# eth_rx

eth_rx, placement by cell class:
Scale bar: 50 um.
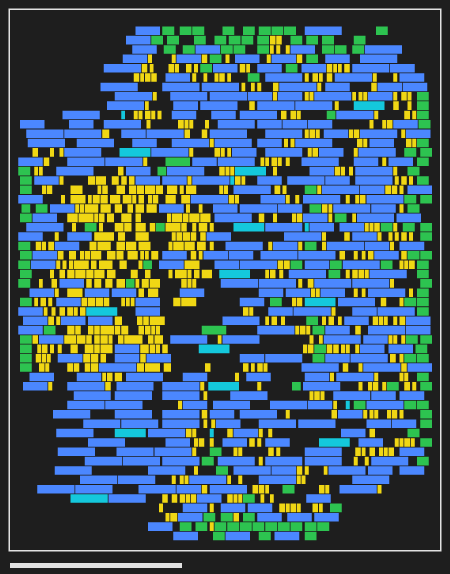
eth_rx, the metal 1 layer:
Supply wires on this layer in grey.
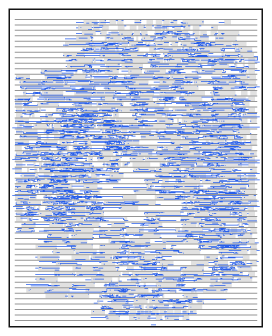
eth_rx, the clock network:
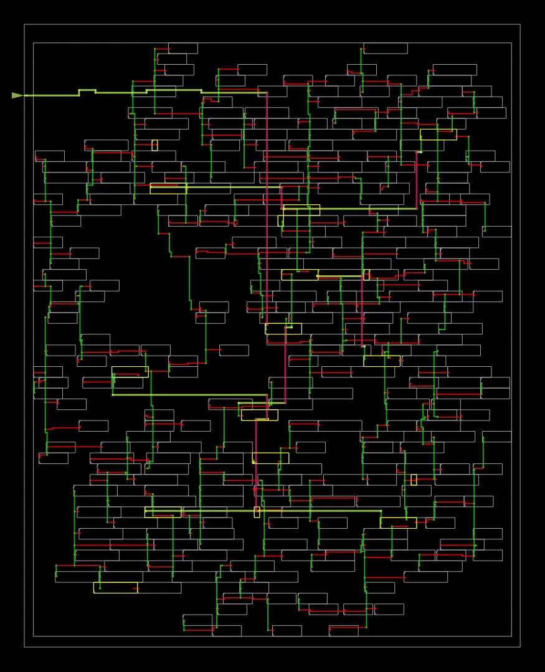
File: config.mk
export PLATFORM = sky130hd
export DESIGN_NAME = eth_rx
export DESIGN_NICKNAME = d
export VERILOG_FILES = /design/src/rtl/eth_rx_pkg.sv /design/src/rtl/eth_crc32_d2.sv /design/src/rtl/eth_rx.sv
export SDC_FILE = /design/constraint.sdc
export NUM_CORES = 1
export LEC_CHECK = 0
export CAP_MARGIN = 10
export CORE_AREA = 2 2 123 155
export CTS_CLUSTER_DIAMETER = 200
export CTS_CLUSTER_SIZE = 40
export DETAILED_ROUTE_END_ITERATION = 8
export DIE_AREA = 0 0 125 157
export MAX_ROUTING_LAYER = met4
export PLACE_DENSITY = 0.89
export RECOVER_POWER = 25
export SLEW_MARGIN = 15
export SYNTH_ARGS = -nofsm -noshare
export SYNTH_HDL_FRONTEND = slang
export SYNTH_SLANG_ARGS = --single-unit
File: constraint.sdc
create_clock -name Clk -period 4.5 [get_ports Clk]
set_clock_uncertainty 0.1 [all_clocks]
set_input_delay 0.45 -clock Clk [delete_from_list [all_inputs] [get_ports Clk]]
set_output_delay 0.45 -clock Clk [all_outputs]
set_load 0.02 [all_outputs]
File: src/rtl/eth_rx_pkg.sv
// Shared types and constants for the RMII receive path and its 2-bit CRC-32 helper.
package eth_rx_pkg;

  localparam int pMII_WIDTH = 2;

  localparam logic [1:0] PRE_DIBIT = 2'b01;
  localparam logic [1:0] SFD_DIBIT = 2'b11;

  localparam logic [31:0] CRC_POLY    = 32'hEDB8_8320;
  localparam logic [31:0] CRC_INIT    = 32'hFFFF_FFFF;
  localparam logic [31:0] CRC_RESIDUE = 32'hDEBB_20E3;

  // Byte-counter values of the last byte of each header field.
  localparam logic [10:0] DEST_LAST = 11'd5;
  localparam logic [10:0] SRC_LAST  = 11'd11;
  localparam logic [10:0] LEN_LAST  = 11'd13;

  typedef enum logic [2:0] {
    IDLE,
    PREAMBLE,
    DEST_ADDR,
    SRC_ADDR,
    LEN_TYPE,
    DATA,
    DROP
  } rx_state_t;

  // Reflected CRC-32 advanced by one RMII dibit, bit[0] first.
  function automatic logic [31:0] crc32_step(input logic [31:0] crc,
                                             input logic [pMII_WIDTH-1:0] din);
    logic [31:0] c;
    c = crc;
    for (int i = 0; i < pMII_WIDTH; i++) begin
      c = (c >> 1) ^ ((c[0] ^ din[i]) ? CRC_POLY : 32'h0);
    end
    return c;
  endfunction

endpackage

File: src/rtl/eth_crc32_d2.sv
// CRC-32 (reflected 0xEDB88320) consuming one dibit per cycle; Init wins over En.
module eth_crc32_d2
  import eth_rx_pkg::*;
(
  input  logic        Clk,
  input  logic        Rst,
  input  logic        Init,
  input  logic        En,
  input  logic [1:0]  Din,
  output logic [31:0] Crc
);

  logic [31:0] crc_q, crc_d;

  always_comb begin
    crc_d = crc_q;
    if (Init) begin
      crc_d = CRC_INIT;
    end else if (En) begin
      crc_d = crc32_step(crc_q, Din);
    end
  end

  always_ff @(posedge Clk) begin
    if (Rst) begin
      crc_q <= CRC_INIT;
    end else begin
      crc_q <= crc_d;
    end
  end

  assign Crc = crc_q;

endmodule

File: src/rtl/eth_rx.sv
// RMII receive datapath: preamble/SFD hunt, header capture, payload streaming with FCS strip.
// Define ETH_RX_CRC_CHK_EN to fold a CRC-32 residue check into the end-of-frame status.
module eth_rx
  import eth_rx_pkg::*;
#(
  parameter int pMIN_PRE_DIBITS = 8,
  parameter int pMIN_FRAME      = 64,
  parameter int pMAX_FRAME      = 1518
) (
  input  logic        Clk,
  input  logic        Rst,
  input  logic [1:0]  Rx_Data,
  input  logic        Crs_Dv,
  output logic [47:0] Dest_Addr,
  output logic [47:0] Src_Addr,
  output logic [15:0] Len_Type,
  output logic        Hdr_Vld,
  output logic [7:0]  Rx_Byte,
  output logic        Rx_Byte_Vld,
  output logic        Rx_Sof,
  output logic        Rx_Eof,
  output logic        Rx_Err
);

  rx_state_t       state_q, state_d;
  logic            armed_q, armed_d;
  logic [7:0]      pre_cnt_q, pre_cnt_d;
  logic [1:0]      phase_q, phase_d;
  logic [10:0]     byte_cnt_q, byte_cnt_d;
  logic [2:0]      dl_cnt_q, dl_cnt_d;
  logic            sof_pend_q, sof_pend_d;

  logic [7:0]      shift_q, shift_d;
  logic [3:0][7:0] dl_q, dl_d;
  logic [47:0]     dest_sh_q, dest_sh_d;
  logic [47:0]     src_sh_q, src_sh_d;
  logic [7:0]      len_sh_q, len_sh_d;

  logic [47:0]     dest_q, dest_d;
  logic [47:0]     src_q, src_d;
  logic [15:0]     len_q, len_d;
  logic            hdr_vld_q, hdr_vld_d;
  logic [7:0]      rx_byte_q, rx_byte_d;
  logic            rx_byte_vld_q, rx_byte_vld_d;
  logic            rx_sof_q, rx_sof_d;
  logic            rx_eof_q, rx_eof_d;
  logic            rx_err_q, rx_err_d;

  logic            in_frame;
  logic            sfd_hit;
  logic            crc_bad;
  logic [7:0]      byte_new;

  assign in_frame = state_q inside {DEST_ADDR, SRC_ADDR, LEN_TYPE, DATA};
  assign sfd_hit  = (state_q == PREAMBLE) && Crs_Dv && (Rx_Data == SFD_DIBIT) &&
                    (int'(pre_cnt_q) >= pMIN_PRE_DIBITS);
  assign byte_new = {Rx_Data, shift_q[7:2]};

`ifdef ETH_RX_CRC_CHK_EN
  logic [31:0] crc;

  eth_crc32_d2 u_crc (
    .Clk  (Clk),
    .Rst  (Rst),
    .Init (sfd_hit),
    .En   (in_frame & Crs_Dv),
    .Din  (Rx_Data),
    .Crc  (crc)
  );

  assign crc_bad = (crc != CRC_RESIDUE);
`else
  assign crc_bad = 1'b0;
`endif

  always_comb begin
    // NOTE: every _d gets a default before any branch, so no path leaves a latch behind.
    state_d       = state_q;
    armed_d       = armed_q | ~Crs_Dv;
    pre_cnt_d     = pre_cnt_q;
    phase_d       = phase_q;
    byte_cnt_d    = byte_cnt_q;
    dl_cnt_d      = dl_cnt_q;
    sof_pend_d    = sof_pend_q;
    shift_d       = shift_q;
    dl_d          = dl_q;
    dest_sh_d     = dest_sh_q;
    src_sh_d      = src_sh_q;
    len_sh_d      = len_sh_q;
    dest_d        = dest_q;
    src_d         = src_q;
    len_d         = len_q;
    rx_byte_d     = rx_byte_q;
    hdr_vld_d     = 1'b0;
    rx_byte_vld_d = 1'b0;
    rx_sof_d      = 1'b0;
    rx_eof_d      = 1'b0;
    rx_err_d      = 1'b0;

    if (in_frame && Crs_Dv) begin
      shift_d = byte_new;
      phase_d = phase_q + 2'd1;
    end

    unique case (state_q)
      IDLE: begin
        if (armed_q && Crs_Dv && (Rx_Data == PRE_DIBIT)) begin
          state_d   = PREAMBLE;
          pre_cnt_d = 8'd1;
        end
      end

      PREAMBLE: begin
        if (!Crs_Dv) begin
          state_d = IDLE;
        end else if (Rx_Data == PRE_DIBIT) begin
          if (pre_cnt_q != 8'hFF) pre_cnt_d = pre_cnt_q + 8'd1;
        end else if (sfd_hit) begin
          state_d    = DEST_ADDR;
          byte_cnt_d = '0;
          phase_d    = '0;
          dl_cnt_d   = '0;
          sof_pend_d = 1'b1;
        end else begin
          state_d = DROP;
        end
      end

      DROP: begin
        if (!Crs_Dv) state_d = IDLE;
      end

      default: begin
        if (!Crs_Dv) begin
          // A dibit missing from a byte in progress leaves phase_q nonzero.
          state_d  = IDLE;
          rx_eof_d = 1'b1;
          rx_err_d = (int'(byte_cnt_q) < pMIN_FRAME) || (int'(byte_cnt_q) > pMAX_FRAME) ||
                     (phase_q != 2'd0) || (state_q != DATA) || crc_bad;
        end else if (phase_q == 2'd3) begin
          if (byte_cnt_q != 11'h7FF) byte_cnt_d = byte_cnt_q + 11'd1;
          case (state_q)
            DEST_ADDR: begin
              dest_sh_d = {dest_sh_q[39:0], byte_new};
              if (byte_cnt_q == DEST_LAST) state_d = SRC_ADDR;
            end
            SRC_ADDR: begin
              src_sh_d = {src_sh_q[39:0], byte_new};
              if (byte_cnt_q == SRC_LAST) state_d = LEN_TYPE;
            end
            LEN_TYPE: begin
              len_sh_d = byte_new;
              if (byte_cnt_q == LEN_LAST) begin
                state_d   = DATA;
                hdr_vld_d = 1'b1;
                dest_d    = dest_sh_q;
                src_d     = src_sh_q;
                len_d     = {len_sh_q, byte_new};
              end
            end
            default: begin
              // Four-byte delay line: whatever is still inside at Crs_Dv low is the FCS.
              dl_d = {dl_q[2:0], byte_new};
              if (dl_cnt_q == 3'd4) begin
                rx_byte_d     = dl_q[3];
                rx_byte_vld_d = 1'b1;
                rx_sof_d      = sof_pend_q;
                sof_pend_d    = 1'b0;
              end else begin
                dl_cnt_d = dl_cnt_q + 3'd1;
              end
            end
          endcase
        end
      end
    endcase
  end

  // NOTE: registers take <= so every flop samples pre-edge values regardless of block order.
  always_ff @(posedge Clk) begin
    if (Rst) begin
      state_q       <= IDLE;
      armed_q       <= 1'b0;
      pre_cnt_q     <= '0;
      phase_q       <= '0;
      byte_cnt_q    <= '0;
      dl_cnt_q      <= '0;
      sof_pend_q    <= 1'b0;
      dest_q        <= '0;
      src_q         <= '0;
      len_q         <= '0;
      hdr_vld_q     <= 1'b0;
      rx_byte_q     <= '0;
      rx_byte_vld_q <= 1'b0;
      rx_sof_q      <= 1'b0;
      rx_eof_q      <= 1'b0;
      rx_err_q      <= 1'b0;
    end else begin
      state_q       <= state_d;
      armed_q       <= armed_d;
      pre_cnt_q     <= pre_cnt_d;
      phase_q       <= phase_d;
      byte_cnt_q    <= byte_cnt_d;
      dl_cnt_q      <= dl_cnt_d;
      sof_pend_q    <= sof_pend_d;
      dest_q        <= dest_d;
      src_q         <= src_d;
      len_q         <= len_d;
      hdr_vld_q     <= hdr_vld_d;
      rx_byte_q     <= rx_byte_d;
      rx_byte_vld_q <= rx_byte_vld_d;
      rx_sof_q      <= rx_sof_d;
      rx_eof_q      <= rx_eof_d;
      rx_err_q      <= rx_err_d;
    end
  end

  // NOTE: shift, delay-line and header shadow contents are only read once the counters and
  // state qualify them, so they skip reset and stay plain data flops.
  always_ff @(posedge Clk) begin
    shift_q   <= shift_d;
    dl_q      <= dl_d;
    dest_sh_q <= dest_sh_d;
    src_sh_q  <= src_sh_d;
    len_sh_q  <= len_sh_d;
  end

  assign Dest_Addr   = dest_q;
  assign Src_Addr    = src_q;
  assign Len_Type    = len_q;
  assign Hdr_Vld     = hdr_vld_q;
  assign Rx_Byte     = rx_byte_q;
  assign Rx_Byte_Vld = rx_byte_vld_q;
  assign Rx_Sof      = rx_sof_q;
  assign Rx_Eof      = rx_eof_q;
  assign Rx_Err      = rx_err_q;

endmodule

==> flow_summary_export.csv <==
group,metric,value,unit
outcome,status,"finished clean",
layout,syn2layout_area_growth,16.68,%
synth,synthXorXnorAreaFrac,0.5924,%
pwr,switching_share,19.31,%
pwr,seq_power_share,68.8,%
cts,clock_latency,0.48,ns
critical_path,cp-endpoint,"Src_Addr[35]",
grt,grt_usage,20.42,%
layout,largest_cell_class,"registers",
worst_hold_path,min_from,"dl_q[0]",
detailed_routing,route.top_layer_used,"met4",
grt,antenna_found_initial,0,
layout,nNonClkBuffers,137,
cts,cts_resized,0,
layout,regArea,7347,um^2
layout,nets,1014,
synth,synth.most_common_cell,"nand2_1",
detailed_routing,drt-met1-wl,8249,um
layout,logic_gate_count,541,
layout,nFlopsAndLatches,296,
placement,pre_cts_ws,1.196,ns
floorplanning,ios,130,
cts,cts_setup_buffers,0,
pwr,pg_seq,2.80,mW
layout,mostFrequentLayoutCells,"nand2_1, dfxtp_1, edfxtp_1",
flow_run,maxCapViolCount,0,
synth,ys_cells,903,
cts,clk_pin_slew,0.14,ns
pwr,intPower,3.281,mW
layout,fill_cells,1340,
grt,grt_pass1_wl,31740,um
critical_path,critPathRequiredTime,4.80,ns
cts,cts_sinks,296,
floorplanning,tap_cells,228,
layout,final_cell_count_no_fill,1233,
grt,use_met2,35.74,%
pwr,p_leak,3.759,nW
detailed_routing,drtIter0Drc,468,
final_timing,worstMarginPinSlew,1.007,ns
## Picture notes: 'placement by cell class' of eth_rx
legend:
  clock drivers and dummy loads:
    colour: cyan
    cells: 17
  remaining logic cells:
    colour: yellow
    cells: 555
  registers:
    colour: blue
    cells: 296
  remaining buffers and delay cells:
    colour: green
    cells: 137
Placement Rows: 55
Final Core Density: 66.97%
Core Area: 18,030 um^2
Final Instance Area: 12,080 um^2
flop share of the area: 60.84%

## Picture notes: 'the metal 1 layer' of eth_rx
longest straight run: 45.1 um
main direction: horizontal
via count: 6,773
met1 Usage GRT: 24.88%
WL final: 20,250 um

## Picture notes: 'the clock network' of eth_rx
Layout clock buffers: 16
Num CTS Buffers: 11


# except_unit_flat

except_unit_flat, the metal 1 layer:
Supply wires on this layer in grey.
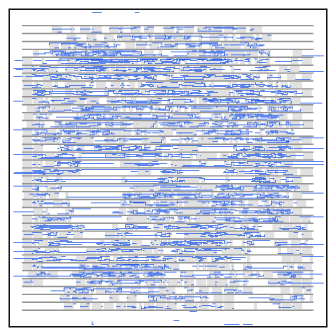
### src/rtl/except_unit_pkg.sv
// except_unit_pkg: cause codes, FSM states and default constants for the exception initiator
package except_unit_pkg;
  typedef enum logic [2:0] {
    EXC_NONE    = 3'd0,
    EXC_INTR    = 3'd1,
    EXC_ADDRERR = 3'd2,
    EXC_OVF     = 3'd3,
    EXC_SYSCALL = 3'd4,
    EXC_BREAK   = 3'd5,
    EXC_DECERR  = 3'd6
  } exc_code_e;
  typedef enum logic [1:0] {
    IDLE  = 2'd0,
    ENTRY = 2'd1,
    DRAIN = 2'd2
  } state_e;
  localparam int VEC_STRIDE_DFLT = 5;
  localparam int DRAIN_DFLT      = 3;
endpackage

### src/rtl/except_unit_if.sv
// except_unit_if: exception-entry and fetch-redirect signals from the initiator to COP0/pipeline
interface except_unit_if;
  logic        except_start;
  logic        except_dly_slt;
  logic [31:0] except_raddr;
  logic [31:0] except_raddr_dly;
  logic        nullify_decode;
  logic        nullify_execute;
  logic        nullify_mem;
  logic        nullify_wb;
  logic        redirect;
  logic [31:0] redirect_addr;
  modport master (
    output except_start, except_dly_slt, except_raddr, except_raddr_dly,
           nullify_decode, nullify_execute, nullify_mem, nullify_wb, redirect, redirect_addr
  );
  modport slave (
    input except_start, except_dly_slt, except_raddr, except_raddr_dly,
          nullify_decode, nullify_execute, nullify_mem, nullify_wb, redirect, redirect_addr
  );
endinterface

### src/rtl/except_prio_enc.sv
// except_prio_enc: picks the oldest pending exception and its stage PC / delay-slot flag
module except_prio_enc
  import except_unit_pkg::*;
(
  input  logic        i_intr_pend,
  input  logic        i_decode_error_p1,
  input  logic        i_syscall_p1,
  input  logic        i_break_p1,
  input  logic        i_overflow_p2,
  input  logic        i_addr_error_p3,
  input  logic        i_valid_p1,
  input  logic        i_valid_p2,
  input  logic        i_valid_p3,
  input  logic [31:0] i_pc_p1,
  input  logic [31:0] i_pc_p2,
  input  logic [31:0] i_pc_p3,
  input  logic        i_dly_slt_p1,
  input  logic        i_dly_slt_p2,
  input  logic        i_dly_slt_p3,
  output logic        o_valid,
  output exc_code_e   o_code,
  output logic [31:0] o_pc,
  output logic        o_dly_slt
);
  logic w_p3, w_p2;
  assign w_p3 = i_valid_p3 && i_addr_error_p3;
  assign w_p2 = (i_valid_p2 && i_overflow_p2) || i_intr_pend;
  always_comb begin
    o_code    = w_p3                              ? EXC_ADDRERR :
                (i_valid_p2 && i_overflow_p2)     ? EXC_OVF     :
                i_intr_pend                       ? EXC_INTR    :
                !i_valid_p1                       ? EXC_NONE    :
                i_decode_error_p1                 ? EXC_DECERR  :
                i_syscall_p1                      ? EXC_SYSCALL :
                i_break_p1                        ? EXC_BREAK   : EXC_NONE;
    o_valid   = o_code != EXC_NONE;
    o_pc      = w_p3 ? i_pc_p3 : w_p2 ? i_pc_p2 : i_pc_p1;
    o_dly_slt = w_p3 ? i_dly_slt_p3 : w_p2 ? i_dly_slt_p2 : i_dly_slt_p1;
  end
endmodule

### src/rtl/except_unit.sv
// except_unit: exception/interrupt initiator driving COP0 entry, stage nullifies and fetch redirect
module except_unit
  import except_unit_pkg::*;
#(
  parameter int VEC_STRIDE_LOG2 = VEC_STRIDE_DFLT,
  parameter int DRAIN_CYCLES    = DRAIN_DFLT
) (
  input  logic                clk,
  input  logic                rst,
  input  logic                i_exec_stall,
  input  logic                i_mem_stall,
  input  logic                i_fetch_stall,
  input  logic [21:0]         i_cop0_ivtbase,
  input  logic                i_cop0_ie,
  input  logic                i_intr,
  input  logic                i_decode_error_p1,
  input  logic                i_syscall_p1,
  input  logic                i_break_p1,
  input  logic                i_overflow_p2,
  input  logic                i_addr_error_p3,
  input  logic                i_valid_p1,
  input  logic                i_valid_p2,
  input  logic                i_valid_p3,
  input  logic [31:0]         i_pc_p1,
  input  logic [31:0]         i_pc_p2,
  input  logic [31:0]         i_pc_p3,
  input  logic                i_dly_slt_p1,
  input  logic                i_dly_slt_p2,
  input  logic                i_dly_slt_p3,
  except_unit_if.master       o_exc
);
  localparam int CW = DRAIN_CYCLES > 1 ? $clog2(DRAIN_CYCLES) : 1;
  logic          w_adv, w_intr_pend, w_sel_valid, w_sel_dly, w_entry;
  exc_code_e     w_sel_code;
  logic [31:0]   w_sel_pc;
  state_e        r_state, w_state_nxt;
  logic [CW-1:0] r_cnt;
  exc_code_e     r_code;
  logic [31:0]   r_pc;
  logic          r_dly, r_intr_q;
  assign w_adv       = !(i_exec_stall || i_mem_stall || i_fetch_stall);
  assign w_intr_pend = r_intr_q && i_cop0_ie && i_valid_p2;
  except_prio_enc u_enc (
    .i_intr_pend      (w_intr_pend),
    .i_decode_error_p1(i_decode_error_p1),
    .i_syscall_p1     (i_syscall_p1),
    .i_break_p1       (i_break_p1),
    .i_overflow_p2    (i_overflow_p2),
    .i_addr_error_p3  (i_addr_error_p3),
    .i_valid_p1       (i_valid_p1),
    .i_valid_p2       (i_valid_p2),
    .i_valid_p3       (i_valid_p3),
    .i_pc_p1          (i_pc_p1),
    .i_pc_p2          (i_pc_p2),
    .i_pc_p3          (i_pc_p3),
    .i_dly_slt_p1     (i_dly_slt_p1),
    .i_dly_slt_p2     (i_dly_slt_p2),
    .i_dly_slt_p3     (i_dly_slt_p3),
    .o_valid          (w_sel_valid),
    .o_code           (w_sel_code),
    .o_pc             (w_sel_pc),
    .o_dly_slt        (w_sel_dly)
  );
  always_comb begin
    w_state_nxt = r_state;
    if (w_adv)
      w_state_nxt = r_state == IDLE  ? (w_sel_valid ? ENTRY : IDLE) :
                    r_state == ENTRY ? DRAIN :
                    (r_cnt == '0 ? IDLE : DRAIN);
  end
  always_ff @(posedge clk) begin
    if (rst) begin
      r_state  <= IDLE;
      r_cnt    <= '0;
      r_intr_q <= 1'b0;
      r_code   <= EXC_NONE;
      r_pc     <= '0;
      r_dly    <= 1'b0;
    end else begin
      r_state <= w_state_nxt;
      if (w_adv) begin
        r_intr_q <= i_intr;
        if (r_state == IDLE && w_sel_valid) begin
          r_code <= w_sel_code;
          r_pc   <= w_sel_pc;
          r_dly  <= w_sel_dly;
        end
        if (r_state == ENTRY) r_cnt <= CW'(DRAIN_CYCLES - 1);
        else if (r_state == DRAIN && r_cnt != '0) r_cnt <= r_cnt - CW'(1);
      end
    end
  end
  // start and nullify_wb share one source: COP0 only honours start alongside a WB squash
  assign w_entry                = r_state == ENTRY;
  assign o_exc.except_start     = w_entry;
  assign o_exc.nullify_wb       = w_entry;
  assign o_exc.nullify_mem      = w_entry;
  assign o_exc.nullify_execute  = w_entry;
  assign o_exc.nullify_decode   = w_entry;
  assign o_exc.redirect         = w_entry;
  assign o_exc.except_dly_slt   = w_entry && r_dly;
  assign o_exc.except_raddr     = w_entry ? r_pc : '0;
  assign o_exc.except_raddr_dly = w_entry ? r_pc - 32'd4 : '0;
  assign o_exc.redirect_addr    = w_entry ? ({i_cop0_ivtbase, 10'b0} | (32'(r_code) << VEC_STRIDE_LOG2)) : '0;
endmodule

### src/flat_wrapper.sv
// flat-port wrapper written by rule: the top's interface ports become plain ports
module except_unit_flat import except_unit_pkg::*;
#(
  parameter int VEC_STRIDE_LOG2 = VEC_STRIDE_DFLT,
  parameter int DRAIN_CYCLES    = DRAIN_DFLT
)
  (clk, rst, i_exec_stall, i_mem_stall, i_fetch_stall, i_cop0_ivtbase, i_cop0_ie, i_intr, i_decode_error_p1, i_syscall_p1, i_break_p1, i_overflow_p2, i_addr_error_p3, i_valid_p1, i_valid_p2, i_valid_p3, i_pc_p1, i_pc_p2, i_pc_p3, i_dly_slt_p1, i_dly_slt_p2, i_dly_slt_p3, o_exc_except_start, o_exc_except_dly_slt, o_exc_except_raddr, o_exc_except_raddr_dly, o_exc_nullify_decode, o_exc_nullify_execute, o_exc_nullify_mem, o_exc_nullify_wb, o_exc_redirect, o_exc_redirect_addr);
  except_unit_if o_exc_i ();
  input  logic clk;
  input  logic rst;
  input  logic i_exec_stall;
  input  logic i_mem_stall;
  input  logic i_fetch_stall;
  input  logic [21:0] i_cop0_ivtbase;
  input  logic i_cop0_ie;
  input  logic i_intr;
  input  logic i_decode_error_p1;
  input  logic i_syscall_p1;
  input  logic i_break_p1;
  input  logic i_overflow_p2;
  input  logic i_addr_error_p3;
  input  logic i_valid_p1;
  input  logic i_valid_p2;
  input  logic i_valid_p3;
  input  logic [31:0] i_pc_p1;
  input  logic [31:0] i_pc_p2;
  input  logic [31:0] i_pc_p3;
  input  logic i_dly_slt_p1;
  input  logic i_dly_slt_p2;
  input  logic i_dly_slt_p3;
  output wire logic [$bits(o_exc_i.except_start)-1:0] o_exc_except_start;
  output wire logic [$bits(o_exc_i.except_dly_slt)-1:0] o_exc_except_dly_slt;
  output wire logic [$bits(o_exc_i.except_raddr)-1:0] o_exc_except_raddr;
  output wire logic [$bits(o_exc_i.except_raddr_dly)-1:0] o_exc_except_raddr_dly;
  output wire logic [$bits(o_exc_i.nullify_decode)-1:0] o_exc_nullify_decode;
  output wire logic [$bits(o_exc_i.nullify_execute)-1:0] o_exc_nullify_execute;
  output wire logic [$bits(o_exc_i.nullify_mem)-1:0] o_exc_nullify_mem;
  output wire logic [$bits(o_exc_i.nullify_wb)-1:0] o_exc_nullify_wb;
  output wire logic [$bits(o_exc_i.redirect)-1:0] o_exc_redirect;
  output wire logic [$bits(o_exc_i.redirect_addr)-1:0] o_exc_redirect_addr;
  assign o_exc_except_start = o_exc_i.except_start;
  assign o_exc_except_dly_slt = o_exc_i.except_dly_slt;
  assign o_exc_except_raddr = o_exc_i.except_raddr;
  assign o_exc_except_raddr_dly = o_exc_i.except_raddr_dly;
  assign o_exc_nullify_decode = o_exc_i.nullify_decode;
  assign o_exc_nullify_execute = o_exc_i.nullify_execute;
  assign o_exc_nullify_mem = o_exc_i.nullify_mem;
  assign o_exc_nullify_wb = o_exc_i.nullify_wb;
  assign o_exc_redirect = o_exc_i.redirect;
  assign o_exc_redirect_addr = o_exc_i.redirect_addr;
  except_unit #(.VEC_STRIDE_LOG2(VEC_STRIDE_LOG2), .DRAIN_CYCLES(DRAIN_CYCLES)) u_core (.clk(clk), .rst(rst), .i_exec_stall(i_exec_stall), .i_mem_stall(i_mem_stall), .i_fetch_stall(i_fetch_stall), .i_cop0_ivtbase(i_cop0_ivtbase), .i_cop0_ie(i_cop0_ie), .i_intr(i_intr), .i_decode_error_p1(i_decode_error_p1), .i_syscall_p1(i_syscall_p1), .i_break_p1(i_break_p1), .i_overflow_p2(i_overflow_p2), .i_addr_error_p3(i_addr_error_p3), .i_valid_p1(i_valid_p1), .i_valid_p2(i_valid_p2), .i_valid_p3(i_valid_p3), .i_pc_p1(i_pc_p1), .i_pc_p2(i_pc_p2), .i_pc_p3(i_pc_p3), .i_dly_slt_p1(i_dly_slt_p1), .i_dly_slt_p2(i_dly_slt_p2), .i_dly_slt_p3(i_dly_slt_p3), .o_exc(o_exc_i));
endmodule
### config.mk
export PLATFORM = sky130hd
export DESIGN_NAME = except_unit_flat
export DESIGN_NICKNAME = d
export VERILOG_FILES = /design/src/rtl/except_unit_pkg.sv /design/src/rtl/except_unit_if.sv /design/src/rtl/except_prio_enc.sv /design/src/rtl/except_unit.sv /design/src/flat_wrapper.sv
export SDC_FILE = /design/constraint.sdc
export NUM_CORES = 1
export LEC_CHECK = 0
export ABC_AREA = 1
export CAP_MARGIN = 10
export CORE_MARGIN = 4
export CORE_UTILIZATION = 39
export DETAILED_ROUTE_END_ITERATION = 6
export GPL_ROUTABILITY_DRIVEN = 0
export PLACE_DENSITY = 0.83
export SKIP_LAST_GASP = 1
export SLEW_MARGIN = 30
export SYNTH_ARGS = -nofsm -noshare
export SYNTH_HDL_FRONTEND = slang
export SYNTH_SLANG_ARGS = --single-unit
### constraint.sdc
create_clock -name clk -period 3.33 [get_ports clk]
set_input_delay 0.999 -clock clk [delete_from_list [all_inputs] [get_ports clk]]
set_output_delay 0.999 -clock clk [all_outputs]
set_load 0.02 [all_outputs]
==> flow_summary_export.csv <==
group,metric,value,unit
cts,cts_tree,"yes",
cts,numCtsBuffers,5,
floorplanning,chipArea,11830,um^2
final_timing,period_used_share,96.37,%
cts,clock_latency,0.29,ns
cts,cts.htree.levels,2,
layout,seq_share,12.78,%
final_timing,rsz0062_at_grt,"false",
layout,nFlopsAndLatches,41,
synth,synth_area,3959,um^2
critical_path,regToRegEndpoint,"u_core.r_pc[1]",
cts,holdBufCountCts,0,
layout,regArea,820.8,um^2
pwr,pg_comb,0.808,mW
synth,netlist_instances,754,
pwr,seq_power_share,32.8,%
pwr,power_clock,0.321,mW
placement,io_buffers,231,
detailed_routing,detailroute.wirelength.met3,922,um
grt,use_met2,39.01,%
layout,clk_share,1.344,%
floorplanning,initCoreUtil,40.32,%
layout,logic_gate_count,590,
layout,largest_reg_flops,32,
cts,clock-root-buffer,"clkbuf_8",
grt,use_met3,3.908,%
detailed_routing,route.met2.wl,6686,um
final_timing,hold_viol,0,
floorplanning,die_x,108.8,um
synth,synthXorXnorAreaFrac,1.327,%
floorplanning,coreArea,9819,um^2
grt,grt_usage,22.32,%
layout,layout.cells.most_common,"clkdlybuf4s50_1",
layout,drive_above_1_share,6.764,%
synth,enable_flop_cells,0,
synth,async_reset_ff_share,0,%
outcome,status,"finished clean",
critical_path,crit_path_start_kind,"primary input",
About 'the metal 1 layer' of except_unit_flat:
wire length on this layer: 5,930 um
main direction: horizontal
longest straight run: 40.5 um
share of all routed wire: 43%
met1 Usage GRT: 28.71%
via count: 5,084
WL final: 13,710 um


# ex_stage_mc

ex_stage_mc, placement by cell class:
Scale bar: 100 um.
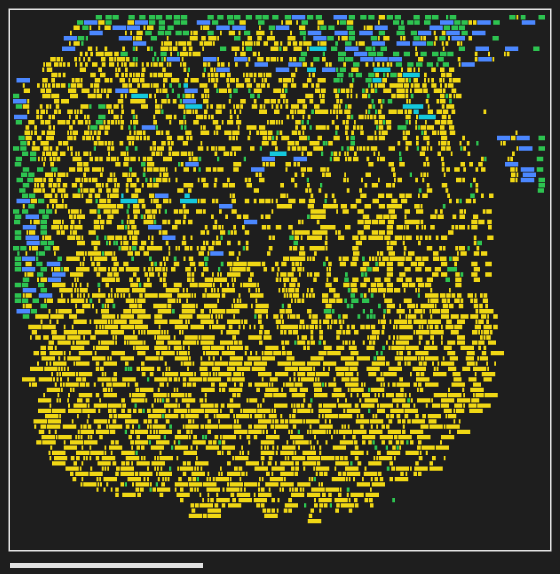
ex_stage_mc, the metal 1 layer:
Supply wires on this layer in grey.
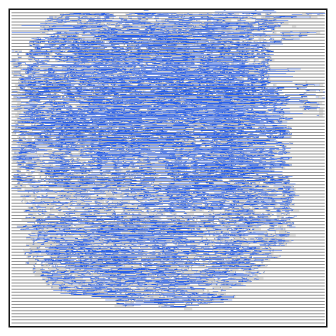
## src/rtl/ex_stage_mc.sv

```systemverilog
// Multi-cycle execute stage: single-cycle ALU/branch resolution feeding the EX/MEM register.
// Define EX_DIV_EN to build the iterative restoring divider; otherwise DIV decodes as a NOP.
module ex_stage_mc #(
    parameter int DATA_W = 32,
    parameter int PC_W   = 8,
    parameter int REG_AW = 5
) (
    input  logic              clk,
    input  logic              rst,
    input  logic [4:0]        ID_EX_ALUOp,
    input  logic [DATA_W-1:0] ID_EX_ReadData1,
    input  logic [DATA_W-1:0] ID_EX_ReadData2,
    input  logic [DATA_W-1:0] ID_EX_SignExtImm,
    input  logic              ID_EX_ALUSrc,
    input  logic              ID_EX_RegWrite,
    input  logic              ID_EX_MemtoReg,
    input  logic              ID_EX_MemWrite,
    input  logic              ID_EX_MemRead,
    input  logic              ID_EX_Branch,
    input  logic [REG_AW-1:0] ID_EX_Rd,
    input  logic [PC_W-1:0]   ID_EX_PC,
    input  logic              ex_flush,
    output logic [DATA_W-1:0] EX_MEM_ALUResult,
    output logic [DATA_W-1:0] EX_MEM_WriteData,
    output logic [REG_AW-1:0] EX_MEM_WriteReg,
    output logic              EX_MEM_RegWrite,
    output logic              EX_MEM_MemtoRegOut,
    output logic              EX_MEM_MemWriteOut,
    output logic              EX_MEM_MemReadOut,
    output logic              EX_MEM_Branch,
    output logic [PC_W-1:0]   EX_MEM_BranchTarget,
    output logic [2:0]        EX_MEM_Flags,
    output logic              ex_stall
);

    localparam logic [4:0] OP_DIV  = 5'd9;
    localparam logic [4:0] OP_CMP  = 5'd14;

    logic [DATA_W-1:0] opB;
    logic [DATA_W-1:0] aluResult;
    logic [PC_W-1:0]   target;
    logic [PC_W-1:0]   pcPlusOne;
    logic              taken;
    logic              divBubble;
    logic [2:0]        cmpFlags;

    assign opB       = ID_EX_ALUSrc ? ID_EX_SignExtImm : ID_EX_ReadData2;
    assign pcPlusOne = ID_EX_PC + PC_W'(1);
    assign cmpFlags  = {ID_EX_ReadData1 > ID_EX_ReadData2,
                        ID_EX_ReadData1 < ID_EX_ReadData2,
                        ID_EX_ReadData1 == ID_EX_ReadData2};

`ifdef EX_DIV_EN
    localparam int CNT_W = $clog2(DATA_W);
    localparam logic [1:0] IDLE = 2'd0;
    localparam logic [1:0] BUSY = 2'd1;
    localparam logic [1:0] DONE = 2'd2;

    logic [1:0]        state;
    logic [CNT_W-1:0]  divCount;
    logic [DATA_W-1:0] quot;
    logic [DATA_W-1:0] rem;
    logic [DATA_W-1:0] divisor;
    logic [DATA_W:0]   remShift;
    logic [DATA_W:0]   diff;
    logic              divStart;

    assign divStart  = (state == IDLE) && (ID_EX_ALUOp == OP_DIV) && (opB != '0);
    assign divBubble = divStart || (state == BUSY);
    assign ex_stall  = !rst && !ex_flush && divBubble;
    // One restoring step: shift the next dividend bit into the remainder, subtract if it fits.
    assign remShift  = {rem, quot[DATA_W-1]};
    assign diff      = remShift - {1'b0, divisor};

    always_ff @(posedge clk) begin
        if (rst || ex_flush) begin
            state    <= IDLE;
            divCount <= '0;
        end else begin
            case (state)
                IDLE: if (divStart) begin
                    state    <= BUSY;
                    quot     <= ID_EX_ReadData1;
                    rem      <= '0;
                    divisor  <= opB;
                    divCount <= '0;
                end
                BUSY: begin
                    quot     <= {quot[DATA_W-2:0], !diff[DATA_W]};
                    rem      <= diff[DATA_W] ? remShift[DATA_W-1:0] : diff[DATA_W-1:0];
                    divCount <= divCount + CNT_W'(1);
                    if (divCount == CNT_W'(DATA_W - 1)) state <= DONE;
                end
                default: state <= IDLE;
            endcase
        end
    end
`else
    assign divBubble = 1'b0;
    assign ex_stall  = 1'b0;
`endif

    always_comb begin
        aluResult = '0;
        taken     = 1'b0;
        target    = '0;
        case (ID_EX_ALUOp)
            5'd0:        aluResult = ID_EX_ReadData1 + ID_EX_SignExtImm;
            5'd1, 5'd4,
            5'd5, 5'd14: aluResult = ID_EX_ReadData1;
            5'd2, 5'd3:  aluResult = ID_EX_SignExtImm;
            5'd6:        aluResult = ID_EX_ReadData1 + opB;
            5'd7:        aluResult = ID_EX_ReadData1 - opB;
            5'd8:        aluResult = ID_EX_ReadData1 * opB;
            OP_DIV: begin
`ifdef EX_DIV_EN
                aluResult = (opB == '0) ? '1 : quot;
`endif
            end
            5'd10:       aluResult = ID_EX_ReadData1 & opB;
            5'd11:       aluResult = ID_EX_ReadData1 | opB;
            5'd12:       aluResult = ID_EX_ReadData1 << opB[4:0];
            5'd13:       aluResult = ID_EX_ReadData1 >> opB[4:0];
            5'd15:       aluResult = ~ID_EX_ReadData1;
            5'd16: begin taken = 1'b1; target = ID_EX_ReadData1[PC_W-1:0]; end
            5'd17: begin taken = 1'b1; target = ID_EX_PC + ID_EX_SignExtImm[PC_W-1:0]; end
            5'd18: begin
                taken  = |(EX_MEM_Flags & ID_EX_ReadData2[2:0]);
                target = ID_EX_ReadData1[PC_W-1:0];
            end
            5'd19: begin
                taken     = 1'b1;
                target    = ID_EX_ReadData1[PC_W-1:0];
                aluResult = DATA_W'(pcPlusOne);
            end
            5'd20: begin taken = 1'b1; target = ID_EX_ReadData2[PC_W-1:0]; end
            default: ;
        endcase
    end

    // Flush and divider bubbles only squash the controls; data fields are don't-care then.
    always_ff @(posedge clk) begin
        if (rst) begin
            EX_MEM_ALUResult    <= '0;
            EX_MEM_WriteData    <= '0;
            EX_MEM_WriteReg     <= '0;
            EX_MEM_RegWrite     <= 1'b0;
            EX_MEM_MemtoRegOut  <= 1'b0;
            EX_MEM_MemWriteOut  <= 1'b0;
            EX_MEM_MemReadOut   <= 1'b0;
            EX_MEM_Branch       <= 1'b0;
            EX_MEM_BranchTarget <= '0;
            EX_MEM_Flags        <= '0;
        end else if (ex_flush || divBubble) begin
            EX_MEM_RegWrite     <= 1'b0;
            EX_MEM_MemtoRegOut  <= 1'b0;
            EX_MEM_MemWriteOut  <= 1'b0;
            EX_MEM_MemReadOut   <= 1'b0;
            EX_MEM_Branch       <= 1'b0;
        end else begin
            EX_MEM_ALUResult    <= aluResult;
            EX_MEM_WriteData    <= ID_EX_ReadData2;
            EX_MEM_WriteReg     <= ID_EX_Rd;
            EX_MEM_RegWrite     <= ID_EX_RegWrite;
            EX_MEM_MemtoRegOut  <= ID_EX_MemtoReg;
            EX_MEM_MemWriteOut  <= ID_EX_MemWrite;
            EX_MEM_MemReadOut   <= ID_EX_MemRead;
            EX_MEM_Branch       <= ID_EX_Branch & taken;
            EX_MEM_BranchTarget <= target;
            if (ID_EX_ALUOp == OP_CMP) EX_MEM_Flags <= cmpFlags;
        end
    end

endmodule

```

## config.mk

```make
export PLATFORM = sky130hd
export DESIGN_NAME = ex_stage_mc
export DESIGN_NICKNAME = d
export VERILOG_FILES = /design/src/rtl/ex_stage_mc.sv
export SDC_FILE = /design/constraint.sdc
export NUM_CORES = 2
export LEC_CHECK = 0
export ABC_CLOCK_PERIOD_IN_PS = 9600
export CORE_UTILIZATION = 37
export DETAILED_ROUTE_END_ITERATION = 10
export GPL_TIMING_DRIVEN = 0
export PLACE_DENSITY_LB_ADDON = 0.25
export RECOVER_POWER = 50
export SYNTH_ARGS = -nofsm -noshare
export SYNTH_HDL_FRONTEND = slang
export SYNTH_SLANG_ARGS = --single-unit
```

## constraint.sdc

```tcl
create_clock -name clk -period 9.6 [get_ports clk]
set_input_delay 0.96 -clock clk [delete_from_list [all_inputs] [get_ports clk]]
set_output_delay 0.96 -clock clk [all_outputs]
set_load 0.01 [all_outputs]
```

==> flow_summary_export.csv <==
group,metric,value,unit
outcome,status,"finished with violations",
outcome,violations,"max-capacitance violations, max-slew violations",
detailed_routing,drt-met1-wl,56390,um
synth,synth.distinct_cells,101,
layout,syn2layout_area_growth,12.86,%
layout,comb_area,24240,um^2
layout,nNonClkBuffers,444,
synth,synthXorXnorAreaFrac,5.232,%
detailed_routing,firstDrtPassIters,10,
detailed_routing,detailroute.wirelength.met3,19490,um
layout,fill_cells,7830,
cts,cts_tree,"yes",
floorplanning,die_h,279.8,um
synth,enable_flop_cells,0,
critical_path,reg2reg_from,"EX_MEM_ALUResult[23]",
detailed_routing,ant_nets,0,
layout,comb_share,75.21,%
critical_path,path_depth,26,
synth,synth.most_common_cell,"inv_1",
critical_path,crit_path_start_kind,"primary input",
critical_path,cp-endpoint,"EX_MEM_ALUResult[20]",
floorplanning,coreArea,76200,um^2
final_timing,timing.final.crit_period,9.598,ns
layout,final_cell_area,32230,um^2
layout,reg_top3,"EX_MEM_ALUResult (32), EX_MEM_WriteData (32), EX_MEM_BranchTarget (8)",
synth,flop_cell,"dfxtp_1",
grt,grt_usage,36.02,%
synth,async_reset_ff_share,0,%
layout,mostFrequentLayoutCells,"inv_1, fa_1, nand2_1",
layout,regArea,1702,um^2
final_timing,skew,0.005500,ns
layout,diodes,5,
layout,nClkBuffers,12,
layout,nets,4406,
detailed_routing,route.met2.wl,56830,um
grt,grt_max_degree,20,
synth,synth_warnings,0,
placement,dpl_cell_area,31750,um^2
worst_hold_path,hp-class,"register to register",
critical_path,cp-startpoint,"ID_EX_ReadData1[4]",
critical_path,crit_fanout,10,
flow_run,maxCapViolCount,1,
cts,cts_buffer_depth,2,
detailed_routing,drtIter0Drc,4110,
floorplanning,ios,209,
final_timing,slew_violations,8,
cts,cts.htree.levels,3,
worst_hold_path,holdPathEnd,"EX_MEM_ALUResult[3]",
Notes on 'placement by cell class' of ex_stage_mc above:
legend:
  remaining logic cells:
    colour: yellow
    cells: 3,137
  clock drivers and dummy loads:
    colour: cyan
    cells: 16
  remaining buffers and delay cells:
    colour: green
    cells: 444
  registers:
    colour: blue
    cells: 85
Placement Rows: 101
flop share of the area: 5.280%
Final Core Density: 42.29%

Notes on 'the metal 1 layer' of ex_stage_mc above:
main direction: horizontal
longest straight run: 84.2 um
wire length on this layer: 56.4 mm
share of all routed wire: 40%
nets with wire on the layer: 4,086
met1 Usage GRT: 48.05%
WL final: 142,300 um
via count: 28,530


# tick_timer

==> config.mk <==
export PLATFORM = sky130hd
export DESIGN_NAME = tick_timer
export DESIGN_NICKNAME = d
export VERILOG_FILES = /design/src/rtl/clocks_pkg.sv /design/src/rtl/tick_timer.sv
export SDC_FILE = /design/constraint.sdc
export NUM_CORES = 1
export LEC_CHECK = 0
export CAP_MARGIN = 10
export CORE_MARGIN = 3
export CORE_UTILIZATION = 45
export CTS_BUF_LIST = sky130_fd_sc_hd__clkbuf_4 sky130_fd_sc_hd__clkbuf_8
export DETAILED_ROUTE_END_ITERATION = 10
export PLACE_DENSITY = 0.67
export SYNTH_ARGS = -nofsm -noshare
export SYNTH_HDL_FRONTEND = slang
export SYNTH_SLANG_ARGS = --single-unit
==> constraint.sdc <==
create_clock -name clk -period 2.56 [get_ports clk]
set_clock_uncertainty 0.05 [all_clocks]
set_input_delay 0.256 -clock clk [delete_from_list [all_inputs] [get_ports clk]]
set_output_delay 0.256 -clock clk [all_outputs]
set_load 0.005 [all_outputs]
==> src/rtl/clocks_pkg.sv <==
// Shared encodings for users of the 1us/1ms strobes.
package clocks_pkg;

    // Timer FSM state encodings
    typedef enum logic [1:0] {
        ST_IDLE  = 2'd0,
        ST_SYNC  = 2'd1,
        ST_COUNT = 2'd2,
        ST_DONE  = 2'd3
    } tmr_state_t;

    // Timer unit select
    localparam logic UNIT_US = 1'b0;
    localparam logic UNIT_MS = 1'b1;

    // Default width of the timer load/remaining count
    localparam int unsigned TMR_CNT_W = 16;

endpackage

==> src/rtl/tick_timer.sv <==
// Programmable delay/timeout timer driven by the 1us/1ms strobes.
// A control FSM loads a count and a unit, then waits for done. One-shot and
// periodic (auto-reload) operation are supported.
// Ports:
//   clk        clock (same domain as the strobes)
//   rst        async active-low reset
//   us_tck     1-cycle strobe per ~1us
//   ms_tck     1-cycle strobe per 1ms
//   start      load and run (accepted only when not busy)
//   unit       0 = count us_tck, 1 = count ms_tck (sampled at start)
//   repeat_en  auto-reload after expiry (sampled at start)
//   load       delay in units (sampled at start)
//   abort      stop, return to idle, no done pulse
//   busy       timer armed (SYNC or COUNT)
//   done       1-cycle pulse on each expiry
//   expired    set on one-shot expiry, cleared by start/abort
//   remaining  units left in current period
module tick_timer
    import clocks_pkg::*;
#(
    parameter int unsigned CNT_W = TMR_CNT_W
) (
    input  logic             clk,
    input  logic             rst,
    input  logic             us_tck,
    input  logic             ms_tck,
    input  logic             start,
    input  logic             unit,
    input  logic             repeat_en,
    input  logic [CNT_W-1:0] load,
    input  logic             abort,
    output logic             busy,
    output logic             done,
    output logic             expired,
    output logic [CNT_W-1:0] remaining
);

    tmr_state_t       state;
    logic             unit_q;
    logic             repeat_q;
    logic [CNT_W-1:0] load_q;
    logic             tck_c;

    // Only the strobe of the latched unit is counted
    assign tck_c = (unit_q == UNIT_MS) ? ms_tck : us_tck;

    // Timer FSM, down-counter and registered outputs
    always_ff @(posedge clk or negedge rst) begin
        if (!rst) begin
            state     <= ST_IDLE;
            unit_q    <= UNIT_US;
            repeat_q  <= 1'b0;
            load_q    <= '0;
            busy      <= 1'b0;
            done      <= 1'b0;
            expired   <= 1'b0;
            remaining <= '0;
        end else begin
            done <= 1'b0;
            if (abort) begin
                // abort overrides any same-cycle start or terminal tick
                state     <= ST_IDLE;
                busy      <= 1'b0;
                expired   <= 1'b0;
                remaining <= '0;
            end else begin
                case (state)
                    ST_IDLE, ST_DONE: begin
                        if (start) begin
                            unit_q    <= unit;
                            repeat_q  <= repeat_en;
                            load_q    <= load;
                            remaining <= load;
                            expired   <= 1'b0;
                            if (load == '0) begin
                                // zero delay: expire immediately, never periodic
                                done    <= 1'b1;
                                expired <= 1'b1;
                                busy    <= 1'b0;
                                state   <= ST_DONE;
                            end else begin
                                busy  <= 1'b1;
                                state <= ST_SYNC;
                            end
                        end
                    end
                    ST_SYNC: begin
                        // first tick only aligns to a unit boundary
                        if (tck_c) begin
                            state <= ST_COUNT;
                        end
                    end
                    ST_COUNT: begin
                        if (tck_c) begin
                            if (remaining == CNT_W'(1)) begin
                                done <= 1'b1;
                                if (repeat_q) begin
                                    remaining <= load_q;
                                end else begin
                                    remaining <= '0;
                                    expired   <= 1'b1;
                                    busy      <= 1'b0;
                                    state     <= ST_DONE;
                                end
                            end else if (remaining != '0) begin
                                remaining <= remaining - CNT_W'(1);
                            end
                        end
                    end
                    default: begin
                        state <= ST_IDLE;
                    end
                endcase
            end
        end
    end

endmodule

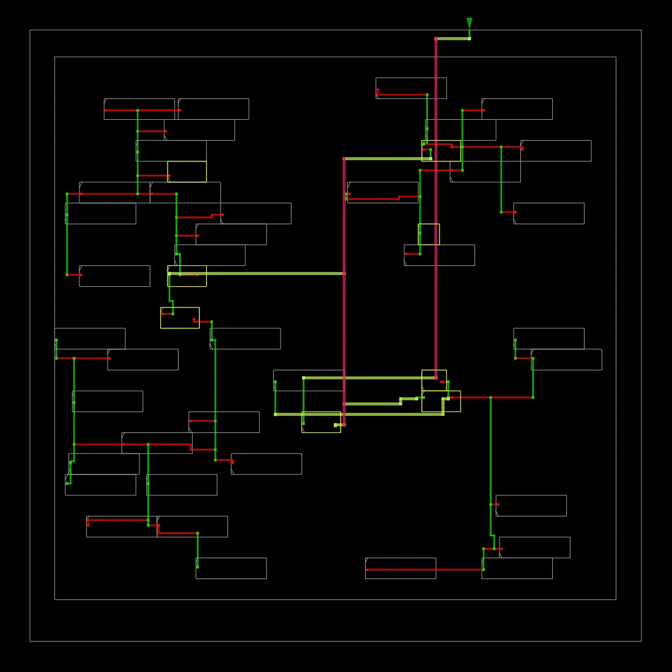
tick_timer: the clock network
Sink Count: 39
worst skew pair latency: 0.30 ns
Power Clock: 0.449 mW

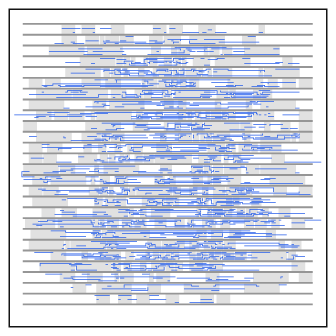
tick_timer: the metal 1 layer
Supply wires on this layer in grey.
wire length on this layer: 3,450 um
nets with wire on the layer: 301
main direction: horizontal
share of all routed wire: 48%
met1 Usage GRT: 36.03%
via count: 2,338
WL final: 7197 um

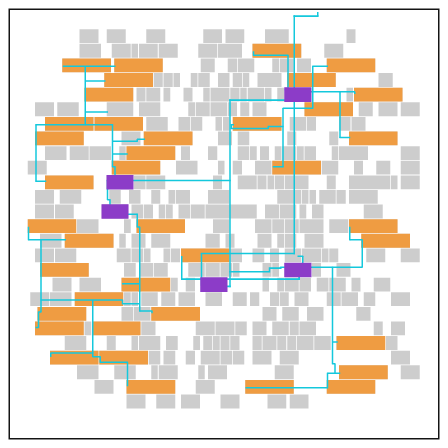
tick_timer: clock distribution
legend:
  flip-flops:
    colour: orange
    count: 39
  clock-net drivers:
    colour: purple
    count: 5
  clock wires:
    colour: cyan
    length: 516 um
flops lie: widely spread
clock share of power: 12.2%

==> flow_summary_export.csv <==
group,metric,value,unit
outcome,status,"finished clean",
synth,postSynthAreaPerCell,9.616,um^2
pwr,power_frac_comb,55.0,%
pwr,irDropWorstVdd,0.5707,mV
critical_path,cpPeakStageDelay,0.44,ns
synth,synth.most_common_cell,"dfrtp_1",
grt,gr-total-overflow,0,
placement,dpl.cell_count,374,
final_timing,slew_violations,0,
synth,yosys_area,2442,um^2
cts,cts_tree,"yes",
detailed_routing,firstDrtPassIters,5,
synth,synthXorXnorAreaFrac,2.869,%
synth,ys_cells,254,
layout,regArea,975.9,um^2
synth,synth_warnings,0,
placement,io_buffers,42,
layout,comb_area,1369,um^2
synth,aoi_share,20.59,%
critical_path,cp.buffers_inverters,2,
layout,mostFrequentLayoutCells,"clkdlybuf4s50_1, dfrtp_1, nand2_1",
synth,ys_seq_share,39.96,%
layout,layout.cells.most_common,"clkdlybuf4s50_1",
detailed_routing,detailroute.wirelength.met3,473,um
synth,area_leaders,"dfrtp_1, mux2_2, nand2_1",

# pam_demodulator_flat

pam_demodulator_flat, the clock network:
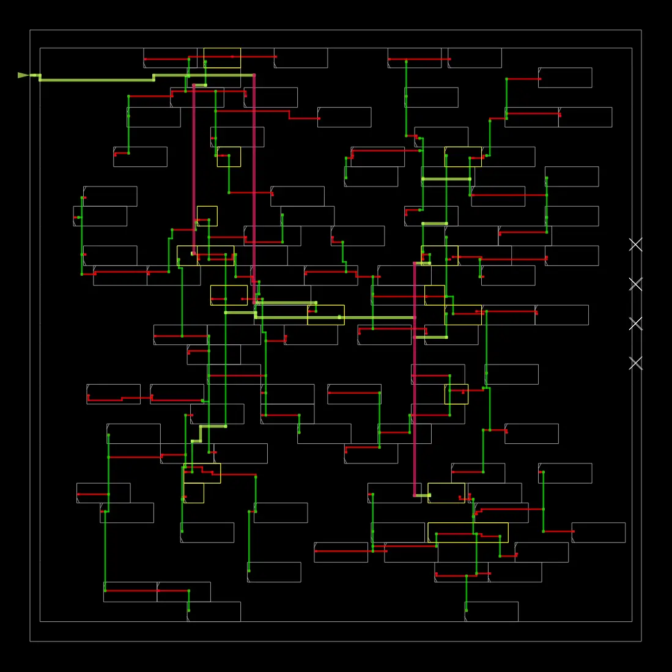
$ cat config.mk
export PLATFORM = sky130hd
export DESIGN_NAME = pam_demodulator_flat
export DESIGN_NICKNAME = d
export VERILOG_FILES = /design/src/rtl/pam_demodulator_if.sv /design/src/rtl/pam_demodulator.sv /design/src/flat_wrapper.sv
export SDC_FILE = /design/constraint.sdc
export NUM_CORES = 1
export LEC_CHECK = 0
export ABC_AREA = 1
export CAP_MARGIN = 20
export CORE_UTILIZATION = 55
export CTS_CLUSTER_SIZE = 24
export DETAILED_ROUTE_END_ITERATION = 12
export PLACE_DENSITY = 0.81
export SYNTH_ARGS = -nofsm -noshare
export SYNTH_HDL_FRONTEND = slang
export SYNTH_SLANG_ARGS = --single-unit
$ cat constraint.sdc
create_clock -name clk -period 1.84 [get_ports clk]
set_input_delay 0.184 -clock clk [delete_from_list [all_inputs] [get_ports clk]]
set_output_delay 0.184 -clock clk [all_outputs]
set_load 0.01 [all_outputs]
$ cat src/rtl/pam_demodulator_if.sv
// FIFO-side bus of the PAM receiver.
//   fifo_data : byte presented to the sample FIFO
//   write     : one-cycle write strobe per byte
//   full      : FIFO full, holds the writer while high
// master = demodulator side, slave = FIFO side.
interface pam_demodulator_if;
   logic [7:0] fifo_data;
   logic       write;
   logic       full;

   modport master (output fifo_data, output write, input full);
   modport slave  (input fifo_data, input write, output full);
endinterface

$ cat src/rtl/pam_demodulator.sv
// PAM serial link receiver: deserializes nsync/bclk/sdata frames (MSB first,
// sampled on bclk falling edge) into DATA_LENGTH-bit words and streams each
// word into an 8-bit FIFO, least-significant byte first.
// Ports:
//   clk, rst        system clock, synchronous active-high reset
//   enable          receiver enable; low parks the frame FSM in IDLE
//   nsync/bclk/sdata asynchronous link pins
//   fifo            FIFO bus (fifo_data, write out; full in)
//   word/word_valid last complete word and its one-cycle update pulse
//   frame_err       one-cycle pulse when a frame ends early
//   overrun         one-cycle pulse when unwritten bytes are discarded
//   busy            frame in progress or bytes waiting for the FIFO
//
// Frame FSM
//   state | meaning
//   IDLE  | waiting for nsync falling edge
//   SHIFT | collecting bits on bclk falling edges
//   DONE  | word delivered, waiting for nsync rising edge
// Writer FSM
//   state    | meaning
//   WR_IDLE  | no bytes pending
//   WR_BYTES | bytes of the captured word still to be written
module pam_demodulator #(
   parameter int DATA_LENGTH = 24,
   parameter int SYNC_STAGES = 2
) (
   input  logic                   clk,
   input  logic                   rst,
   input  logic                   enable,
   input  logic                   nsync,
   input  logic                   bclk,
   input  logic                   sdata,
   pam_demodulator_if.master      fifo,
   output logic [DATA_LENGTH-1:0] word,
   output logic                   word_valid,
   output logic                   frame_err,
   output logic                   overrun,
   output logic                   busy
);
   localparam int CNT_W  = $clog2(DATA_LENGTH + 1);
   localparam int BYTES  = DATA_LENGTH / 8;
   localparam int PEND_W = $clog2(BYTES + 1);

   typedef enum logic [1:0] {IDLE, SHIFT, DONE} frame_state_t;
   typedef enum logic {WR_IDLE, WR_BYTES} wr_state_t;

   logic [SYNC_STAGES-1:0] nsync_sync, bclk_sync, sdata_sync;
   logic prev_nsync, prev_bclk;
   logic nsync_s, bclk_s, sdata_s;
   logic start, stop, fall_bclk;

   frame_state_t state, state_next;
   logic [CNT_W-1:0] count, count_next;
   logic [DATA_LENGTH-1:0] shift_reg, shift_next, word_next;
   logic word_valid_next, frame_err_next;

   wr_state_t wr_state, wr_state_next;
   logic [DATA_LENGTH-1:0] wr_word, wr_word_next;
   logic [PEND_W-1:0] pending, pending_next;
   logic write;

   // sdata shares the synchronizer depth with bclk so the sampled bit lines
   // up with the detected falling edge.
   always_ff @(posedge clk) begin
      if (rst) begin
         nsync_sync <= '1;
         bclk_sync  <= '1;
         sdata_sync <= '0;
         prev_nsync <= 1'b1;
         prev_bclk  <= 1'b1;
      end else begin
         nsync_sync <= {nsync_sync[SYNC_STAGES-2:0], nsync};
         bclk_sync  <= {bclk_sync[SYNC_STAGES-2:0], bclk};
         sdata_sync <= {sdata_sync[SYNC_STAGES-2:0], sdata};
         prev_nsync <= nsync_s;
         prev_bclk  <= bclk_s;
      end
   end

   assign nsync_s   = nsync_sync[SYNC_STAGES-1];
   assign bclk_s    = bclk_sync[SYNC_STAGES-1];
   assign sdata_s   = sdata_sync[SYNC_STAGES-1];
   assign fall_bclk = prev_bclk & ~bclk_s;
   assign start     = prev_nsync & ~nsync_s;
   assign stop      = ~prev_nsync & nsync_s;

   always_ff @(posedge clk) begin
      if (rst) begin
         state      <= IDLE;
         count      <= '0;
         shift_reg  <= '0;
         word       <= '0;
         word_valid <= 1'b0;
         frame_err  <= 1'b0;
      end else begin
         state      <= state_next;
         count      <= count_next;
         shift_reg  <= shift_next;
         word       <= word_next;
         word_valid <= word_valid_next;
         frame_err  <= frame_err_next;
      end
   end

   always_comb begin
      state_next      = state;
      count_next      = count;
      shift_next      = shift_reg;
      word_next       = word;
      word_valid_next = 1'b0;
      frame_err_next  = 1'b0;
      if (!enable) begin
         state_next = IDLE;
         count_next = '0;
         shift_next = '0;
      end else begin
         case (state)
            IDLE: begin
               if (start) begin
                  shift_next = '0;
                  count_next = '0;
                  state_next = SHIFT;
               end
            end
            SHIFT: begin
               if (fall_bclk) begin
                  shift_next = {shift_reg[DATA_LENGTH-2:0], sdata_s};
                  count_next = count + 1'b1;
                  if (count == CNT_W'(DATA_LENGTH - 1)) begin
                     word_next       = {shift_reg[DATA_LENGTH-2:0], sdata_s};
                     word_valid_next = 1'b1;
                     // a coincident stop is consumed here, so skip DONE
                     state_next      = stop ? IDLE : DONE;
                  end else if (stop) begin
                     frame_err_next = 1'b1;
                     state_next     = IDLE;
                  end
               end else if (stop) begin
                  frame_err_next = 1'b1;
                  state_next     = IDLE;
               end
            end
            DONE: begin
               if (stop) state_next = IDLE;
            end
            default: state_next = IDLE;
         endcase
      end
   end

   always_ff @(posedge clk) begin
      if (rst) begin
         wr_state <= WR_IDLE;
         wr_word  <= '0;
         pending  <= '0;
      end else begin
         wr_state <= wr_state_next;
         wr_word  <= wr_word_next;
         pending  <= pending_next;
      end
   end

   // The captured word is shifted down one byte per write, so the low byte
   // is always the next one to go out.
   always_comb begin
      wr_state_next = wr_state;
      wr_word_next  = wr_word;
      pending_next  = pending;
      write         = (wr_state == WR_BYTES) && !fifo.full;
      if (write) begin
         wr_word_next = wr_word >> 8;
         pending_next = pending - 1'b1;
         if (pending == PEND_W'(1)) wr_state_next = WR_IDLE;
      end
      // only bytes still unwritten after this cycle count as dropped
      overrun = word_valid && (pending_next != '0);
      if (word_valid) begin
         wr_word_next  = word;
         pending_next  = PEND_W'(BYTES);
         wr_state_next = WR_BYTES;
      end
   end

   assign fifo.write     = write;
   assign fifo.fifo_data = wr_word[7:0];
   assign busy = (state == SHIFT) || (wr_state == WR_BYTES) || word_valid;
endmodule

$ cat src/flat_wrapper.sv
// flat-port wrapper written by rule: the top's interface ports become plain ports
module pam_demodulator_flat 
#(
   parameter int DATA_LENGTH = 24,
   parameter int SYNC_STAGES = 2
)
  (clk, rst, enable, nsync, bclk, sdata, word, word_valid, frame_err, overrun, busy, fifo_fifo_data, fifo_write, fifo_full);
  pam_demodulator_if fifo_i ();
  input  logic clk;
  input  logic rst;
  input  logic enable;
  input  logic nsync;
  input  logic bclk;
  input  logic sdata;
  output logic [DATA_LENGTH-1:0] word;
  output logic word_valid;
  output logic frame_err;
  output logic overrun;
  output logic busy;
  output wire logic [$bits(fifo_i.fifo_data)-1:0] fifo_fifo_data;
  output wire logic [$bits(fifo_i.write)-1:0] fifo_write;
  input wire logic [$bits(fifo_i.full)-1:0] fifo_full;
  assign fifo_fifo_data = fifo_i.fifo_data;
  assign fifo_write = fifo_i.write;
  assign fifo_i.full = fifo_full;
  pam_demodulator #(.DATA_LENGTH(DATA_LENGTH), .SYNC_STAGES(SYNC_STAGES)) u_core (.clk(clk), .rst(rst), .enable(enable), .nsync(nsync), .bclk(bclk), .sdata(sdata), .fifo(fifo_i), .word(word), .word_valid(word_valid), .frame_err(frame_err), .overrun(overrun), .busy(busy));
endmodule
==> flow_summary_export.csv <==
group,metric,value,unit
synth,enable_flop_cells,0,
layout,nets,554,
layout,drive_above_1_share,9.091,%
critical_path,reg2reg_from,"u_core.count[0]",
critical_path,path_depth,4,
placement,dpl.cell_count,609,
placement,dpl.hpwl,5310,um
floorplanning,die_x,84.09,um
critical_path,cp-startpoint,"u_core.word_valid",
detailed_routing,post-route-drc-count,8,
grt,use_met2,38.90,%
floorplanning,chipArea,7070,um^2
pwr,power.total,3.479,mW
floorplanning,row_count,29,
layout,comb_share,33.89,%
pwr,power-top-group,"registers",
critical_path,cpPeakStageDelay,0.53,ns
critical_path,cp-endpoint,"busy",
cts,cts_setup_buffers,1,
grt,antenna_found_initial,0,
outcome,status,"finished with violations",
outcome,violations,"design-rule violations",
layout,final_cell_area,4404,um^2
grt,busiest_layer,"met2",
synth,yosys-top-cells-count,"nand2_1, nor2_1, dfxtp_1",
grt,grt_usage,24.12,%
final_timing,worstMarginPinSlew,0.4252,ns
cts,holdBufCountCts,0,
critical_path,crit_fanout,18,
final_timing,setup_viol,0,
layout,regArea,1823,um^2
## Picture notes: 'the clock network' of pam_demodulator_flat
clk_skew: 0.007017 ns
Power Clock: 1.35 mW
worst skew pair latency: 0.35 ns
registers: 91


# uart_rx

--- src/rtl/uart_rx.sv ---
// uart_rx: 8N1 LSB-first asynchronous serial receiver.
// The RX pin is double-flopped into rxs. Each bit is sampled at its midpoint,
// timed from the detected falling edge of the start bit. A good frame produces
// a one-cycle data_valid pulse. A low stop bit produces a one-cycle frame_err
// pulse, and the receiver then parks in BREAK until the line returns high.
module uart_rx #(
  parameter int CLKS_PER_BIT = 868
) (
  input  logic       clk,
  input  logic       rst_n,
  input  logic       uart_rx_serial,
  output logic [7:0] uart_rx_data_out,
  output logic       uart_rx_data_valid,
  output logic       uart_rx_frame_err,
  output logic       uart_rx_busy
);

  // Fewer than 4 clocks per bit leaves no usable mid-bit sampling margin.
  if (CLKS_PER_BIT < 4) begin : g_bad_clks_per_bit
    $error("uart_rx: CLKS_PER_BIT must be >= 4");
  end

  localparam int CW = $clog2(CLKS_PER_BIT);

  // START waits to the middle of the start bit. Every later bit is one full bit period on.
  localparam logic [CW-1:0] HALF_CNT = CW'((CLKS_PER_BIT - 1) / 2);
  localparam logic [CW-1:0] LAST_CNT = CW'(CLKS_PER_BIT - 1);

  localparam logic [2:0] ST_IDLE  = 3'd0;
  localparam logic [2:0] ST_START = 3'd1;
  localparam logic [2:0] ST_DATA  = 3'd2;
  localparam logic [2:0] ST_STOP  = 3'd3;
  localparam logic [2:0] ST_BREAK = 3'd4;

  logic          sync1_q;
  logic          sync2_q;
  logic          rxs;
  logic [2:0]    state_q;
  logic [2:0]    state_d;
  logic [CW-1:0] clk_cnt_q;
  logic [CW-1:0] clk_cnt_d;
  logic [2:0]    bit_idx_q;
  logic [2:0]    bit_idx_d;
  logic [7:0]    shift_q;
  logic [7:0]    shift_d;
  logic [7:0]    data_q;
  logic [7:0]    data_d;
  logic          valid_q;
  logic          valid_d;
  logic          ferr_q;
  logic          ferr_d;
  logic          busy_q;
  logic          busy_d;

  // Two-flop synchronizer. Both flops reset to the idle-high line level.
  always_ff @(posedge clk or negedge rst_n) begin
    if (!rst_n) begin
      sync1_q <= 1'b1;
      sync2_q <= 1'b1;
    end else begin
      sync1_q <= uart_rx_serial;
      sync2_q <= sync1_q;
    end
  end

  assign rxs = sync2_q;

  // Next-state logic: frame sequencing, bit capture and output pulses.
  always_comb begin
    state_d   = state_q;
    clk_cnt_d = clk_cnt_q;
    bit_idx_d = bit_idx_q;
    shift_d   = shift_q;
    data_d    = data_q;
    valid_d   = 1'b0;
    ferr_d    = 1'b0;

    case (state_q)
      ST_IDLE: begin
        clk_cnt_d = {CW{1'b0}};
        bit_idx_d = 3'd0;
        if (rxs == 1'b0) begin
          state_d = ST_START;
        end else begin
          state_d = ST_IDLE;
        end
      end

      ST_START: begin
        if (clk_cnt_q == HALF_CNT) begin
          clk_cnt_d = {CW{1'b0}};
          if (rxs == 1'b0) begin
            state_d   = ST_DATA;
            bit_idx_d = 3'd0;
          end else begin
            // The line went high again before mid-bit, so this was a glitch, not a start bit.
            state_d = ST_IDLE;
          end
        end else begin
          clk_cnt_d = clk_cnt_q + {{(CW-1){1'b0}}, 1'b1};
        end
      end

      ST_DATA: begin
        if (clk_cnt_q == LAST_CNT) begin
          clk_cnt_d          = {CW{1'b0}};
          shift_d[bit_idx_q] = rxs;
          if (bit_idx_q == 3'd7) begin
            state_d = ST_STOP;
          end else begin
            bit_idx_d = bit_idx_q + 3'd1;
          end
        end else begin
          clk_cnt_d = clk_cnt_q + {{(CW-1){1'b0}}, 1'b1};
        end
      end

      ST_STOP: begin
        if (clk_cnt_q == LAST_CNT) begin
          clk_cnt_d = {CW{1'b0}};
          if (rxs == 1'b1) begin
            data_d  = shift_q;
            valid_d = 1'b1;
            state_d = ST_IDLE;
          end else begin
            // data_out keeps the last good byte. BREAK absorbs a held-low line.
            ferr_d  = 1'b1;
            state_d = ST_BREAK;
          end
        end else begin
          clk_cnt_d = clk_cnt_q + {{(CW-1){1'b0}}, 1'b1};
        end
      end

      ST_BREAK: begin
        clk_cnt_d = {CW{1'b0}};
        if (rxs == 1'b1) begin
          state_d = ST_IDLE;
        end else begin
          state_d = ST_BREAK;
        end
      end

      default: begin
        clk_cnt_d = {CW{1'b0}};
        bit_idx_d = 3'd0;
        state_d   = ST_IDLE;
      end
    endcase

    // busy is registered from the next state, so it tracks state_q with no extra delay.
    busy_d = (state_d != ST_IDLE);
  end

  // State, counters, shift register and registered outputs.
  always_ff @(posedge clk or negedge rst_n) begin
    if (!rst_n) begin
      state_q   <= ST_IDLE;
      clk_cnt_q <= {CW{1'b0}};
      bit_idx_q <= 3'd0;
      shift_q   <= 8'h00;
      data_q    <= 8'h00;
      valid_q   <= 1'b0;
      ferr_q    <= 1'b0;
      busy_q    <= 1'b0;
    end else begin
      state_q   <= state_d;
      clk_cnt_q <= clk_cnt_d;
      bit_idx_q <= bit_idx_d;
      shift_q   <= shift_d;
      data_q    <= data_d;
      valid_q   <= valid_d;
      ferr_q    <= ferr_d;
      busy_q    <= busy_d;
    end
  end

  assign uart_rx_data_out   = data_q;
  assign uart_rx_data_valid = valid_q;
  assign uart_rx_frame_err  = ferr_q;
  assign uart_rx_busy       = busy_q;

endmodule

--- config.mk ---
export PLATFORM = sky130hd
export DESIGN_NAME = uart_rx
export DESIGN_NICKNAME = d
export VERILOG_FILES = /design/src/rtl/uart_rx.sv
export SDC_FILE = /design/constraint.sdc
export NUM_CORES = 1
export LEC_CHECK = 0
export CAP_MARGIN = 10
export CORE_ASPECT_RATIO = 1.5
export CORE_MARGIN = 2
export CORE_UTILIZATION = 51
export CTS_BUF_LIST = sky130_fd_sc_hd__clkbuf_16
export CTS_CLUSTER_SIZE = 16
export DETAILED_ROUTE_END_ITERATION = 7
export PLACE_DENSITY_LB_ADDON = 0.25
export SLEW_MARGIN = 10
export SYNTH_ARGS = -nofsm -noshare
export SYNTH_HDL_FRONTEND = slang
export SYNTH_SLANG_ARGS = --single-unit
--- constraint.sdc ---
create_clock -name clk -period 1.71 [get_ports clk]
set_input_delay 0.2565 -clock clk [delete_from_list [all_inputs] [get_ports clk]]
set_output_delay 0.2565 -clock clk [all_outputs]
set_load 0.01 [all_outputs]
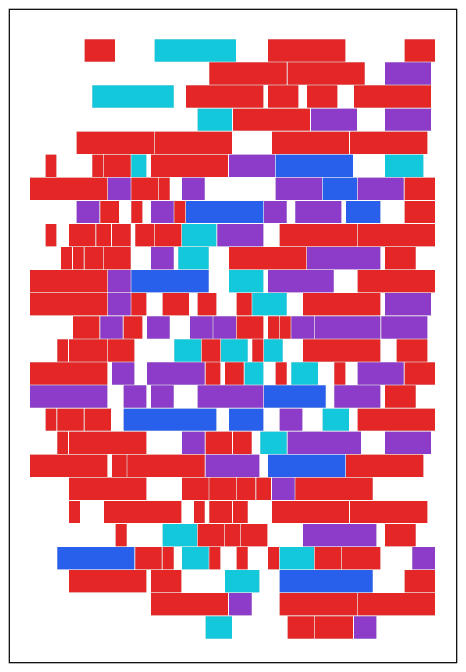
uart_rx: cells by drive strength
legend:
  x6 and larger:
    colour: blue
    cells: 11
    share: 5.9%
    most_used: clkbuf_16
  x2:
    colour: cyan
    cells: 21
    share: 11%
    most_used: mux2_2
  x1 and smaller:
    colour: red
    cells: 112
    share: 60%
    most_used: dfrtp_1
  x3 and x4:
    colour: purple
    cells: 44
    share: 23%
    most_used: buf_4
Final Instance Area: 2487 um^2
Final Worst Setup Slack: -0.07646 ns

==> flow_summary_export.csv <==
group,metric,value,unit
placement,gp_congestion,0.7419,
final_timing,fin_ws,-0.07646,ns
final_timing,setup_viol,11,
flow_run,maxCapViolCount,0,
grt,use_met3,5.253,%
pwr,power-top-group,"the clock network",
final_timing,timing.hold.ws,0.3541,ns
outcome,status,"finished with violations",
cts,clock_latency,0.28,ns
cts,cts_setup_buffers,2,
synth,fp_nets,152,
detailed_routing,routedWlPerCell,16.48,um
critical_path,crit_type,"register to register",
pwr,clkPwrFrac,56.1,%
outcome,violations,"negative setup slack",
layout,seq_share,37.32,%
layout,fill_cells,222,
cts,holdBufCountCts,0,

# stream_rr_arbiter

<file path="config.mk">
export PLATFORM = sky130hd
export DESIGN_NAME = stream_rr_arbiter
export DESIGN_NICKNAME = d
export VERILOG_FILES = /design/src/rtl/stream_rr_arbiter.sv
export SDC_FILE = /design/constraint.sdc
export NUM_CORES = 1
export LEC_CHECK = 0
export CORE_MARGIN = 2
export CORE_UTILIZATION = 39
export CTS_CLUSTER_DIAMETER = 80
export DETAILED_ROUTE_END_ITERATION = 8
export GPL_TIMING_DRIVEN = 0
export PLACE_DENSITY = 0.85
export SLEW_MARGIN = 5
export SYNTH_ARGS = -nofsm -noshare
export SYNTH_HDL_FRONTEND = slang
export SYNTH_SLANG_ARGS = --single-unit
export TNS_END_PERCENT = 10
</file>
<file path="constraint.sdc">
create_clock -name clk -period 2.4 [get_ports clk]
set_input_delay 0.36 -clock clk [delete_from_list [all_inputs] [get_ports clk]]
set_output_delay 0.36 -clock clk [all_outputs]
set_load 0.05 [all_outputs]
</file>
<file path="src/rtl/stream_rr_arbiter.sv">
// ---------------------------------------------------------------------------
// stream_rr_arbiter
//
// Round-robin arbiter sharing one AXI-Stream output between NI requesters.
// The output is a single registered slot. A new beat can be accepted in the
// same cycle the current one drains, so throughput is one beat per cycle.
// m_axis_tid reports which requester supplied the beat.
//
// Optional feature (macro STREAM_RR_ARBITER_PACKET_LOCK_EN):
//   When the macro is defined, a grant is held for a whole tlast-delimited
//   packet, and the round-robin pointer only advances when the packet ends.
//   When it is undefined, arbitration is per beat and tlast is forwarded only.
//
// Ports:
//   clk            clock
//   rst_n          asynchronous active-low reset
//   s_axis_tdata   NI*DW  requester data, requester i at [i*DW +: DW]
//   s_axis_tvalid  NI     per-requester valid
//   s_axis_tlast   NI     per-requester end-of-packet
//   s_axis_tready  NI     per-requester ready (combinational, one-hot or zero)
//   m_axis_tdata   DW     registered output data
//   m_axis_tid     IW     source index of the output beat
//   m_axis_tlast   1      registered tlast
//   m_axis_tvalid  1      output valid
//   m_axis_tready  1      downstream ready
// ---------------------------------------------------------------------------
module stream_rr_arbiter #(
    parameter int NI = 4,
    parameter int DW = 24,
    localparam int IW = $clog2(NI)
) (
    input  logic             clk,
    input  logic             rst_n,
    input  logic [NI*DW-1:0] s_axis_tdata,
    input  logic [NI-1:0]    s_axis_tvalid,
    input  logic [NI-1:0]    s_axis_tlast,
    output logic [NI-1:0]    s_axis_tready,
    output logic [DW-1:0]    m_axis_tdata,
    output logic [IW-1:0]    m_axis_tid,
    output logic             m_axis_tlast,
    output logic             m_axis_tvalid,
    input  logic             m_axis_tready
);

    logic [IW-1:0] ptr_reg;      // round-robin start index
    logic [IW-1:0] rr_sel;       // first valid requester from ptr_reg
    logic          rr_found;
    logic [IW-1:0] grant_idx;    // requester actually granted this cycle
    logic          grant_any;
    logic          slot_free;
    logic          accept;
    logic [DW-1:0] grant_data;
    logic          grant_last;
    logic [IW-1:0] ptr_inc;

    // Rotating priority scan. Iterating from the farthest offset down to 0
    // lets the nearest valid requester (smallest offset) overwrite the rest.
    always_comb begin
        int idx;
        rr_sel   = '0;
        rr_found = 1'b0;
        idx      = 0;
        for (int k = NI - 1; k >= 0; k--) begin
            idx = int'(ptr_reg) + k;
            if (idx >= NI) begin
                idx = idx - NI;
            end
            if (s_axis_tvalid[idx]) begin
                rr_sel   = IW'(idx);
                rr_found = 1'b1;
            end
        end
    end

`ifdef STREAM_RR_ARBITER_PACKET_LOCK_EN
    typedef enum logic {IDLE, LOCKED} lock_state_t;

    lock_state_t   state_reg;
    logic [IW-1:0] lk_reg;       // requester owning the packet in progress

    // While locked, only the owner may be granted, even if it is idle.
    always_comb begin
        if (state_reg == LOCKED) begin
            grant_idx = lk_reg;
            grant_any = s_axis_tvalid[lk_reg];
        end else begin
            grant_idx = rr_sel;
            grant_any = rr_found;
        end
    end

    always_ff @(posedge clk or negedge rst_n) begin
        if (!rst_n) begin
            state_reg <= IDLE;
            lk_reg    <= '0;
        end else if (accept) begin
            if (grant_last) begin
                state_reg <= IDLE;
            end else begin
                state_reg <= LOCKED;
                lk_reg    <= grant_idx;
            end
        end
    end
`else
    assign grant_idx = rr_sel;
    assign grant_any = rr_found;
`endif

    assign slot_free  = !m_axis_tvalid || m_axis_tready;
    // rst_n gates accept so no ready is offered while reset is held.
    assign accept     = grant_any && slot_free && rst_n;
    assign grant_data = s_axis_tdata[grant_idx*DW +: DW];
    assign grant_last = s_axis_tlast[grant_idx];
    assign ptr_inc    = (int'(grant_idx) == NI - 1) ? '0 : grant_idx + 1'b1;

    for (genvar gi = 0; gi < NI; gi++) begin : g_ready
        assign s_axis_tready[gi] = accept && (grant_idx == IW'(gi));
    end

    always_ff @(posedge clk or negedge rst_n) begin
        if (!rst_n) begin
            m_axis_tdata  <= '0;
            m_axis_tid    <= '0;
            m_axis_tlast  <= 1'b0;
            m_axis_tvalid <= 1'b0;
            ptr_reg       <= '0;
        end else begin
            if (accept) begin
                m_axis_tdata  <= grant_data;
                m_axis_tid    <= grant_idx;
                m_axis_tlast  <= grant_last;
                m_axis_tvalid <= 1'b1;
            end else if (m_axis_tready) begin
                m_axis_tvalid <= 1'b0;
            end
`ifdef STREAM_RR_ARBITER_PACKET_LOCK_EN
            // Mid-packet beats leave the pointer where it is.
            if (accept && grant_last) begin
                ptr_reg <= ptr_inc;
            end
`else
            if (accept) begin
                ptr_reg <= ptr_inc;
            end
`endif
        end
    end

endmodule

</file>
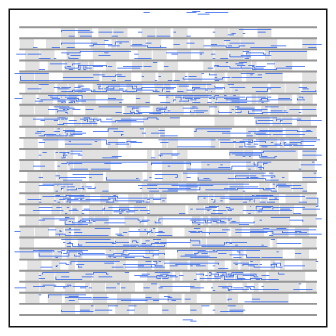
stream_rr_arbiter: the metal 1 layer
Supply wires on this layer in grey.
wire length on this layer: 2,740 um
nets with wire on the layer: 420
main direction: horizontal
WL final: 7171 um
via count: 2,361

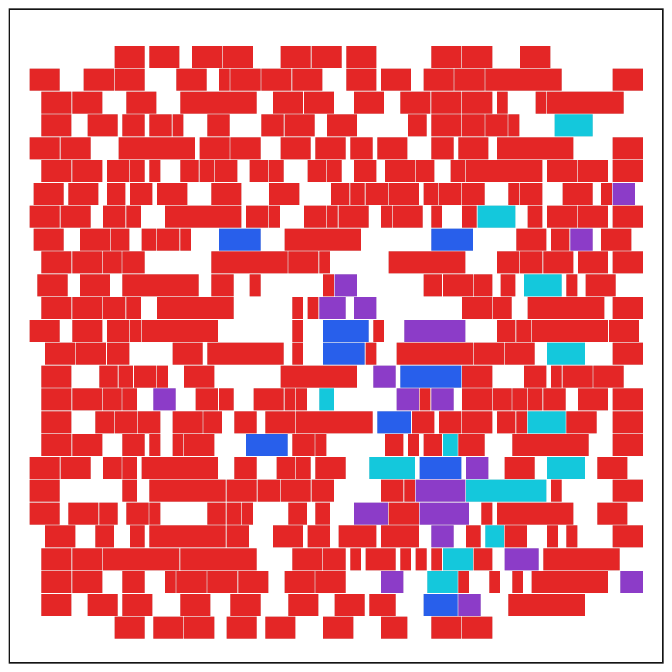
stream_rr_arbiter: cells by drive strength
legend:
  x2:
    colour: cyan
    cells: 13
    share: 3.4%
    most_used: o211ai_2
  x1 and smaller:
    colour: red
    cells: 341
    share: 89%
    most_used: clkdlybuf4s50_1
  x6 and larger:
    colour: blue
    cells: 9
    share: 2.4%
    most_used: clkbuf_8
  x3 and x4:
    colour: purple
    cells: 19
    share: 5.0%
    most_used: buf_4
Final Worst Setup Slack: 0.1053 ns
Area growth, synth to finish: 76.30%
Non-CTS buffers: 163

==> flow_summary_export.csv <==
group,metric,value,unit
grt,use_met3,7.442,%
synth,yosys_area,2117,um^2
floorplanning,die_h,77.68,um
detailed_routing,post-route-drc-count,0,
layout,comb_share,34.19,%
placement,dpl.cell_count,440,
detailed_routing,drtIter0Drc,88,
placement,dpl.hpwl,5547,um
layout,diodes,0,
pwr,clkPwrFrac,11.3,%
layout,comb_area,1276,um^2
pwr,power.total,3.312,mW
placement,io_buffers,138,
final_timing,timing.hold.ws,0.01897,ns
outcome,status,"finished clean",
synth,yosys-top-cells-count,"nand2_1, dfrtp_1, mux2i_1",
layout,final_cell_count_no_fill,452,
synth,netlist_instances,232,
flow_run,maxCapViolCount,0,
synth,flop_cell,"dfrtp_1",
pwr,intPower,1.749,mW
layout,largest_reg_flops,24,
grt,grt_max_degree,34,
cts,cts_buffer_depth,2,
pwr,pg_comb,2.11,mW
pwr,pg_seq,0.827,mW
cts,numCtsBuffers,5,
layout,largest_cell_class,"buffers",
critical_path,regToRegEndpoint,"m_axis_tdata[17]",
final_timing,period_used_share,95.61,%

# led_mode_ctrl_flat

$ cat src/rtl/led_mode_ctrl_if.sv
// Command bus for led_mode_ctrl: two requesters, each with valid/cmd/ready.
// Requester A has fixed priority over requester B.
//
// Signals:
//   a_valid, a_cmd[2:0], a_ready : requester A handshake and command code
//   b_valid, b_cmd[2:0], b_ready : requester B handshake and command code
// Modports:
//   master : requester side (drives valid/cmd, sees ready)
//   slave  : controller side (sees valid/cmd, drives ready)
interface led_mode_ctrl_if;
    logic       a_valid;
    logic [2:0] a_cmd;
    logic       a_ready;
    logic       b_valid;
    logic [2:0] b_cmd;
    logic       b_ready;

    modport master (
        output a_valid,
        output a_cmd,
        input  a_ready,
        output b_valid,
        output b_cmd,
        input  b_ready
    );

    modport slave (
        input  a_valid,
        input  a_cmd,
        output a_ready,
        input  b_valid,
        input  b_cmd,
        output b_ready
    );
endinterface

$ cat src/rtl/led_mode_ctrl.sv
// 4-LED mode controller: fixed-priority command arbiter, step prescaler
// and LED pattern sequencer (rotate R/L, blink, ping-pong, hold, off).
//
// Ports:
//   sys_clk     : system clock, rising edge
//   sys_rst     : synchronous active-high reset
//   bus (slave) : requester A/B command handshakes (A has priority)
//   led[3:0]    : LED drive, 1 = on
//   mode[2:0]   : current mode code
//   tick        : one-cycle pulse on each pattern step
//   cmd_err     : one-cycle pulse after an illegal command is accepted
module led_mode_ctrl #(
    parameter int STEP_CYCLES = 50_000_000
) (
    input  logic            sys_clk,
    input  logic            sys_rst,
    led_mode_ctrl_if.slave  bus,
    output logic [3:0]      led,
    output logic [2:0]      mode,
    output logic            tick,
    output logic            cmd_err
);

    localparam int CNT_W = (STEP_CYCLES > 2) ? $clog2(STEP_CYCLES) : 1;
    localparam logic [CNT_W-1:0] CNT_LAST = CNT_W'(STEP_CYCLES - 1);

    typedef enum logic [2:0] {
        M_OFF   = 3'd0,
        M_ROT_R = 3'd1,
        M_ROT_L = 3'd2,
        M_BLINK = 3'd3,
        M_PING  = 3'd4,
        M_HOLD  = 3'd5
    } mode_e;

    mode_e            r_mode;
    logic [3:0]       r_led;
    logic [CNT_W-1:0] r_cnt;
    logic             r_dir_up;
    logic             r_tick;
    logic             r_err;

    mode_e            w_mode_n;
    logic [3:0]       w_led_n;
    logic [CNT_W-1:0] w_cnt_n;
    logic             w_dir_up_n;
    logic             w_tick_n;
    logic             w_err_n;

    logic             w_acc_a;
    logic             w_acc_b;
    logic             w_acc;
    logic [2:0]       w_cmd;
    logic             w_legal;
    logic             w_run;
    logic             w_wrap;
    logic [3:0]       w_led_shl;
    logic [3:0]       w_led_shr;

    // Ready is purely combinational; B is blocked whenever A is asking.
    assign bus.a_ready = !sys_rst;
    assign bus.b_ready = !sys_rst && !bus.a_valid;

    assign w_acc_a = bus.a_valid && bus.a_ready;
    assign w_acc_b = bus.b_valid && bus.b_ready;
    assign w_acc   = w_acc_a || w_acc_b;
    assign w_cmd   = w_acc_a ? bus.a_cmd : bus.b_cmd;
    assign w_legal = (w_cmd <= 3'd5);

    assign w_run = (r_mode == M_ROT_R) || (r_mode == M_ROT_L) ||
                   (r_mode == M_BLINK) || (r_mode == M_PING);
    assign w_wrap = w_run && (r_cnt == CNT_LAST);

    assign w_led_shl = {r_led[2:0], 1'b0};
    assign w_led_shr = {1'b0, r_led[3:1]};

    always_ff @(posedge sys_clk) begin
        if (sys_rst) begin
            r_mode   <= M_ROT_R;
            r_led    <= 4'b0001;
            r_cnt    <= '0;
            r_dir_up <= 1'b1;
            r_tick   <= 1'b0;
            r_err    <= 1'b0;
        end else begin
            r_mode   <= w_mode_n;
            r_led    <= w_led_n;
            r_cnt    <= w_cnt_n;
            r_dir_up <= w_dir_up_n;
            r_tick   <= w_tick_n;
            r_err    <= w_err_n;
        end
    end

    always_comb begin
        w_mode_n   = r_mode;
        w_led_n    = r_led;
        w_cnt_n    = '0;
        w_dir_up_n = r_dir_up;
        w_tick_n   = 1'b0;
        w_err_n    = 1'b0;

        if (w_run) begin
            w_cnt_n = w_wrap ? '0 : r_cnt + CNT_W'(1);
        end

        if (w_acc && w_legal) begin
            // A legal command always restarts from its entry pattern,
            // and swallows any step due on this edge.
            w_mode_n   = mode_e'(w_cmd);
            w_cnt_n    = '0;
            w_dir_up_n = 1'b1;
            case (mode_e'(w_cmd))
                M_OFF:   w_led_n = 4'b0000;
                M_ROT_R: w_led_n = 4'b0001;
                M_ROT_L: w_led_n = 4'b0001;
                M_BLINK: w_led_n = 4'b1111;
                M_PING:  w_led_n = 4'b0001;
                default: w_led_n = r_led;
            endcase
        end else begin
            // An illegal command only flags; the sequence runs on.
            w_err_n = w_acc;
            if (w_wrap) begin
                w_tick_n = 1'b1;
                case (r_mode)
                    M_ROT_R: w_led_n = {r_led[0], r_led[3:1]};
                    M_ROT_L: w_led_n = {r_led[2:0], r_led[3]};
                    M_BLINK: w_led_n = ~r_led;
                    M_PING: begin
                        if (r_dir_up) begin
                            w_led_n = w_led_shl;
                            if (w_led_shl == 4'b1000) begin
                                w_dir_up_n = 1'b0;
                            end
                        end else begin
                            w_led_n = w_led_shr;
                            if (w_led_shr == 4'b0001) begin
                                w_dir_up_n = 1'b1;
                            end
                        end
                    end
                    default: w_led_n = r_led;
                endcase
            end
        end
    end

    assign led     = r_led;
    assign mode    = r_mode;
    assign tick    = r_tick;
    assign cmd_err = r_err;

endmodule

$ cat src/flat_wrapper.sv
// flat-port wrapper written by rule: the top's interface ports become plain ports
module led_mode_ctrl_flat 
#(
    parameter int STEP_CYCLES = 50_000_000
)
  (sys_clk, sys_rst, led, mode, tick, cmd_err, bus_a_valid, bus_a_cmd, bus_a_ready, bus_b_valid, bus_b_cmd, bus_b_ready);
  led_mode_ctrl_if bus_i ();
  input  logic sys_clk;
  input  logic sys_rst;
  output logic [3:0] led;
  output logic [2:0] mode;
  output logic tick;
  output logic cmd_err;
  input wire logic [$bits(bus_i.a_valid)-1:0] bus_a_valid;
  input wire logic [$bits(bus_i.a_cmd)-1:0] bus_a_cmd;
  output wire logic [$bits(bus_i.a_ready)-1:0] bus_a_ready;
  input wire logic [$bits(bus_i.b_valid)-1:0] bus_b_valid;
  input wire logic [$bits(bus_i.b_cmd)-1:0] bus_b_cmd;
  output wire logic [$bits(bus_i.b_ready)-1:0] bus_b_ready;
  assign bus_i.a_valid = bus_a_valid;
  assign bus_i.a_cmd = bus_a_cmd;
  assign bus_a_ready = bus_i.a_ready;
  assign bus_i.b_valid = bus_b_valid;
  assign bus_i.b_cmd = bus_b_cmd;
  assign bus_b_ready = bus_i.b_ready;
  led_mode_ctrl #(.STEP_CYCLES(STEP_CYCLES)) u_core (.sys_clk(sys_clk), .sys_rst(sys_rst), .bus(bus_i), .led(led), .mode(mode), .tick(tick), .cmd_err(cmd_err));
endmodule
$ cat config.mk
export PLATFORM = sky130hd
export DESIGN_NAME = led_mode_ctrl_flat
export DESIGN_NICKNAME = d
export VERILOG_FILES = /design/src/rtl/led_mode_ctrl_if.sv /design/src/rtl/led_mode_ctrl.sv /design/src/flat_wrapper.sv
export SDC_FILE = /design/constraint.sdc
export NUM_CORES = 1
export LEC_CHECK = 0
export ABC_AREA = 1
export CAP_MARGIN = 20
export CORE_MARGIN = 10
export CORE_UTILIZATION = 60
export CTS_CLUSTER_SIZE = 25
export DETAILED_ROUTE_END_ITERATION = 12
export MAX_ROUTING_LAYER = met4
export PLACE_DENSITY = 0.85
export SYNTH_ARGS = -nofsm -noshare
export SYNTH_HDL_FRONTEND = slang
export SYNTH_SLANG_ARGS = --single-unit
$ cat constraint.sdc
create_clock -name sys_clk -period 2.6 [get_ports sys_clk]
set_clock_uncertainty 0.15 [all_clocks]
set_input_delay 0.39 -clock sys_clk [delete_from_list [all_inputs] [get_ports sys_clk]]
set_output_delay 0.39 -clock sys_clk [all_outputs]
set_load 0.02 [all_outputs]
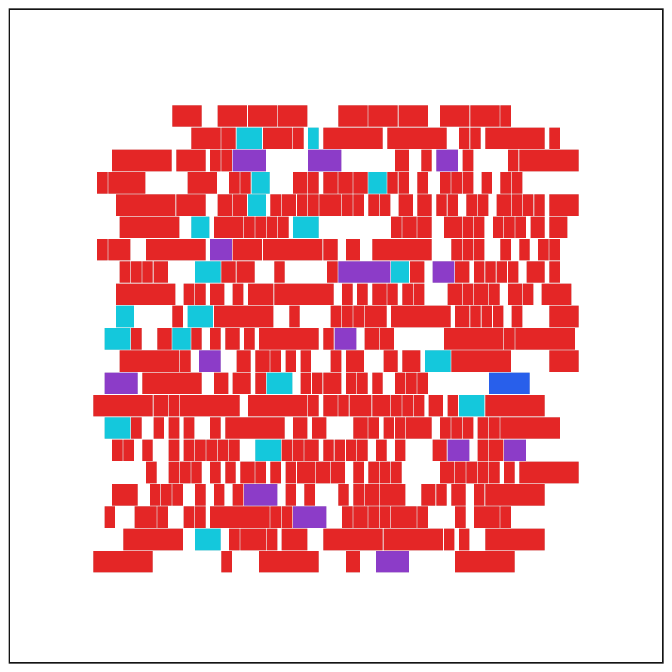
led_mode_ctrl_flat: cells by drive strength
legend:
  x6 and larger:
    colour: blue
    cells: 1
    share: 0.28%
    most_used: clkbuf_8
  x1 and smaller:
    colour: red
    cells: 323
    share: 90%
    most_used: nand2_1
  x3 and x4:
    colour: purple
    cells: 14
    share: 3.9%
    most_used: clkbuf_4
  x2:
    colour: cyan
    cells: 19
    share: 5.3%
    most_used: a21oi_2
Final Worst Setup Slack: 0.3419 ns
Area growth, synth to finish: 14.34%
Non-CTS buffers: 21

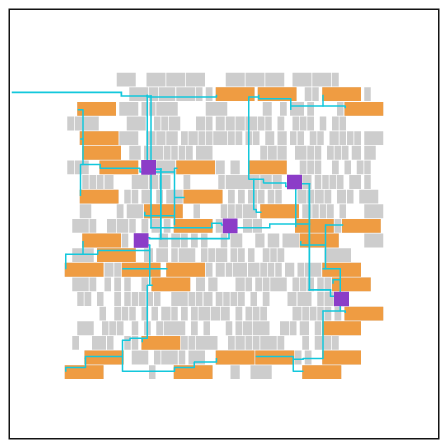
led_mode_ctrl_flat: clock distribution
legend:
  flip-flops:
    colour: orange
    count: 36
  clock wires:
    colour: cyan
    length: 448 um
  clock-net drivers:
    colour: purple
    count: 5
routed clock nets: 6
Power Clock: 0.322 mW
worst skew pair latency: 0.35 ns
clock share of power: 29.5%

==> flow_summary_export.csv <==
group,metric,value,unit
outcome,status,"finished clean",
grt,grt_max_degree,27,
layout,largest_reg_flops,26,
critical_path,path_depth,3,
synth,fp_nets,341,
layout,layout.cells.most_common,"nand2_1",
critical_path,crit_type,"primary input to output pin",
critical_path,cp-endpoint,"bus_a_ready",
layout,logic_gate_count,254,
layout,seq_share,29.60,%
synth,mux_area_share,0,%
synth,area_leaders,"dfxtp_1, nand2_1, nor2_1",
pwr,power_frac_comb,16.9,%
synth,synth_top_cell_by_area,"dfxtp_1",
critical_path,crit_slowest_cell,"clkdlybuf4s50_1",
grt,grt_usage,17.39,%
synth,aoi_share,8.284,%
detailed_routing,routedWlPerCell,12.45,um
final_timing,fin_setup_tns,0,ns
critical_path,crit_path_start_kind,"primary input",
placement,dpl.hpwl,3904,um
layout,regArea,720.7,um^2
cts,holdBufCountCts,0,
synth,yosys-top-cells-count,"nand2_1, nor2_1, inv_1",
cts,cts_tree,"yes",
floorplanning,die_x,79.58,um
layout,nets,367,
final_timing,timing.final.crit_period,2.258,ns
detailed_routing,route.top_layer_used,"met4",
placement,io_buffers,20,
grt,gr-total-overflow,0,
detailed_routing,drt-met1-wl,2211,um
layout,diodes,0,
grt,antenna_found_initial,0,
synth,enable_flop_cells,0,
worst_hold_path,min_from,"u_core.r_cnt[0]",
synth,synth_area,2130,um^2
layout,nClkBuffers,7,
floorplanning,die_h,79.58,um
floorplanning,initCoreUtil,62.83,%
floorplanning,coreArea,3390,um^2
synth,netlist_instances,330,

# fetch_stage

[config.mk]
export PLATFORM = sky130hd
export DESIGN_NAME = fetch_stage
export DESIGN_NICKNAME = d
export VERILOG_FILES = /design/src/rtl/fetch_stage.sv
export SDC_FILE = /design/constraint.sdc
export NUM_CORES = 1
export LEC_CHECK = 0
export CAP_MARGIN = 5
export CELL_PAD_IN_SITES_DETAIL_PLACEMENT = 0
export CELL_PAD_IN_SITES_GLOBAL_PLACEMENT = 1
export CORE_ASPECT_RATIO = 1.4
export CORE_MARGIN = 5
export CORE_UTILIZATION = 46
export DETAILED_ROUTE_END_ITERATION = 7
export DONT_BUFFER_PORTS = 1
export PLACE_DENSITY = 0.84
export SKIP_LAST_GASP = 1
export SYNTH_ARGS = -nofsm -noshare
export SYNTH_HDL_FRONTEND = slang
export SYNTH_SLANG_ARGS = --single-unit
[constraint.sdc]
create_clock -name i_clk -period 2.48 [get_ports i_clk]
set_input_delay 0.496 -clock i_clk [delete_from_list [all_inputs] [get_ports i_clk]]
set_output_delay 0.496 -clock i_clk [all_outputs]
set_load 0.01 [all_outputs]
[src/rtl/fetch_stage.sv]
// IF stage: PC register, synchronous imem address, IF/ID register, always-untaken prediction.
// Optional perf counters under `define FETCH_PERF_EN.
module fetch_stage #(
  parameter logic [31:0] RESET_PC = 32'h0000_0000,
  parameter logic [31:0] NOP_INSN = 32'h0000_0013
) (
  input  logic        i_clk,
  input  logic        i_reset,
  input  logic        i_stall,
  input  logic        i_redirect,
  input  logic [31:0] i_redirect_pc,
  output logic [31:0] o_imem_addr,
  input  logic [31:0] i_imem_rdata,
  output logic [31:0] o_pc,
  output logic [31:0] o_pc_four,
  output logic [31:0] o_instr,
  output logic        o_insn_vld,
  output logic        o_fetch_err,
  output logic [31:0] o_fetch_cnt,
  output logic [31:0] o_flush_cnt
);

  typedef enum logic [1:0] {
    BOOT = 2'd0,
    RUN  = 2'd1,
    HALT = 2'd2
  } state_t;

  state_t      state_q, state_d;
  logic [31:0] pc_q, pc_d, pc_inc;
  logic        load_vld, load_nop, set_err;

  assign pc_inc = pc_q + 32'd4;

  // pc_q tracks the address whose word arrives on i_imem_rdata this cycle
  always_comb begin
    state_d     = state_q;
    pc_d        = pc_q;
    o_imem_addr = pc_q;
    load_vld    = 1'b0;
    load_nop    = 1'b0;
    set_err     = 1'b0;
    case (state_q)
      BOOT: begin
        load_nop = 1'b1;
        state_d  = RUN;
      end
      RUN: begin
        if (i_redirect) begin
          load_nop = 1'b1;
          if (i_redirect_pc[1:0] == 2'b00) begin
            o_imem_addr = i_redirect_pc;
            pc_d        = i_redirect_pc;
          end else begin
            set_err = 1'b1;
            state_d = HALT;
          end
        end else if (!i_stall) begin
          o_imem_addr = pc_inc;
          pc_d        = pc_inc;
          load_vld    = 1'b1;
        end
      end
      HALT: begin
        load_nop = 1'b1;
      end
      default: begin
        load_nop = 1'b1;
        state_d  = HALT;
      end
    endcase
  end

  always_ff @(posedge i_clk or negedge i_reset) begin
    if (!i_reset) begin
      state_q <= BOOT;
      pc_q    <= RESET_PC;
    end else begin
      state_q <= state_d;
      pc_q    <= pc_d;
    end
  end

  // On a flush only the instruction/valid are cleared; the PC fields hold
  always_ff @(posedge i_clk or negedge i_reset) begin
    if (!i_reset) begin
      o_pc        <= RESET_PC;
      o_pc_four   <= RESET_PC + 32'd4;
      o_instr     <= NOP_INSN;
      o_insn_vld  <= 1'b0;
      o_fetch_err <= 1'b0;
    end else begin
      if (load_vld) begin
        o_pc       <= pc_q;
        o_pc_four  <= pc_inc;
        o_instr    <= i_imem_rdata;
        o_insn_vld <= 1'b1;
      end else if (load_nop) begin
        o_instr    <= NOP_INSN;
        o_insn_vld <= 1'b0;
      end
      if (set_err) begin
        o_fetch_err <= 1'b1;
      end
    end
  end

`ifdef FETCH_PERF_EN
  logic [31:0] fetch_cnt_q, flush_cnt_q;
  logic        flush;

  assign flush = (state_q == RUN) && i_redirect;

  always_ff @(posedge i_clk or negedge i_reset) begin
    if (!i_reset) begin
      fetch_cnt_q <= '0;
      flush_cnt_q <= '0;
    end else begin
      if (load_vld) fetch_cnt_q <= fetch_cnt_q + 32'd1;
      if (flush)    flush_cnt_q <= flush_cnt_q + 32'd1;
    end
  end

  assign o_fetch_cnt = fetch_cnt_q;
  assign o_flush_cnt = flush_cnt_q;
`else
  assign o_fetch_cnt = '0;
  assign o_flush_cnt = '0;
`endif

endmodule

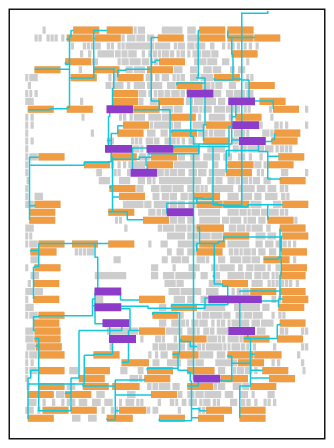
fetch_stage: clock distribution
legend:
  flip-flops:
    colour: orange
    count: 130
  clock-net drivers:
    colour: purple
    count: 17
  clock wires:
    colour: cyan
    length: 1,690 um
flops lie: widely spread
routed clock nets: 18
clock share of power: 28.9%
Power Clock: 2.41 mW
worst skew pair latency: 0.41 ns

==> flow_summary_export.csv <==
group,metric,value,unit
final_timing,hold_viol,130,
synth,enable_flop_cells,0,
placement,pre_cts_ws,0.04014,ns
detailed_routing,drt-met1-wl,6420,um
outcome,status,"finished with violations",
detailed_routing,route.final.wire_length,18430,um
grt,grt_pass1_vias,4875,
layout,logic_gate_count,446,
final_timing,slew_violations,0,
critical_path,path_delay_family,"buffers and inverters",
synth,synthXorXnorAreaFrac,3.977,%
critical_path,cp.buffers_inverters,5,
critical_path,crit_chain,"ha_2 > buf_6 > nand4_1 > buf_4 > buf_4 > buf_4 > nor2_1 > a311oi_2 > buf_4",
layout,syn2layout_area_growth,31.53,%
grt,grt_pass1_wl,26950,um
final_timing,setup_viol,24,
floorplanning,initCoreUtil,46.49,%
final_timing,fin_ws,-0.2512,ns
cts,numCtsBuffers,17,
detailed_routing,routedWlPerCell,20.12,um
layout,final_cell_area,8110,um^2
pwr,power-top-group,"registers",
critical_path,reg2reg_from,"pc_q[3]",
critical_path,r2r_setup_slack,0.51,ns
critical_path,arrival,2.24,ns
final_timing,fin_setup_tns,-2.879,ns
pwr,seq_power_share,40.3,%
placement,dpl.cell_count,817,
critical_path,cp_common_cell,"buf_4",
synth,synth.most_common_cell,"nand2_1",
pwr,intPower,5.321,mW
grt,grt_max_degree,131,
critical_path,crit_type,"register to output pin",
placement,gp_congestion,0.8300,
worst_hold_path,hp-class,"primary input to asynchronous set/reset pin",
detailed_routing,post-route-drc-count,0,
pwr,irDropWorstVdd,0.4235,mV
final_timing,rsz0062_at_grt,"true",
synth,async_reset_ff_share,100.0,%
final_timing,timing.hold.ws,-0.2230,ns
floorplanning,die_h,147.0,um
cts,cts.htree.levels,4,
layout,buffer_area_share,13.73,%
cts,clock-root-buffer,"clkbuf_16",
synth,numSynthFlops,130,
pwr,power.total,8.342,mW
critical_path,cp-startpoint,"pc_q[3]",
floorplanning,coreArea,13260,um^2
outcome,violations,"negative hold slack, negative setup slack",
layout,layout.cells.most_common,"nand2_1",
final_timing,period_used_share,110.1,%
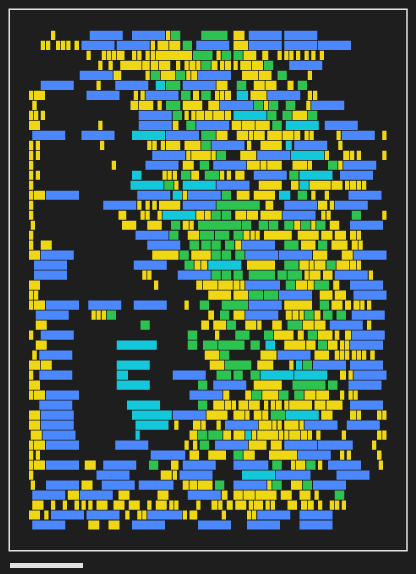
fetch_stage: placement by cell class
Scale bar: 20 um.
legend:
  registers:
    colour: blue
    cells: 130
  remaining buffers and delay cells:
    colour: green
    cells: 121
  remaining logic cells:
    colour: yellow
    cells: 452
  clock drivers and dummy loads:
    colour: cyan
    cells: 31
Placement Rows: 50
Final Core Density: 61.15%


# nco_sweep_ctrl

--- config.mk ---
export PLATFORM = sky130hd
export DESIGN_NAME = nco_sweep_ctrl
export DESIGN_NICKNAME = d
export VERILOG_FILES = /design/src/rtl/nco_ctrl_pkg.sv /design/src/rtl/nco_dwell_timer.sv /design/src/rtl/nco_sweep_ctrl.sv
export SDC_FILE = /design/constraint.sdc
export NUM_CORES = 1
export LEC_CHECK = 0
export ABC_AREA = 0
export ABC_CLOCK_PERIOD_IN_PS = 8500
export CELL_PAD_IN_SITES_DETAIL_PLACEMENT = 1
export CELL_PAD_IN_SITES_GLOBAL_PLACEMENT = 1
export CORE_MARGIN = 2
export CORE_UTILIZATION = 44
export DETAILED_ROUTE_END_ITERATION = 10
export PLACE_DENSITY_LB_ADDON = 0.1
export RECOVER_POWER = 25
export SLEW_MARGIN = 20
export SYNTH_ARGS = -nofsm -noshare
export SYNTH_HDL_FRONTEND = slang
export SYNTH_SLANG_ARGS = --single-unit
export TNS_END_PERCENT = 50
--- constraint.sdc ---
create_clock -name clk_i -period 8.5 [get_ports clk_i]
set_input_delay 2.55 -clock clk_i [delete_from_list [all_inputs] [get_ports clk_i]]
set_output_delay 2.55 -clock clk_i [all_outputs]
set_load 0.02 [all_outputs]
--- src/rtl/nco_ctrl_pkg.sv ---
// Shared types and constants for the NCO frequency-sweep sequencer.
package nco_ctrl_pkg;

  localparam int PHASE_W_DEF = 16;
  localparam int CNT_W_DEF   = 16;
  localparam int DWELL_W_DEF = 16;

  localparam logic [1:0] MODE_SINGLE   = 2'd0;
  localparam logic [1:0] MODE_REPEAT   = 2'd1;
  localparam logic [1:0] MODE_TRIANGLE = 2'd2;

  typedef enum logic [1:0] {
    ST_IDLE,
    ST_RUN,
    ST_FINISH
  } state_t;

endpackage

--- src/rtl/nco_dwell_timer.sv ---
// Loadable dwell down-counter; flags the last cycle of each point and
// auto-reloads so consecutive points follow with no gap. Dwell 0 acts as 1.
module nco_dwell_timer #(
  parameter int DWELL_W = 16
) (
  input  logic               clk_i,
  input  logic               rst_i,
  input  logic               load_i,
  input  logic [DWELL_W-1:0] dwell_i,
  input  logic               run_i,
  output logic               tc_o
);

  localparam logic [DWELL_W-1:0] ONE = DWELL_W'(1);

  logic [DWELL_W-1:0] cnt;
  logic [DWELL_W-1:0] period;
  logic [DWELL_W-1:0] dwell_eff;

  assign dwell_eff = (dwell_i == '0) ? ONE : dwell_i;

  always_ff @(posedge clk_i) begin
    if (rst_i) begin
      cnt    <= '0;
      period <= '0;
    end else if (load_i) begin
      cnt    <= dwell_eff;
      period <= dwell_eff;
    end else if (run_i) begin
      if (cnt <= ONE)
        cnt <= period;
      else
        cnt <= cnt - ONE;
    end
  end

  assign tc_o = run_i && (cnt <= ONE);

endmodule

--- src/rtl/nco_sweep_ctrl.sv ---
// Stepped-frequency sweep sequencer feeding the CORDIC NCO phase increment:
// single chirp, repeating sawtooth or triangle up/down.
//
//   state     | meaning
//   ST_IDLE   | waiting for start_i, NCO disabled
//   ST_RUN    | presenting current point to the NCO
//   ST_FINISH | one-cycle done pulse after a single sweep
module nco_sweep_ctrl
  import nco_ctrl_pkg::*;
#(
  parameter int PHASE_W = PHASE_W_DEF,
  parameter int CNT_W   = CNT_W_DEF,
  parameter int DWELL_W = DWELL_W_DEF
) (
  input  logic               clk_i,
  input  logic               rst_i,
  input  logic               start_i,
  input  logic               abort_i,
  input  logic [1:0]         mode_i,
  input  logic [PHASE_W-1:0] f_start_i,
  input  logic [PHASE_W-1:0] f_step_i,
  input  logic [CNT_W-1:0]   n_points_i,
  input  logic [DWELL_W-1:0] dwell_i,
  output logic               val_o,
  output logic [PHASE_W-1:0] phase_inc_o,
  output logic [CNT_W-1:0]   step_idx_o,
  output logic               busy_o,
  output logic               done_o
);

  localparam logic [CNT_W-1:0] CNT_ONE = CNT_W'(1);

  state_t             state_q, state_d;
  logic               launch;
  logic               tc;
  logic               at_end;
  logic               continuous;

  logic [1:0]         mode_q;
  logic [PHASE_W-1:0] fstart_q;
  logic [PHASE_W-1:0] fstep_q;
  logic [CNT_W-1:0]   nlast_q;
  logic               down_q;
  logic [PHASE_W-1:0] phase_q;
  logic [CNT_W-1:0]   idx_q;

  nco_dwell_timer #(.DWELL_W(DWELL_W)) u_dwell (
    .clk_i   (clk_i),
    .rst_i   (rst_i),
    .load_i  (launch),
    .dwell_i (dwell_i),
    .run_i   (state_q == ST_RUN),
    .tc_o    (tc)
  );

  assign at_end     = down_q ? (idx_q == '0) : (idx_q == nlast_q);
  assign continuous = (mode_q == MODE_REPEAT) || (mode_q == MODE_TRIANGLE);

  always_ff @(posedge clk_i) begin
    if (rst_i)
      state_q <= ST_IDLE;
    else
      state_q <= state_d;
  end

  always_comb begin
    state_d = state_q;
    launch  = 1'b0;
    case (state_q)
      ST_IDLE: begin
        if (start_i && !abort_i) begin
          state_d = ST_RUN;
          launch  = 1'b1;
        end
      end
      ST_RUN: begin
        if (abort_i)
          state_d = ST_IDLE;
        else if (tc && at_end && !continuous)
          state_d = ST_FINISH;
      end
      ST_FINISH: state_d = ST_IDLE;
      default:   state_d = ST_IDLE;
    endcase
  end

  // Point/direction datapath; phase arithmetic wraps modulo 2^PHASE_W.
  always_ff @(posedge clk_i) begin
    if (rst_i) begin
      mode_q   <= '0;
      fstart_q <= '0;
      fstep_q  <= '0;
      nlast_q  <= '0;
      down_q   <= 1'b0;
      phase_q  <= '0;
      idx_q    <= '0;
    end else if (launch) begin
      mode_q   <= mode_i;
      fstart_q <= f_start_i;
      fstep_q  <= f_step_i;
      nlast_q  <= (n_points_i == '0) ? '0 : n_points_i - CNT_ONE;
      down_q   <= 1'b0;
      phase_q  <= f_start_i;
      idx_q    <= '0;
    end else if ((state_q == ST_RUN) && !abort_i && tc) begin
      if (!at_end) begin
        phase_q <= down_q ? phase_q - fstep_q : phase_q + fstep_q;
        idx_q   <= down_q ? idx_q - CNT_ONE : idx_q + CNT_ONE;
      end else if (mode_q == MODE_REPEAT) begin
        phase_q <= fstart_q;
        idx_q   <= '0;
      end else if ((mode_q == MODE_TRIANGLE) && (nlast_q != '0)) begin
        // reverse and move one point inward so endpoints are not repeated
        down_q  <= !down_q;
        phase_q <= down_q ? phase_q + fstep_q : phase_q - fstep_q;
        idx_q   <= down_q ? idx_q + CNT_ONE : idx_q - CNT_ONE;
      end
    end
  end

  assign val_o       = (state_q == ST_RUN);
  assign busy_o      = (state_q == ST_RUN);
  assign done_o      = (state_q == ST_FINISH);
  assign phase_inc_o = phase_q;
  assign step_idx_o  = idx_q;

endmodule

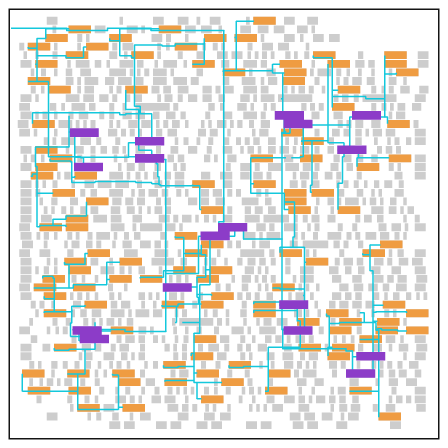
nco_sweep_ctrl: clock distribution
legend:
  clock-net drivers:
    colour: purple
    count: 17
  flip-flops:
    colour: orange
    count: 117
  clock wires:
    colour: cyan
    length: 1,900 um
flops lie: widely spread
routed clock nets: 18
clock share of power: 43.1%
Power Clock: 0.769 mW
worst skew pair latency: 0.43 ns
clk_skew: 0.01702 ns

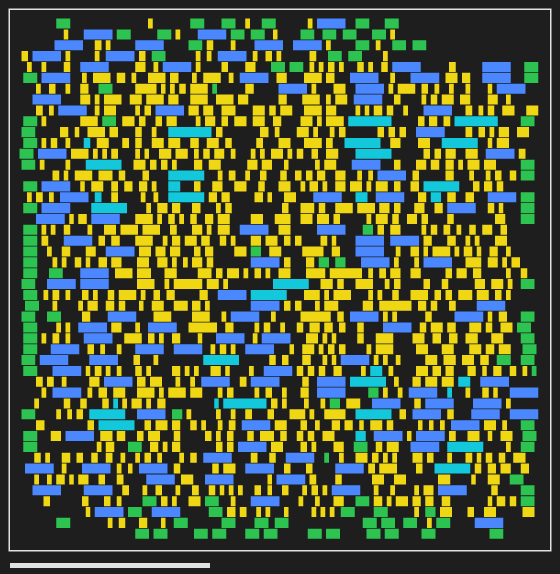
nco_sweep_ctrl: placement by cell class
Scale bar: 50 um.
legend:
  registers:
    colour: blue
    cells: 117
  clock drivers and dummy loads:
    colour: cyan
    cells: 32
  remaining logic cells:
    colour: yellow
    cells: 823
  remaining buffers and delay cells:
    colour: green
    cells: 114
Final Instance Area: 9264 um^2
Core Area: 17,060 um^2
flop share of the area: 25.28%
Placement Rows: 48

==> flow_summary_export.csv <==
group,metric,value,unit
final_timing,slew_violations,151,
final_timing,hold_viol,0,
floorplanning,initCoreUtil,44.49,%
final_timing,worstMarginPinSlew,2.769,ns
layout,syn2layout_area_growth,22.08,%
worst_hold_path,holdPathEnd,"fstart_q[0]",
outcome,violations,"max-capacitance violations, max-slew violations",
layout,regArea,2342,um^2
layout,comb_share,51.42,%
flow_run,maxCapViolCount,3,
layout,mostFrequentLayoutCells,"nand2_1, dfxtp_1, a21oi_1",
detailed_routing,route.final.wire_length,24360,um
detailed_routing,ant_nets,0,
outcome,status,"finished with violations",
synth,ys_seq_share,30.87,%

# alu181_nibble_sequencer

$ cat config.mk
export PLATFORM = sky130hd
export DESIGN_NAME = alu181_nibble_sequencer
export DESIGN_NICKNAME = d
export VERILOG_FILES = /design/src/rtl/alu181_nibble_sequencer.sv
export SDC_FILE = /design/constraint.sdc
export NUM_CORES = 1
export LEC_CHECK = 0
export CORE_ASPECT_RATIO = 1.2
export CORE_UTILIZATION = 35
export DETAILED_ROUTE_END_ITERATION = 8
export GPL_ROUTABILITY_DRIVEN = 0
export PLACE_DENSITY = 0.73
export REMOVE_ABC_BUFFERS = 1
export SKIP_LAST_GASP = 1
export SLEW_MARGIN = 10
export SYNTH_ARGS = -nofsm -noshare
export SYNTH_HDL_FRONTEND = slang
export SYNTH_SLANG_ARGS = --single-unit
export TNS_END_PERCENT = 50
$ cat constraint.sdc
create_clock -name clk -period 3.6 [get_ports clk]
set_input_delay 0.72 -clock clk [delete_from_list [all_inputs] [get_ports clk]]
set_output_delay 0.72 -clock clk [all_outputs]
set_load 0.05 [all_outputs]
$ cat src/rtl/alu181_nibble_sequencer.sv
// rtl/alu181_nibble_sequencer.sv - nibble-serial sequencer for one 74LS181-style ALU slice
// Optional zero flag output enabled by defining ALU181_ZERO_FLAG_EN.
module alu181_nibble_sequencer #(
  parameter int WIDTH = 16
) (
  input  logic             clk,
  input  logic             rst_n,
  input  logic             in_valid,
  output logic             in_ready,
  input  logic [WIDTH-1:0] op_a,
  input  logic [WIDTH-1:0] op_b,
  input  logic [3:0]       op_sel,
  input  logic             op_mode,
  input  logic             op_cin_n,
  output logic [3:0]       alu_a,
  output logic [3:0]       alu_b,
  output logic [3:0]       alu_s,
  output logic             alu_m,
  output logic             alu_cn,
  input  logic [3:0]       alu_f,
  input  logic             alu_cout_n,
  input  logic             alu_aeqb,
  output logic             out_valid,
  input  logic             out_ready,
  output logic [WIDTH-1:0] result,
  output logic             carry_out_n,
  output logic             a_eq_b
`ifdef ALU181_ZERO_FLAG_EN
  ,
  output logic             zero
`endif
);

  localparam int NIBBLES = WIDTH / 4;
  localparam int CW      = (NIBBLES > 1) ? $clog2(NIBBLES) : 1;

  localparam logic [1:0] ST_IDLE = 2'd0;
  localparam logic [1:0] ST_RUN  = 2'd1;
  localparam logic [1:0] ST_DONE = 2'd2;

  logic [1:0]       state_q, state_d;
  logic [WIDTH-1:0] a_q, a_d;
  logic [WIDTH-1:0] b_q, b_d;
  logic [3:0]       sel_q, sel_d;
  logic             mode_q, mode_d;
  logic             carry_q, carry_d;
  logic             eq_q, eq_d;
  logic [CW-1:0]    cnt_q, cnt_d;
  logic [WIDTH-1:0] result_q, result_d;
  logic [CW+1:0]    base;
  logic             run;

  assign run  = (state_q == ST_RUN);
  assign base = {cnt_q, 2'b00};

  always_comb begin
    state_d  = state_q;
    a_d      = a_q;
    b_d      = b_q;
    sel_d    = sel_q;
    mode_d   = mode_q;
    carry_d  = carry_q;
    eq_d     = eq_q;
    cnt_d    = cnt_q;
    result_d = result_q;
    case (state_q)
      ST_IDLE: begin
        if (in_valid) begin
          a_d     = op_a;
          b_d     = op_b;
          sel_d   = op_sel;
          mode_d  = op_mode;
          carry_d = op_cin_n;
          eq_d    = 1'b1;
          cnt_d   = '0;
          state_d = ST_RUN;
        end
      end
      ST_RUN: begin
        // Carry ripples in logic mode too so carry_out_n always mirrors the top slice.
        result_d[base +: 4] = alu_f;
        carry_d             = alu_cout_n;
        eq_d                = eq_q & alu_aeqb;
        if (cnt_q == CW'(NIBBLES - 1)) begin
          state_d = ST_DONE;
        end else begin
          cnt_d = cnt_q + CW'(1);
        end
      end
      ST_DONE: begin
        if (out_ready) begin
          state_d = ST_IDLE;
        end
      end
      default: state_d = ST_IDLE;
    endcase
  end

  always_ff @(posedge clk or negedge rst_n) begin
    if (!rst_n) begin
      state_q  <= ST_IDLE;
      a_q      <= '0;
      b_q      <= '0;
      sel_q    <= '0;
      mode_q   <= 1'b1;
      carry_q  <= 1'b1;
      eq_q     <= 1'b0;
      cnt_q    <= '0;
      result_q <= '0;
    end else begin
      state_q  <= state_d;
      a_q      <= a_d;
      b_q      <= b_d;
      sel_q    <= sel_d;
      mode_q   <= mode_d;
      carry_q  <= carry_d;
      eq_q     <= eq_d;
      cnt_q    <= cnt_d;
      result_q <= result_d;
    end
  end

`ifdef ALU181_ZERO_FLAG_EN
  logic zero_q, zero_d;

  always_comb begin
    zero_d = zero_q;
    if (state_q == ST_IDLE && in_valid) begin
      zero_d = 1'b1;
    end else if (run) begin
      zero_d = zero_q & (alu_f == 4'h0);
    end
  end

  always_ff @(posedge clk or negedge rst_n) begin
    if (!rst_n) begin
      zero_q <= 1'b0;
    end else begin
      zero_q <= zero_d;
    end
  end

  assign zero = zero_q;
`endif

  // Slice drive comes only from registers, so there is no in-to-out combinational path.
  assign alu_a  = run ? a_q[base +: 4] : 4'h0;
  assign alu_b  = run ? b_q[base +: 4] : 4'h0;
  assign alu_s  = run ? sel_q : 4'h0;
  assign alu_m  = run ? mode_q : 1'b1;
  assign alu_cn = run ? carry_q : 1'b1;

  assign in_ready    = (state_q == ST_IDLE);
  assign out_valid   = (state_q == ST_DONE);
  assign result      = result_q;
  assign carry_out_n = carry_q;
  assign a_eq_b      = eq_q;

endmodule
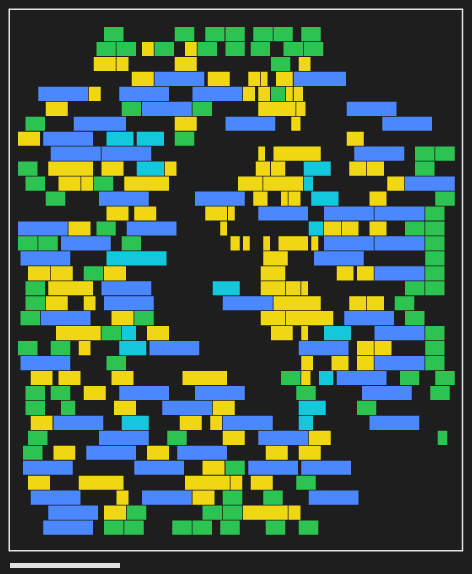
alu181_nibble_sequencer: placement by cell class
Scale bar: 20 um.
legend:
  remaining logic cells:
    colour: yellow
    cells: 113
  registers:
    colour: blue
    cells: 59
  clock drivers and dummy loads:
    colour: cyan
    cells: 16
  remaining buffers and delay cells:
    colour: green
    cells: 83
Final Instance Area: 3780 um^2
Placement Rows: 34
flop share of the area: 39.13%
Core Area: 7360 um^2
Final Core Density: 51.36%

==> flow_summary_export.csv <==
group,metric,value,unit
outcome,status,"finished clean",
critical_path,r2r_setup_slack,1.07,ns
layout,mostFrequentLayoutCells,"clkdlybuf4s50_1, dfrtp_1, mux2_2",
placement,dpl_cell_area,3577,um^2
synth,adder_share,2.317,%
detailed_routing,viasPerCell,5.006,
final_timing,worstMarginPinSlew,0.8501,ns
pwr,intPower,2.321,mW
grt,gr-total-overflow,0,
floorplanning,die_x,82.18,um
placement,dpl.cell_count,345,
critical_path,regToRegEndpoint,"result[9]",
critical_path,critPathCaptureType,"output pin",
synth,synth-simple-area-share,11.54,%
layout,nets,319,
worst_hold_path,hp-class,"primary input to asynchronous set/reset pin",
layout,clk_share,5.362,%
pwr,power-top-group,"combinational cells",
pwr,power.total,4.089,mW
grt,use_met3,5.327,%
cts,cts_tree,"yes",
flow_run,warnings,29,
critical_path,cp-endpoint,"alu_b[2]",
cts,clk_pin_slew,0.07,ns
floorplanning,chipArea,8071,um^2
pwr,power_density,1082,nW/um^2
synth,yosys-top-cells-count,"dfrtp_1, mux2_2, a22o_1",
pwr,seq_power_share,30.7,%
synth,logic_family,"multiplexers",
layout,syn2layout_area_growth,39.99,%
critical_path,cp.buffers_inverters,1,
layout,largest_cell_class,"registers",
cts,cts.htree.levels,3,
final_timing,period_used_share,93.82,%
cts,cts_resized,0,
pwr,pg_comb,2.23,mW
layout,logic_gate_count,110,
grt,met1_usage,18.95,%
layout,buffer_area_share,21.71,%
synth,top_area_share,52.83,%
synth,synthXorXnorAreaFrac,0,%
synth,synth.most_common_cell,"dfrtp_1",
floorplanning,ios,82,
synth,ys_seq_share,54.77,%
critical_path,cp-startpoint,"cnt_q[0]",
synth,synth_top_cell_by_area,"dfrtp_1",
layout,comb_share,30.52,%
placement,io_buffers,81,
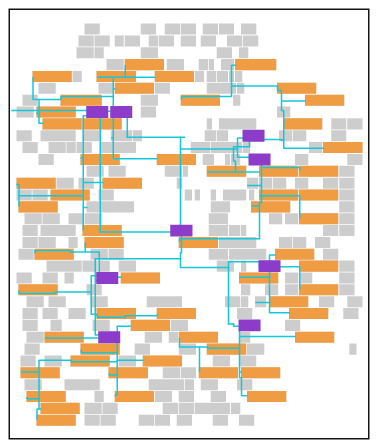
alu181_nibble_sequencer: clock distribution
legend:
  clock-net drivers:
    colour: purple
    count: 9
  flip-flops:
    colour: orange
    count: 59
  clock wires:
    colour: cyan
    length: 788 um
routed clock nets: 10
flops lie: widely spread
clock share of power: 14.8%
clk_skew: 0.01091 ns
worst skew pair latency: 0.33 ns
Power Clock: 0.606 mW


# led_frame_buffer

==> src/rtl/led_frame_buffer.sv <==
// Double-buffered per-LED RGB brightness store feeding the PWM stage.
// Commits swap banks only on a PWM frame boundary; reads apply the physical sink mapping.
module led_frame_buffer #(
  parameter int NUM_LEDS = 11,
  parameter int VALUE_W  = 8,
  parameter logic [6*NUM_LEDS-1:0] CHAN_MAP = {
    6'h06, 6'h24, 6'h06, 6'h24, 6'h06, 6'h24,
    6'h24, 6'h12, 6'h12, 6'h06, 6'h06
  }
) (
  input  logic                          clk,
  input  logic                          rst_,
  input  logic                          wr_valid,
  output logic                          wr_ready,
  input  logic [3:0]                    wr_led,
  input  logic [1:0]                    wr_color,
  input  logic [VALUE_W-1:0]            wr_value,
  output logic                          wr_err,
  input  logic                          commit,
  output logic                          commit_pending,
  input  logic                          frame_start,
  output logic                          swap_done,
  input  logic [1:0]                    rd_sink,
  output logic [NUM_LEDS*VALUE_W-1:0]   rd_values
);

  typedef enum logic [0:0] {ST_IDLE = 1'b0, ST_PENDING = 1'b1} state_t;

  state_t                          state_r;
  state_t                          state_next_s;
  logic                            wr_ready_s;
  logic                            commit_pending_s;
  logic                            swap_s;
  logic                            wr_hs_s;
  logic                            wr_ok_s;
  logic                            front_sel_r;
  logic                            back_sel_s;
  logic                            swap_done_r;
  logic                            wr_err_r;
  logic [VALUE_W-1:0]              bank_r [2][NUM_LEDS][3];
  logic [NUM_LEDS*VALUE_W-1:0]     rd_next_s;
  logic [NUM_LEDS*VALUE_W-1:0]     rd_values_r;

  // Logical colour wired to a physical sink; field is {s0,s1,s2}, 3 means dark.
  function automatic logic [1:0] sink_color(input logic [5:0] field, input logic [1:0] sink);
    case (sink)
      2'd0:    return field[5:4];
      2'd1:    return field[3:2];
      2'd2:    return field[1:0];
      default: return 2'd3;
    endcase
  endfunction

  // State register
  always_ff @(posedge clk or negedge rst_) begin
    if (!rst_) begin
      state_r <= ST_IDLE;
    end else begin
      state_r <= state_next_s;
    end
  end

  // Next-state logic: a commit arms the swap, the following frame_start fires it
  always_comb begin
    state_next_s = state_r;
    case (state_r)
      ST_IDLE: begin
        if (commit) state_next_s = ST_PENDING;
        else        state_next_s = ST_IDLE;
      end
      ST_PENDING: begin
        if (frame_start) state_next_s = ST_IDLE;
        else             state_next_s = ST_PENDING;
      end
      default: state_next_s = ST_IDLE;
    endcase
  end

  // Output decode from the state register
  always_comb begin
    wr_ready_s       = 1'b1;
    commit_pending_s = 1'b0;
    swap_s           = 1'b0;
    case (state_r)
      ST_IDLE: begin
        wr_ready_s       = 1'b1;
        commit_pending_s = 1'b0;
        swap_s           = 1'b0;
      end
      ST_PENDING: begin
        wr_ready_s       = 1'b0;
        commit_pending_s = 1'b1;
        swap_s           = frame_start;
      end
      default: begin
        wr_ready_s       = 1'b1;
        commit_pending_s = 1'b0;
        swap_s           = 1'b0;
      end
    endcase
  end

  assign wr_hs_s    = wr_valid & wr_ready_s;
  assign wr_ok_s    = ({1'b0, wr_led} < 5'(NUM_LEDS)) && (wr_color != 2'd3);
  assign back_sel_s = ~front_sel_r;

  // Bank select, swap and error pulses
  always_ff @(posedge clk or negedge rst_) begin
    if (!rst_) begin
      front_sel_r <= 1'b0;
      swap_done_r <= 1'b0;
      wr_err_r    <= 1'b0;
    end else begin
      front_sel_r <= swap_s ? ~front_sel_r : front_sel_r;
      swap_done_r <= swap_s;
      wr_err_r    <= wr_hs_s & ~wr_ok_s;
    end
  end

  // Back-bank storage; the front bank is never written
  always_ff @(posedge clk or negedge rst_) begin
    if (!rst_) begin
      for (int b = 0; b < 2; b++) begin
        for (int l = 0; l < NUM_LEDS; l++) begin
          for (int c = 0; c < 3; c++) begin
            bank_r[b][l][c] <= '0;
          end
        end
      end
    end else if (wr_hs_s && wr_ok_s) begin
      bank_r[back_sel_s][wr_led][wr_color] <= wr_value;
    end else begin
      bank_r <= bank_r;
    end
  end

  // Per-LED sink-to-colour mux on the pre-swap front bank
  always_comb begin : rd_mux
    logic [1:0] col_s;
    col_s     = 2'd3;
    rd_next_s = '0;
    for (int i = 0; i < NUM_LEDS; i++) begin
      col_s = sink_color(CHAN_MAP[6*(NUM_LEDS-1-i) +: 6], rd_sink);
      if (col_s != 2'd3) begin
        rd_next_s[VALUE_W*i +: VALUE_W] = bank_r[front_sel_r][i][col_s];
      end else begin
        rd_next_s[VALUE_W*i +: VALUE_W] = '0;
      end
    end
  end

  // Registered read port
  always_ff @(posedge clk or negedge rst_) begin
    if (!rst_) begin
      rd_values_r <= '0;
    end else begin
      rd_values_r <= rd_next_s;
    end
  end

  assign wr_ready       = wr_ready_s;
  assign commit_pending = commit_pending_s;
  assign swap_done      = swap_done_r;
  assign wr_err         = wr_err_r;
  assign rd_values      = rd_values_r;

endmodule
==> config.mk <==
export PLATFORM = sky130hd
export DESIGN_NAME = led_frame_buffer
export DESIGN_NICKNAME = d
export VERILOG_FILES = /design/src/rtl/led_frame_buffer.sv
export SDC_FILE = /design/constraint.sdc
export NUM_CORES = 1
export LEC_CHECK = 0
export CAP_MARGIN = 40
export CORE_ASPECT_RATIO = 1.25
export CORE_UTILIZATION = 45
export CTS_CLUSTER_SIZE = 20
export DETAILED_ROUTE_END_ITERATION = 8
export DONT_BUFFER_PORTS = 1
export PLACE_DENSITY = 0.68
export SLEW_MARGIN = 30
export SYNTH_ARGS = -nofsm -noshare
export SYNTH_HDL_FRONTEND = slang
export SYNTH_SLANG_ARGS = --single-unit
==> constraint.sdc <==
create_clock -name clk -period 1.8 [get_ports clk]
set_input_delay 0.18 -clock clk [delete_from_list [all_inputs] [get_ports clk]]
set_output_delay 0.18 -clock clk [all_outputs]
set_load 0.02 [all_outputs]
==> flow_summary_export.csv <==
group,metric,value,unit
cts,numCtsBuffers,59,
synth,synth_top_cell_by_area,"dfrtp_1",
critical_path,crit_fanout,12,
grt,grt_pass1_wl,103000,um
pwr,power_frac_comb,18.8,%
critical_path,path_delay_family,"buffers and inverters",
layout,regArea,15520,um^2
final_timing,fin_setup_tns,-0.8566,ns
critical_path,crit_chain,"nor3b_4 > buf_4 > clkbuf_16 > nand3_1 > buf_6 > mux2_2",
pwr,irDropWorstVdd,0.7729,mV
final_timing,timing.hold.ws,-0.7061,ns
pwr,seq_power_share,45.0,%
critical_path,reg2reg_from,"front_sel_r",
grt,grt_usage,21.48,%
cts,cts_tree,"yes",
cts,cts_setup_buffers,5,
cts,cts.htree.levels,2,
critical_path,critPathRequiredTime,2.30,ns
floorplanning,tap_cells,765,
layout,mostFrequentLayoutCells,"mux2_2, dfrtp_1, nand2_1",
cts,cts_resized,10,
layout,largest_reg_flops,528,
grt,grt_pass1_vias,17290,
cts,clk_pin_slew,0.06,ns
synth,mux_area_share,32.51,%
critical_path,critPathCaptureType,"register",
layout,drive_above_1_share,52.96,%
cts,clock-root-buffer,"clkbuf_16",
final_timing,hold_viol,620,
final_timing,max_slew_margin,-34.50,%
detailed_routing,route.final.wire_length,65310,um
layout,comb_share,36.16,%
critical_path,crit_path_start_kind,"register",
layout,fill_cells,4760,
outcome,status,"finished with violations",
layout,clk_share,6.391,%
synth,area_leaders,"dfrtp_1, mux2_2, a22oi_1",
synth,synth.most_common_cell,"mux2_2",
floorplanning,ios,113,
floorplanning,coreArea,59930,um^2
layout,postLayoutCoreUtil,53.58,%
synth,enable_flop_cells,0,
detailed_routing,post-route-drc-count,0,
final_timing,slew_violations,207,
outcome,violations,"negative hold slack, max-slew violations, negative setup slack",
layout,final_cell_count_no_fill,2776,
layout,regMostFlops,"bank_r",
final_timing,fin_ws,-0.04625,ns
final_timing,setup_viol,42,
detailed_routing,detailroute.wirelength.met3,2478,um
layout,syn2layout_area_growth,16.85,%
synth,yosys_area,27480,um^2
grt,busiest_layer,"met2",
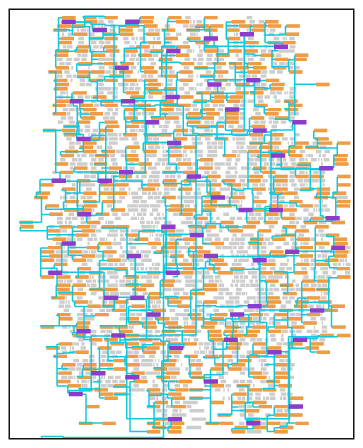
led_frame_buffer: clock distribution
legend:
  flip-flops:
    colour: orange
    count: 620
  clock-net drivers:
    colour: purple
    count: 59
  clock wires:
    colour: cyan
    length: 7,540 um
routed clock nets: 60
clk_skew: 0.009899 ns
Power Clock: 13.2 mW


# memory_access

memory_access, clock distribution:
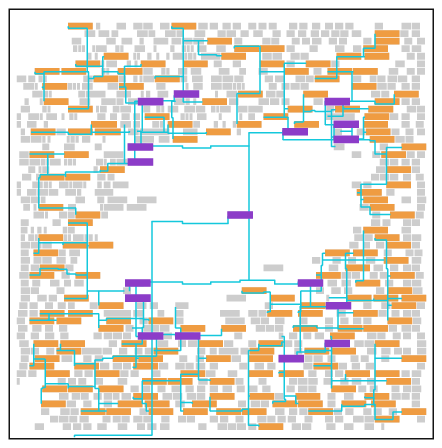
**config.mk**
```make
export PLATFORM = sky130hd
export DESIGN_NAME = memory_access
export DESIGN_NICKNAME = d
export VERILOG_FILES = /design/src/rtl/memory_access.sv
export SDC_FILE = /design/constraint.sdc
export NUM_CORES = 1
export LEC_CHECK = 0
export ABC_CLOCK_PERIOD_IN_PS = 1900
export CAP_MARGIN = 40
export CORE_AREA = 2 2 150 152
export CTS_CLUSTER_SIZE = 20
export DETAILED_ROUTE_END_ITERATION = 7
export DIE_AREA = 0 0 152 154
export GPL_TIMING_DRIVEN = 1
export HOLD_SLACK_MARGIN = 0.03
export PLACE_DENSITY = 0.72
export SLEW_MARGIN = 40
export SYNTH_ARGS = -nofsm -noshare
export SYNTH_HDL_FRONTEND = slang
export SYNTH_SLANG_ARGS = --single-unit
export TNS_END_PERCENT = 20
```
**constraint.sdc**
```tcl
create_clock -name CLK -period 1.9 [get_ports CLK]
set_clock_uncertainty 0.15 [all_clocks]
set_input_delay 0.475 -clock CLK [delete_from_list [all_inputs] [get_ports CLK]]
set_output_delay 0.475 -clock CLK [all_outputs]
set_load 0.02 [all_outputs]
```
**src/rtl/memory_access.sv**
```systemverilog
// MEM stage of the five-stage MIPS pipeline: registers the EX/MEM fields and
// issues one data-cache word access per load/store, stalling until dhit.
module memory_access (
    input  logic        CLK,
    input  logic        nRST,
    input  logic        ihit,
    input  logic        flush,
    input  logic        ex_dREN,
    input  logic        ex_dWEN,
    input  logic        ex_regWr,
    input  logic        ex_halt,
    input  logic [1:0]  ex_regSel,
    input  logic [4:0]  ex_regDst,
    input  logic [31:0] ex_nPC,
    input  logic [31:0] ex_ALUOut,
    input  logic [31:0] ex_lui,
    input  logic [31:0] ex_storeData,
    input  logic        dhit,
    input  logic [31:0] dmemload,
    output logic        dmemREN,
    output logic        dmemWEN,
    output logic [31:0] dmemaddr,
    output logic [31:0] dmemstore,
    output logic        mem_stall,
    output logic        dREN,
    output logic        dWEN,
    output logic        regWr,
    output logic        halt,
    output logic [1:0]  regSel,
    output logic [4:0]  regDst,
    output logic [31:0] nPC,
    output logic [31:0] ALUOut,
    output logic [31:0] lui,
    output logic [31:0] ld_data,
    output logic [1:0]  state_dbg
);

    typedef enum logic [1:0] {
        IDLE = 2'd0,
        REQ  = 2'd1,
        DONE = 2'd2
    } state_t;

    state_t      state;
    state_t      next_state;
    logic        advance;
    logic        mem_op;
    logic [31:0] store_q;
    logic [31:0] ld_q;

    // Cache handshake: dmemREN/dmemWEN act as valid and dhit as ready. The
    // request stays stable until the cycle dhit is high and drops the cycle after.
    assign mem_stall = (state == REQ) && !dhit;
    assign advance   = ihit && !mem_stall;
    assign mem_op    = ex_dREN || ex_dWEN;

    always_ff @(posedge CLK or negedge nRST) begin
        if (!nRST) begin
            dREN    <= 1'b0;
            dWEN    <= 1'b0;
            regWr   <= 1'b0;
            halt    <= 1'b0;
            regSel  <= 2'd0;
            regDst  <= 5'd0;
            nPC     <= 32'd0;
            ALUOut  <= 32'd0;
            lui     <= 32'd0;
            store_q <= 32'd0;
        end else if (flush) begin
            // halt survives a squash so a captured halt is never lost
            dREN    <= 1'b0;
            dWEN    <= 1'b0;
            regWr   <= 1'b0;
            regSel  <= 2'd0;
            regDst  <= 5'd0;
            nPC     <= 32'd0;
            ALUOut  <= 32'd0;
            lui     <= 32'd0;
            store_q <= 32'd0;
        end else if (advance) begin
            dREN    <= ex_dREN;
            dWEN    <= ex_dWEN && !ex_dREN;
            regWr   <= ex_regWr;
            halt    <= halt || ex_halt;
            regSel  <= ex_regSel;
            regDst  <= ex_regDst;
            nPC     <= ex_nPC;
            ALUOut  <= ex_ALUOut;
            lui     <= ex_lui;
            store_q <= ex_storeData;
        end
    end

    always_ff @(posedge CLK or negedge nRST) begin
        if (!nRST) begin
            ld_q <= 32'd0;
        end else if (flush) begin
            ld_q <= 32'd0;
        end else if (state == REQ && dhit) begin
            ld_q <= dmemload;
        end
    end

    always_ff @(posedge CLK or negedge nRST) begin
        if (!nRST) begin
            state <= IDLE;
        end else begin
            state <= next_state;
        end
    end

    // A dhit edge that also advances may capture the next memory op directly.
    always_comb begin
        next_state = state;
        dmemREN    = 1'b0;
        dmemWEN    = 1'b0;
        case (state)
            IDLE, DONE: begin
                if (advance) begin
                    next_state = mem_op ? REQ : IDLE;
                end
            end
            REQ: begin
                dmemREN = dREN;
                dmemWEN = dWEN;
                if (dhit) begin
                    next_state = (advance && mem_op) ? REQ : DONE;
                end
            end
            default: next_state = IDLE;
        endcase
        if (flush) begin
            next_state = IDLE;
        end
    end

    assign dmemaddr  = {ALUOut[31:2], 2'b00};
    assign dmemstore = store_q;
    assign ld_data   = (state == REQ) ? dmemload : ld_q;
    assign state_dbg = state;

endmodule
```
==> flow_summary_export.csv <==
group,metric,value,unit
final_timing,fin_ws,-0.5148,ns
final_timing,setup_viol,173,
floorplanning,coreArea,21690,um^2
pwr,power_clock,3.56,mW
cts,cts_tree,"yes",
grt,met1_usage,24.40,%
synth,synth_warnings,0,
cts,cts.htree.levels,4,
outcome,status,"finished with violations",
pwr,switching_share,27.34,%
floorplanning,tap_cells,280,
pwr,pg_seq,4.01,mW
critical_path,critPathRequiredTime,1.27,ns
critical_path,path_depth,5,
layout,final_cell_count_no_fill,1199,
outcome,violations,"negative setup slack",
synth,yosys_area,7064,um^2
synth,synth_top_cell_by_area,"dfrtp_1",
critical_path,path_delay_family,"flip-flops",
Notes on 'clock distribution' of memory_access above:
legend:
  clock wires:
    colour: cyan
    length: 2,230 um
  clock-net drivers:
    colour: purple
    count: 17
  flip-flops:
    colour: orange
    count: 173
flops lie: widely spread
clock share of power: 38.0%
worst skew pair latency: 0.41 ns


# cpa_iter_flat

cpa_iter_flat, the clock network:
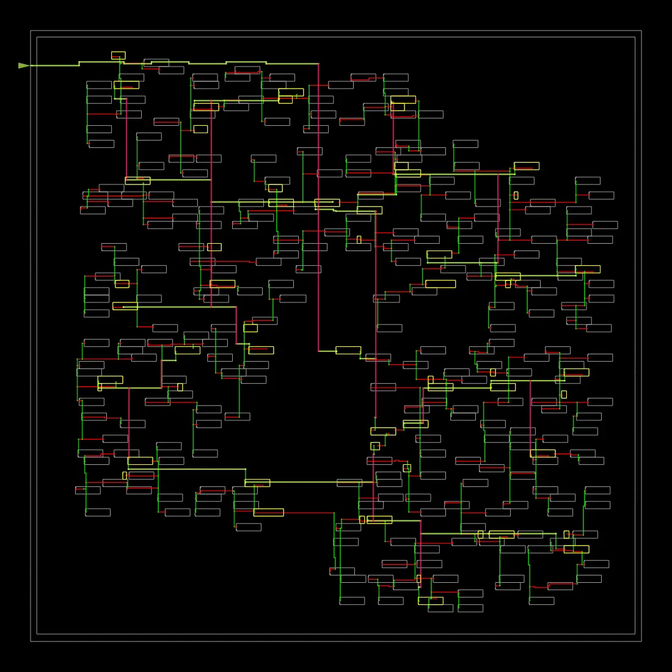
$ cat config.mk
export PLATFORM = sky130hd
export DESIGN_NAME = cpa_iter_flat
export DESIGN_NICKNAME = d
export VERILOG_FILES = /design/src/rtl/cpa_pkg.sv /design/src/rtl/cpa_iter_if.sv /design/src/rtl/cpa_chunk_adder.sv /design/src/rtl/cpa_iter.sv /design/src/flat_wrapper.sv
export SDC_FILE = /design/constraint.sdc
export NUM_CORES = 1
export LEC_CHECK = 0
export CAP_MARGIN = 5
export CELL_PAD_IN_SITES_DETAIL_PLACEMENT = 1
export CELL_PAD_IN_SITES_GLOBAL_PLACEMENT = 2
export CORE_MARGIN = 2
export CORE_UTILIZATION = 24
export DETAILED_ROUTE_END_ITERATION = 6
export PLACE_DENSITY = 0.6
export SYNTH_ARGS = -nofsm -noshare
export SYNTH_HDL_FRONTEND = slang
export SYNTH_SLANG_ARGS = --single-unit
$ cat constraint.sdc
create_clock -name clk -period 3.56 [get_ports clk]
set_input_delay 0.356 -clock clk [delete_from_list [all_inputs] [get_ports clk]]
set_output_delay 0.356 -clock clk [all_outputs]
set_load 0.01 [all_outputs]
$ cat src/rtl/cpa_pkg.sv
// Shared types and sizing helpers for the iterative carry-propagate adder.
// The CPA_BYPASS_EN build option itself lives in cpa_iter.sv.
package cpa_pkg;

    localparam int DEF_WIDTH = 64;
    localparam int DEF_CHUNK = 16;

    typedef enum logic [1:0] {
        ST_IDLE = 2'd0,
        ST_ADD  = 2'd1,
        ST_DONE = 2'd2
    } state_t;

    function automatic int calc_nchunk(input int width, input int chunk);
        return width / chunk;
    endfunction

    // Keep at least one index bit so a single-chunk build still elaborates.
    function automatic int calc_idx_width(input int nchunk);
        return (nchunk > 1) ? $clog2(nchunk) : 1;
    endfunction

endpackage

$ cat src/rtl/cpa_iter_if.sv
// Operand and result handshake bundle for cpa_iter.
// master = upstream/consumer side, slave = the adder.
interface cpa_iter_if
    import cpa_pkg::*;
#(
    parameter int WIDTH = DEF_WIDTH
);
    // valid/ready: a transfer happens on a rising edge where both are high;
    // valid, once raised, is held with stable data until that edge, and
    // ready never depends on valid.
    logic             in_valid;
    logic             in_ready;
    logic [WIDTH-1:0] in_s;
    logic [WIDTH-1:0] in_c;
    logic             out_valid;
    logic             out_ready;
    logic [WIDTH-1:0] out_sum;
    logic             out_cout;

    modport master (
        output in_valid, in_s, in_c, out_ready,
        input  in_ready, out_valid, out_sum, out_cout
    );

    modport slave (
        input  in_valid, in_s, in_c, out_ready,
        output in_ready, out_valid, out_sum, out_cout
    );

endinterface

$ cat src/rtl/cpa_chunk_adder.sv
// CHUNK-bit ripple slice with carry in/out; one instance is time-shared
// over all chunks of the operand.
module cpa_chunk_adder
    import cpa_pkg::*;
#(
    parameter int CHUNK = DEF_CHUNK
) (
    input  logic [CHUNK-1:0] i_a,
    input  logic [CHUNK-1:0] i_b,
    input  logic             i_cin,
    output logic [CHUNK-1:0] o_sum,
    output logic             o_cout
);

    logic [CHUNK:0] w_total;

    assign w_total = {1'b0, i_a} + {1'b0, i_b} + {{CHUNK{1'b0}}, i_cin};
    assign o_sum   = w_total[CHUNK-1:0];
    assign o_cout  = w_total[CHUNK];

endmodule

$ cat src/rtl/cpa_iter.sv
// Resolves the final CSA sum/carry pair into S + (C<<1), CHUNK bits per cycle.
// Define CPA_BYPASS_EN to finish in one cycle when the shifted carry is zero.
module cpa_iter
    import cpa_pkg::*;
#(
    parameter int WIDTH = DEF_WIDTH,
    parameter int CHUNK = DEF_CHUNK
) (
    input  logic         clk,
    input  logic         rst_n,
    cpa_iter_if.slave    bus,
    output state_t       o_state
);

    localparam int NCHUNK = calc_nchunk(WIDTH, CHUNK);
    localparam int IDXW   = calc_idx_width(NCHUNK);
    localparam logic [IDXW-1:0] LAST_IDX = IDXW'(NCHUNK - 1);

    state_t           r_state;
    state_t           w_state_nxt;
    logic [WIDTH-1:0] r_a;
    logic [WIDTH-1:0] r_b;
    logic [WIDTH-1:0] r_res;
    logic [WIDTH-1:0] r_sum;
    logic             r_cout;
    logic             r_carry;
    logic [IDXW-1:0]  r_idx;

    logic [WIDTH-1:0] w_b_in;
    logic [WIDTH-1:0] w_res_nxt;
    logic [CHUNK-1:0] w_a_chunk;
    logic [CHUNK-1:0] w_b_chunk;
    logic [CHUNK-1:0] w_chunk_sum;
    logic             w_chunk_cout;
    logic             w_in_ready;
    logic             w_accept;
    logic             w_last;
    logic             w_b_zero;
    int               w_base;

    // The MSB of the carry vector shifts out of range and is dropped.
    assign w_b_in = {bus.in_c[WIDTH-2:0], 1'b0};

`ifdef CPA_BYPASS_EN
    assign w_b_zero = (w_b_in == '0);
`else
    assign w_b_zero = 1'b0;
`endif

    assign w_in_ready = (r_state == ST_IDLE) | ((r_state == ST_DONE) & bus.out_ready);
    assign w_accept   = bus.in_valid & w_in_ready;
    assign w_last     = (r_idx == LAST_IDX);
    assign w_base     = int'(r_idx) * CHUNK;

    always_comb begin
        w_a_chunk = r_a[w_base +: CHUNK];
        w_b_chunk = r_b[w_base +: CHUNK];
        w_res_nxt = r_res;
        w_res_nxt[w_base +: CHUNK] = w_chunk_sum;
    end

    cpa_chunk_adder #(
        .CHUNK (CHUNK)
    ) u_chunk_adder (
        .i_a    (w_a_chunk),
        .i_b    (w_b_chunk),
        .i_cin  (r_carry),
        .o_sum  (w_chunk_sum),
        .o_cout (w_chunk_cout)
    );

    always_comb begin
        w_state_nxt = r_state;
        case (r_state)
            ST_IDLE: begin
                if (w_accept) w_state_nxt = w_b_zero ? ST_DONE : ST_ADD;
            end
            ST_ADD: begin
                if (w_last) w_state_nxt = ST_DONE;
            end
            ST_DONE: begin
                // Result handshake and the next accept may share one edge.
                if (bus.out_ready) begin
                    if (w_accept) w_state_nxt = w_b_zero ? ST_DONE : ST_ADD;
                    else          w_state_nxt = ST_IDLE;
                end
            end
            default: w_state_nxt = ST_IDLE;
        endcase
    end

    always_ff @(posedge clk or negedge rst_n) begin
        if (!rst_n) begin
            r_state <= ST_IDLE;
        end else begin
            r_state <= w_state_nxt;
        end
    end

    always_ff @(posedge clk or negedge rst_n) begin
        if (!rst_n) begin
            r_a     <= '0;
            r_b     <= '0;
            r_res   <= '0;
            r_sum   <= '0;
            r_cout  <= 1'b0;
            r_carry <= 1'b0;
            r_idx   <= '0;
        end else if (w_accept) begin
            r_a     <= bus.in_s;
            r_b     <= w_b_in;
            r_carry <= 1'b0;
            r_idx   <= '0;
            if (w_b_zero) begin
                r_sum  <= bus.in_s;
                r_cout <= 1'b0;
            end
        end else if (r_state == ST_ADD) begin
            r_res   <= w_res_nxt;
            r_carry <= w_chunk_cout;
            r_idx   <= r_idx + 1'b1;
            // Published outputs only move when DONE is entered.
            if (w_last) begin
                r_sum  <= w_res_nxt;
                r_cout <= w_chunk_cout;
            end
        end
    end

    assign bus.in_ready  = w_in_ready;
    assign bus.out_valid = (r_state == ST_DONE);
    assign bus.out_sum   = r_sum;
    assign bus.out_cout  = r_cout;
    assign o_state       = r_state;

endmodule

$ cat src/flat_wrapper.sv
// flat-port wrapper written by rule: the top's interface ports become plain ports
module cpa_iter_flat import cpa_pkg::*;
#(
    parameter int WIDTH = DEF_WIDTH,
    parameter int CHUNK = DEF_CHUNK
)
  (clk, rst_n, o_state, bus_in_valid, bus_in_s, bus_in_c, bus_out_ready, bus_in_ready, bus_out_valid, bus_out_sum, bus_out_cout);
  cpa_iter_if #(.WIDTH(WIDTH)) bus_i ();
  input  logic clk;
  input  logic rst_n;
  output state_t o_state;
  input wire logic [$bits(bus_i.in_valid)-1:0] bus_in_valid;
  input wire logic [$bits(bus_i.in_s)-1:0] bus_in_s;
  input wire logic [$bits(bus_i.in_c)-1:0] bus_in_c;
  input wire logic [$bits(bus_i.out_ready)-1:0] bus_out_ready;
  output wire logic [$bits(bus_i.in_ready)-1:0] bus_in_ready;
  output wire logic [$bits(bus_i.out_valid)-1:0] bus_out_valid;
  output wire logic [$bits(bus_i.out_sum)-1:0] bus_out_sum;
  output wire logic [$bits(bus_i.out_cout)-1:0] bus_out_cout;
  assign bus_i.in_valid = bus_in_valid;
  assign bus_i.in_s = bus_in_s;
  assign bus_i.in_c = bus_in_c;
  assign bus_i.out_ready = bus_out_ready;
  assign bus_in_ready = bus_i.in_ready;
  assign bus_out_valid = bus_i.out_valid;
  assign bus_out_sum = bus_i.out_sum;
  assign bus_out_cout = bus_i.out_cout;
  cpa_iter #(.WIDTH(WIDTH), .CHUNK(CHUNK)) u_core (.clk(clk), .rst_n(rst_n), .bus(bus_i), .o_state(o_state));
endmodule
==> flow_summary_export.csv <==
group,metric,value,unit
outcome,status,"finished clean",
final_timing,setup_viol,0,
critical_path,path_depth,10,
final_timing,hold_viol,0,
synth,synth.most_common_cell,"nand2_1",
detailed_routing,routedWlPerCell,19.11,um
critical_path,arrival,3.81,ns
detailed_routing,ant_nets,0,
detailed_routing,detailroute.wirelength.met3,1384,um
pwr,pg_seq,5.04,mW
floorplanning,tap_cells,622,
synth,fp_nets,1345,
cts,cts_tree,"yes",
floorplanning,die_x,225.4,um
layout,final_cell_area,15690,um^2
critical_path,cp_common_cell,"fa_1",
cts,cts.htree.levels,1,
layout,diodes,0,
pwr,power_clock,3.20,mW
synth,adder_share,2.573,%
detailed_routing,route.top_layer_used,"met5",
cts,clock-root-buffer,"clkbuf_16",
layout,drive_above_1_share,11.00,%
cts,numCtsBuffers,31,
critical_path,r2r_cells,10,
flow_run,maxCapViolCount,0,
About 'the clock network' of cpa_iter_flat:
clk_skew: 0.02113 ns
registers: 261
Layout clock buffers: 45
Sink Count: 261


# bus_load_regs

bus_load_regs, placement by cell class:
Scale bar: 20 um.
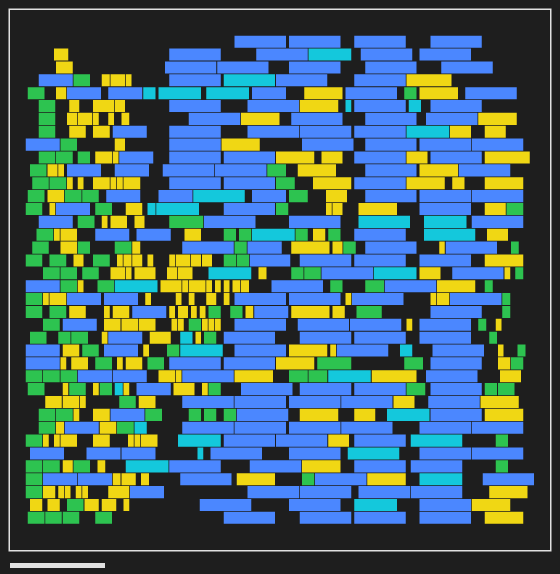
bus_load_regs, the clock network:
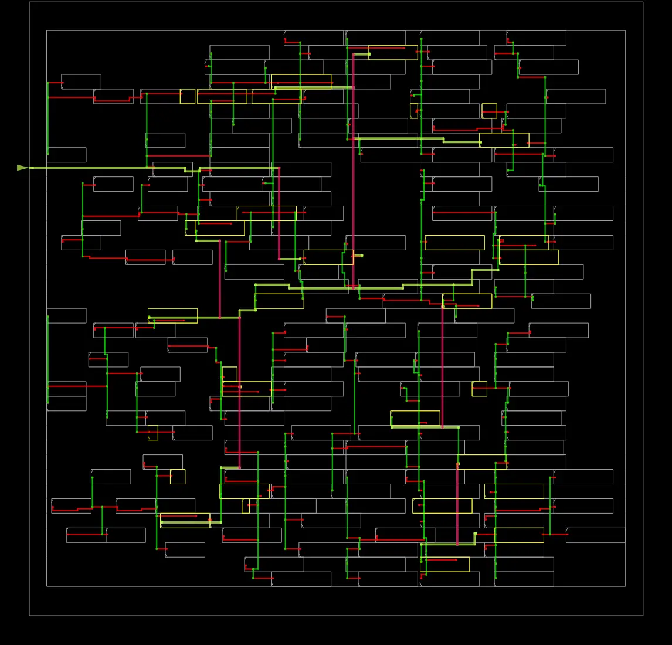
<file path="config.mk">
export PLATFORM = sky130hd
export DESIGN_NAME = bus_load_regs
export DESIGN_NICKNAME = d
export VERILOG_FILES = /design/src/rtl/bus_load_regs.sv
export SDC_FILE = /design/constraint.sdc
export NUM_CORES = 1
export LEC_CHECK = 0
export CORE_MARGIN = 3
export CORE_UTILIZATION = 56
export CTS_CLUSTER_DIAMETER = 150
export DETAILED_ROUTE_END_ITERATION = 8
export GPL_ROUTABILITY_DRIVEN = 0
export PLACE_DENSITY = 0.79
export SYNTH_ARGS = -nofsm -noshare
export SYNTH_HDL_FRONTEND = slang
export SYNTH_SLANG_ARGS = --single-unit
</file>
<file path="constraint.sdc">
create_clock -name clk -period 2.3 [get_ports clk]
set_input_delay 0.46 -clock clk [delete_from_list [all_inputs] [get_ports clk]]
set_output_delay 0.46 -clock clk [all_outputs]
set_load 0.005 [all_outputs]
</file>
<file path="src/rtl/bus_load_regs.sv">
// Destination end of the common bus: AR, PC, DR, AC, IR, a small RAM and the
// sequence counter whose one-hot decode provides timing signals T0..T(2**SCW-1).
module bus_load_regs #(
  parameter int AW  = 4,
  parameter int DW  = 8,
  parameter int SCW = 3
) (
  input  logic              clk,
  input  logic              rst,
  input  logic [DW-1:0]     bus,
  input  logic              ar_ld,
  input  logic              ar_inr,
  input  logic              ar_clr,
  input  logic              pc_ld,
  input  logic              pc_inr,
  input  logic              pc_clr,
  input  logic              dr_ld,
  input  logic              ac_ld,
  input  logic              ac_clr,
  input  logic              ir_ld,
  input  logic              mem_wr,
  input  logic              sc_inr,
  input  logic              sc_clr,
  output logic [AW-1:0]     ar,
  output logic [AW-1:0]     pc,
  output logic [DW-1:0]     dr,
  output logic [DW-1:0]     ac,
  output logic [DW-1:0]     ir,
  output logic [DW-1:0]     mem_rd,
  output logic [2**SCW-1:0] t
);

  logic [DW-1:0]  mem [2**AW];
  logic [SCW-1:0] sc;

  always_ff @(posedge clk) begin
    if (rst) begin
      ar <= '0;
      pc <= '0;
      dr <= '0;
      ac <= '0;
      ir <= '0;
      sc <= '0;
    end else begin
      // Clear beats load beats increment on every register.
      if (ar_clr)      ar <= '0;
      else if (ar_ld)  ar <= bus[AW-1:0];
      else if (ar_inr) ar <= ar + 1'b1;

      if (pc_clr)      pc <= '0;
      else if (pc_ld)  pc <= bus[AW-1:0];
      else if (pc_inr) pc <= pc + 1'b1;

      if (dr_ld) dr <= bus;

      if (ac_clr)     ac <= '0;
      else if (ac_ld) ac <= bus;

      if (ir_ld) ir <= bus;

      if (sc_clr)      sc <= '0;
      else if (sc_inr) sc <= sc + 1'b1;
    end
  end

  // Memory is not reset; the address is the AR value before this edge.
  always_ff @(posedge clk) begin
    if (!rst && mem_wr) mem[ar] <= bus;
  end

  always_comb begin
    mem_rd = mem[ar];
  end

  always_comb begin
    t     = '0;
    t[sc] = 1'b1;
  end

endmodule
</file>
==> flow_summary_export.csv <==
group,metric,value,unit
outcome,status,"finished with violations",
outcome,violations,"negative setup slack",
synth,fp_nets,409,
layout,syn2layout_area_growth,26.92,%
layout,comb_area,1809,um^2
synth,synth_warnings,0,
floorplanning,die_x,114.1,um
layout,regMostFlops,"mem",
final_timing,timing.hold.ws,0.4995,ns
placement,dpl.cell_count,600,
synth,ys_cells,380,
pwr,power-top-group,"registers",
final_timing,setup_viol,8,
final_timing,slew_violations,0,
floorplanning,chipArea,13030,um^2
pwr,irDropWorstVdd,0.7574,mV
grt,use_met3,6.448,%
synth,enable_flop_cells,128,
final_timing,rsz0062_at_grt,"true",
critical_path,crit_path_start_kind,"register",
synth,synth-simple-area-share,6.439,%
synth,postSynthAreaPerCell,17.23,um^2
synth,top_area_share,58.69,%
cts,cts.htree.levels,4,
final_timing,timing.final.crit_period,2.503,ns
critical_path,path_delay_family,"multiplexers",
layout,nFlopsAndLatches,167,
layout,drive_above_1_share,24.30,%
critical_path,cp.buffers_inverters,3,
grt,met1_usage,34.98,%
synth,area_leaders,"edfxtp_1, dfxtp_1, mux4_2",
layout,mostFrequentLayoutCells,"edfxtp_1, clkdlybuf4s50_1, nor2_1",
detailed_routing,route.final.wire_length,14970,um
placement,dpl.hpwl,9160,um
critical_path,cpPeakStageDelay,0.50,ns
worst_hold_path,hp-class,"register to register",
grt,busiest_layer,"met2",
flow_run,maxCapViolCount,0,
placement,io_buffers,70,
grt,grt_pass1_wl,23550,um
synth,yosys-top-cells-count,"edfxtp_1, nor2_1, dfxtp_1",
detailed_routing,route.top_layer_used,"met4",
synth,netlist_instances,380,
critical_path,regToRegEndpoint,"mem[3][4]",
layout,final_cell_count_no_fill,642,
flow_run,warnings,31,
cts,clock-root-buffer,"clkbuf_16",
synth,synthXorXnorAreaFrac,1.070,%
grt,gr-total-overflow,0,
final_timing,fin_ws,-0.2032,ns
final_timing,skew,0.007045,ns
grt,use_met2,38.64,%
final_timing,period_used_share,108.8,%
Notes on 'placement by cell class' of bus_load_regs above:
legend:
  clock drivers and dummy loads:
    colour: cyan
    cells: 32
  registers:
    colour: blue
    cells: 167
  remaining buffers and delay cells:
    colour: green
    cells: 111
  remaining logic cells:
    colour: yellow
    cells: 192
Final Instance Area: 8312 um^2
Final Core Density: 74.71%
Core Area: 11,130 um^2
flop share of the area: 55.68%

Notes on 'the clock network' of bus_load_regs above:
Num CTS Buffers: 17
Power Clock: 3.12 mW
worst skew pair latency: 0.42 ns
Sink Count: 167
Layout clock buffers: 19


# uart_baud_gen_frac

uart_baud_gen_frac, cells by drive strength:
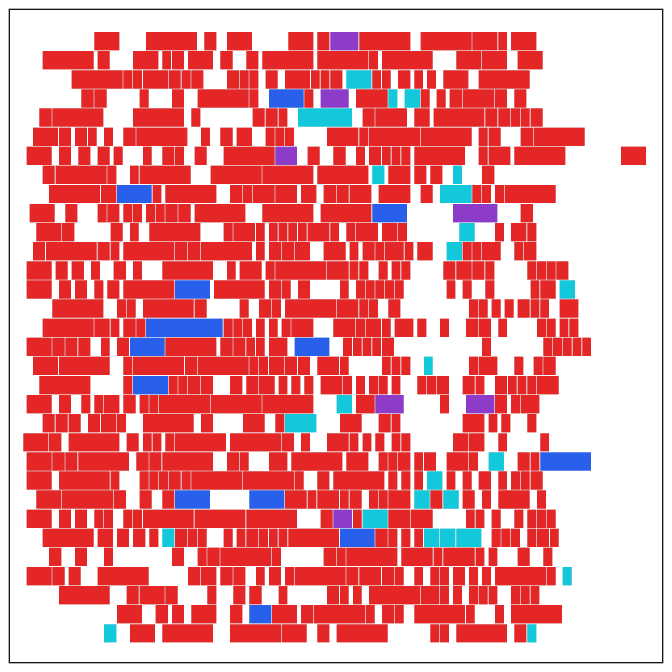
--- src/rtl/uart_baud_gen_frac.sv ---
// Fractional-N baud generator: oversample, mid-bit and bit-end strobes from a
// D + F/2^FRAC_W divisor, with a double-buffered divisor and start-edge resync.
module uart_baud_gen_frac #(
    parameter int DIV_W  = 20,
    parameter int FRAC_W = 4,
    parameter int OSR    = 16
) (
    input  logic                   clk,
    input  logic                   rst_n,
    input  logic                   en_i,
    input  logic [DIV_W-1:0]       div_int_i,
    input  logic [FRAC_W-1:0]      div_frac_i,
    input  logic                   div_load_i,
    input  logic                   resync_i,
    output logic                   os_tick_o,
    output logic                   mid_tick_o,
    output logic                   bit_tick_o,
    output logic [$clog2(OSR)-1:0] os_cnt_o,
    output logic                   cfg_err_o
);

    localparam int OS_W = $clog2(OSR);
    localparam int CW   = DIV_W + 1;
    localparam logic [OS_W-1:0] OS_LAST    = OS_W'(OSR - 1);
    localparam logic [OS_W-1:0] OS_MID_PRE = OS_W'(OSR / 2 - 1);

    logic [DIV_W-1:0]  r_act_int;
    logic [FRAC_W-1:0] r_act_frac;
    logic [DIV_W-1:0]  r_pend_int;
    logic [FRAC_W-1:0] r_pend_frac;
    logic              r_pend_valid;
    logic [DIV_W-1:0]  r_clk_cnt;
    logic [FRAC_W-1:0] r_frac_acc;
    logic [OS_W-1:0]   r_os_cnt;
    logic              r_run_q;
    logic              r_os_tick;
    logic              r_mid_tick;
    logic              r_bit_tick;
    logic              r_cfg_err;

    logic              w_act_ok;
    logic              w_run;
    logic [FRAC_W:0]   w_sum;
    logic              w_carry;
    logic [CW-1:0]     w_period_m1;
    logic              w_end;
    logic              w_tick;
    logic              w_mid;
    logic              w_bit;
    logic              w_apply;

    assign w_act_ok = (r_act_int >= DIV_W'(2));
    assign w_run    = en_i && w_act_ok;

    // Period is compared at DIV_W+1 bits so D = 2^DIV_W-1 with a carry still fits.
    assign w_sum       = {1'b0, r_frac_acc} + {1'b0, r_act_frac};
    assign w_carry     = w_sum[FRAC_W];
    assign w_period_m1 = {1'b0, r_act_int} + CW'(w_carry) - CW'(1);
    assign w_end       = ({1'b0, r_clk_cnt} == w_period_m1);

    // r_run_q makes the first running cycle a restart, like resync: first tick D cycles later.
    assign w_tick = w_run && r_run_q && w_end && !resync_i;
    assign w_mid  = w_tick && (r_os_cnt == OS_MID_PRE);
    assign w_bit  = w_tick && (r_os_cnt == OS_LAST);

    // An illegal active divisor never reaches a bit boundary, so it is replaced immediately.
    assign w_apply = r_pend_valid && (!en_i || !w_act_ok || w_bit || resync_i);

    always_ff @(posedge clk) begin
        if (!rst_n) begin
            r_act_int    <= '0;
            r_act_frac   <= '0;
            r_pend_int   <= '0;
            r_pend_frac  <= '0;
            r_pend_valid <= 1'b0;
            r_clk_cnt    <= '0;
            r_frac_acc   <= '0;
            r_os_cnt     <= '0;
            r_run_q      <= 1'b0;
            r_os_tick    <= 1'b0;
            r_mid_tick   <= 1'b0;
            r_bit_tick   <= 1'b0;
            r_cfg_err    <= 1'b1;
        end else begin
            r_run_q    <= w_run;
            r_os_tick  <= w_tick;
            r_mid_tick <= w_mid;
            r_bit_tick <= w_bit;

            if (!w_run || !r_run_q || resync_i) begin
                r_clk_cnt  <= '0;
                r_frac_acc <= '0;
                r_os_cnt   <= '0;
            end else if (w_end) begin
                r_clk_cnt  <= '0;
                r_frac_acc <= w_sum[FRAC_W-1:0];
                r_os_cnt   <= r_os_cnt + OS_W'(1);
            end else begin
                r_clk_cnt  <= r_clk_cnt + DIV_W'(1);
            end

            if (div_load_i) begin
                r_pend_int   <= div_int_i;
                r_pend_frac  <= div_frac_i;
                r_pend_valid <= 1'b1;
            end else if (w_apply) begin
                r_pend_valid <= 1'b0;
            end

            if (w_apply) begin
                r_act_int  <= r_pend_int;
                r_act_frac <= r_pend_frac;
                r_cfg_err  <= (r_pend_int < DIV_W'(2));
            end else begin
                r_cfg_err  <= !w_act_ok;
            end
        end
    end

    assign os_tick_o  = r_os_tick;
    assign mid_tick_o = r_mid_tick;
    assign bit_tick_o = r_bit_tick;
    assign os_cnt_o   = r_os_cnt;
    assign cfg_err_o  = r_cfg_err;

endmodule

--- config.mk ---
export PLATFORM = sky130hd
export DESIGN_NAME = uart_baud_gen_frac
export DESIGN_NICKNAME = d
export VERILOG_FILES = /design/src/rtl/uart_baud_gen_frac.sv
export SDC_FILE = /design/constraint.sdc
export NUM_CORES = 1
export LEC_CHECK = 0
export ABC_AREA = 1
export CAP_MARGIN = 10
export CORE_MARGIN = 1.5
export CORE_UTILIZATION = 55
export CTS_CLUSTER_SIZE = 28
export DETAILED_ROUTE_END_ITERATION = 8
export GPL_TIMING_DRIVEN = 0
export PLACE_DENSITY = 0.83
export REMOVE_ABC_BUFFERS = 1
export SLEW_MARGIN = 10
export SYNTH_ARGS = -nofsm -noshare
export SYNTH_HDL_FRONTEND = slang
export SYNTH_SLANG_ARGS = --single-unit
--- constraint.sdc ---
create_clock -name clk -period 4.21 [get_ports clk]
set_input_delay 0.421 -clock clk [delete_from_list [all_inputs] [get_ports clk]]
set_output_delay 0.421 -clock clk [all_outputs]
set_load 0.02 [all_outputs]
==> flow_summary_export.csv <==
group,metric,value,unit
outcome,status,"finished clean",
synth,numSynthFlops,82,
synth,ys_seq_share,36.98,%
synth,yosys_area,4439,um^2
critical_path,regToRegEndpoint,"r_clk_cnt[12]",
pwr,switching_share,30.49,%
placement,pre_cts_ws,0.5470,ns
critical_path,cpPeakStageDelay,0.58,ns
synth,adder_share,2.706,%
pwr,power.total,1.781,mW
grt,grt_pass1_wl,16590,um
layout,postLayoutCoreUtil,64.22,%
cts,holdBufCountCts,0,
critical_path,arrival,3.90,ns
layout,logic_gate_count,456,
worst_hold_path,min_from,"r_pend_frac[3]",
synth,area_leaders,"dfxtp_1, nand2_1, nor2_1",
final_timing,rsz0062_at_grt,"false",
final_timing,skew,0.009838,ns
layout,reg_top3,"r_act_int (20), r_clk_cnt (20), r_pend_int (20)",
layout,final_cell_count_no_fill,772,
critical_path,critPathCaptureType,"register",
synth,top_area_share,36.98,%
pwr,power_density,357.1,nW/um^2
cts,cts_buffer_depth,2,
cts,cts_tree,"yes",
synth,mux_area_share,0,%
layout,drive_above_1_share,6.716,%
synth,synth_area,4439,um^2
placement,dpl.cell_count,756,
pwr,intPower,1.238,mW
critical_path,crit_type,"register to register",
detailed_routing,vias,4101,
worst_hold_path,hp-class,"register to register",
critical_path,crit_chain,"ha_1 > inv_1 > fa_1 > o21ai_0 > a21oi_1 > ha_1 > ha_1 > nand2_2 > nor2_4 > nand2_1 > nand2_1 > nand2_1 > nor2_1 > nand2_1 > nor2_4 > nand3_4 > nand2_1 > nor3_1",
worst_hold_path,holdPathEnd,"r_pend_frac[3]",
cts,cts_sinks,82,
placement,gp_congestion,0.8777,
final_timing,timing.hold.ws,0.4621,ns
cts,cts.htree.levels,3,
final_timing,slew_violations,0,
final_timing,worstMarginPinSlew,1.032,ns
final_timing,setup_viol,0,
final_timing,period_used_share,88.16,%
pwr,p_leak,2.069,nW
grt,gr-total-overflow,0,
grt,busiest_layer,"met2",
flow_run,maxCapViolCount,0,
layout,nets,703,
layout,comb_area,2360,um^2
layout,nFlopsAndLatches,82,
pwr,irDropWorstVdd,0.2739,mV
layout,largest_cell_class,"logic gates",
layout,nClkBuffers,10,
layout,diodes,0,
cts,clock-root-buffer,"clkbuf_8",
detailed_routing,route.met2.wl,4507,um
synth,synthXorXnorAreaFrac,5.722,%
detailed_routing,route.top_layer_used,"met4",
synth,synth-simple-area-share,33.74,%
final_timing,timing.final.crit_period,3.711,ns
grt,antenna_found_initial,0,
cts,cts_setup_buffers,0,
critical_path,crit_path_start_kind,"register",
layout,comb_share,47.30,%
floorplanning,initCoreUtil,57.15,%
synth,netlist_instances,643,
synth,logic_family,"simple AND/OR/NAND/NOR gates",
pwr,power_clock,0.573,mW
layout,inv_count,80,
About 'cells by drive strength' of uart_baud_gen_frac:
legend:
  x3 and x4:
    colour: purple
    cells: 7
    share: 1.0%
    most_used: nor2_4
  x1 and smaller:
    colour: red
    cells: 625
    share: 93%
    most_used: nand2_1
  x6 and larger:
    colour: blue
    cells: 13
    share: 1.9%
    most_used: clkbuf_8
  x2:
    colour: cyan
    cells: 25
    share: 3.7%
    most_used: nor2_2
Area growth, synth to finish: 12.37%
Non-CTS buffers: 36
Final Instance Area: 4989 um^2
Final Worst Setup Slack: 0.4986 ns


# dividend_reconstructor

dividend_reconstructor, cells by drive strength:
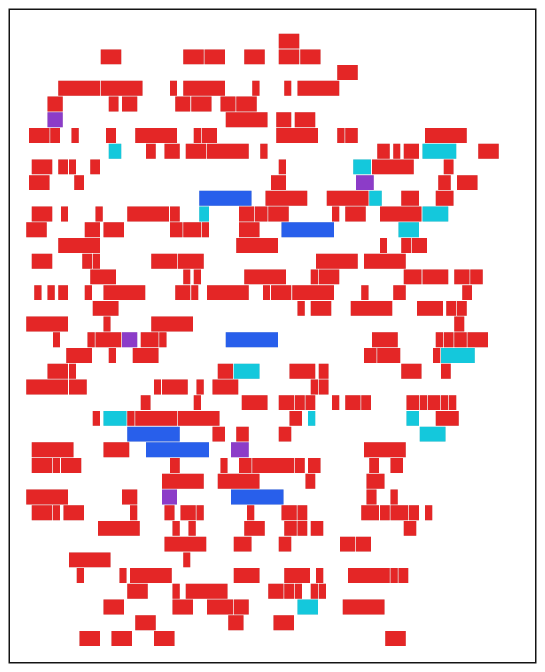
dividend_reconstructor, placement by cell class:
Scale bar: 20 um.
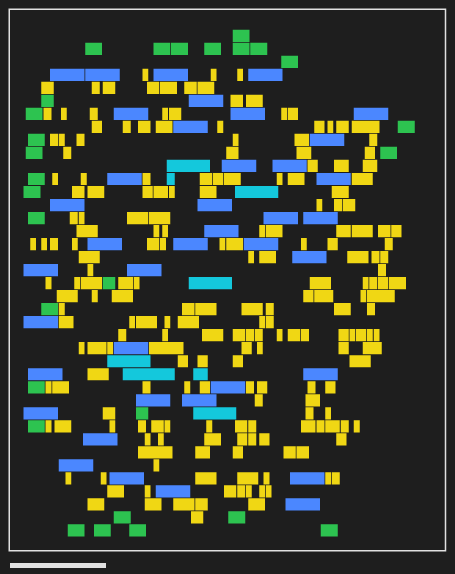
dividend_reconstructor, the metal 1 layer:
Supply wires on this layer in grey.
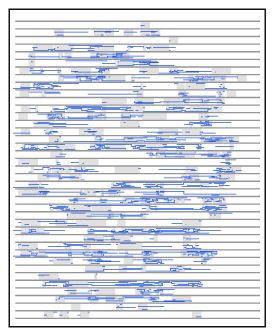
**src/rtl/dividend_reconstructor_pkg.sv**
```systemverilog
// Shared definitions for the dividend reconstructor: FSM state encoding
// and default operand/result widths.
package recon_pkg;

    // Default operand width; the reconstructed dividend is twice as wide.
    localparam int unsigned RECON_WIDTH   = 4;
    localparam int unsigned RECON_RESULT_W = 2 * RECON_WIDTH;

    typedef enum logic [1:0] {
        IDLE = 2'd0,
        MUL  = 2'd1,
        ADD  = 2'd2,
        DONE = 2'd3
    } recon_state_t;

endpackage : recon_pkg

```
**src/rtl/dividend_reconstructor_shift_add.sv**
```systemverilog
// Shift-and-add datapath for the dividend reconstructor.
// Holds the 2*WIDTH accumulator, the shifted multiplicand and the bit
// counter. load starts an operation, step consumes one quotient bit
// (LSB first), add_rem folds the remainder into the accumulator.
module recon_shift_add
    import recon_pkg::*;
#(
    parameter int unsigned WIDTH = RECON_WIDTH
) (
    input  logic                 clk,
    input  logic                 rst,
    input  logic                 i_load,
    input  logic                 i_step,
    input  logic                 i_add_rem,
    input  logic [WIDTH-1:0]     i_quotient,
    input  logic [WIDTH-1:0]     i_divisor,
    input  logic [WIDTH-1:0]     i_remainder,
    output logic [2*WIDTH-1:0]   o_acc_next,
    output logic                 o_last_step
);

    localparam int unsigned RES_W = 2 * WIDTH;
    localparam int unsigned CNT_W = $clog2(WIDTH + 1);

    logic [RES_W-1:0] r_acc;
    logic [RES_W-1:0] r_mcand;
    logic [WIDTH-1:0] r_q;
    logic [CNT_W-1:0] r_cnt;
    logic [RES_W-1:0] w_acc_next;

    // Next accumulator value: conditional partial-product add or remainder add.
    always_comb begin
        w_acc_next = r_acc;
        if (i_step && r_q[0]) begin
            w_acc_next = r_acc + r_mcand;
        end else if (i_add_rem) begin
            w_acc_next = r_acc + {{WIDTH{1'b0}}, i_remainder};
        end
    end

    // Datapath registers: load operands, then shift one quotient bit per step.
    always_ff @(posedge clk) begin
        if (rst) begin
            r_acc   <= '0;
            r_mcand <= '0;
            r_q     <= '0;
            r_cnt   <= '0;
        end else if (i_load) begin
            r_acc   <= '0;
            r_mcand <= {{WIDTH{1'b0}}, i_divisor};
            r_q     <= i_quotient;
            r_cnt   <= CNT_W'(WIDTH);
        end else begin
            r_acc <= w_acc_next;
            if (i_step) begin
                r_mcand <= r_mcand << 1;
                r_q     <= r_q >> 1;
                r_cnt   <= r_cnt - CNT_W'(1);
            end
        end
    end

    assign o_acc_next  = w_acc_next;
    // The step that brings the counter from 1 to 0 is the last multiply step.
    assign o_last_step = (r_cnt == CNT_W'(1));

endmodule : recon_shift_add

```
**src/rtl/dividend_reconstructor.sv**
```systemverilog
// Dividend reconstructor top: dividend = quotient * divisor + remainder,
// computed sequentially with valid/ready handshakes on both sides.
// Optional feature macro: RECON_CHECK_EN adds the expected/mismatch ports
// and compares the result against a latched expected dividend.
module dividend_reconstructor
    import recon_pkg::*;
#(
    parameter int unsigned WIDTH = RECON_WIDTH
) (
    input  logic                 clk,
    input  logic                 rst,
    input  logic                 in_valid,
    output logic                 in_ready,
    input  logic [WIDTH-1:0]     quotient,
    input  logic [WIDTH-1:0]     divisor,
    input  logic [WIDTH-1:0]     remainder,
    output logic                 out_valid,
    input  logic                 out_ready,
    output logic [2*WIDTH-1:0]   dividend
`ifdef RECON_CHECK_EN
    ,
    input  logic [2*WIDTH-1:0]   expected,
    output logic                 mismatch
`endif
);

    localparam int unsigned RES_W = 2 * WIDTH;

    recon_state_t     r_state;
    logic             r_in_ready;
    logic             r_out_valid;
    logic [RES_W-1:0] r_dividend;
    logic [WIDTH-1:0] r_rem;
`ifdef RECON_CHECK_EN
    logic [RES_W-1:0] r_expected;
    logic             r_mismatch;
`endif

    logic             w_accept;
    logic             w_step;
    logic             w_add_rem;
    logic             w_last_step;
    logic [RES_W-1:0] w_acc_next;

    assign w_accept  = in_valid && r_in_ready;
    assign w_step    = (r_state == MUL);
    assign w_add_rem = (r_state == ADD);

    recon_shift_add #(
        .WIDTH (WIDTH)
    ) u_shift_add (
        .clk         (clk),
        .rst         (rst),
        .i_load      (w_accept),
        .i_step      (w_step),
        .i_add_rem   (w_add_rem),
        .i_quotient  (quotient),
        .i_divisor   (divisor),
        .i_remainder (r_rem),
        .o_acc_next  (w_acc_next),
        .o_last_step (w_last_step)
    );

    // Control FSM with registered handshake outputs and result capture.
    always_ff @(posedge clk) begin
        if (rst) begin
            r_state     <= IDLE;
            r_in_ready  <= 1'b1;
            r_out_valid <= 1'b0;
            r_dividend  <= '0;
            r_rem       <= '0;
`ifdef RECON_CHECK_EN
            r_expected  <= '0;
            r_mismatch  <= 1'b0;
`endif
        end else begin
            case (r_state)
                IDLE: begin
                    if (w_accept) begin
                        r_rem      <= remainder;
`ifdef RECON_CHECK_EN
                        r_expected <= expected;
`endif
                        r_in_ready <= 1'b0;
                        r_state    <= MUL;
                    end
                end
                MUL: begin
                    if (w_last_step) begin
                        r_state <= ADD;
                    end
                end
                ADD: begin
                    // Final sum is captured straight from the datapath adder so
                    // dividend and mismatch are valid in the first DONE cycle.
                    r_dividend  <= w_acc_next;
                    r_out_valid <= 1'b1;
`ifdef RECON_CHECK_EN
                    r_mismatch  <= (w_acc_next != r_expected);
`endif
                    r_state     <= DONE;
                end
                DONE: begin
                    if (out_ready) begin
                        r_out_valid <= 1'b0;
                        r_in_ready  <= 1'b1;
`ifdef RECON_CHECK_EN
                        r_mismatch  <= 1'b0;
`endif
                        r_state     <= IDLE;
                    end
                end
                default: begin
                    r_state <= IDLE;
                end
            endcase
        end
    end

    assign in_ready  = r_in_ready;
    assign out_valid = r_out_valid;
    assign dividend  = r_dividend;
`ifdef RECON_CHECK_EN
    assign mismatch  = r_mismatch;
`endif

endmodule : dividend_reconstructor

```
**config.mk**
```make
export PLATFORM = sky130hd
export DESIGN_NAME = dividend_reconstructor
export DESIGN_NICKNAME = d
export VERILOG_FILES = /design/src/rtl/dividend_reconstructor_pkg.sv /design/src/rtl/dividend_reconstructor_shift_add.sv /design/src/rtl/dividend_reconstructor.sv
export SDC_FILE = /design/constraint.sdc
export NUM_CORES = 1
export LEC_CHECK = 0
export CELL_PAD_IN_SITES_DETAIL_PLACEMENT = 0
export CELL_PAD_IN_SITES_GLOBAL_PLACEMENT = 2
export CORE_ASPECT_RATIO = 1.25
export CORE_MARGIN = 1.5
export CORE_UTILIZATION = 24
export CTS_CLUSTER_DIAMETER = 100
export CTS_CLUSTER_SIZE = 16
export DETAILED_ROUTE_END_ITERATION = 7
export PLACE_DENSITY_LB_ADDON = 0.1
export SKIP_LAST_GASP = 1
export SLEW_MARGIN = 20
export SYNTH_ARGS = -nofsm -noshare
export SYNTH_HDL_FRONTEND = slang
export SYNTH_SLANG_ARGS = --single-unit
```
**constraint.sdc**
```tcl
create_clock -name clk -period 5.5 [get_ports clk]
set_clock_uncertainty 0.1 [all_clocks]
set_input_delay 0.825 -clock clk [delete_from_list [all_inputs] [get_ports clk]]
set_output_delay 0.825 -clock clk [all_outputs]
set_load 0.02 [all_outputs]
```
==> flow_summary_export.csv <==
group,metric,value,unit
layout,inv_count,14,
synth,logic_family,"simple AND/OR/NAND/NOR gates",
detailed_routing,viasPerCell,4.680,
floorplanning,initCoreUtil,24.98,%
placement,pre_cts_ws,2.830,ns
final_timing,timing.final.crit_period,2.381,ns
final_timing,fmax,419.9,MHz
floorplanning,chipArea,10250,um^2
worst_hold_path,holdPathStages,2,
outcome,status,"finished clean",
pwr,switching_share,35.86,%
critical_path,path_delay_family,"AND-OR/OR-AND gates",
pwr,p_switching,0.4048,mW
synth,synthXorXnorAreaFrac,3.025,%
cts,cts_sinks,39,
grt,busiest_layer,"met2",
Notes on 'cells by drive strength' of dividend_reconstructor above:
legend:
  x3 and x4:
    colour: purple
    cells: 5
    share: 1.7%
    most_used: buf_4
  x6 and larger:
    colour: blue
    cells: 6
    share: 2.1%
    most_used: clkbuf_16
  x1 and smaller:
    colour: red
    cells: 261
    share: 91%
  x2:
    colour: cyan
    cells: 14
    share: 4.9%
Non-CTS buffers: 28
Final Worst Setup Slack: 3.119 ns
Final Instance Area: 2825 um^2

Notes on 'placement by cell class' of dividend_reconstructor above:
legend:
  remaining buffers and delay cells:
    colour: green
    cells: 28
  clock drivers and dummy loads:
    colour: cyan
    cells: 8
  remaining logic cells:
    colour: yellow
    cells: 211
  registers:
    colour: blue
    cells: 39
Placement Rows: 39
Final Core Density: 30.47%
Core Area: 9271 um^2

Notes on 'the metal 1 layer' of dividend_reconstructor above:
wire length on this layer: 2,910 um
share of all routed wire: 47%
longest straight run: 26.2 um
nets with wire on the layer: 289
main direction: horizontal
met1 Usage GRT: 15.70%
via count: 1,914


# div_repsub

div_repsub, the clock network:
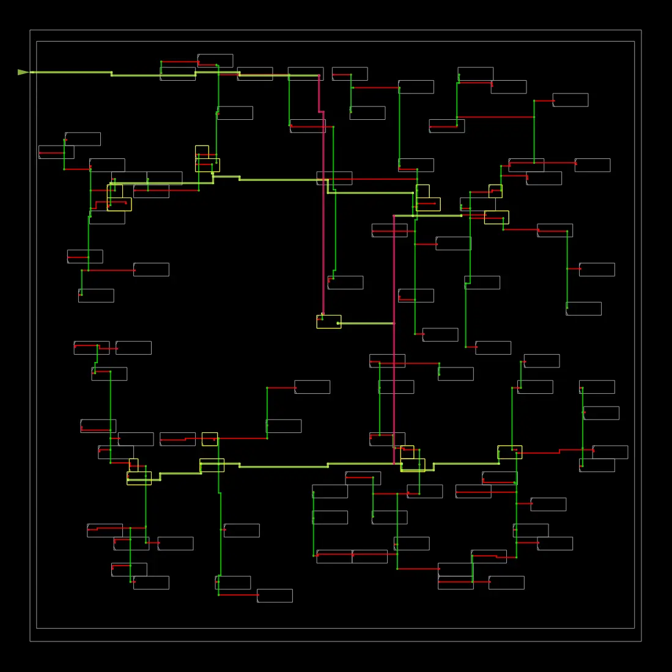
div_repsub, clock distribution:
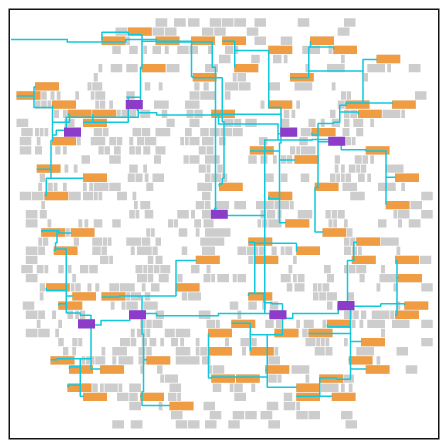
File: src/rtl/div_pkg.sv
// Shared definitions for the repeated-subtraction divider.
package div_pkg;

  // Default operand/result width.
  localparam int DEF_W = 16;

  // Control states.
  typedef enum logic [1:0] {
    IDLE = 2'd0,
    RUN  = 2'd1,
    DONE = 2'd2
  } state_e;

endpackage

File: src/rtl/div_ctrl_fsm.sv
// Control FSM for the repeated-subtraction divider: sequences load,
// one subtraction per clock, result capture and the done pulse.
module div_ctrl_fsm
  import div_pkg::*;
(
  input  logic clk,
  input  logic rst,     // synchronous, active-low
  input  logic start,
  input  logic dz,      // divisor input is zero
  input  logic a_ge_b,  // working remainder >= divisor
  output logic ld,      // load A/B/Q from operands
  output logic sub,     // A <= A-B, Q <= Q+1
  output logic fin,     // capture results (quotient/remainder/flag)
  output logic busy,
  output logic done
);

  state_e state_q, state_d;

  // State register; reset wins over any start on the same edge.
  always_ff @(posedge clk) begin
    // NOTE: sequential state uses non-blocking assignment so every register samples pre-edge values.
    if (!rst) state_q <= IDLE;
    else      state_q <= state_d;
  end

  // Next-state and strobe decode.
  always_comb begin
    // NOTE: every output gets a default first so no path leaves a value unassigned (no latches).
    state_d = state_q;
    ld      = 1'b0;
    sub     = 1'b0;
    fin     = 1'b0;
    busy    = 1'b0;
    done    = 1'b0;
    unique case (state_q)
      IDLE: begin
        if (start) begin
          if (dz) begin
            fin     = 1'b1;
            state_d = DONE;
          end else begin
            ld      = 1'b1;
            state_d = RUN;
          end
        end
      end
      RUN: begin
        busy = 1'b1;
        if (a_ge_b) begin
          sub = 1'b1;
        end else begin
          fin     = 1'b1;
          state_d = DONE;
        end
      end
      DONE: begin
        busy    = 1'b1;
        done    = 1'b1;
        state_d = IDLE;
      end
      default: state_d = IDLE;
    endcase
  end

endmodule

File: src/rtl/div_repsub.sv
// Unsigned divider by repeated subtraction: A holds the running
// remainder, B the divisor, Q the count of subtractions so far.
module div_repsub
  import div_pkg::*;
#(
  parameter int W = DEF_W
) (
  input  logic         clk,
  input  logic         rst,          // synchronous, active-low
  input  logic         start,
  input  logic [W-1:0] dividend,
  input  logic [W-1:0] divisor,
  output logic [W-1:0] quotient,
  output logic [W-1:0] remainder,
  output logic         done,
  output logic         busy,
  output logic         div_by_zero
);

  logic [W-1:0] a_q, a_d;
  logic [W-1:0] b_q, b_d;
  logic [W-1:0] q_q, q_d;
  logic [W-1:0] quo_q, quo_d;
  logic [W-1:0] rem_q, rem_d;
  logic         dbz_q, dbz_d;

  logic ld, sub, fin;
  logic dz, a_ge_b;

  assign dz     = (divisor == '0);
  assign a_ge_b = (a_q >= b_q);

  div_ctrl_fsm u_ctrl (
    .clk    (clk),
    .rst    (rst),
    .start  (start),
    .dz     (dz),
    .a_ge_b (a_ge_b),
    .ld     (ld),
    .sub    (sub),
    .fin    (fin),
    .busy   (busy),
    .done   (done)
  );

  // Datapath next-state: load, subtract, or capture results.
  always_comb begin
    a_d   = a_q;
    b_d   = b_q;
    q_d   = q_q;
    quo_d = quo_q;
    rem_d = rem_q;
    dbz_d = dbz_q;
    if (ld) begin
      a_d = dividend;
      b_d = divisor;
      q_d = '0;
    end
    if (sub) begin
      a_d = a_q - b_q;       // guarded by a_ge_b, never underflows
      q_d = q_q + W'(1);     // bounded by the dividend, never wraps
    end
    if (fin) begin
      // fin while not busy can only be the divide-by-zero shortcut from IDLE.
      if (busy) begin
        quo_d = q_q;
        rem_d = a_q;
        dbz_d = 1'b0;
      end else begin
        quo_d = '1;
        rem_d = dividend;
        dbz_d = 1'b1;
      end
    end
  end

  // Datapath registers, all cleared by reset.
  always_ff @(posedge clk) begin
    if (!rst) begin
      a_q   <= '0;
      b_q   <= '0;
      q_q   <= '0;
      quo_q <= '0;
      rem_q <= '0;
      dbz_q <= 1'b0;
    end else begin
      a_q   <= a_d;
      b_q   <= b_d;
      q_q   <= q_d;
      quo_q <= quo_d;
      rem_q <= rem_d;
      dbz_q <= dbz_d;
    end
  end

  assign quotient    = quo_q;
  assign remainder   = rem_q;
  assign div_by_zero = dbz_q;

endmodule
File: config.mk
export PLATFORM = sky130hd
export DESIGN_NAME = div_repsub
export DESIGN_NICKNAME = d
export VERILOG_FILES = /design/src/rtl/div_pkg.sv /design/src/rtl/div_ctrl_fsm.sv /design/src/rtl/div_repsub.sv
export SDC_FILE = /design/constraint.sdc
export NUM_CORES = 1
export LEC_CHECK = 0
export CAP_MARGIN = 20
export CORE_UTILIZATION = 30
export CTS_BUF_LIST = sky130_fd_sc_hd__clkbuf_2 sky130_fd_sc_hd__clkbuf_4 sky130_fd_sc_hd__clkbuf_8
export DETAILED_ROUTE_END_ITERATION = 8
export PLACE_DENSITY_LB_ADDON = 0.05
export SETUP_SLACK_MARGIN = 0.4
export SYNTH_ARGS = -nofsm -noshare
export SYNTH_HDL_FRONTEND = slang
export SYNTH_SLANG_ARGS = --single-unit
File: constraint.sdc
create_clock -name clk -period 3.6 [get_ports clk]
set_input_delay 0.72 -clock clk [delete_from_list [all_inputs] [get_ports clk]]
set_output_delay 0.72 -clock clk [all_outputs]
set_load 0.005 [all_outputs]
==> flow_summary_export.csv <==
group,metric,value,unit
final_timing,fmax,367.0,MHz
critical_path,path_delay_family,"AND-OR/OR-AND gates",
final_timing,timing.final.crit_period,2.725,ns
layout,largest_cell_class,"logic gates",
cts,clk_pin_slew,0.09,ns
outcome,status,"finished clean",
grt,use_met2,27.45,%
detailed_routing,drtIter0Drc,159,
final_timing,timing.hold.ws,0.4559,ns
layout,syn2layout_area_growth,22.86,%
cts,cts_sinks,83,
synth,numSynthFlops,83,
synth,aoi_share,23.58,%
synth,yosys_area,4723,um^2
detailed_routing,drt-met1-wl,6365,um
floorplanning,initCoreUtil,30.96,%
grt,grt_pass1_vias,4148,
synth,synthXorXnorAreaFrac,1.854,%
critical_path,r2r_setup_slack,0.88,ns
synth,netlist_instances,573,
critical_path,crit_slowest_cell,"o31ai_4",
pwr,power_frac_comb,55.2,%
cts,numCtsBuffers,9,
layout,comb_share,47.07,%
critical_path,crit_fanout,14,
cts,clock-root-buffer,"clkbuf_8",
pwr,power-top-group,"combinational cells",
floorplanning,coreArea,15260,um^2
synth,logic_family,"AND-OR/OR-AND gates",
worst_hold_path,holdPathStages,2,
grt,gr-total-overflow,0,
final_timing,setup_viol,0,
critical_path,regToRegEndpoint,"q_q[11]",
Notes on 'the clock network' of div_repsub above:
worst skew pair latency: 0.38 ns
registers: 83
clk_skew: 0.02029 ns
Power Clock: 0.645 mW

Notes on 'clock distribution' of div_repsub above:
legend:
  clock wires:
    colour: cyan
    length: 1,330 um
  flip-flops:
    colour: orange
    count: 83
  clock-net drivers:
    colour: purple
    count: 9
routed clock nets: 10
flops lie: widely spread
clock share of power: 15.1%


# spi_master_arb

spi_master_arb, the metal 1 layer:
Supply wires on this layer in grey.
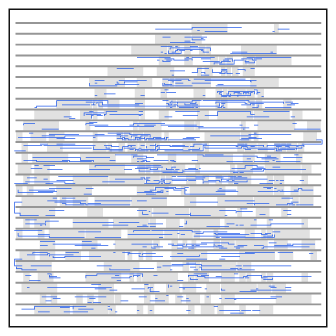
spi_master_arb, the clock network:
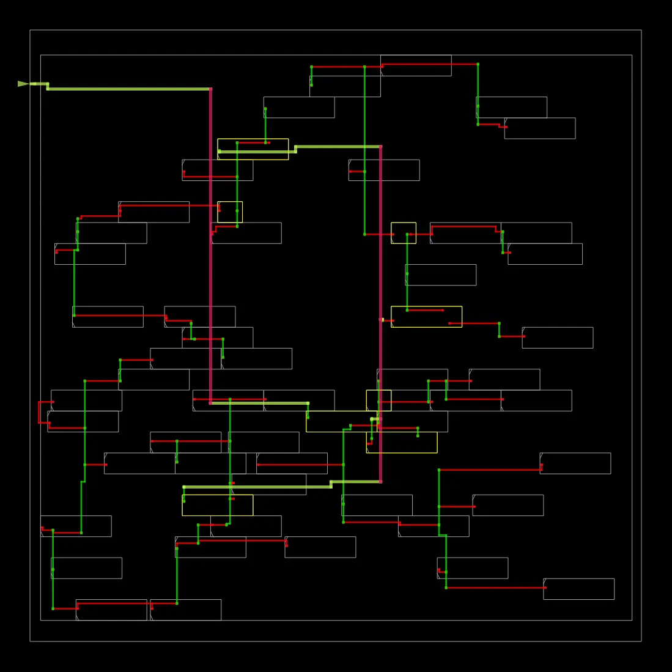
--- src/rtl/spi_pkg.sv ---
`default_nettype none
// ============================================================================
// Module      : spi_pkg
// Description : Shared types and defaults for the arbitrated SPI master.
// Revision    : 1.0 - initial release
// ============================================================================
package spi_pkg;

  localparam int c_CLK_DIV_DEFAULT = 4;
  localparam int c_DATA_W_DEFAULT  = 8;

  // {CPOL, CPHA}; mode 0 idles SCLK low and samples on the rising edge.
  localparam logic [1:0] c_SPI_MODE = 2'b00;
  localparam logic       c_CPOL     = c_SPI_MODE[1];

  typedef enum logic [2:0] {
    ST_IDLE  = 3'd0,
    ST_SETUP = 3'd1,
    ST_SHIFT = 3'd2,
    ST_HOLD  = 3'd3,
    ST_GAP   = 3'd4
  } spi_state_t;

endpackage
`default_nettype wire

--- src/rtl/spi_clk_tick.sv ---
`default_nettype none
// ============================================================================
// Module      : spi_clk_tick
// Description : Half-period tick generator, one pulse every CLK_DIV cycles.
// Revision    : 1.0 - initial release
// ============================================================================
module spi_clk_tick #(
  parameter int CLK_DIV = 4
) (
  input  logic clk,
  input  logic rst_n,
  input  logic clear,
  input  logic enable,
  output logic tick
);

  localparam logic [7:0] c_TERM = 8'(CLK_DIV - 1);

  logic [7:0] r_cnt;

  always_ff @(posedge clk or negedge rst_n) begin
    if (!rst_n) begin
      r_cnt <= '0;
    end else if (clear) begin
      r_cnt <= '0;
    end else if (enable) begin
      r_cnt <= (r_cnt == c_TERM) ? 8'd0 : r_cnt + 8'd1;
    end
  end

  assign tick = enable && !clear && (r_cnt == c_TERM);

endmodule
`default_nettype wire

--- src/rtl/spi_master_arb.sv ---
`default_nettype none
// ============================================================================
// Module      : spi_master_arb
// Description : Two-requester round-robin arbitrated SPI mode-0 master.
// Revision    : 1.0 - initial release
// ============================================================================
module spi_master_arb
  import spi_pkg::*;
#(
  parameter int CLK_DIV = c_CLK_DIV_DEFAULT,
  parameter int DATA_W  = c_DATA_W_DEFAULT
) (
  input  logic              clk,
  input  logic              rst_n,
  input  logic [1:0]        req_i,
  input  logic [DATA_W-1:0] wdata0_i,
  input  logic [DATA_W-1:0] wdata1_i,
  output logic [1:0]        gnt_o,
  output logic [1:0]        done_o,
  output logic [DATA_W-1:0] rdata_o,
  output logic              busy_o,
  output logic              SCLK,
  output logic              MOSI,
  output logic              CS,
  input  logic              MISO,
  output logic [DATA_W-1:0] data_mosi,
  output logic [DATA_W-1:0] data_miso
);

  localparam int                HALF_W      = $clog2(2 * DATA_W);
  localparam int                IDX_W       = $clog2(DATA_W);
  localparam logic [HALF_W-1:0] c_HALF_LAST = HALF_W'(2 * DATA_W - 1);

  spi_state_t        r_state, w_state;
  logic [1:0]        r_gnt, w_gnt, r_done, w_done, w_pick;
  logic [DATA_W-1:0] r_rdata, w_rdata, r_data_mosi, w_data_mosi, r_data_miso, w_data_miso;
  logic              r_sclk, w_sclk, r_mosi, w_mosi, r_cs, w_cs, r_last, w_last;
  logic [HALF_W-1:0] r_half, w_half;
  logic [IDX_W-1:0]  r_bit_idx, w_bit_idx;
  logic              w_grant, w_tick;

  assign w_grant = (r_state == ST_IDLE) && (|req_i);

  spi_clk_tick #(.CLK_DIV(CLK_DIV)) u_tick (
    .clk    (clk),
    .rst_n  (rst_n),
    .clear  (w_grant),
    .enable (r_state != ST_IDLE),
    .tick   (w_tick)
  );

  always_ff @(posedge clk or negedge rst_n) begin
    if (!rst_n) begin
      r_state     <= ST_IDLE;
      r_gnt       <= '0;
      r_done      <= '0;
      r_rdata     <= '0;
      r_data_mosi <= '0;
      r_data_miso <= '0;
      r_sclk      <= c_CPOL;
      r_mosi      <= 1'b0;
      r_cs        <= 1'b1;
      r_last      <= 1'b1;
      r_half      <= '0;
      r_bit_idx   <= '0;
    end else begin
      r_state     <= w_state;
      r_gnt       <= w_gnt;
      r_done      <= w_done;
      r_rdata     <= w_rdata;
      r_data_mosi <= w_data_mosi;
      r_data_miso <= w_data_miso;
      r_sclk      <= w_sclk;
      r_mosi      <= w_mosi;
      r_cs        <= w_cs;
      r_last      <= w_last;
      r_half      <= w_half;
      r_bit_idx   <= w_bit_idx;
    end
  end

  always_comb begin
    w_state     = r_state;
    w_gnt       = r_gnt;
    w_done      = '0;
    w_rdata     = r_rdata;
    w_data_mosi = r_data_mosi;
    w_data_miso = r_data_miso;
    w_sclk      = r_sclk;
    w_mosi      = r_mosi;
    w_cs        = r_cs;
    w_last      = r_last;
    w_half      = r_half;
    w_bit_idx   = r_bit_idx;
    w_pick      = '0;
    case (r_state)
      ST_IDLE: begin
        if (|req_i) begin
          // r_last set means requester 1 was served last, so 0 wins a tie.
          w_pick      = (req_i == 2'b11) ? (r_last ? 2'b01 : 2'b10) : req_i;
          w_gnt       = w_pick;
          w_last      = w_pick[1];
          w_data_mosi = w_pick[1] ? wdata1_i : wdata0_i;
          w_mosi      = w_data_mosi[DATA_W-1];
          w_cs        = 1'b0;
          w_sclk      = c_CPOL;
          w_half      = '0;
          w_bit_idx   = IDX_W'(DATA_W - 1);
          w_state     = ST_SETUP;
        end
      end
      ST_SETUP: begin
        if (w_tick) w_state = ST_SHIFT;
      end
      ST_SHIFT: begin
        if (w_tick) begin
          w_sclk = ~r_sclk;
          if (!r_sclk) begin
            w_data_miso = {r_data_miso[DATA_W-2:0], MISO};
          end else if (r_half != c_HALF_LAST) begin
            w_bit_idx = r_bit_idx - 1'b1;
            w_mosi    = r_data_mosi[w_bit_idx];
          end
          if (r_half == c_HALF_LAST) w_state = ST_HOLD;
          else                       w_half  = r_half + 1'b1;
        end
      end
      ST_HOLD: begin
        if (w_tick) begin
          w_cs    = 1'b1;
          w_done  = r_gnt;
          w_rdata = r_data_miso;
          w_gnt   = '0;
          w_state = ST_GAP;
        end
      end
      ST_GAP: begin
        if (w_tick) w_state = ST_IDLE;
      end
      default: w_state = ST_IDLE;
    endcase
  end

  assign gnt_o     = r_gnt;
  assign done_o    = r_done;
  assign rdata_o   = r_rdata;
  assign busy_o    = (r_state != ST_IDLE);
  assign SCLK      = r_sclk;
  assign MOSI      = r_mosi;
  assign CS        = r_cs;
  assign data_mosi = r_data_mosi;
  assign data_miso = r_data_miso;

endmodule
`default_nettype wire

--- config.mk ---
export PLATFORM = sky130hd
export DESIGN_NAME = spi_master_arb
export DESIGN_NICKNAME = d
export VERILOG_FILES = /design/src/rtl/spi_pkg.sv /design/src/rtl/spi_clk_tick.sv /design/src/rtl/spi_master_arb.sv
export SDC_FILE = /design/constraint.sdc
export NUM_CORES = 1
export LEC_CHECK = 0
export CORE_UTILIZATION = 40
export CTS_BUF_LIST = sky130_fd_sc_hd__clkbuf_16
export CTS_CLUSTER_DIAMETER = 40
export DETAILED_ROUTE_END_ITERATION = 6
export PLACE_DENSITY = 0.66
export RECOVER_POWER = 100
export SETUP_SLACK_MARGIN = 0.1
export SYNTH_ARGS = -nofsm -noshare
export SYNTH_HDL_FRONTEND = slang
export SYNTH_SLANG_ARGS = --single-unit
--- constraint.sdc ---
create_clock -name clk -period 2.4 [get_ports clk]
set_input_delay 0.72 -clock clk [delete_from_list [all_inputs] [get_ports clk]]
set_output_delay 0.72 -clock clk [all_outputs]
set_load 0.1 [all_outputs]
==> flow_summary_export.csv <==
group,metric,value,unit
cts,holdBufCountCts,0,
critical_path,crit_fanout,9,
grt,gr-total-overflow,0,
floorplanning,ios,53,
pwr,power.total,4.209,mW
outcome,status,"finished clean",
layout,postLayoutCoreUtil,52.89,%
synth,adder_share,1.566,%
pwr,power_density,1410,nW/um^2
pwr,irDropWorstVdd,0.9163,mV
pwr,pg_comb,2.20,mW
synth,synth.most_common_cell,"dfrtp_1",
layout,fill_cells,532,
final_timing,fin_setup_tns,0,ns
synth,fp_nets,236,
final_timing,period_used_share,89.98,%
layout,comb_share,34.47,%
grt,antenna_found_initial,0,
synth,synth.distinct_cells,48,
synth,top_area_share,50.10,%
final_timing,fmax,463.1,MHz
layout,logic_gate_count,146,
final_timing,hold_viol,0,
critical_path,path_depth,4,
final_timing,rsz0062_at_grt,"false",
layout,nFlopsAndLatches,50,
layout,nets,296,
layout,regArea,1254,um^2
floorplanning,row_count,27,
detailed_routing,drtIter0Drc,85,
critical_path,reg2reg_from,"u_tick.r_cnt[5]",
synth,synth_top_cell_by_area,"dfrtp_1",
critical_path,critPathRequiredTime,1.68,ns
worst_hold_path,holdPathEnd,"CS",
pwr,seq_power_share,30.5,%
grt,grt_pass1_wl,8397,um
cts,clk_pin_slew,0.07,ns
final_timing,slew_violations,0,
layout,drive_above_1_share,25.64,%
cts,cts.htree.levels,2,
critical_path,crit_chain,"buf_4 > nor3_4 > inv_1 > clkbuf_4",
critical_path,crit_path_start_kind,"register",
pwr,pg_seq,1.29,mW
placement,gp_congestion,0.7827,
grt,use_met3,4.457,%
final_timing,timing.hold.ws,0.4604,ns
final_timing,max_slew_margin,14.92,%
detailed_routing,detailroute.wirelength.met3,204,um
placement,dpl.cell_count,337,
critical_path,path_delay_family,"buffers and inverters",
critical_path,r2r_cells,4,
cts,clock-root-buffer,"clkbuf_16",
synth,logic_family,"multiplexers",
synth,postSynthAreaPerCell,11.31,um^2
flow_run,warnings,26,
layout,clk_share,5.073,%
grt,grt_pass1_vias,1759,
detailed_routing,post-route-drc-count,0,
## Picture notes: 'the metal 1 layer' of spi_master_arb
longest straight run: 20.2 um
wire length on this layer: 2,330 um
nets with wire on the layer: 251
share of all routed wire: 48%
main direction: horizontal
met1 Usage GRT: 23.17%
via count: 1,790
WL final: 4843 um

## Picture notes: 'the clock network' of spi_master_arb
clk_skew: 0.009337 ns
Power Clock: 0.728 mW
Sink Count: 50
Num CTS Buffers: 5
worst skew pair latency: 0.30 ns


# sig16b_to_double

===== config.mk =====
export PLATFORM = sky130hd
export DESIGN_NAME = sig16b_to_double
export DESIGN_NICKNAME = d
export VERILOG_FILES = /design/src/rtl/sig16b_to_double_pkg.sv /design/src/rtl/sig16b_to_double.sv
export SDC_FILE = /design/constraint.sdc
export NUM_CORES = 1
export LEC_CHECK = 0
export CAP_MARGIN = 10
export CORE_AREA = 2 2 84 86
export CTS_CLUSTER_SIZE = 40
export DETAILED_ROUTE_END_ITERATION = 10
export DIE_AREA = 0 0 86 88
export HOLD_SLACK_MARGIN = 0.06
export PLACE_DENSITY_LB_ADDON = 0.2
export SETUP_SLACK_MARGIN = 0.05
export SLEW_MARGIN = 30
export SYNTH_ARGS = -nofsm -noshare
export SYNTH_HDL_FRONTEND = slang
export SYNTH_SLANG_ARGS = --single-unit

===== constraint.sdc =====
create_clock -name clk_operation -period 4.5 [get_ports clk_operation]
set_input_delay 0.45 -clock clk_operation [delete_from_list [all_inputs] [get_ports clk_operation]]
set_output_delay 0.45 -clock clk_operation [all_outputs]
set_load 0.1 [all_outputs]

===== src/rtl/sig16b_to_double_pkg.sv =====
`default_nettype none
// ============================================================================
// Module   : sig16b_to_double_pkg
// Brief    : Shared constants and FSM encoding for the sig16b -> double
//            converter.
// Revision : 1.0 - initial release
// ============================================================================
package sig16b_to_double_pkg;

  localparam int DOUBLE_BIAS  = 1023;
  localparam int DOUBLE_W     = 64;
  localparam int EXP_W        = 11;
  localparam int MANT_W       = 52;
  localparam int SIG16B_W     = 16;
  localparam int SIG16B_MAG_W = 15;

  typedef enum logic [1:0] {
    IDLE = 2'd0,
    NORM = 2'd1,
    PACK = 2'd2
  } state_t;

endpackage
`default_nettype wire


===== src/rtl/sig16b_to_double.sv =====
`default_nettype none
// ============================================================================
// Module   : sig16b_to_double
// Brief    : Converts one 16-bit sign-magnitude sample per sampling period to
//            an IEEE-754 double. Normalisation shifts one bit per cycle.
// Revision : 1.0 - initial release
// ============================================================================
module sig16b_to_double
  import sig16b_to_double_pkg::*;
#(
  parameter logic [12:0] TRIGGER_COUNT = 13'd0
) (
  input  logic                clk_operation,
  input  logic                rst,
  input  logic                enable,
  input  logic [12:0]         sampling_cycle_counter,
  input  logic [SIG16B_W-1:0] sig16b,
  output logic [DOUBLE_W-1:0] double,
  output logic                busy,
  output logic                done
);

  state_t                  state;
  state_t                  state_next;
  logic                    sign;
  logic                    zero;
  logic [SIG16B_MAG_W-1:0] mag;
  logic [3:0]              exp;
  logic                    trigger;
  logic                    in_zero;
  logic [EXP_W-1:0]        biased_exp;

  assign trigger    = enable && (state == IDLE) && (sampling_cycle_counter == TRIGGER_COUNT);
  assign in_zero    = (sig16b[SIG16B_MAG_W-1:0] == '0);
  // exp never exceeds 14, so the biased exponent cannot overflow 11 bits.
  assign biased_exp = EXP_W'(DOUBLE_BIAS) + EXP_W'(exp);

  // State register; asynchronous reset aborts any conversion in flight.
  always_ff @(posedge clk_operation or posedge rst) begin
    if (rst) begin
      state <= IDLE;
    end else begin
      state <= state_next;
    end
  end

  // Next-state logic; every transition is qualified by enable.
  always_comb begin
    state_next = state;
    if (enable) begin
      case (state)
        IDLE: if (trigger) state_next = in_zero ? PACK : NORM;
        NORM: if (mag[SIG16B_MAG_W-1]) state_next = PACK;
        PACK: state_next = IDLE;
        default: state_next = IDLE;
      endcase
    end
  end

  // Datapath: capture, shift-normalise, then pack into the output register.
  always_ff @(posedge clk_operation or posedge rst) begin
    if (rst) begin
      sign   <= 1'b0;
      zero   <= 1'b0;
      mag    <= '0;
      exp    <= 4'd0;
      double <= '0;
      busy   <= 1'b0;
      done   <= 1'b0;
    end else if (enable) begin
      done <= 1'b0;
      case (state)
        IDLE: begin
          if (trigger) begin
            sign <= sig16b[SIG16B_W-1];
            mag  <= sig16b[SIG16B_MAG_W-1:0];
            zero <= in_zero;
            exp  <= 4'd14;
            busy <= 1'b1;
          end
        end
        NORM: begin
          if (!mag[SIG16B_MAG_W-1]) begin
            mag <= {mag[SIG16B_MAG_W-2:0], 1'b0};
            exp <= exp - 4'd1;
          end
        end
        PACK: begin
          // Zero magnitude, including negative zero, packs to +0.
          if (zero) begin
            double <= '0;
          end else begin
            double <= {sign, biased_exp, mag[SIG16B_MAG_W-2:0],
                       {(MANT_W-SIG16B_MAG_W+1){1'b0}}};
          end
          done <= 1'b1;
          busy <= 1'b0;
        end
        default: ;
      endcase
    end
  end

endmodule
`default_nettype wire


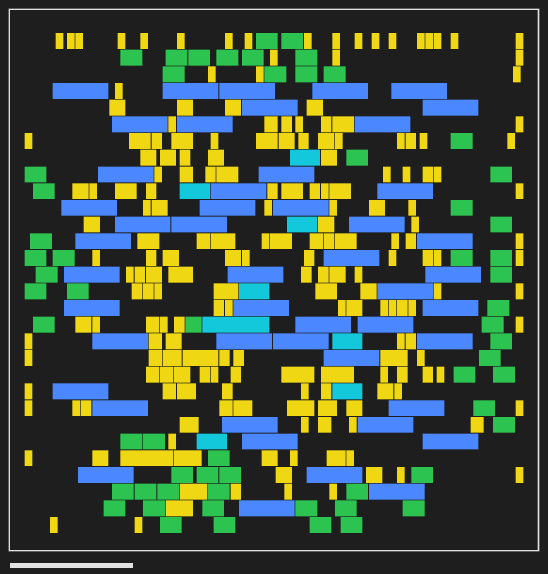
sig16b_to_double: placement by cell class
Scale bar: 20 um.
legend:
  clock drivers and dummy loads:
    colour: cyan
    cells: 8
  remaining logic cells:
    colour: yellow
    cells: 200
  remaining buffers and delay cells:
    colour: green
    cells: 60
  registers:
    colour: blue
    cells: 48
Placement Rows: 30
Core Area: 6644 um^2

==> flow_summary_export.csv <==
group,metric,value,unit
critical_path,crit_slowest_cell,"clkdlybuf4s50_1",
cts,clock-root-buffer,"clkbuf_8",
placement,pre_cts_ws,1.748,ns
cts,clk_pin_slew,0.09,ns
grt,grt_pass1_wl,8542,um
cts,cts_tree,"yes",
final_timing,timing.final.crit_period,2.430,ns
layout,postLayoutCoreUtil,48.04,%
critical_path,r2r_setup_slack,2.37,ns
grt,grt_pass1_vias,1712,
cts,cts_setup_buffers,0,
detailed_routing,viasPerCell,4.742,
floorplanning,ios,98,
synth,flop_cell,"dfrtp_1",
layout,final_cell_count_no_fill,396,
grt,antenna_found_initial,0,
detailed_routing,firstDrtPassIters,4,
synth,ys_seq_share,46.24,%
cts,cts_resized,0,
outcome,status,"finished clean",
layout,fill_cells,653,
placement,dpl.cell_count,388,
synth,aoi_share,14.11,%
pwr,power_frac_comb,51.5,%
grt,gr-total-overflow,0,
critical_path,crit_path_start_kind,"primary input",
floorplanning,die_x,86,um
floorplanning,die_h,88,um
synth,netlist_instances,265,
layout,inv_count,20,
layout,buffer_area_share,18.74,%
final_timing,max_slew_margin,34.57,%
grt,busiest_layer,"met2",
pwr,power_clock,0.340,mW
synth,synthXorXnorAreaFrac,0.3372,%
final_timing,setup_viol,0,
final_timing,hold_viol,0,
layout,nFlopsAndLatches,48,
layout,syn2layout_area_growth,22.88,%
layout,nClkBuffers,7,
synth,numSynthFlops,48,
layout,logic_gate_count,180,
detailed_routing,routedWlPerCell,13.51,um
floorplanning,initCoreUtil,39.10,%
final_timing,worstMarginPinSlew,0.9783,ns
flow_run,maxCapViolCount,0,
synth,yosys_area,2597,um^2
detailed_routing,post-route-drc-count,0,
synth,yosys-top-cells-count,"dfrtp_1, buf_4, nand2_1",
critical_path,reg2reg_from,"state[0]",
critical_path,regToRegEndpoint,"mag[1]",
placement,dpl.hpwl,3832,um
detailed_routing,route.top_layer_used,"met4",
placement,io_buffers,59,
synth,synth_area,2597,um^2
synth,synth_top_cell_by_area,"dfrtp_1",
critical_path,r2r_cells,4,
pwr,pg_seq,0.662,mW
flow_run,warnings,26,
cts,cts_buffer_depth,2,
cts,holdBufCountCts,0,
detailed_routing,drt-met1-wl,2511,um
final_timing,fmax,411.5,MHz
pwr,switching_share,51.17,%
critical_path,crit_type,"primary input to register",
pwr,p_switching,1.058,mW
pwr,p_leak,1.368,nW
placement,dpl_cell_area,3065,um^2
layout,largest_reg_flops,23,
critical_path,cpPeakStageDelay,0.65,ns
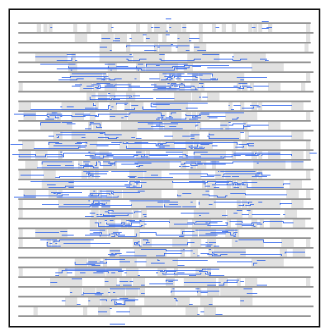
sig16b_to_double: the metal 1 layer
Supply wires on this layer in grey.
longest straight run: 30.8 um
main direction: horizontal
WL final: 5350 um
met1 Usage GRT: 20.23%


# rom_port_arbiter

File: src/rtl/rom_port_arbiter_pkg.sv
// Shared definitions for the two-port ROM burst arbiter: FSM encoding,
// port indices and burst-length width.
package rom_port_arbiter_pkg;

    typedef enum logic {
        ST_IDLE  = 1'b0,
        ST_BURST = 1'b1
    } state_t;

    localparam logic PORT_IF  = 1'b0;
    localparam logic PORT_DBG = 1'b1;

    localparam int LEN_W = 2;

endpackage

File: src/rtl/rr_pick2.sv
// Two-way round-robin pick: a lone request wins outright, a tie goes to the
// port that did not win last time.
module rr_pick2
    import rom_port_arbiter_pkg::*;
(
    input  logic       req0,
    input  logic       req1,
    input  logic       last,
    output logic [1:0] gnt
);

    always_comb begin
        gnt = {req1, req0};
        if (req0 && req1) begin
            gnt = (last == PORT_IF) ? 2'b10 : 2'b01;
        end
    end

endmodule

File: src/rtl/rom_port_arbiter.sv
// Arbitrates two burst readers onto one combinational ROM; read data comes
// back registered, one word per cycle, two cycles after the grant.
module rom_port_arbiter
    import rom_port_arbiter_pkg::*;
#(
    parameter int AW = 10,
    parameter int DW = 32
)
(
    input  logic             clk,
    input  logic             rst_n,
    input  logic             req0,
    input  logic             req1,
    input  logic [AW-1:0]    addr0,
    input  logic [AW-1:0]    addr1,
    input  logic [LEN_W-1:0] len0,
    input  logic [LEN_W-1:0] len1,
    output logic             gnt0,
    output logic             gnt1,
    output logic             rvalid0,
    output logic             rvalid1,
    output logic             rlast,
    output logic [DW-1:0]    rdata,
    output logic [AW-1:0]    rom_addr,
    output logic             rom_sel,
    input  logic [DW-1:0]    rom_data
);

    state_t           state_reg, state_next;
    logic             last_reg, last_next;
    logic [AW-1:0]    addr_reg, addr_next;
    logic [LEN_W-1:0] cnt_reg, cnt_next;
    logic             rvalid0_reg, rvalid1_reg, rlast_reg;
    logic [DW-1:0]    rdata_reg;
    logic [1:0]       pick;
    logic             in_burst;

    rr_pick2 u_pick (
        .req0 (req0),
        .req1 (req1),
        .last (last_reg),
        .gnt  (pick)
    );

    assign in_burst = (state_reg == ST_BURST);

    // Grants are combinational so the burst owner is latched on the same edge;
    // gating with rst_n keeps them low while reset is held.
    assign gnt0 = rst_n && !in_burst && pick[0];
    assign gnt1 = rst_n && !in_burst && pick[1];

    always_comb begin
        state_next = state_reg;
        last_next  = last_reg;
        addr_next  = addr_reg;
        cnt_next   = cnt_reg;
        case (state_reg)
            ST_IDLE: begin
                if (gnt0 || gnt1) begin
                    state_next = ST_BURST;
                    last_next  = gnt1 ? PORT_DBG : PORT_IF;
                    addr_next  = gnt1 ? addr1 : addr0;
                    cnt_next   = gnt1 ? len1 : len0;
                end
            end
            ST_BURST: begin
                // The address stops on the final word so IDLE shows the last one read.
                if (cnt_reg == '0) begin
                    state_next = ST_IDLE;
                end else begin
                    cnt_next  = cnt_reg - LEN_W'(1);
                    addr_next = addr_reg + AW'(1);
                end
            end
            default: state_next = ST_IDLE;
        endcase
    end

    always_ff @(posedge clk or negedge rst_n) begin
        if (!rst_n) begin
            state_reg   <= ST_IDLE;
            last_reg    <= PORT_DBG;
            addr_reg    <= '0;
            cnt_reg     <= '0;
            rvalid0_reg <= 1'b0;
            rvalid1_reg <= 1'b0;
            rlast_reg   <= 1'b0;
            rdata_reg   <= '0;
        end else begin
            state_reg   <= state_next;
            last_reg    <= last_next;
            addr_reg    <= addr_next;
            cnt_reg     <= cnt_next;
            rvalid0_reg <= in_burst && (last_reg == PORT_IF);
            rvalid1_reg <= in_burst && (last_reg == PORT_DBG);
            rlast_reg   <= in_burst && (cnt_reg == '0);
            if (in_burst) begin
                rdata_reg <= rom_data;
            end
        end
    end

    assign rom_sel  = in_burst;
    assign rom_addr = addr_reg;
    assign rvalid0  = rvalid0_reg;
    assign rvalid1  = rvalid1_reg;
    assign rlast    = rlast_reg;
    assign rdata    = rdata_reg;

endmodule

File: config.mk
export PLATFORM = sky130hd
export DESIGN_NAME = rom_port_arbiter
export DESIGN_NICKNAME = d
export VERILOG_FILES = /design/src/rtl/rom_port_arbiter_pkg.sv /design/src/rtl/rr_pick2.sv /design/src/rtl/rom_port_arbiter.sv
export SDC_FILE = /design/constraint.sdc
export NUM_CORES = 1
export LEC_CHECK = 0
export CORE_ASPECT_RATIO = 0.5
export CORE_MARGIN = 2
export CORE_UTILIZATION = 37
export DETAILED_ROUTE_END_ITERATION = 10
export PLACE_DENSITY = 0.81
export SYNTH_ARGS = -nofsm -noshare
export SYNTH_HDL_FRONTEND = slang
export SYNTH_SLANG_ARGS = --single-unit
export TNS_END_PERCENT = 20
File: constraint.sdc
create_clock -name clk -period 1.6 [get_ports clk]
set_clock_uncertainty 0.2 [all_clocks]
set_input_delay 0.32 -clock clk [delete_from_list [all_inputs] [get_ports clk]]
set_output_delay 0.32 -clock clk [all_outputs]
set_load 0.02 [all_outputs]
==> flow_summary_export.csv <==
group,metric,value,unit
outcome,status,"finished with violations",
outcome,violations,"negative setup slack",
floorplanning,die_x,114.5,um
detailed_routing,ant_nets,0,
pwr,pg_comb,4.86,mW
floorplanning,initCoreUtil,37.78,%
final_timing,period_used_share,114.5,%
detailed_routing,viasPerCell,5.448,
critical_path,r2r_setup_slack,-0.23,ns
grt,busiest_layer,"met2",
critical_path,cp-startpoint,"last_reg",
critical_path,reg2reg_from,"cnt_reg[1]",
final_timing,setup_viol,16,
floorplanning,row_count,20,
pwr,power-top-group,"combinational cells",
critical_path,crit_path_start_kind,"register",
grt,met1_usage,25.03,%
flow_run,warnings,29,
synth,synth_area,2260,um^2
synth,flop_cell,"dfrtp_1",
layout,final_cell_count_no_fill,413,
placement,dpl.hpwl,4870,um
cts,cts_setup_buffers,12,
synth,ys_seq_share,54.32,%
synth,synthXorXnorAreaFrac,0,%
critical_path,cp.buffers_inverters,1,
synth,area_leaders,"dfrtp_1, mux2_2, a21oi_1",
pwr,irDropWorstVdd,0.6982,mV
critical_path,crit_fanout,2,
cts,clock-root-buffer,"clkbuf_16",
floorplanning,tap_cells,77,
detailed_routing,routedWlPerCell,19.03,um
cts,clk_pin_slew,0.07,ns
grt,grt_pass1_wl,11170,um
layout,drive_above_1_share,37.80,%
layout,largest_cell_class,"buffers",
final_timing,fin_ws,-0.2317,ns
synth,adder_share,1.107,%
cts,numCtsBuffers,5,
synth,fp_nets,248,
worst_hold_path,hp-class,"primary input to asynchronous set/reset pin",
synth,synth_warnings,0,
grt,use_met2,38.80,%
grt,grt_usage,21.35,%
final_timing,fmax,545.9,MHz
grt,grt_max_degree,42,
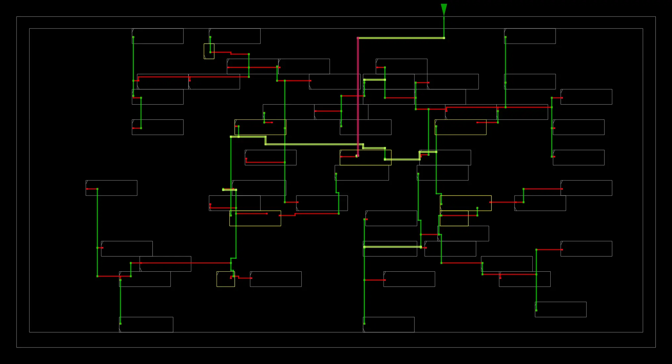
rom_port_arbiter: the clock network
worst skew pair latency: 0.28 ns
registers: 49
Sink Count: 49


# d_mem_lsu

d_mem_lsu, placement by cell class:
Scale bar: 50 um.
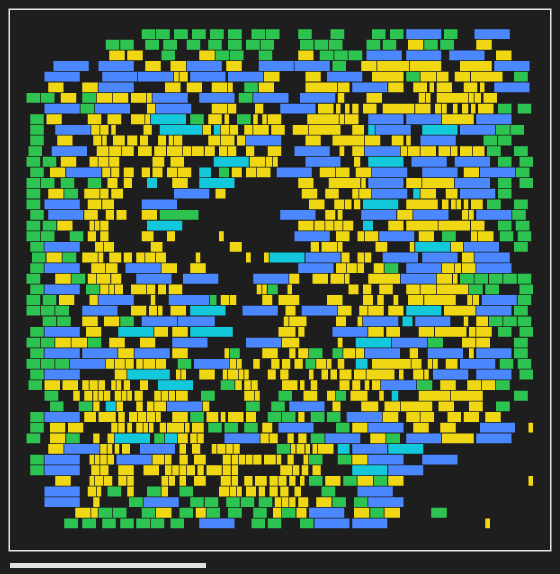
d_mem_lsu, the metal 1 layer:
Supply wires on this layer in grey.
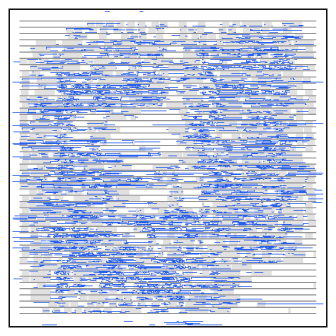
d_mem_lsu, clock distribution:
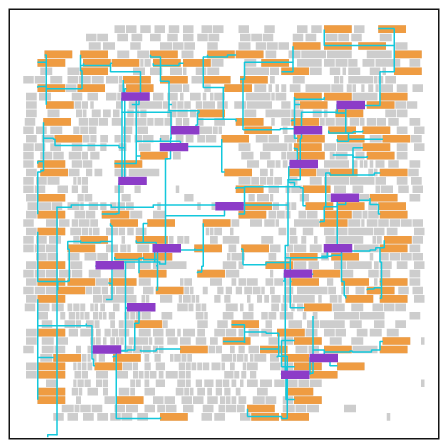
--- src/rtl/d_mem_lsu.sv ---
// d_mem_lsu: load/store unit driving a word-aligned data-memory port.
// Does lane placement, byte enables, extension and word-crossing splits.
module d_mem_lsu #(
    parameter int WORD_WIDTH       = 32,
    parameter int ADRS_WIDTH       = 32,
    parameter bit ALLOW_MISALIGNED = 1'b1
) (
    input  logic                  clk,
    input  logic                  rst_n,
    input  logic                  req_valid,
    output logic                  req_ready,
    input  logic                  req_we,
    input  logic [1:0]            req_size,
    input  logic                  req_unsigned,
    input  logic [ADRS_WIDTH-1:0] req_adrs,
    input  logic [WORD_WIDTH-1:0] req_wdata,
    output logic                  resp_valid,
    input  logic                  resp_ready,
    output logic [WORD_WIDTH-1:0] resp_rdata,
    output logic                  resp_err,
    output logic [ADRS_WIDTH-1:0] mem_adrs,
    output logic                  mem_rden,
    output logic                  mem_wren,
    output logic [3:0]            mem_byt_en,
    output logic                  mem_sign_ext,
    output logic [WORD_WIDTH-1:0] mem_wr_data,
    input  logic [WORD_WIDTH-1:0] mem_rd_data
);

    localparam logic [1:0] IDLE = 2'd0;
    localparam logic [1:0] ACC0 = 2'd1;
    localparam logic [1:0] ACC1 = 2'd2;
    localparam logic [1:0] RESP = 2'd3;

    logic [1:0]            state;
    logic                  r_we;
    logic [1:0]            r_size;
    logic                  r_uns;
    logic [ADRS_WIDTH-1:0] r_adrs;
    logic [WORD_WIDTH-1:0] r_wdata;
    logic [WORD_WIDTH-1:0] lo_buf;

    function automatic logic [2:0] size_bytes(input logic [1:0] sz);
        unique case (sz)
            2'b00:   return 3'd1;
            2'b01:   return 3'd2;
            default: return 3'd4;
        endcase
    endfunction

    function automatic logic crosses(input logic [1:0] off,
                                     input logic [1:0] sz);
        return ({1'b0, off} + size_bytes(sz)) > 3'd4;
    endfunction

    logic                    in_err;
    logic [1:0]              off;
    logic                    r_cross;
    logic [3:0]              fill;
    logic [7:0]              lane_mask;
    logic [2*WORD_WIDTH-1:0] wr_sh;
    logic [ADRS_WIDTH-1:0]   word0;
    logic [ADRS_WIDTH-1:0]   word1;
    logic [WORD_WIDTH-1:0]   lo_src;
    logic [2*WORD_WIDTH-1:0] rd_cat;
    logic [WORD_WIDTH-1:0]   rd_sh;
    logic [WORD_WIDTH-1:0]   load_val;

    assign in_err = (req_size == 2'b11) ||
                    (crosses(req_adrs[1:0], req_size) && !ALLOW_MISALIGNED);

    assign off     = r_adrs[1:0];
    assign r_cross = crosses(off, r_size);
    assign word0   = {r_adrs[ADRS_WIDTH-1:2], 2'b00};
    assign word1   = word0 + ADRS_WIDTH'(4);

    // Lane fill pattern for the access size, before shifting to the offset
    always_comb begin
        fill = 4'b1111;
        unique case (r_size)
            2'b00:   fill = 4'b0001;
            2'b01:   fill = 4'b0011;
            default: fill = 4'b1111;
        endcase
    end

    // Low nibble/word feeds ACC0, high nibble/word feeds ACC1
    assign lane_mask = {4'b0000, fill} << off;
    assign wr_sh     = {{WORD_WIDTH{1'b0}}, r_wdata} << {off, 3'b000};

    // High word is merged straight from the ACC1 read, low word from ACC0
    assign lo_src = (state == ACC0) ? mem_rd_data : lo_buf;
    assign rd_cat = {mem_rd_data, lo_src};
    assign rd_sh  = WORD_WIDTH'(rd_cat >> {off, 3'b000});

    // Truncate merged load data to its size, then sign- or zero-extend
    always_comb begin
        load_val = rd_sh;
        unique case (r_size)
            2'b00: load_val = r_uns ?
                {{(WORD_WIDTH-8){1'b0}}, rd_sh[7:0]} :
                {{(WORD_WIDTH-8){rd_sh[7]}}, rd_sh[7:0]};
            2'b01: load_val = r_uns ?
                {{(WORD_WIDTH-16){1'b0}}, rd_sh[15:0]} :
                {{(WORD_WIDTH-16){rd_sh[15]}}, rd_sh[15:0]};
            default: load_val = rd_sh;
        endcase
    end

    // Memory port is driven only in the access states
    always_comb begin
        mem_adrs    = '0;
        mem_rden    = 1'b0;
        mem_wren    = 1'b0;
        mem_byt_en  = 4'b0000;
        mem_wr_data = '0;
        unique case (state)
            ACC0: begin
                mem_adrs    = word0;
                mem_rden    = !r_we;
                mem_wren    = r_we;
                mem_byt_en  = lane_mask[3:0];
                mem_wr_data = wr_sh[WORD_WIDTH-1:0];
            end
            ACC1: begin
                mem_adrs    = word1;
                mem_rden    = !r_we;
                mem_wren    = r_we;
                mem_byt_en  = lane_mask[7:4];
                mem_wr_data = wr_sh[2*WORD_WIDTH-1:WORD_WIDTH];
            end
            default: ;
        endcase
    end

    assign mem_sign_ext = 1'b0;
    assign req_ready    = rst_n && (state == IDLE);
    assign resp_valid   = (state == RESP);

    // Request capture, access sequencing and response registers
    always_ff @(posedge clk or negedge rst_n) begin
        if (!rst_n) begin
            state      <= IDLE;
            r_we       <= 1'b0;
            r_size     <= 2'b00;
            r_uns      <= 1'b0;
            r_adrs     <= '0;
            r_wdata    <= '0;
            lo_buf     <= '0;
            resp_rdata <= '0;
            resp_err   <= 1'b0;
        end else begin
            unique case (state)
                IDLE: begin
                    if (req_valid) begin
                        r_we    <= req_we;
                        r_size  <= req_size;
                        r_uns   <= req_unsigned;
                        r_adrs  <= req_adrs;
                        r_wdata <= req_wdata;
                        if (in_err) begin
                            state      <= RESP;
                            resp_err   <= 1'b1;
                            resp_rdata <= '0;
                        end else begin
                            state <= ACC0;
                        end
                    end
                end
                ACC0: begin
                    if (!r_we) lo_buf <= mem_rd_data;
                    if (r_cross) begin
                        state <= ACC1;
                    end else begin
                        state      <= RESP;
                        resp_err   <= 1'b0;
                        resp_rdata <= r_we ? '0 : load_val;
                    end
                end
                ACC1: begin
                    state      <= RESP;
                    resp_err   <= 1'b0;
                    resp_rdata <= r_we ? '0 : load_val;
                end
                default: begin
                    if (resp_ready) begin
                        state      <= IDLE;
                        resp_err   <= 1'b0;
                        resp_rdata <= '0;
                    end
                end
            endcase
        end
    end

endmodule
--- config.mk ---
export PLATFORM = sky130hd
export DESIGN_NAME = d_mem_lsu
export DESIGN_NICKNAME = d
export VERILOG_FILES = /design/src/rtl/d_mem_lsu.sv
export SDC_FILE = /design/constraint.sdc
export NUM_CORES = 1
export LEC_CHECK = 0
export CAP_MARGIN = 20
export CORE_MARGIN = 4
export CORE_UTILIZATION = 50
export DETAILED_ROUTE_END_ITERATION = 10
export PLACE_DENSITY = 0.79
export SETUP_SLACK_MARGIN = 0.05
export SLEW_MARGIN = 30
export SYNTH_ARGS = -nofsm -noshare
export SYNTH_HDL_FRONTEND = slang
export SYNTH_SLANG_ARGS = --single-unit
export TNS_END_PERCENT = 20
--- constraint.sdc ---
create_clock -name clk -period 6.2 [get_ports clk]
set_clock_uncertainty 0.05 [all_clocks]
set_input_delay 0.62 -clock clk [delete_from_list [all_inputs] [get_ports clk]]
set_output_delay 0.62 -clock clk [all_outputs]
set_load 0.1 [all_outputs]
==> flow_summary_export.csv <==
group,metric,value,unit
critical_path,critPathRequiredTime,5.53,ns
grt,antenna_found_initial,0,
detailed_routing,route.top_layer_used,"met4",
floorplanning,initCoreUtil,51.03,%
outcome,status,"finished clean",
critical_path,cp-startpoint,"state[0]",
layout,drive_above_1_share,21.40,%
placement,dpl.hpwl,16450,um
synth,mux_area_share,26.54,%
critical_path,crit_slowest_cell,"clkdlybuf4s50_1",
placement,io_buffers,206,
detailed_routing,firstDrtPassIters,5,
synth,yosys-top-cells-count,"dfrtp_1, mux2_2, nand2_1",
detailed_routing,route.met2.wl,11920,um
placement,dpl_cell_area,10590,um^2
layout,clk_share,5.352,%
cts,clock-root-buffer,"clkbuf_16",
cts,cts_resized,0,
cts,numCtsBuffers,17,
detailed_routing,drtIter0Drc,608,
detailed_routing,drt-met1-wl,10150,um
detailed_routing,routedWlPerCell,20.41,um
detailed_routing,post-route-drc-count,0,
synth,synth-simple-area-share,11.24,%
cts,holdBufCountCts,0,
floorplanning,ios,210,
critical_path,path_depth,5,
cts,cts_tree,"yes",
synth,postSynthAreaPerCell,10.70,um^2
grt,use_met2,40.18,%
critical_path,critPathCaptureType,"output pin",
grt,gr-total-overflow,0,
floorplanning,die_x,138.1,um
layout,comb_area,4752,um^2
synth,synth_warnings,0,
critical_path,cpPeakStageDelay,1.23,ns
floorplanning,row_count,47,
synth,ys_seq_share,39.92,%
cts,cts_sinks,135,
detailed_routing,ant_nets,0,
## Picture notes: 'placement by cell class' of d_mem_lsu
legend:
  remaining logic cells:
    colour: yellow
    cells: 589
  clock drivers and dummy loads:
    colour: cyan
    cells: 32
  remaining buffers and delay cells:
    colour: green
    cells: 216
  registers:
    colour: blue
    cells: 135
Final Core Density: 67.66%
flop share of the area: 30.15%
Final Instance Area: 11,220 um^2

## Picture notes: 'the metal 1 layer' of d_mem_lsu
share of all routed wire: 42%
wire length on this layer: 10,100 um
met1 Usage GRT: 33.76%
WL final: 24,330 um
via count: 7,410

## Picture notes: 'clock distribution' of d_mem_lsu
legend:
  flip-flops:
    colour: orange
    count: 135
  clock-net drivers:
    colour: purple
    count: 17
  clock wires:
    colour: cyan
    length: 1,860 um
routed clock nets: 18
flops lie: widely spread
worst skew pair latency: 0.42 ns


# hazard_scoreboard

$ cat src/rtl/arm_pipe_pkg.sv
// arm_pipe_pkg: shared types and stage indices for the hazard scoreboard.
// Register indices are stored at REG_W_MAX bits so one entry type serves every REG_W <= REG_W_MAX.
package arm_pipe_pkg;

    localparam int REG_W_DEFAULT = 4;
    localparam int REG_W_MAX     = 8;
    localparam int DEPTH_DEFAULT = 3;

    localparam int STG_EXE = 0;
    localparam int STG_MEM = 1;

    typedef logic [REG_W_MAX-1:0] reg_idx_t;

    typedef struct packed {
        logic     v;
        reg_idx_t dest;
        logic     wb_en;
        logic     load;
        reg_idx_t s1;
        logic     s1v;
        reg_idx_t s2;
        logic     s2v;
    } sb_entry_t;

    // WB is the last tracked stage, so its index follows the configured depth.
    function automatic int stg_wb(input int depth);
        return depth - 1;
    endfunction

    function automatic logic stage_hit(input sb_entry_t e, input reg_idx_t src, input logic src_v);
        return e.v && e.wb_en && src_v && (e.dest == src);
    endfunction

endpackage

$ cat src/rtl/sb_fwd_select.sv
// sb_fwd_select: priority matcher over shadow stages MEM..WB for one EXE source operand.
module sb_fwd_select
    import arm_pipe_pkg::*;
#(
    parameter int DEPTH = DEPTH_DEFAULT,
    parameter int SEL_W = $clog2(DEPTH)
) (
    input  sb_entry_t        i_stages [DEPTH],
    input  logic             i_en,
    input  reg_idx_t         i_src,
    input  logic             i_src_v,
    output logic [SEL_W-1:0] o_sel
);

    always_comb begin
        // NOTE: default assignment first so no path through the loop can infer a latch.
        o_sel = '0;
        // Walk oldest to youngest so the youngest forwardable producer is written last.
        for (int k = DEPTH - 1; k >= STG_MEM; k--) begin
            if (i_en && stage_hit(i_stages[k], i_src, i_src_v) &&
                !(i_stages[k].load && k < stg_wb(DEPTH)))
                o_sel = SEL_W'(k);
        end
    end

endmodule

$ cat src/rtl/hazard_scoreboard.sv
// hazard_scoreboard: shadow EXE..WB pipeline driving the ID stall and EXE forwarding selects.
// Define SB_PERF_CNT_EN to add the saturating stall/issue performance counters and their ports.
module hazard_scoreboard
    import arm_pipe_pkg::*;
#(
    parameter int REG_W = REG_W_DEFAULT,
    parameter int DEPTH = DEPTH_DEFAULT,
    parameter int SEL_W = $clog2(DEPTH),
    parameter int CNT_W = 16
) (
    input  logic             clk,
    input  logic             rst,
    input  logic             forwarding_en,
    input  logic             pipe_adv,
    input  logic             flush,
    input  logic             iss_valid,
    input  logic [REG_W-1:0] iss_src1,
    input  logic [REG_W-1:0] iss_src2,
    input  logic             iss_two_src,
    input  logic             iss_ignore,
    input  logic [REG_W-1:0] iss_dest,
    input  logic             iss_wb_en,
    input  logic             iss_load,
    output logic             hazard,
    output logic [SEL_W-1:0] fwd_sel_src1,
    output logic [SEL_W-1:0] fwd_sel_src2
`ifdef SB_PERF_CNT_EN
    ,
    output logic [CNT_W-1:0] stall_cnt,
    output logic [CNT_W-1:0] issue_cnt
`endif
);

    sb_entry_t r_stage [DEPTH];
    sb_entry_t w_new;
    logic      w_hazard;
    logic      w_issue;

    always_comb begin
        w_new       = '0;
        w_new.v     = 1'b1;
        w_new.dest  = reg_idx_t'(iss_dest);
        w_new.wb_en = iss_wb_en;
        w_new.load  = iss_load;
        w_new.s1    = reg_idx_t'(iss_src1);
        w_new.s1v   = !iss_ignore;
        w_new.s2    = reg_idx_t'(iss_src2);
        w_new.s2v   = !iss_ignore && iss_two_src;
    end

    // With forwarding only a load still in EXE blocks; otherwise anything short of WB does,
    // because the register file writes on the falling edge.
    always_comb begin
        w_hazard = 1'b0;
        for (int k = 0; k < DEPTH - 1; k++) begin
            if (stage_hit(r_stage[k], w_new.s1, w_new.s1v) ||
                stage_hit(r_stage[k], w_new.s2, w_new.s2v)) begin
                if (!forwarding_en || (k == STG_EXE && r_stage[k].load))
                    w_hazard = 1'b1;
            end
        end
        w_hazard = w_hazard && iss_valid && !iss_ignore;
    end

    assign hazard  = w_hazard;
    assign w_issue = iss_valid && !w_hazard && !flush && pipe_adv;

    // NOTE: the shadow stages are a handful of flops, so every entry is cleared on reset,
    // which drops all in-flight instructions the moment rst falls.
    always_ff @(posedge clk or negedge rst) begin
        if (!rst) begin
            for (int k = 0; k < DEPTH; k++)
                r_stage[k] <= '0;
        end else if (pipe_adv) begin
            // NOTE: non-blocking updates let every stage read its neighbour's old value.
            r_stage[STG_EXE] <= w_issue ? w_new : '0;
            for (int k = 1; k < DEPTH; k++)
                r_stage[k] <= r_stage[k-1];
        end
    end

    sb_fwd_select #(
        .DEPTH (DEPTH),
        .SEL_W (SEL_W)
    ) u_fwd_src1 (
        .i_stages (r_stage),
        .i_en     (forwarding_en),
        .i_src    (r_stage[STG_EXE].s1),
        .i_src_v  (r_stage[STG_EXE].v && r_stage[STG_EXE].s1v),
        .o_sel    (fwd_sel_src1)
    );

    sb_fwd_select #(
        .DEPTH (DEPTH),
        .SEL_W (SEL_W)
    ) u_fwd_src2 (
        .i_stages (r_stage),
        .i_en     (forwarding_en),
        .i_src    (r_stage[STG_EXE].s2),
        .i_src_v  (r_stage[STG_EXE].v && r_stage[STG_EXE].s2v),
        .o_sel    (fwd_sel_src2)
    );

`ifdef SB_PERF_CNT_EN
    logic [CNT_W-1:0] r_stall_cnt;
    logic [CNT_W-1:0] r_issue_cnt;

    always_ff @(posedge clk or negedge rst) begin
        if (!rst) begin
            r_stall_cnt <= '0;
            r_issue_cnt <= '0;
        end else begin
            if (pipe_adv && iss_valid && w_hazard && r_stall_cnt != '1)
                r_stall_cnt <= r_stall_cnt + 1'b1;
            if (w_issue && r_issue_cnt != '1)
                r_issue_cnt <= r_issue_cnt + 1'b1;
        end
    end

    assign stall_cnt = r_stall_cnt;
    assign issue_cnt = r_issue_cnt;
`endif

endmodule

$ cat config.mk
export PLATFORM = sky130hd
export DESIGN_NAME = hazard_scoreboard
export DESIGN_NICKNAME = d
export VERILOG_FILES = /design/src/rtl/arm_pipe_pkg.sv /design/src/rtl/sb_fwd_select.sv /design/src/rtl/hazard_scoreboard.sv
export SDC_FILE = /design/constraint.sdc
export NUM_CORES = 1
export LEC_CHECK = 0
export CAP_MARGIN = 0
export CELL_PAD_IN_SITES_DETAIL_PLACEMENT = 1
export CELL_PAD_IN_SITES_GLOBAL_PLACEMENT = 2
export CORE_AREA = 2 2 75 77
export CTS_CLUSTER_SIZE = 16
export DETAILED_ROUTE_END_ITERATION = 7
export DIE_AREA = 0 0 77 79
export PLACE_DENSITY_LB_ADDON = 0.1
export SETUP_SLACK_MARGIN = 0.5
export SLEW_MARGIN = 20
export SYNTH_ARGS = -nofsm -noshare
export SYNTH_HDL_FRONTEND = slang
export SYNTH_SLANG_ARGS = --single-unit
$ cat constraint.sdc
create_clock -name clk -period 2.1 [get_ports clk]
set_input_delay 0.42 -clock clk [delete_from_list [all_inputs] [get_ports clk]]
set_output_delay 0.42 -clock clk [all_outputs]
set_load 0.005 [all_outputs]
==> flow_summary_export.csv <==
group,metric,value,unit
synth,aoi_share,9.581,%
final_timing,fin_ws,-0.3215,ns
outcome,status,"finished with violations",
synth,mux_area_share,8.757,%
flow_run,warnings,29,
final_timing,skew,0.003005,ns
detailed_routing,route.top_layer_used,"met4",
final_timing,max_slew_margin,73.25,%
worst_hold_path,holdPathEnd,"r_stage[70]",
final_timing,timing.final.crit_period,2.421,ns
critical_path,cp-endpoint,"fwd_sel_src1[1]",
synth,synth_warnings,0,
final_timing,setup_viol,13,
floorplanning,chipArea,6083,um^2
floorplanning,row_count,27,
layout,reg_top3,"r_stage (30)",
outcome,violations,"negative setup slack",
synth,synth.distinct_cells,32,
final_timing,rsz0062_at_grt,"true",
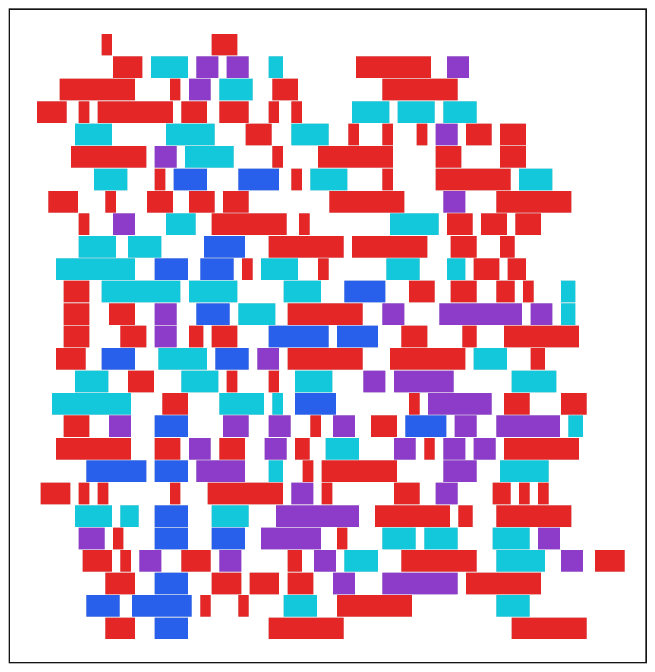
hazard_scoreboard: cells by drive strength
legend:
  x2:
    colour: cyan
    cells: 50
    share: 21%
  x3 and x4:
    colour: purple
    cells: 42
    share: 18%
    most_used: buf_4
  x1 and smaller:
    colour: red
    cells: 120
    share: 51%
    most_used: dfrtp_1
  x6 and larger:
    colour: blue
    cells: 23
    share: 9.8%
    most_used: buf_6
Non-CTS buffers: 73
Area growth, synth to finish: 64.37%
Final Worst Setup Slack: -0.3215 ns
Final Instance Area: 2748 um^2

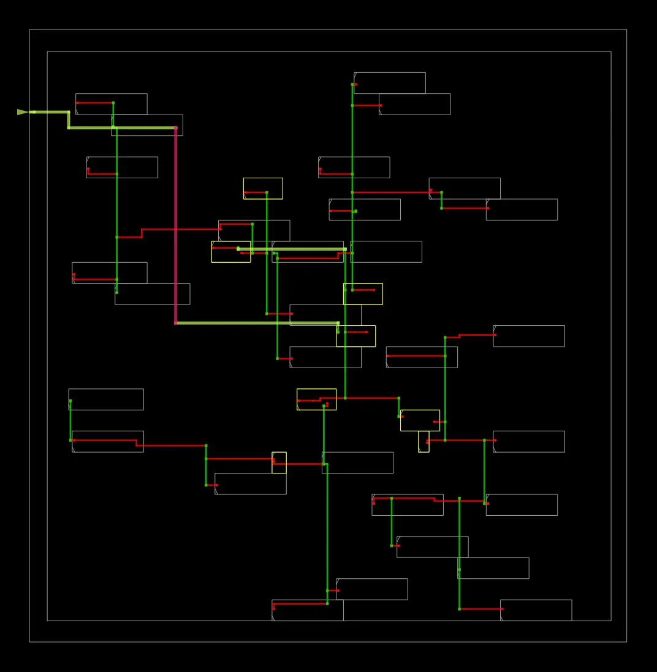
hazard_scoreboard: the clock network
Sink Count: 30
worst skew pair latency: 0.27 ns


# encdec_ctrl

encdec_ctrl, cells by drive strength:
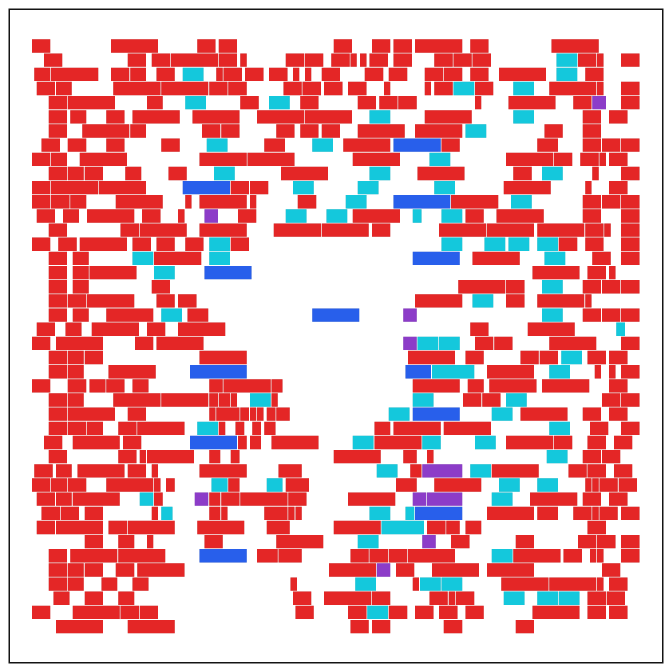
encdec_ctrl, the metal 1 layer:
Supply wires on this layer in grey.
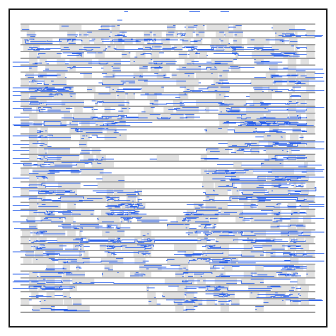
File: config.mk
export PLATFORM = sky130hd
export DESIGN_NAME = encdec_ctrl
export DESIGN_NICKNAME = d
export VERILOG_FILES = /design/src/rtl/encdec_ctrl.sv
export SDC_FILE = /design/constraint.sdc
export NUM_CORES = 1
export LEC_CHECK = 0
export CAP_MARGIN = 25
export CORE_MARGIN = 4
export CORE_UTILIZATION = 35
export CTS_CLUSTER_SIZE = 10
export DETAILED_ROUTE_END_ITERATION = 12
export PLACE_DENSITY_LB_ADDON = 0.15
export SLEW_MARGIN = 20
export SYNTH_ARGS = -nofsm -noshare
export SYNTH_HDL_FRONTEND = slang
export SYNTH_SLANG_ARGS = --single-unit
File: constraint.sdc
create_clock -name clk -period 5.1 [get_ports clk]
set_input_delay 0.765 -clock clk [delete_from_list [all_inputs] [get_ports clk]]
set_output_delay 0.765 -clock clk [all_outputs]
set_load 0.01 [all_outputs]
File: src/rtl/encdec_ctrl.sv
// encdec_ctrl: APB register file plus sequencer for the encoder/decoder datapath.
// Software writes operation, width, data and noise. A CTRL write then issues one
// start pulse. The block waits for the datapath result, or for a timeout, and
// presents the result with a single-cycle operation_done pulse.
module encdec_ctrl #(
  parameter int DATA_WIDTH      = 32,
  parameter int AMBA_ADDR_WIDTH = 20,
  parameter int AMBA_WORD       = 32,
  parameter int TIMEOUT_CYCLES  = 64
) (
  input  logic                       clk,
  input  logic                       rst,
  input  logic [AMBA_ADDR_WIDTH-1:0] PADDR,
  input  logic                       PENABLE,
  input  logic                       PSEL,
  input  logic [AMBA_WORD-1:0]       PWDATA,
  input  logic                       PWRITE,
  output logic [AMBA_WORD-1:0]       PRDATA,
  output logic                       dp_start,
  output logic [1:0]                 dp_op,
  output logic [1:0]                 dp_width,
  output logic [DATA_WIDTH-1:0]      dp_data,
  output logic [DATA_WIDTH-1:0]      dp_noise,
  input  logic                       dp_valid,
  input  logic [DATA_WIDTH-1:0]      dp_data_out,
  input  logic [1:0]                 dp_num_of_errors,
  output logic [DATA_WIDTH-1:0]      data_out,
  output logic [1:0]                 num_of_errors,
  output logic                       operation_done,
  output logic                       busy
);

  localparam int CNT_W = $clog2(TIMEOUT_CYCLES);

  typedef enum logic [1:0] {S_IDLE, S_ISSUE, S_WAIT, S_DONE} state_t;

  state_t                state, state_nxt;
  logic [1:0]            ctrl_q, width_q;
  logic [DATA_WIDTH-1:0] data_q, noise_q;
  logic [CNT_W-1:0]      cnt_q;
  logic [1:0]            reg_sel;
  logic                  reg_wr, start_req, timeout, capture;
  logic                  unused_paddr;

  // Only bits [3:2] decode a register; the remaining address bits alias.
  assign unused_paddr = ^{PADDR[AMBA_ADDR_WIDTH-1:4], PADDR[1:0]};
  assign reg_sel      = PADDR[3:2];

  // Writes are accepted only in IDLE, so dp_* cannot change mid-operation.
  assign reg_wr    = PSEL & PENABLE & PWRITE & (state == S_IDLE);
  assign start_req = reg_wr && (reg_sel == 2'd0) && (PWDATA[1:0] != 2'b11)
                     && (width_q != 2'b11);
  assign timeout   = (cnt_q == CNT_W'(TIMEOUT_CYCLES - 1));
  assign capture   = (state == S_WAIT) && (dp_valid || timeout);

  assign dp_op    = ctrl_q;
  assign dp_width = width_q;
  assign dp_data  = data_q;
  assign dp_noise = noise_q;

  // Software-visible registers.
  // NOTE: state is updated with non-blocking assignments so every flop samples pre-edge values.
  always_ff @(posedge clk or negedge rst) begin
    if (!rst) begin
      ctrl_q  <= '0;
      width_q <= '0;
      data_q  <= '0;
      noise_q <= '0;
    end else if (reg_wr) begin
      case (reg_sel)
        2'd0:    ctrl_q  <= PWDATA[1:0];
        2'd1:    data_q  <= PWDATA[DATA_WIDTH-1:0];
        2'd2:    width_q <= PWDATA[1:0];
        default: noise_q <= PWDATA[DATA_WIDTH-1:0];
      endcase
    end
  end

  // Combinational read mux; the bus is driven only during a read access.
  always_comb begin
    PRDATA = '0;
    if (PSEL && !PWRITE) begin
      case (reg_sel)
        2'd0:    PRDATA = AMBA_WORD'(ctrl_q);
        2'd1:    PRDATA = AMBA_WORD'(data_q);
        2'd2:    PRDATA = AMBA_WORD'(width_q);
        default: PRDATA = AMBA_WORD'(noise_q);
      endcase
    end
  end

  // Sequencer state register.
  always_ff @(posedge clk or negedge rst) begin
    if (!rst) state <= S_IDLE;
    else      state <= state_nxt;
  end

  // Next-state logic and per-state strobes.
  // NOTE: every output gets a default first so no path leaves one unassigned (no latches).
  always_comb begin
    state_nxt      = state;
    dp_start       = 1'b0;
    operation_done = 1'b0;
    busy           = 1'b1;
    case (state)
      S_IDLE: begin
        busy = 1'b0;
        if (start_req) state_nxt = S_ISSUE;
      end
      S_ISSUE: begin
        dp_start  = 1'b1;
        state_nxt = S_WAIT;
      end
      S_WAIT: begin
        if (capture) state_nxt = S_DONE;
      end
      S_DONE: begin
        operation_done = 1'b1;
        state_nxt      = S_IDLE;
      end
      default: state_nxt = S_IDLE;
    endcase
  end

  // Timeout counter: cleared while issuing, counts each WAIT cycle.
  always_ff @(posedge clk or negedge rst) begin
    if (!rst)                  cnt_q <= '0;
    else if (state == S_ISSUE) cnt_q <= '0;
    else if (state == S_WAIT)  cnt_q <= cnt_q + 1'b1;
  end

  // Result capture; a valid in the expiry cycle takes priority over the timeout code.
  always_ff @(posedge clk or negedge rst) begin
    if (!rst) begin
      data_out      <= '0;
      num_of_errors <= '0;
    end else if (capture) begin
      if (dp_valid) begin
        data_out      <= dp_data_out;
        num_of_errors <= dp_num_of_errors;
      end else begin
        data_out      <= '0;
        num_of_errors <= 2'b11;
      end
    end
  end

endmodule

==> flow_summary_export.csv <==
group,metric,value,unit
synth,synth.distinct_cells,33,
synth,flop_cell,"dfrtp_1",
final_timing,fmax,289.4,MHz
synth,adder_share,1.560,%
layout,nClkBuffers,10,
grt,use_met3,6.269,%
final_timing,period_used_share,67.75,%
detailed_routing,detailroute.wirelength.met3,1152,um
final_timing,hold_viol,0,
placement,io_buffers,210,
pwr,p_switching,1.288,mW
layout,largest_cell_class,"registers",
layout,inv_count,9,
layout,buffer_area_share,28.92,%
grt,antenna_found_initial,0,
layout,logic_gate_count,213,
cts,cts.htree.levels,3,
detailed_routing,drtIter0Drc,106,
critical_path,crit_chain,"clkdlybuf4s50_1 > nand3b_1 > buf_4 > nor2_1 > clkdlybuf4s50_1",
synth,async_reset_ff_share,100.0,%
pwr,p_leak,3.234,nW
synth,area_leaders,"dfrtp_1, mux2_2, mux2i_1",
floorplanning,tap_cells,176,
layout,regArea,2753,um^2
synth,synth_area,4811,um^2
final_timing,setup_viol,0,
final_timing,skew,0.004739,ns
placement,dpl.cell_count,723,
cts,cts_sinks,110,
outcome,status,"finished clean",
detailed_routing,viasPerCell,4.897,
critical_path,path_delay_family,"buffers and inverters",
synth,synth-simple-area-share,6.060,%
critical_path,regToRegEndpoint,"dp_data[17]",
detailed_routing,routedWlPerCell,17.12,um
final_timing,slew_violations,0,
pwr,power-top-group,"combinational cells",
critical_path,cp.buffers_inverters,3,
final_timing,fin_setup_tns,0,ns
layout,fill_cells,1184,
critical_path,r2r_setup_slack,2.79,ns
detailed_routing,route.top_layer_used,"met4",
critical_path,reg2reg_from,"state[0]",
synth,aoi_share,7.984,%
cts,cts_resized,0,
grt,grt_usage,16.28,%
grt,grt_max_degree,61,
synth,synth.most_common_cell,"dfrtp_1",
pwr,pg_comb,1.79,mW
critical_path,crit_fanout,28,
synth,ys_seq_share,57.22,%
pwr,irDropWorstVdd,0.2408,mV
synth,numSynthFlops,110,
detailed_routing,drt-met1-wl,5569,um
pwr,power_density,556.7,nW/um^2
placement,dpl_cell_area,7044,um^2
floorplanning,die_x,125.2,um
final_timing,max_slew_margin,49.05,%
cts,cts_setup_buffers,0,
critical_path,path_depth,5,
floorplanning,die_h,125.2,um
layout,final_cell_count_no_fill,739,
final_timing,timing.final.crit_period,3.455,ns
layout,clk_share,4.396,%
pwr,power_clock,0.749,mW
## Picture notes: 'cells by drive strength' of encdec_ctrl
legend:
  x6 and larger:
    colour: blue
    cells: 12
    share: 2.1%
    most_used: clkbuf_16
  x1 and smaller:
    colour: red
    cells: 465
    share: 83%
    most_used: clkdlybuf4s50_1
  x2:
    colour: cyan
    cells: 76
    share: 13%
    most_used: mux2_2
  x3 and x4:
    colour: purple
    cells: 10
    share: 1.8%
    most_used: buf_4
Non-CTS buffers: 215
Area growth, synth to finish: 53.24%
Final Instance Area: 7372 um^2
Final Worst Setup Slack: 1.645 ns

## Picture notes: 'the metal 1 layer' of encdec_ctrl
wire length on this layer: 5,570 um
longest straight run: 44.2 um
main direction: horizontal
nets with wire on the layer: 536
share of all routed wire: 44%
via count: 3,619
WL final: 12,650 um
met1 Usage GRT: 20.28%


# instr_fetch_queue

instr_fetch_queue, clock distribution:
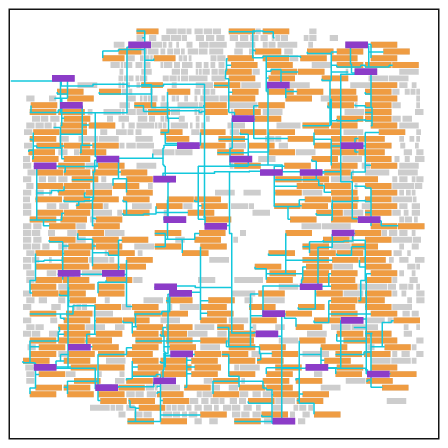
**config.mk**
```make
export PLATFORM = sky130hd
export DESIGN_NAME = instr_fetch_queue
export DESIGN_NICKNAME = d
export VERILOG_FILES = /design/src/rtl/instr_fetch_queue.sv
export SDC_FILE = /design/constraint.sdc
export NUM_CORES = 1
export LEC_CHECK = 0
export CAP_MARGIN = 20
export CORE_MARGIN = 5
export CORE_UTILIZATION = 50
export DETAILED_ROUTE_END_ITERATION = 16
export PLACE_DENSITY = 0.86
export SETUP_SLACK_MARGIN = 0.2
export SLEW_MARGIN = 20
export SYNTH_ARGS = -nofsm -noshare
export SYNTH_HDL_FRONTEND = slang
export SYNTH_SLANG_ARGS = --single-unit
export TNS_END_PERCENT = 10
```
**constraint.sdc**
```tcl
create_clock -name clk -period 2.7 [get_ports clk]
set_input_delay 0.27 -clock clk [delete_from_list [all_inputs] [get_ports clk]]
set_output_delay 0.27 -clock clk [all_outputs]
set_load 0.02 [all_outputs]
```
**src/rtl/instr_fetch_queue.sv**
```systemverilog
// Instruction fetch queue: issues PC fetches to instruction memory with credit-based flow
// control, buffers in-order responses and drains stale responses after a flush.
// Define IFQ_BYPASS_EN to add a same-cycle response-to-decode bypass when the queue is empty.
module instr_fetch_queue #(
  parameter int WIDTH   = 32,
  parameter int DEPTH   = 4,
  parameter int MAX_OUT = 2
) (
  input  logic             clk,
  input  logic             rst,
  input  logic [WIDTH-1:0] PC,
  input  logic             pc_valid,
  output logic             pc_ready,
  output logic             imem_req,
  output logic [WIDTH-1:0] imem_addr,
  input  logic             imem_gnt,
  input  logic             imem_rvalid,
  input  logic [WIDTH-1:0] imem_rdata,
  input  logic             flush,
  output logic [WIDTH-1:0] instr,
  output logic [WIDTH-1:0] instr_pc,
  output logic             instr_valid,
  input  logic             instr_ready,
  output logic             err
);

  localparam int AW = $clog2(DEPTH);
  localparam int CW = $clog2(DEPTH + 1);
  localparam int OW = $clog2(MAX_OUT + 1);
  localparam int TW = (MAX_OUT > 1) ? $clog2(MAX_OUT) : 1;
  localparam int SW = ((CW > OW) ? CW : OW) + 1;

  typedef enum logic {RUN, DRAIN} state_e;

  state_e          state_q, state_d;
  logic [CW-1:0]   count_q, count_d;
  logic [OW-1:0]   out_q, out_d;
  logic [OW-1:0]   discard_q, discard_d;
  logic [AW-1:0]   rd_ptr_q, rd_ptr_d, wr_ptr_q, wr_ptr_d;
  logic [TW-1:0]   tag_rd_q, tag_rd_d, tag_wr_q, tag_wr_d;
  logic            err_q, err_d;

  logic [WIDTH-1:0] q_pc_mem   [DEPTH];
  logic [WIDTH-1:0] q_data_mem [DEPTH];
  logic [WIDTH-1:0] tag_mem    [MAX_OUT];

  logic            run, credit, issue, rsp_hit, rsp_err, push, pop;
  logic [SW-1:0]   occupancy;
  logic [OW-1:0]   drain_cnt;
  logic [WIDTH-1:0] head_pc, head_data, tag_pc;

  // Tag FIFO depth need not be a power of two, so wrap explicitly.
  function automatic logic [TW-1:0] tag_inc(input logic [TW-1:0] p);
    return (p == TW'(MAX_OUT - 1)) ? '0 : p + TW'(1);
  endfunction

  assign run       = (state_q == RUN);
  assign occupancy = SW'(count_q) + SW'(out_q);
  assign credit    = run && (occupancy < SW'(DEPTH)) && (out_q < OW'(MAX_OUT));

  assign imem_req  = !rst && pc_valid && credit && !flush;
  assign imem_addr = PC;
  assign pc_ready  = imem_req && imem_gnt;
  assign issue     = pc_ready;

  assign rsp_hit   = !rst && imem_rvalid && run && (out_q != '0);
  assign rsp_err   = imem_rvalid && run && (out_q == '0);
  assign drain_cnt = out_q - OW'(rsp_hit);

  assign head_pc   = q_pc_mem[rd_ptr_q];
  assign head_data = q_data_mem[rd_ptr_q];
  assign tag_pc    = tag_mem[tag_rd_q];
  assign err       = err_q;

`ifdef IFQ_BYPASS_EN
  logic bypass;
  assign bypass      = rsp_hit && !flush && (count_q == '0);
  assign instr_valid = !rst && !flush && ((count_q != '0) || bypass);
  assign instr       = bypass ? imem_rdata : (instr_valid ? head_data : '0);
  assign instr_pc    = bypass ? tag_pc     : (instr_valid ? head_pc   : '0);
  assign pop         = instr_valid && instr_ready && (count_q != '0);
  assign push        = rsp_hit && !flush && !(bypass && instr_ready);
`else
  assign instr_valid = !rst && !flush && (count_q != '0);
  assign instr       = instr_valid ? head_data : '0;
  assign instr_pc    = instr_valid ? head_pc   : '0;
  assign pop         = instr_valid && instr_ready;
  assign push        = rsp_hit && !flush;
`endif

  // NOTE: every next-state variable gets a default before the case so no latch is inferred.
  always_comb begin
    state_d   = state_q;
    count_d   = count_q;
    out_d     = out_q;
    discard_d = discard_q;
    rd_ptr_d  = rd_ptr_q;
    wr_ptr_d  = wr_ptr_q;
    tag_rd_d  = tag_rd_q;
    tag_wr_d  = tag_wr_q;
    err_d     = err_q || rsp_err;

    case (state_q)
      RUN: begin
        if (flush) begin
          count_d  = '0;
          rd_ptr_d = '0;
          wr_ptr_d = '0;
          tag_rd_d = '0;
          tag_wr_d = '0;
          out_d    = '0;
          if (drain_cnt != '0) begin
            state_d   = DRAIN;
            discard_d = drain_cnt;
          end
        end else begin
          if (issue)   tag_wr_d = tag_inc(tag_wr_q);
          if (rsp_hit) tag_rd_d = tag_inc(tag_rd_q);
          case ({issue, rsp_hit})
            2'b10:   out_d = out_q + OW'(1);
            2'b01:   out_d = out_q - OW'(1);
            default: out_d = out_q;
          endcase
          if (push) wr_ptr_d = wr_ptr_q + AW'(1);
          if (pop)  rd_ptr_d = rd_ptr_q + AW'(1);
          case ({push, pop})
            2'b10:   count_d = count_q + CW'(1);
            2'b01:   count_d = count_q - CW'(1);
            default: count_d = count_q;
          endcase
        end
      end
      DRAIN: begin
        if (imem_rvalid && (discard_q != '0)) discard_d = discard_q - OW'(1);
        if (!flush && (discard_d == '0)) state_d = RUN;
      end
      default: state_d = RUN;
    endcase
  end

  // NOTE: sequential state uses non-blocking assignments so all registers update together.
  always_ff @(posedge clk or posedge rst) begin
    if (rst) begin
      state_q   <= RUN;
      count_q   <= '0;
      out_q     <= '0;
      discard_q <= '0;
      rd_ptr_q  <= '0;
      wr_ptr_q  <= '0;
      tag_rd_q  <= '0;
      tag_wr_q  <= '0;
      err_q     <= 1'b0;
    end else begin
      state_q   <= state_d;
      count_q   <= count_d;
      out_q     <= out_d;
      discard_q <= discard_d;
      rd_ptr_q  <= rd_ptr_d;
      wr_ptr_q  <= wr_ptr_d;
      tag_rd_q  <= tag_rd_d;
      tag_wr_q  <= tag_wr_d;
      err_q     <= err_d;
    end
  end

  // NOTE: storage arrays are not reset; count and pointers alone decide what is valid.
  always_ff @(posedge clk) begin
    if (issue) tag_mem[tag_wr_q] <= PC;
    if (push) begin
      q_pc_mem[wr_ptr_q]   <= tag_pc;
      q_data_mem[wr_ptr_q] <= imem_rdata;
    end
  end

endmodule

```
==> flow_summary_export.csv <==
group,metric,value,unit
synth,synth_area,13320,um^2
pwr,irDropWorstVdd,0.5879,mV
floorplanning,chipArea,30000,um^2
synth,synth_top_cell_by_area,"edfxtp_1",
layout,logic_gate_count,254,
detailed_routing,ant_nets,0,
critical_path,crit_slowest_cell,"mux4_2",
pwr,power_density,658.0,nW/um^2
layout,buffer_area_share,13.26,%
critical_path,path_delay_family,"buffers and inverters",
synth,aoi_share,1.560,%
final_timing,slew_violations,0,
floorplanning,die_x,173.2,um
final_timing,rsz0062_at_grt,"true",
layout,layout.cells.most_common,"edfxtp_1",
placement,dpl_cell_area,15400,um^2
critical_path,reg2reg_from,"count_q[0]",
layout,comb_share,17.66,%
cts,cts_buffer_depth,3,
placement,io_buffers,170,
layout,final_cell_area,16720,um^2
pwr,pg_seq,5.79,mW
synth,yosys-top-cells-count,"edfxtp_1, and2_1, mux4_2",
cts,cts_resized,117,
floorplanning,ios,171,
grt,busiest_layer,"met2",
outcome,status,"finished clean",
detailed_routing,post-route-drc-count,0,
placement,dpl.hpwl,15340,um
layout,fill_cells,1799,
Notes on 'clock distribution' of instr_fetch_queue above:
legend:
  flip-flops:
    colour: orange
    count: 335
  clock-net drivers:
    colour: purple
    count: 35
  clock wires:
    colour: cyan
    length: 3,530 um
flops lie: widely spread
clk_skew: 0.01006 ns
worst skew pair latency: 0.50 ns
Power Clock: 4.53 mW
clock share of power: 41.2%


# fibonacci_gen

fibonacci_gen, placement by cell class:
Scale bar: 50 um.
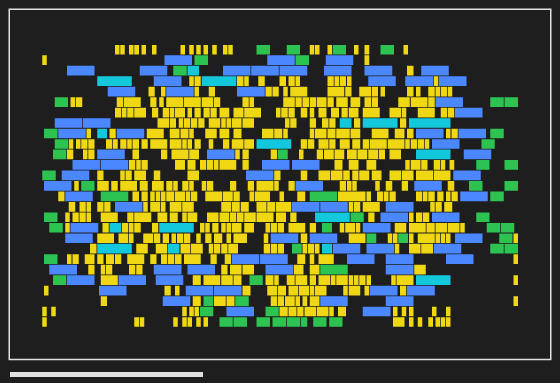
fibonacci_gen, the clock network:
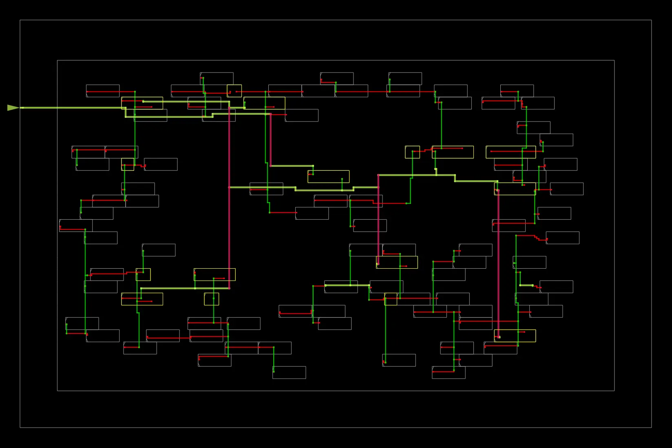
fibonacci_gen, cells by drive strength:
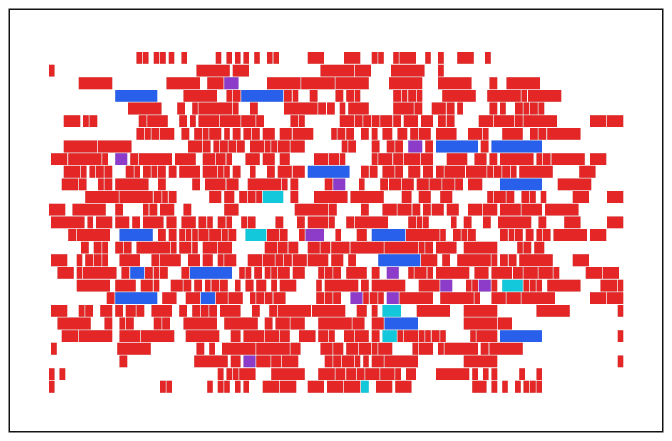
$ cat config.mk
export PLATFORM = sky130hd
export DESIGN_NAME = fibonacci_gen
export DESIGN_NICKNAME = d
export VERILOG_FILES = /design/src/rtl/fibonacci_gen.sv
export SDC_FILE = /design/constraint.sdc
export NUM_CORES = 1
export LEC_CHECK = 0
export CORE_ASPECT_RATIO = 0.6
export CORE_MARGIN = 8
export CORE_UTILIZATION = 53
export CTS_CLUSTER_DIAMETER = 40
export DETAILED_ROUTE_END_ITERATION = 12
export PLACE_DENSITY = 0.82
export SLEW_MARGIN = 20
export SYNTH_ARGS = -nofsm -noshare
export SYNTH_HDL_FRONTEND = slang
export SYNTH_SLANG_ARGS = --single-unit
$ cat constraint.sdc
create_clock -name wb_clk_i -period 3.5 [get_ports wb_clk_i]
set_clock_uncertainty 0.15 [all_clocks]
set_input_delay 0.35 -clock wb_clk_i [delete_from_list [all_inputs] [get_ports wb_clk_i]]
set_output_delay 0.35 -clock wb_clk_i [all_outputs]
set_load 0.03 [all_outputs]
$ cat src/rtl/fibonacci_gen.sv
// ---------------------------------------------------------------------------
// fibonacci_gen
//
// Fibonacci sequence generator fed by the Wishbone control slave. While
// running, it steps the sequence once per prescaler period and shows the
// current value on user pads 37:8. When the next value no longer fits in
// VALUE_WIDTH bits, the sequence restarts from its seed (0, 1) and wrap_irq
// pulses for one cycle.
//
// Ports
//   wb_clk_i   in   1            system clock (single clock domain)
//   reset      in   1            synchronous, active-high reset
//   switch     in   1            run enable: 1 = RUN, 0 = PAUSED
//   clock_sel  in   CLOCK_WIDTH  step-period select, lowest set bit k
//                                gives period 2^k; all-zero = no steps
//   io_out     out  VW+8         {current value, 8'h00}
//   io_oeb     out  VW+8         pad output enables (active low), constant
//   fib_index  out  6            index n of the displayed F(n)
//   wrap_irq   out  1            one-cycle pulse when the sequence wraps
// ---------------------------------------------------------------------------
module fibonacci_gen #(
    parameter int CLOCK_WIDTH = 6,
    parameter int VALUE_WIDTH = 30
) (
    input  logic                   wb_clk_i,
    input  logic                   reset,
    input  logic                   switch,
    input  logic [CLOCK_WIDTH-1:0] clock_sel,
    output logic [VALUE_WIDTH+7:0] io_out,
    output logic [VALUE_WIDTH+7:0] io_oeb,
    output logic [5:0]             fib_index,
    output logic                   wrap_irq
);

    typedef enum logic {
        PAUSED = 1'b0,
        RUN    = 1'b1
    } state_t;

    localparam logic [CLOCK_WIDTH-1:0] CNT_ONE = CLOCK_WIDTH'(1);

    state_t                 state;
    logic [VALUE_WIDTH-1:0] a;
    logic [VALUE_WIDTH-1:0] b;
    logic [5:0]             index;
    logic [CLOCK_WIDTH-1:0] cnt;
    logic [CLOCK_WIDTH-1:0] sel_q;

    logic [CLOCK_WIDTH-1:0] period_m1;
    logic                   rate_change;
    logic                   tick;
    logic [VALUE_WIDTH:0]   sum;
    logic                   overflow;

    // Terminal count P-1 for the lowest set bit of clock_sel. Scanning from
    // the top down lets the lowest set bit overwrite any higher one.
    // NOTE: period_m1 gets a default before the loop so that no path leaves
    // it unassigned; otherwise synthesis would infer a latch.
    always_comb begin
        period_m1 = '0;
        for (int i = CLOCK_WIDTH - 1; i >= 0; i--) begin
            if (clock_sel[i]) begin
                period_m1 = CLOCK_WIDTH'((1 << i) - 1);
            end
        end
    end

    // A changed rate restarts the prescaler and suppresses the tick, so a
    // new period always begins from a full count.
    assign rate_change = (clock_sel != sel_q);
    assign tick        = (state == RUN) && (clock_sel != '0) && !rate_change
                         && (cnt == period_m1);

    // One extra bit holds the carry; a set carry marks a sum that no longer
    // fits, and the sequence must restart.
    assign sum      = {1'b0, a} + {1'b0, b};
    assign overflow = sum[VALUE_WIDTH];

    // NOTE: every register here uses non-blocking assignments, so all of
    // them sample the values from before the edge. This matters for the
    // a <= b, b <= a + b swap.
    always_ff @(posedge wb_clk_i) begin
        if (reset) begin
            state    <= PAUSED;
            a        <= '0;
            b        <= VALUE_WIDTH'(1);
            index    <= '0;
            cnt      <= '0;
            sel_q    <= '0;
            wrap_irq <= 1'b0;
        end else begin
            sel_q    <= clock_sel;
            wrap_irq <= 1'b0;

            case (state)
                PAUSED: begin
                    cnt <= '0;
                    if (switch) begin
                        state <= RUN;
                    end
                end

                RUN: begin
                    if (rate_change || (clock_sel == '0) || tick) begin
                        cnt <= '0;
                    end else begin
                        cnt <= cnt + CNT_ONE;
                    end

                    // A step taken on the same edge that switch falls is
                    // kept; the state still drops to PAUSED.
                    if (tick) begin
                        if (overflow) begin
                            a        <= '0;
                            b        <= VALUE_WIDTH'(1);
                            index    <= '0;
                            wrap_irq <= 1'b1;
                        end else begin
                            a     <= b;
                            b     <= sum[VALUE_WIDTH-1:0];
                            index <= index + 6'd1;
                        end
                    end

                    if (!switch) begin
                        state <= PAUSED;
                    end
                end

                default: state <= PAUSED;
            endcase
        end
    end

    // a is already a register, so the pads have no combinational path from
    // any input.
    assign io_out    = {a, 8'h00};
    assign io_oeb    = {{VALUE_WIDTH{1'b0}}, 8'hFF};
    assign fib_index = index;

endmodule
==> flow_summary_export.csv <==
group,metric,value,unit
outcome,status,"finished clean",
cts,cts_setup_buffers,0,
grt,busiest_layer,"met1",
critical_path,cp-endpoint,"b[29]",
pwr,clkPwrFrac,48.0,%
detailed_routing,firstDrtPassIters,5,
detailed_routing,route.met2.wl,4738,um
layout,comb_area,2954,um^2
final_timing,timing.final.crit_period,3.185,ns
layout,inv_count,12,
cts,cts_buffer_depth,2,
placement,dpl_cell_area,5296,um^2
detailed_routing,drtIter0Drc,348,
detailed_routing,route.final.wire_length,11760,um
pwr,pg_comb,0.116,mW
floorplanning,chipArea,12700,um^2
layout,logic_gate_count,498,
final_timing,period_used_share,90.99,%
cts,clk_pin_slew,0.06,ns
pwr,power_density,354.6,nW/um^2
critical_path,regToRegEndpoint,"b[29]",
About 'placement by cell class' of fibonacci_gen:
legend:
  remaining logic cells:
    colour: yellow
    cells: 510
  registers:
    colour: blue
    cells: 80
  remaining buffers and delay cells:
    colour: green
    cells: 54
  clock drivers and dummy loads:
    colour: cyan
    cells: 16
Final Instance Area: 5602 um^2
flop share of the area: 28.59%

About 'the clock network' of fibonacci_gen:
Layout clock buffers: 9
Num CTS Buffers: 9
Sink Count: 80
registers: 80
Power Clock: 0.953 mW

About 'cells by drive strength' of fibonacci_gen:
legend:
  x6 and larger:
    colour: blue
    cells: 15
    share: 2.3%
    most_used: clkbuf_16
  x1 and smaller:
    colour: red
    cells: 628
    share: 95%
  x3 and x4:
    colour: purple
    cells: 11
    share: 1.7%
    most_used: buf_4
  x2:
    colour: cyan
    cells: 6
    share: 0.91%
Non-CTS buffers: 54
Area growth, synth to finish: 14.09%
Final Worst Setup Slack: 0.3152 ns



==> notes/layouts.md <==
Pictures saved along the way, in no particular order.

Clock distribution.
image #1
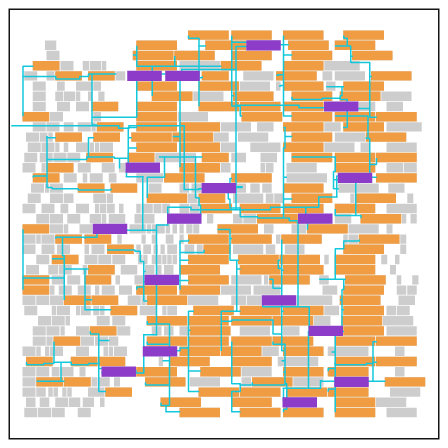
image #2
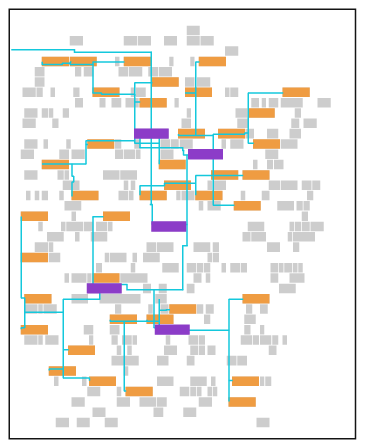
image #3
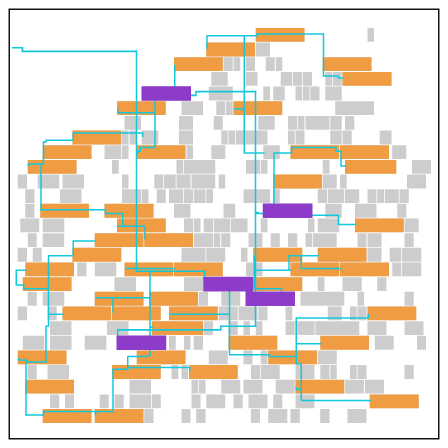
image #4
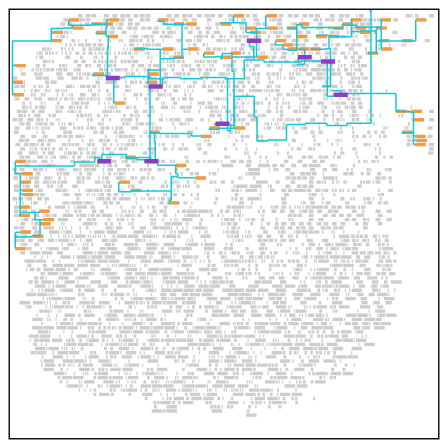
image #5
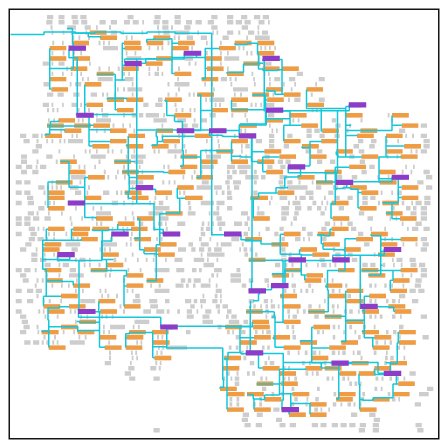
image #6
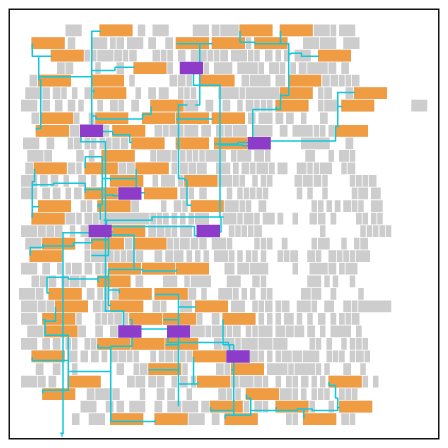
- fewest sequential cells: image #2
spi_master_arb: image #3
uart_baud_gen_frac: image #6
ex_stage_mc: image #4
dividend_reconstructor: image #2
bus_load_regs: image #1
cpa_iter_flat: image #5


==> notes/layouts.md <==
Pictures saved along the way, in no particular order.

The metal 1 layer.
Supply wires on this layer in grey.
Plate I
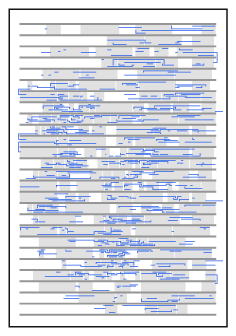
Plate II
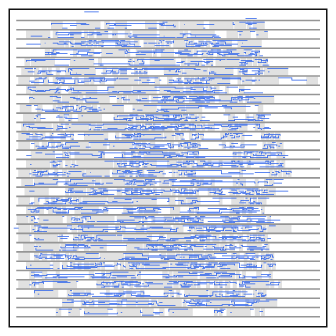
Plate III
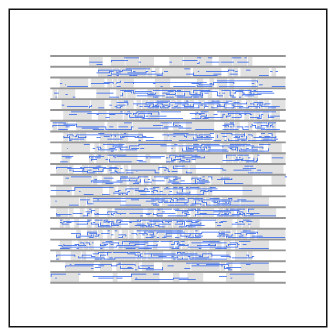
Plate IV
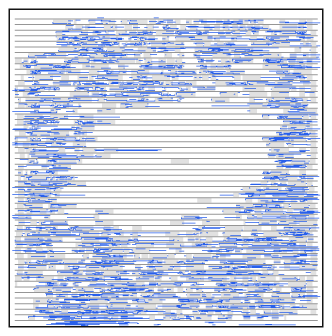
Plate V
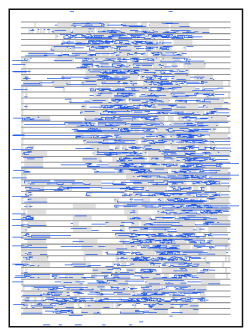
Plate VI
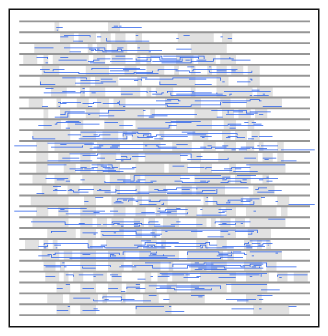
| picture | from |
|---|---|
| Plate IV | memory_access |
| Plate VI | hazard_scoreboard |
| Plate I | uart_rx |
| Plate III | led_mode_ctrl_flat |
| Plate V | fetch_stage |
| Plate II | uart_baud_gen_frac |

Power is estimated from default activity; no workload was simulated.
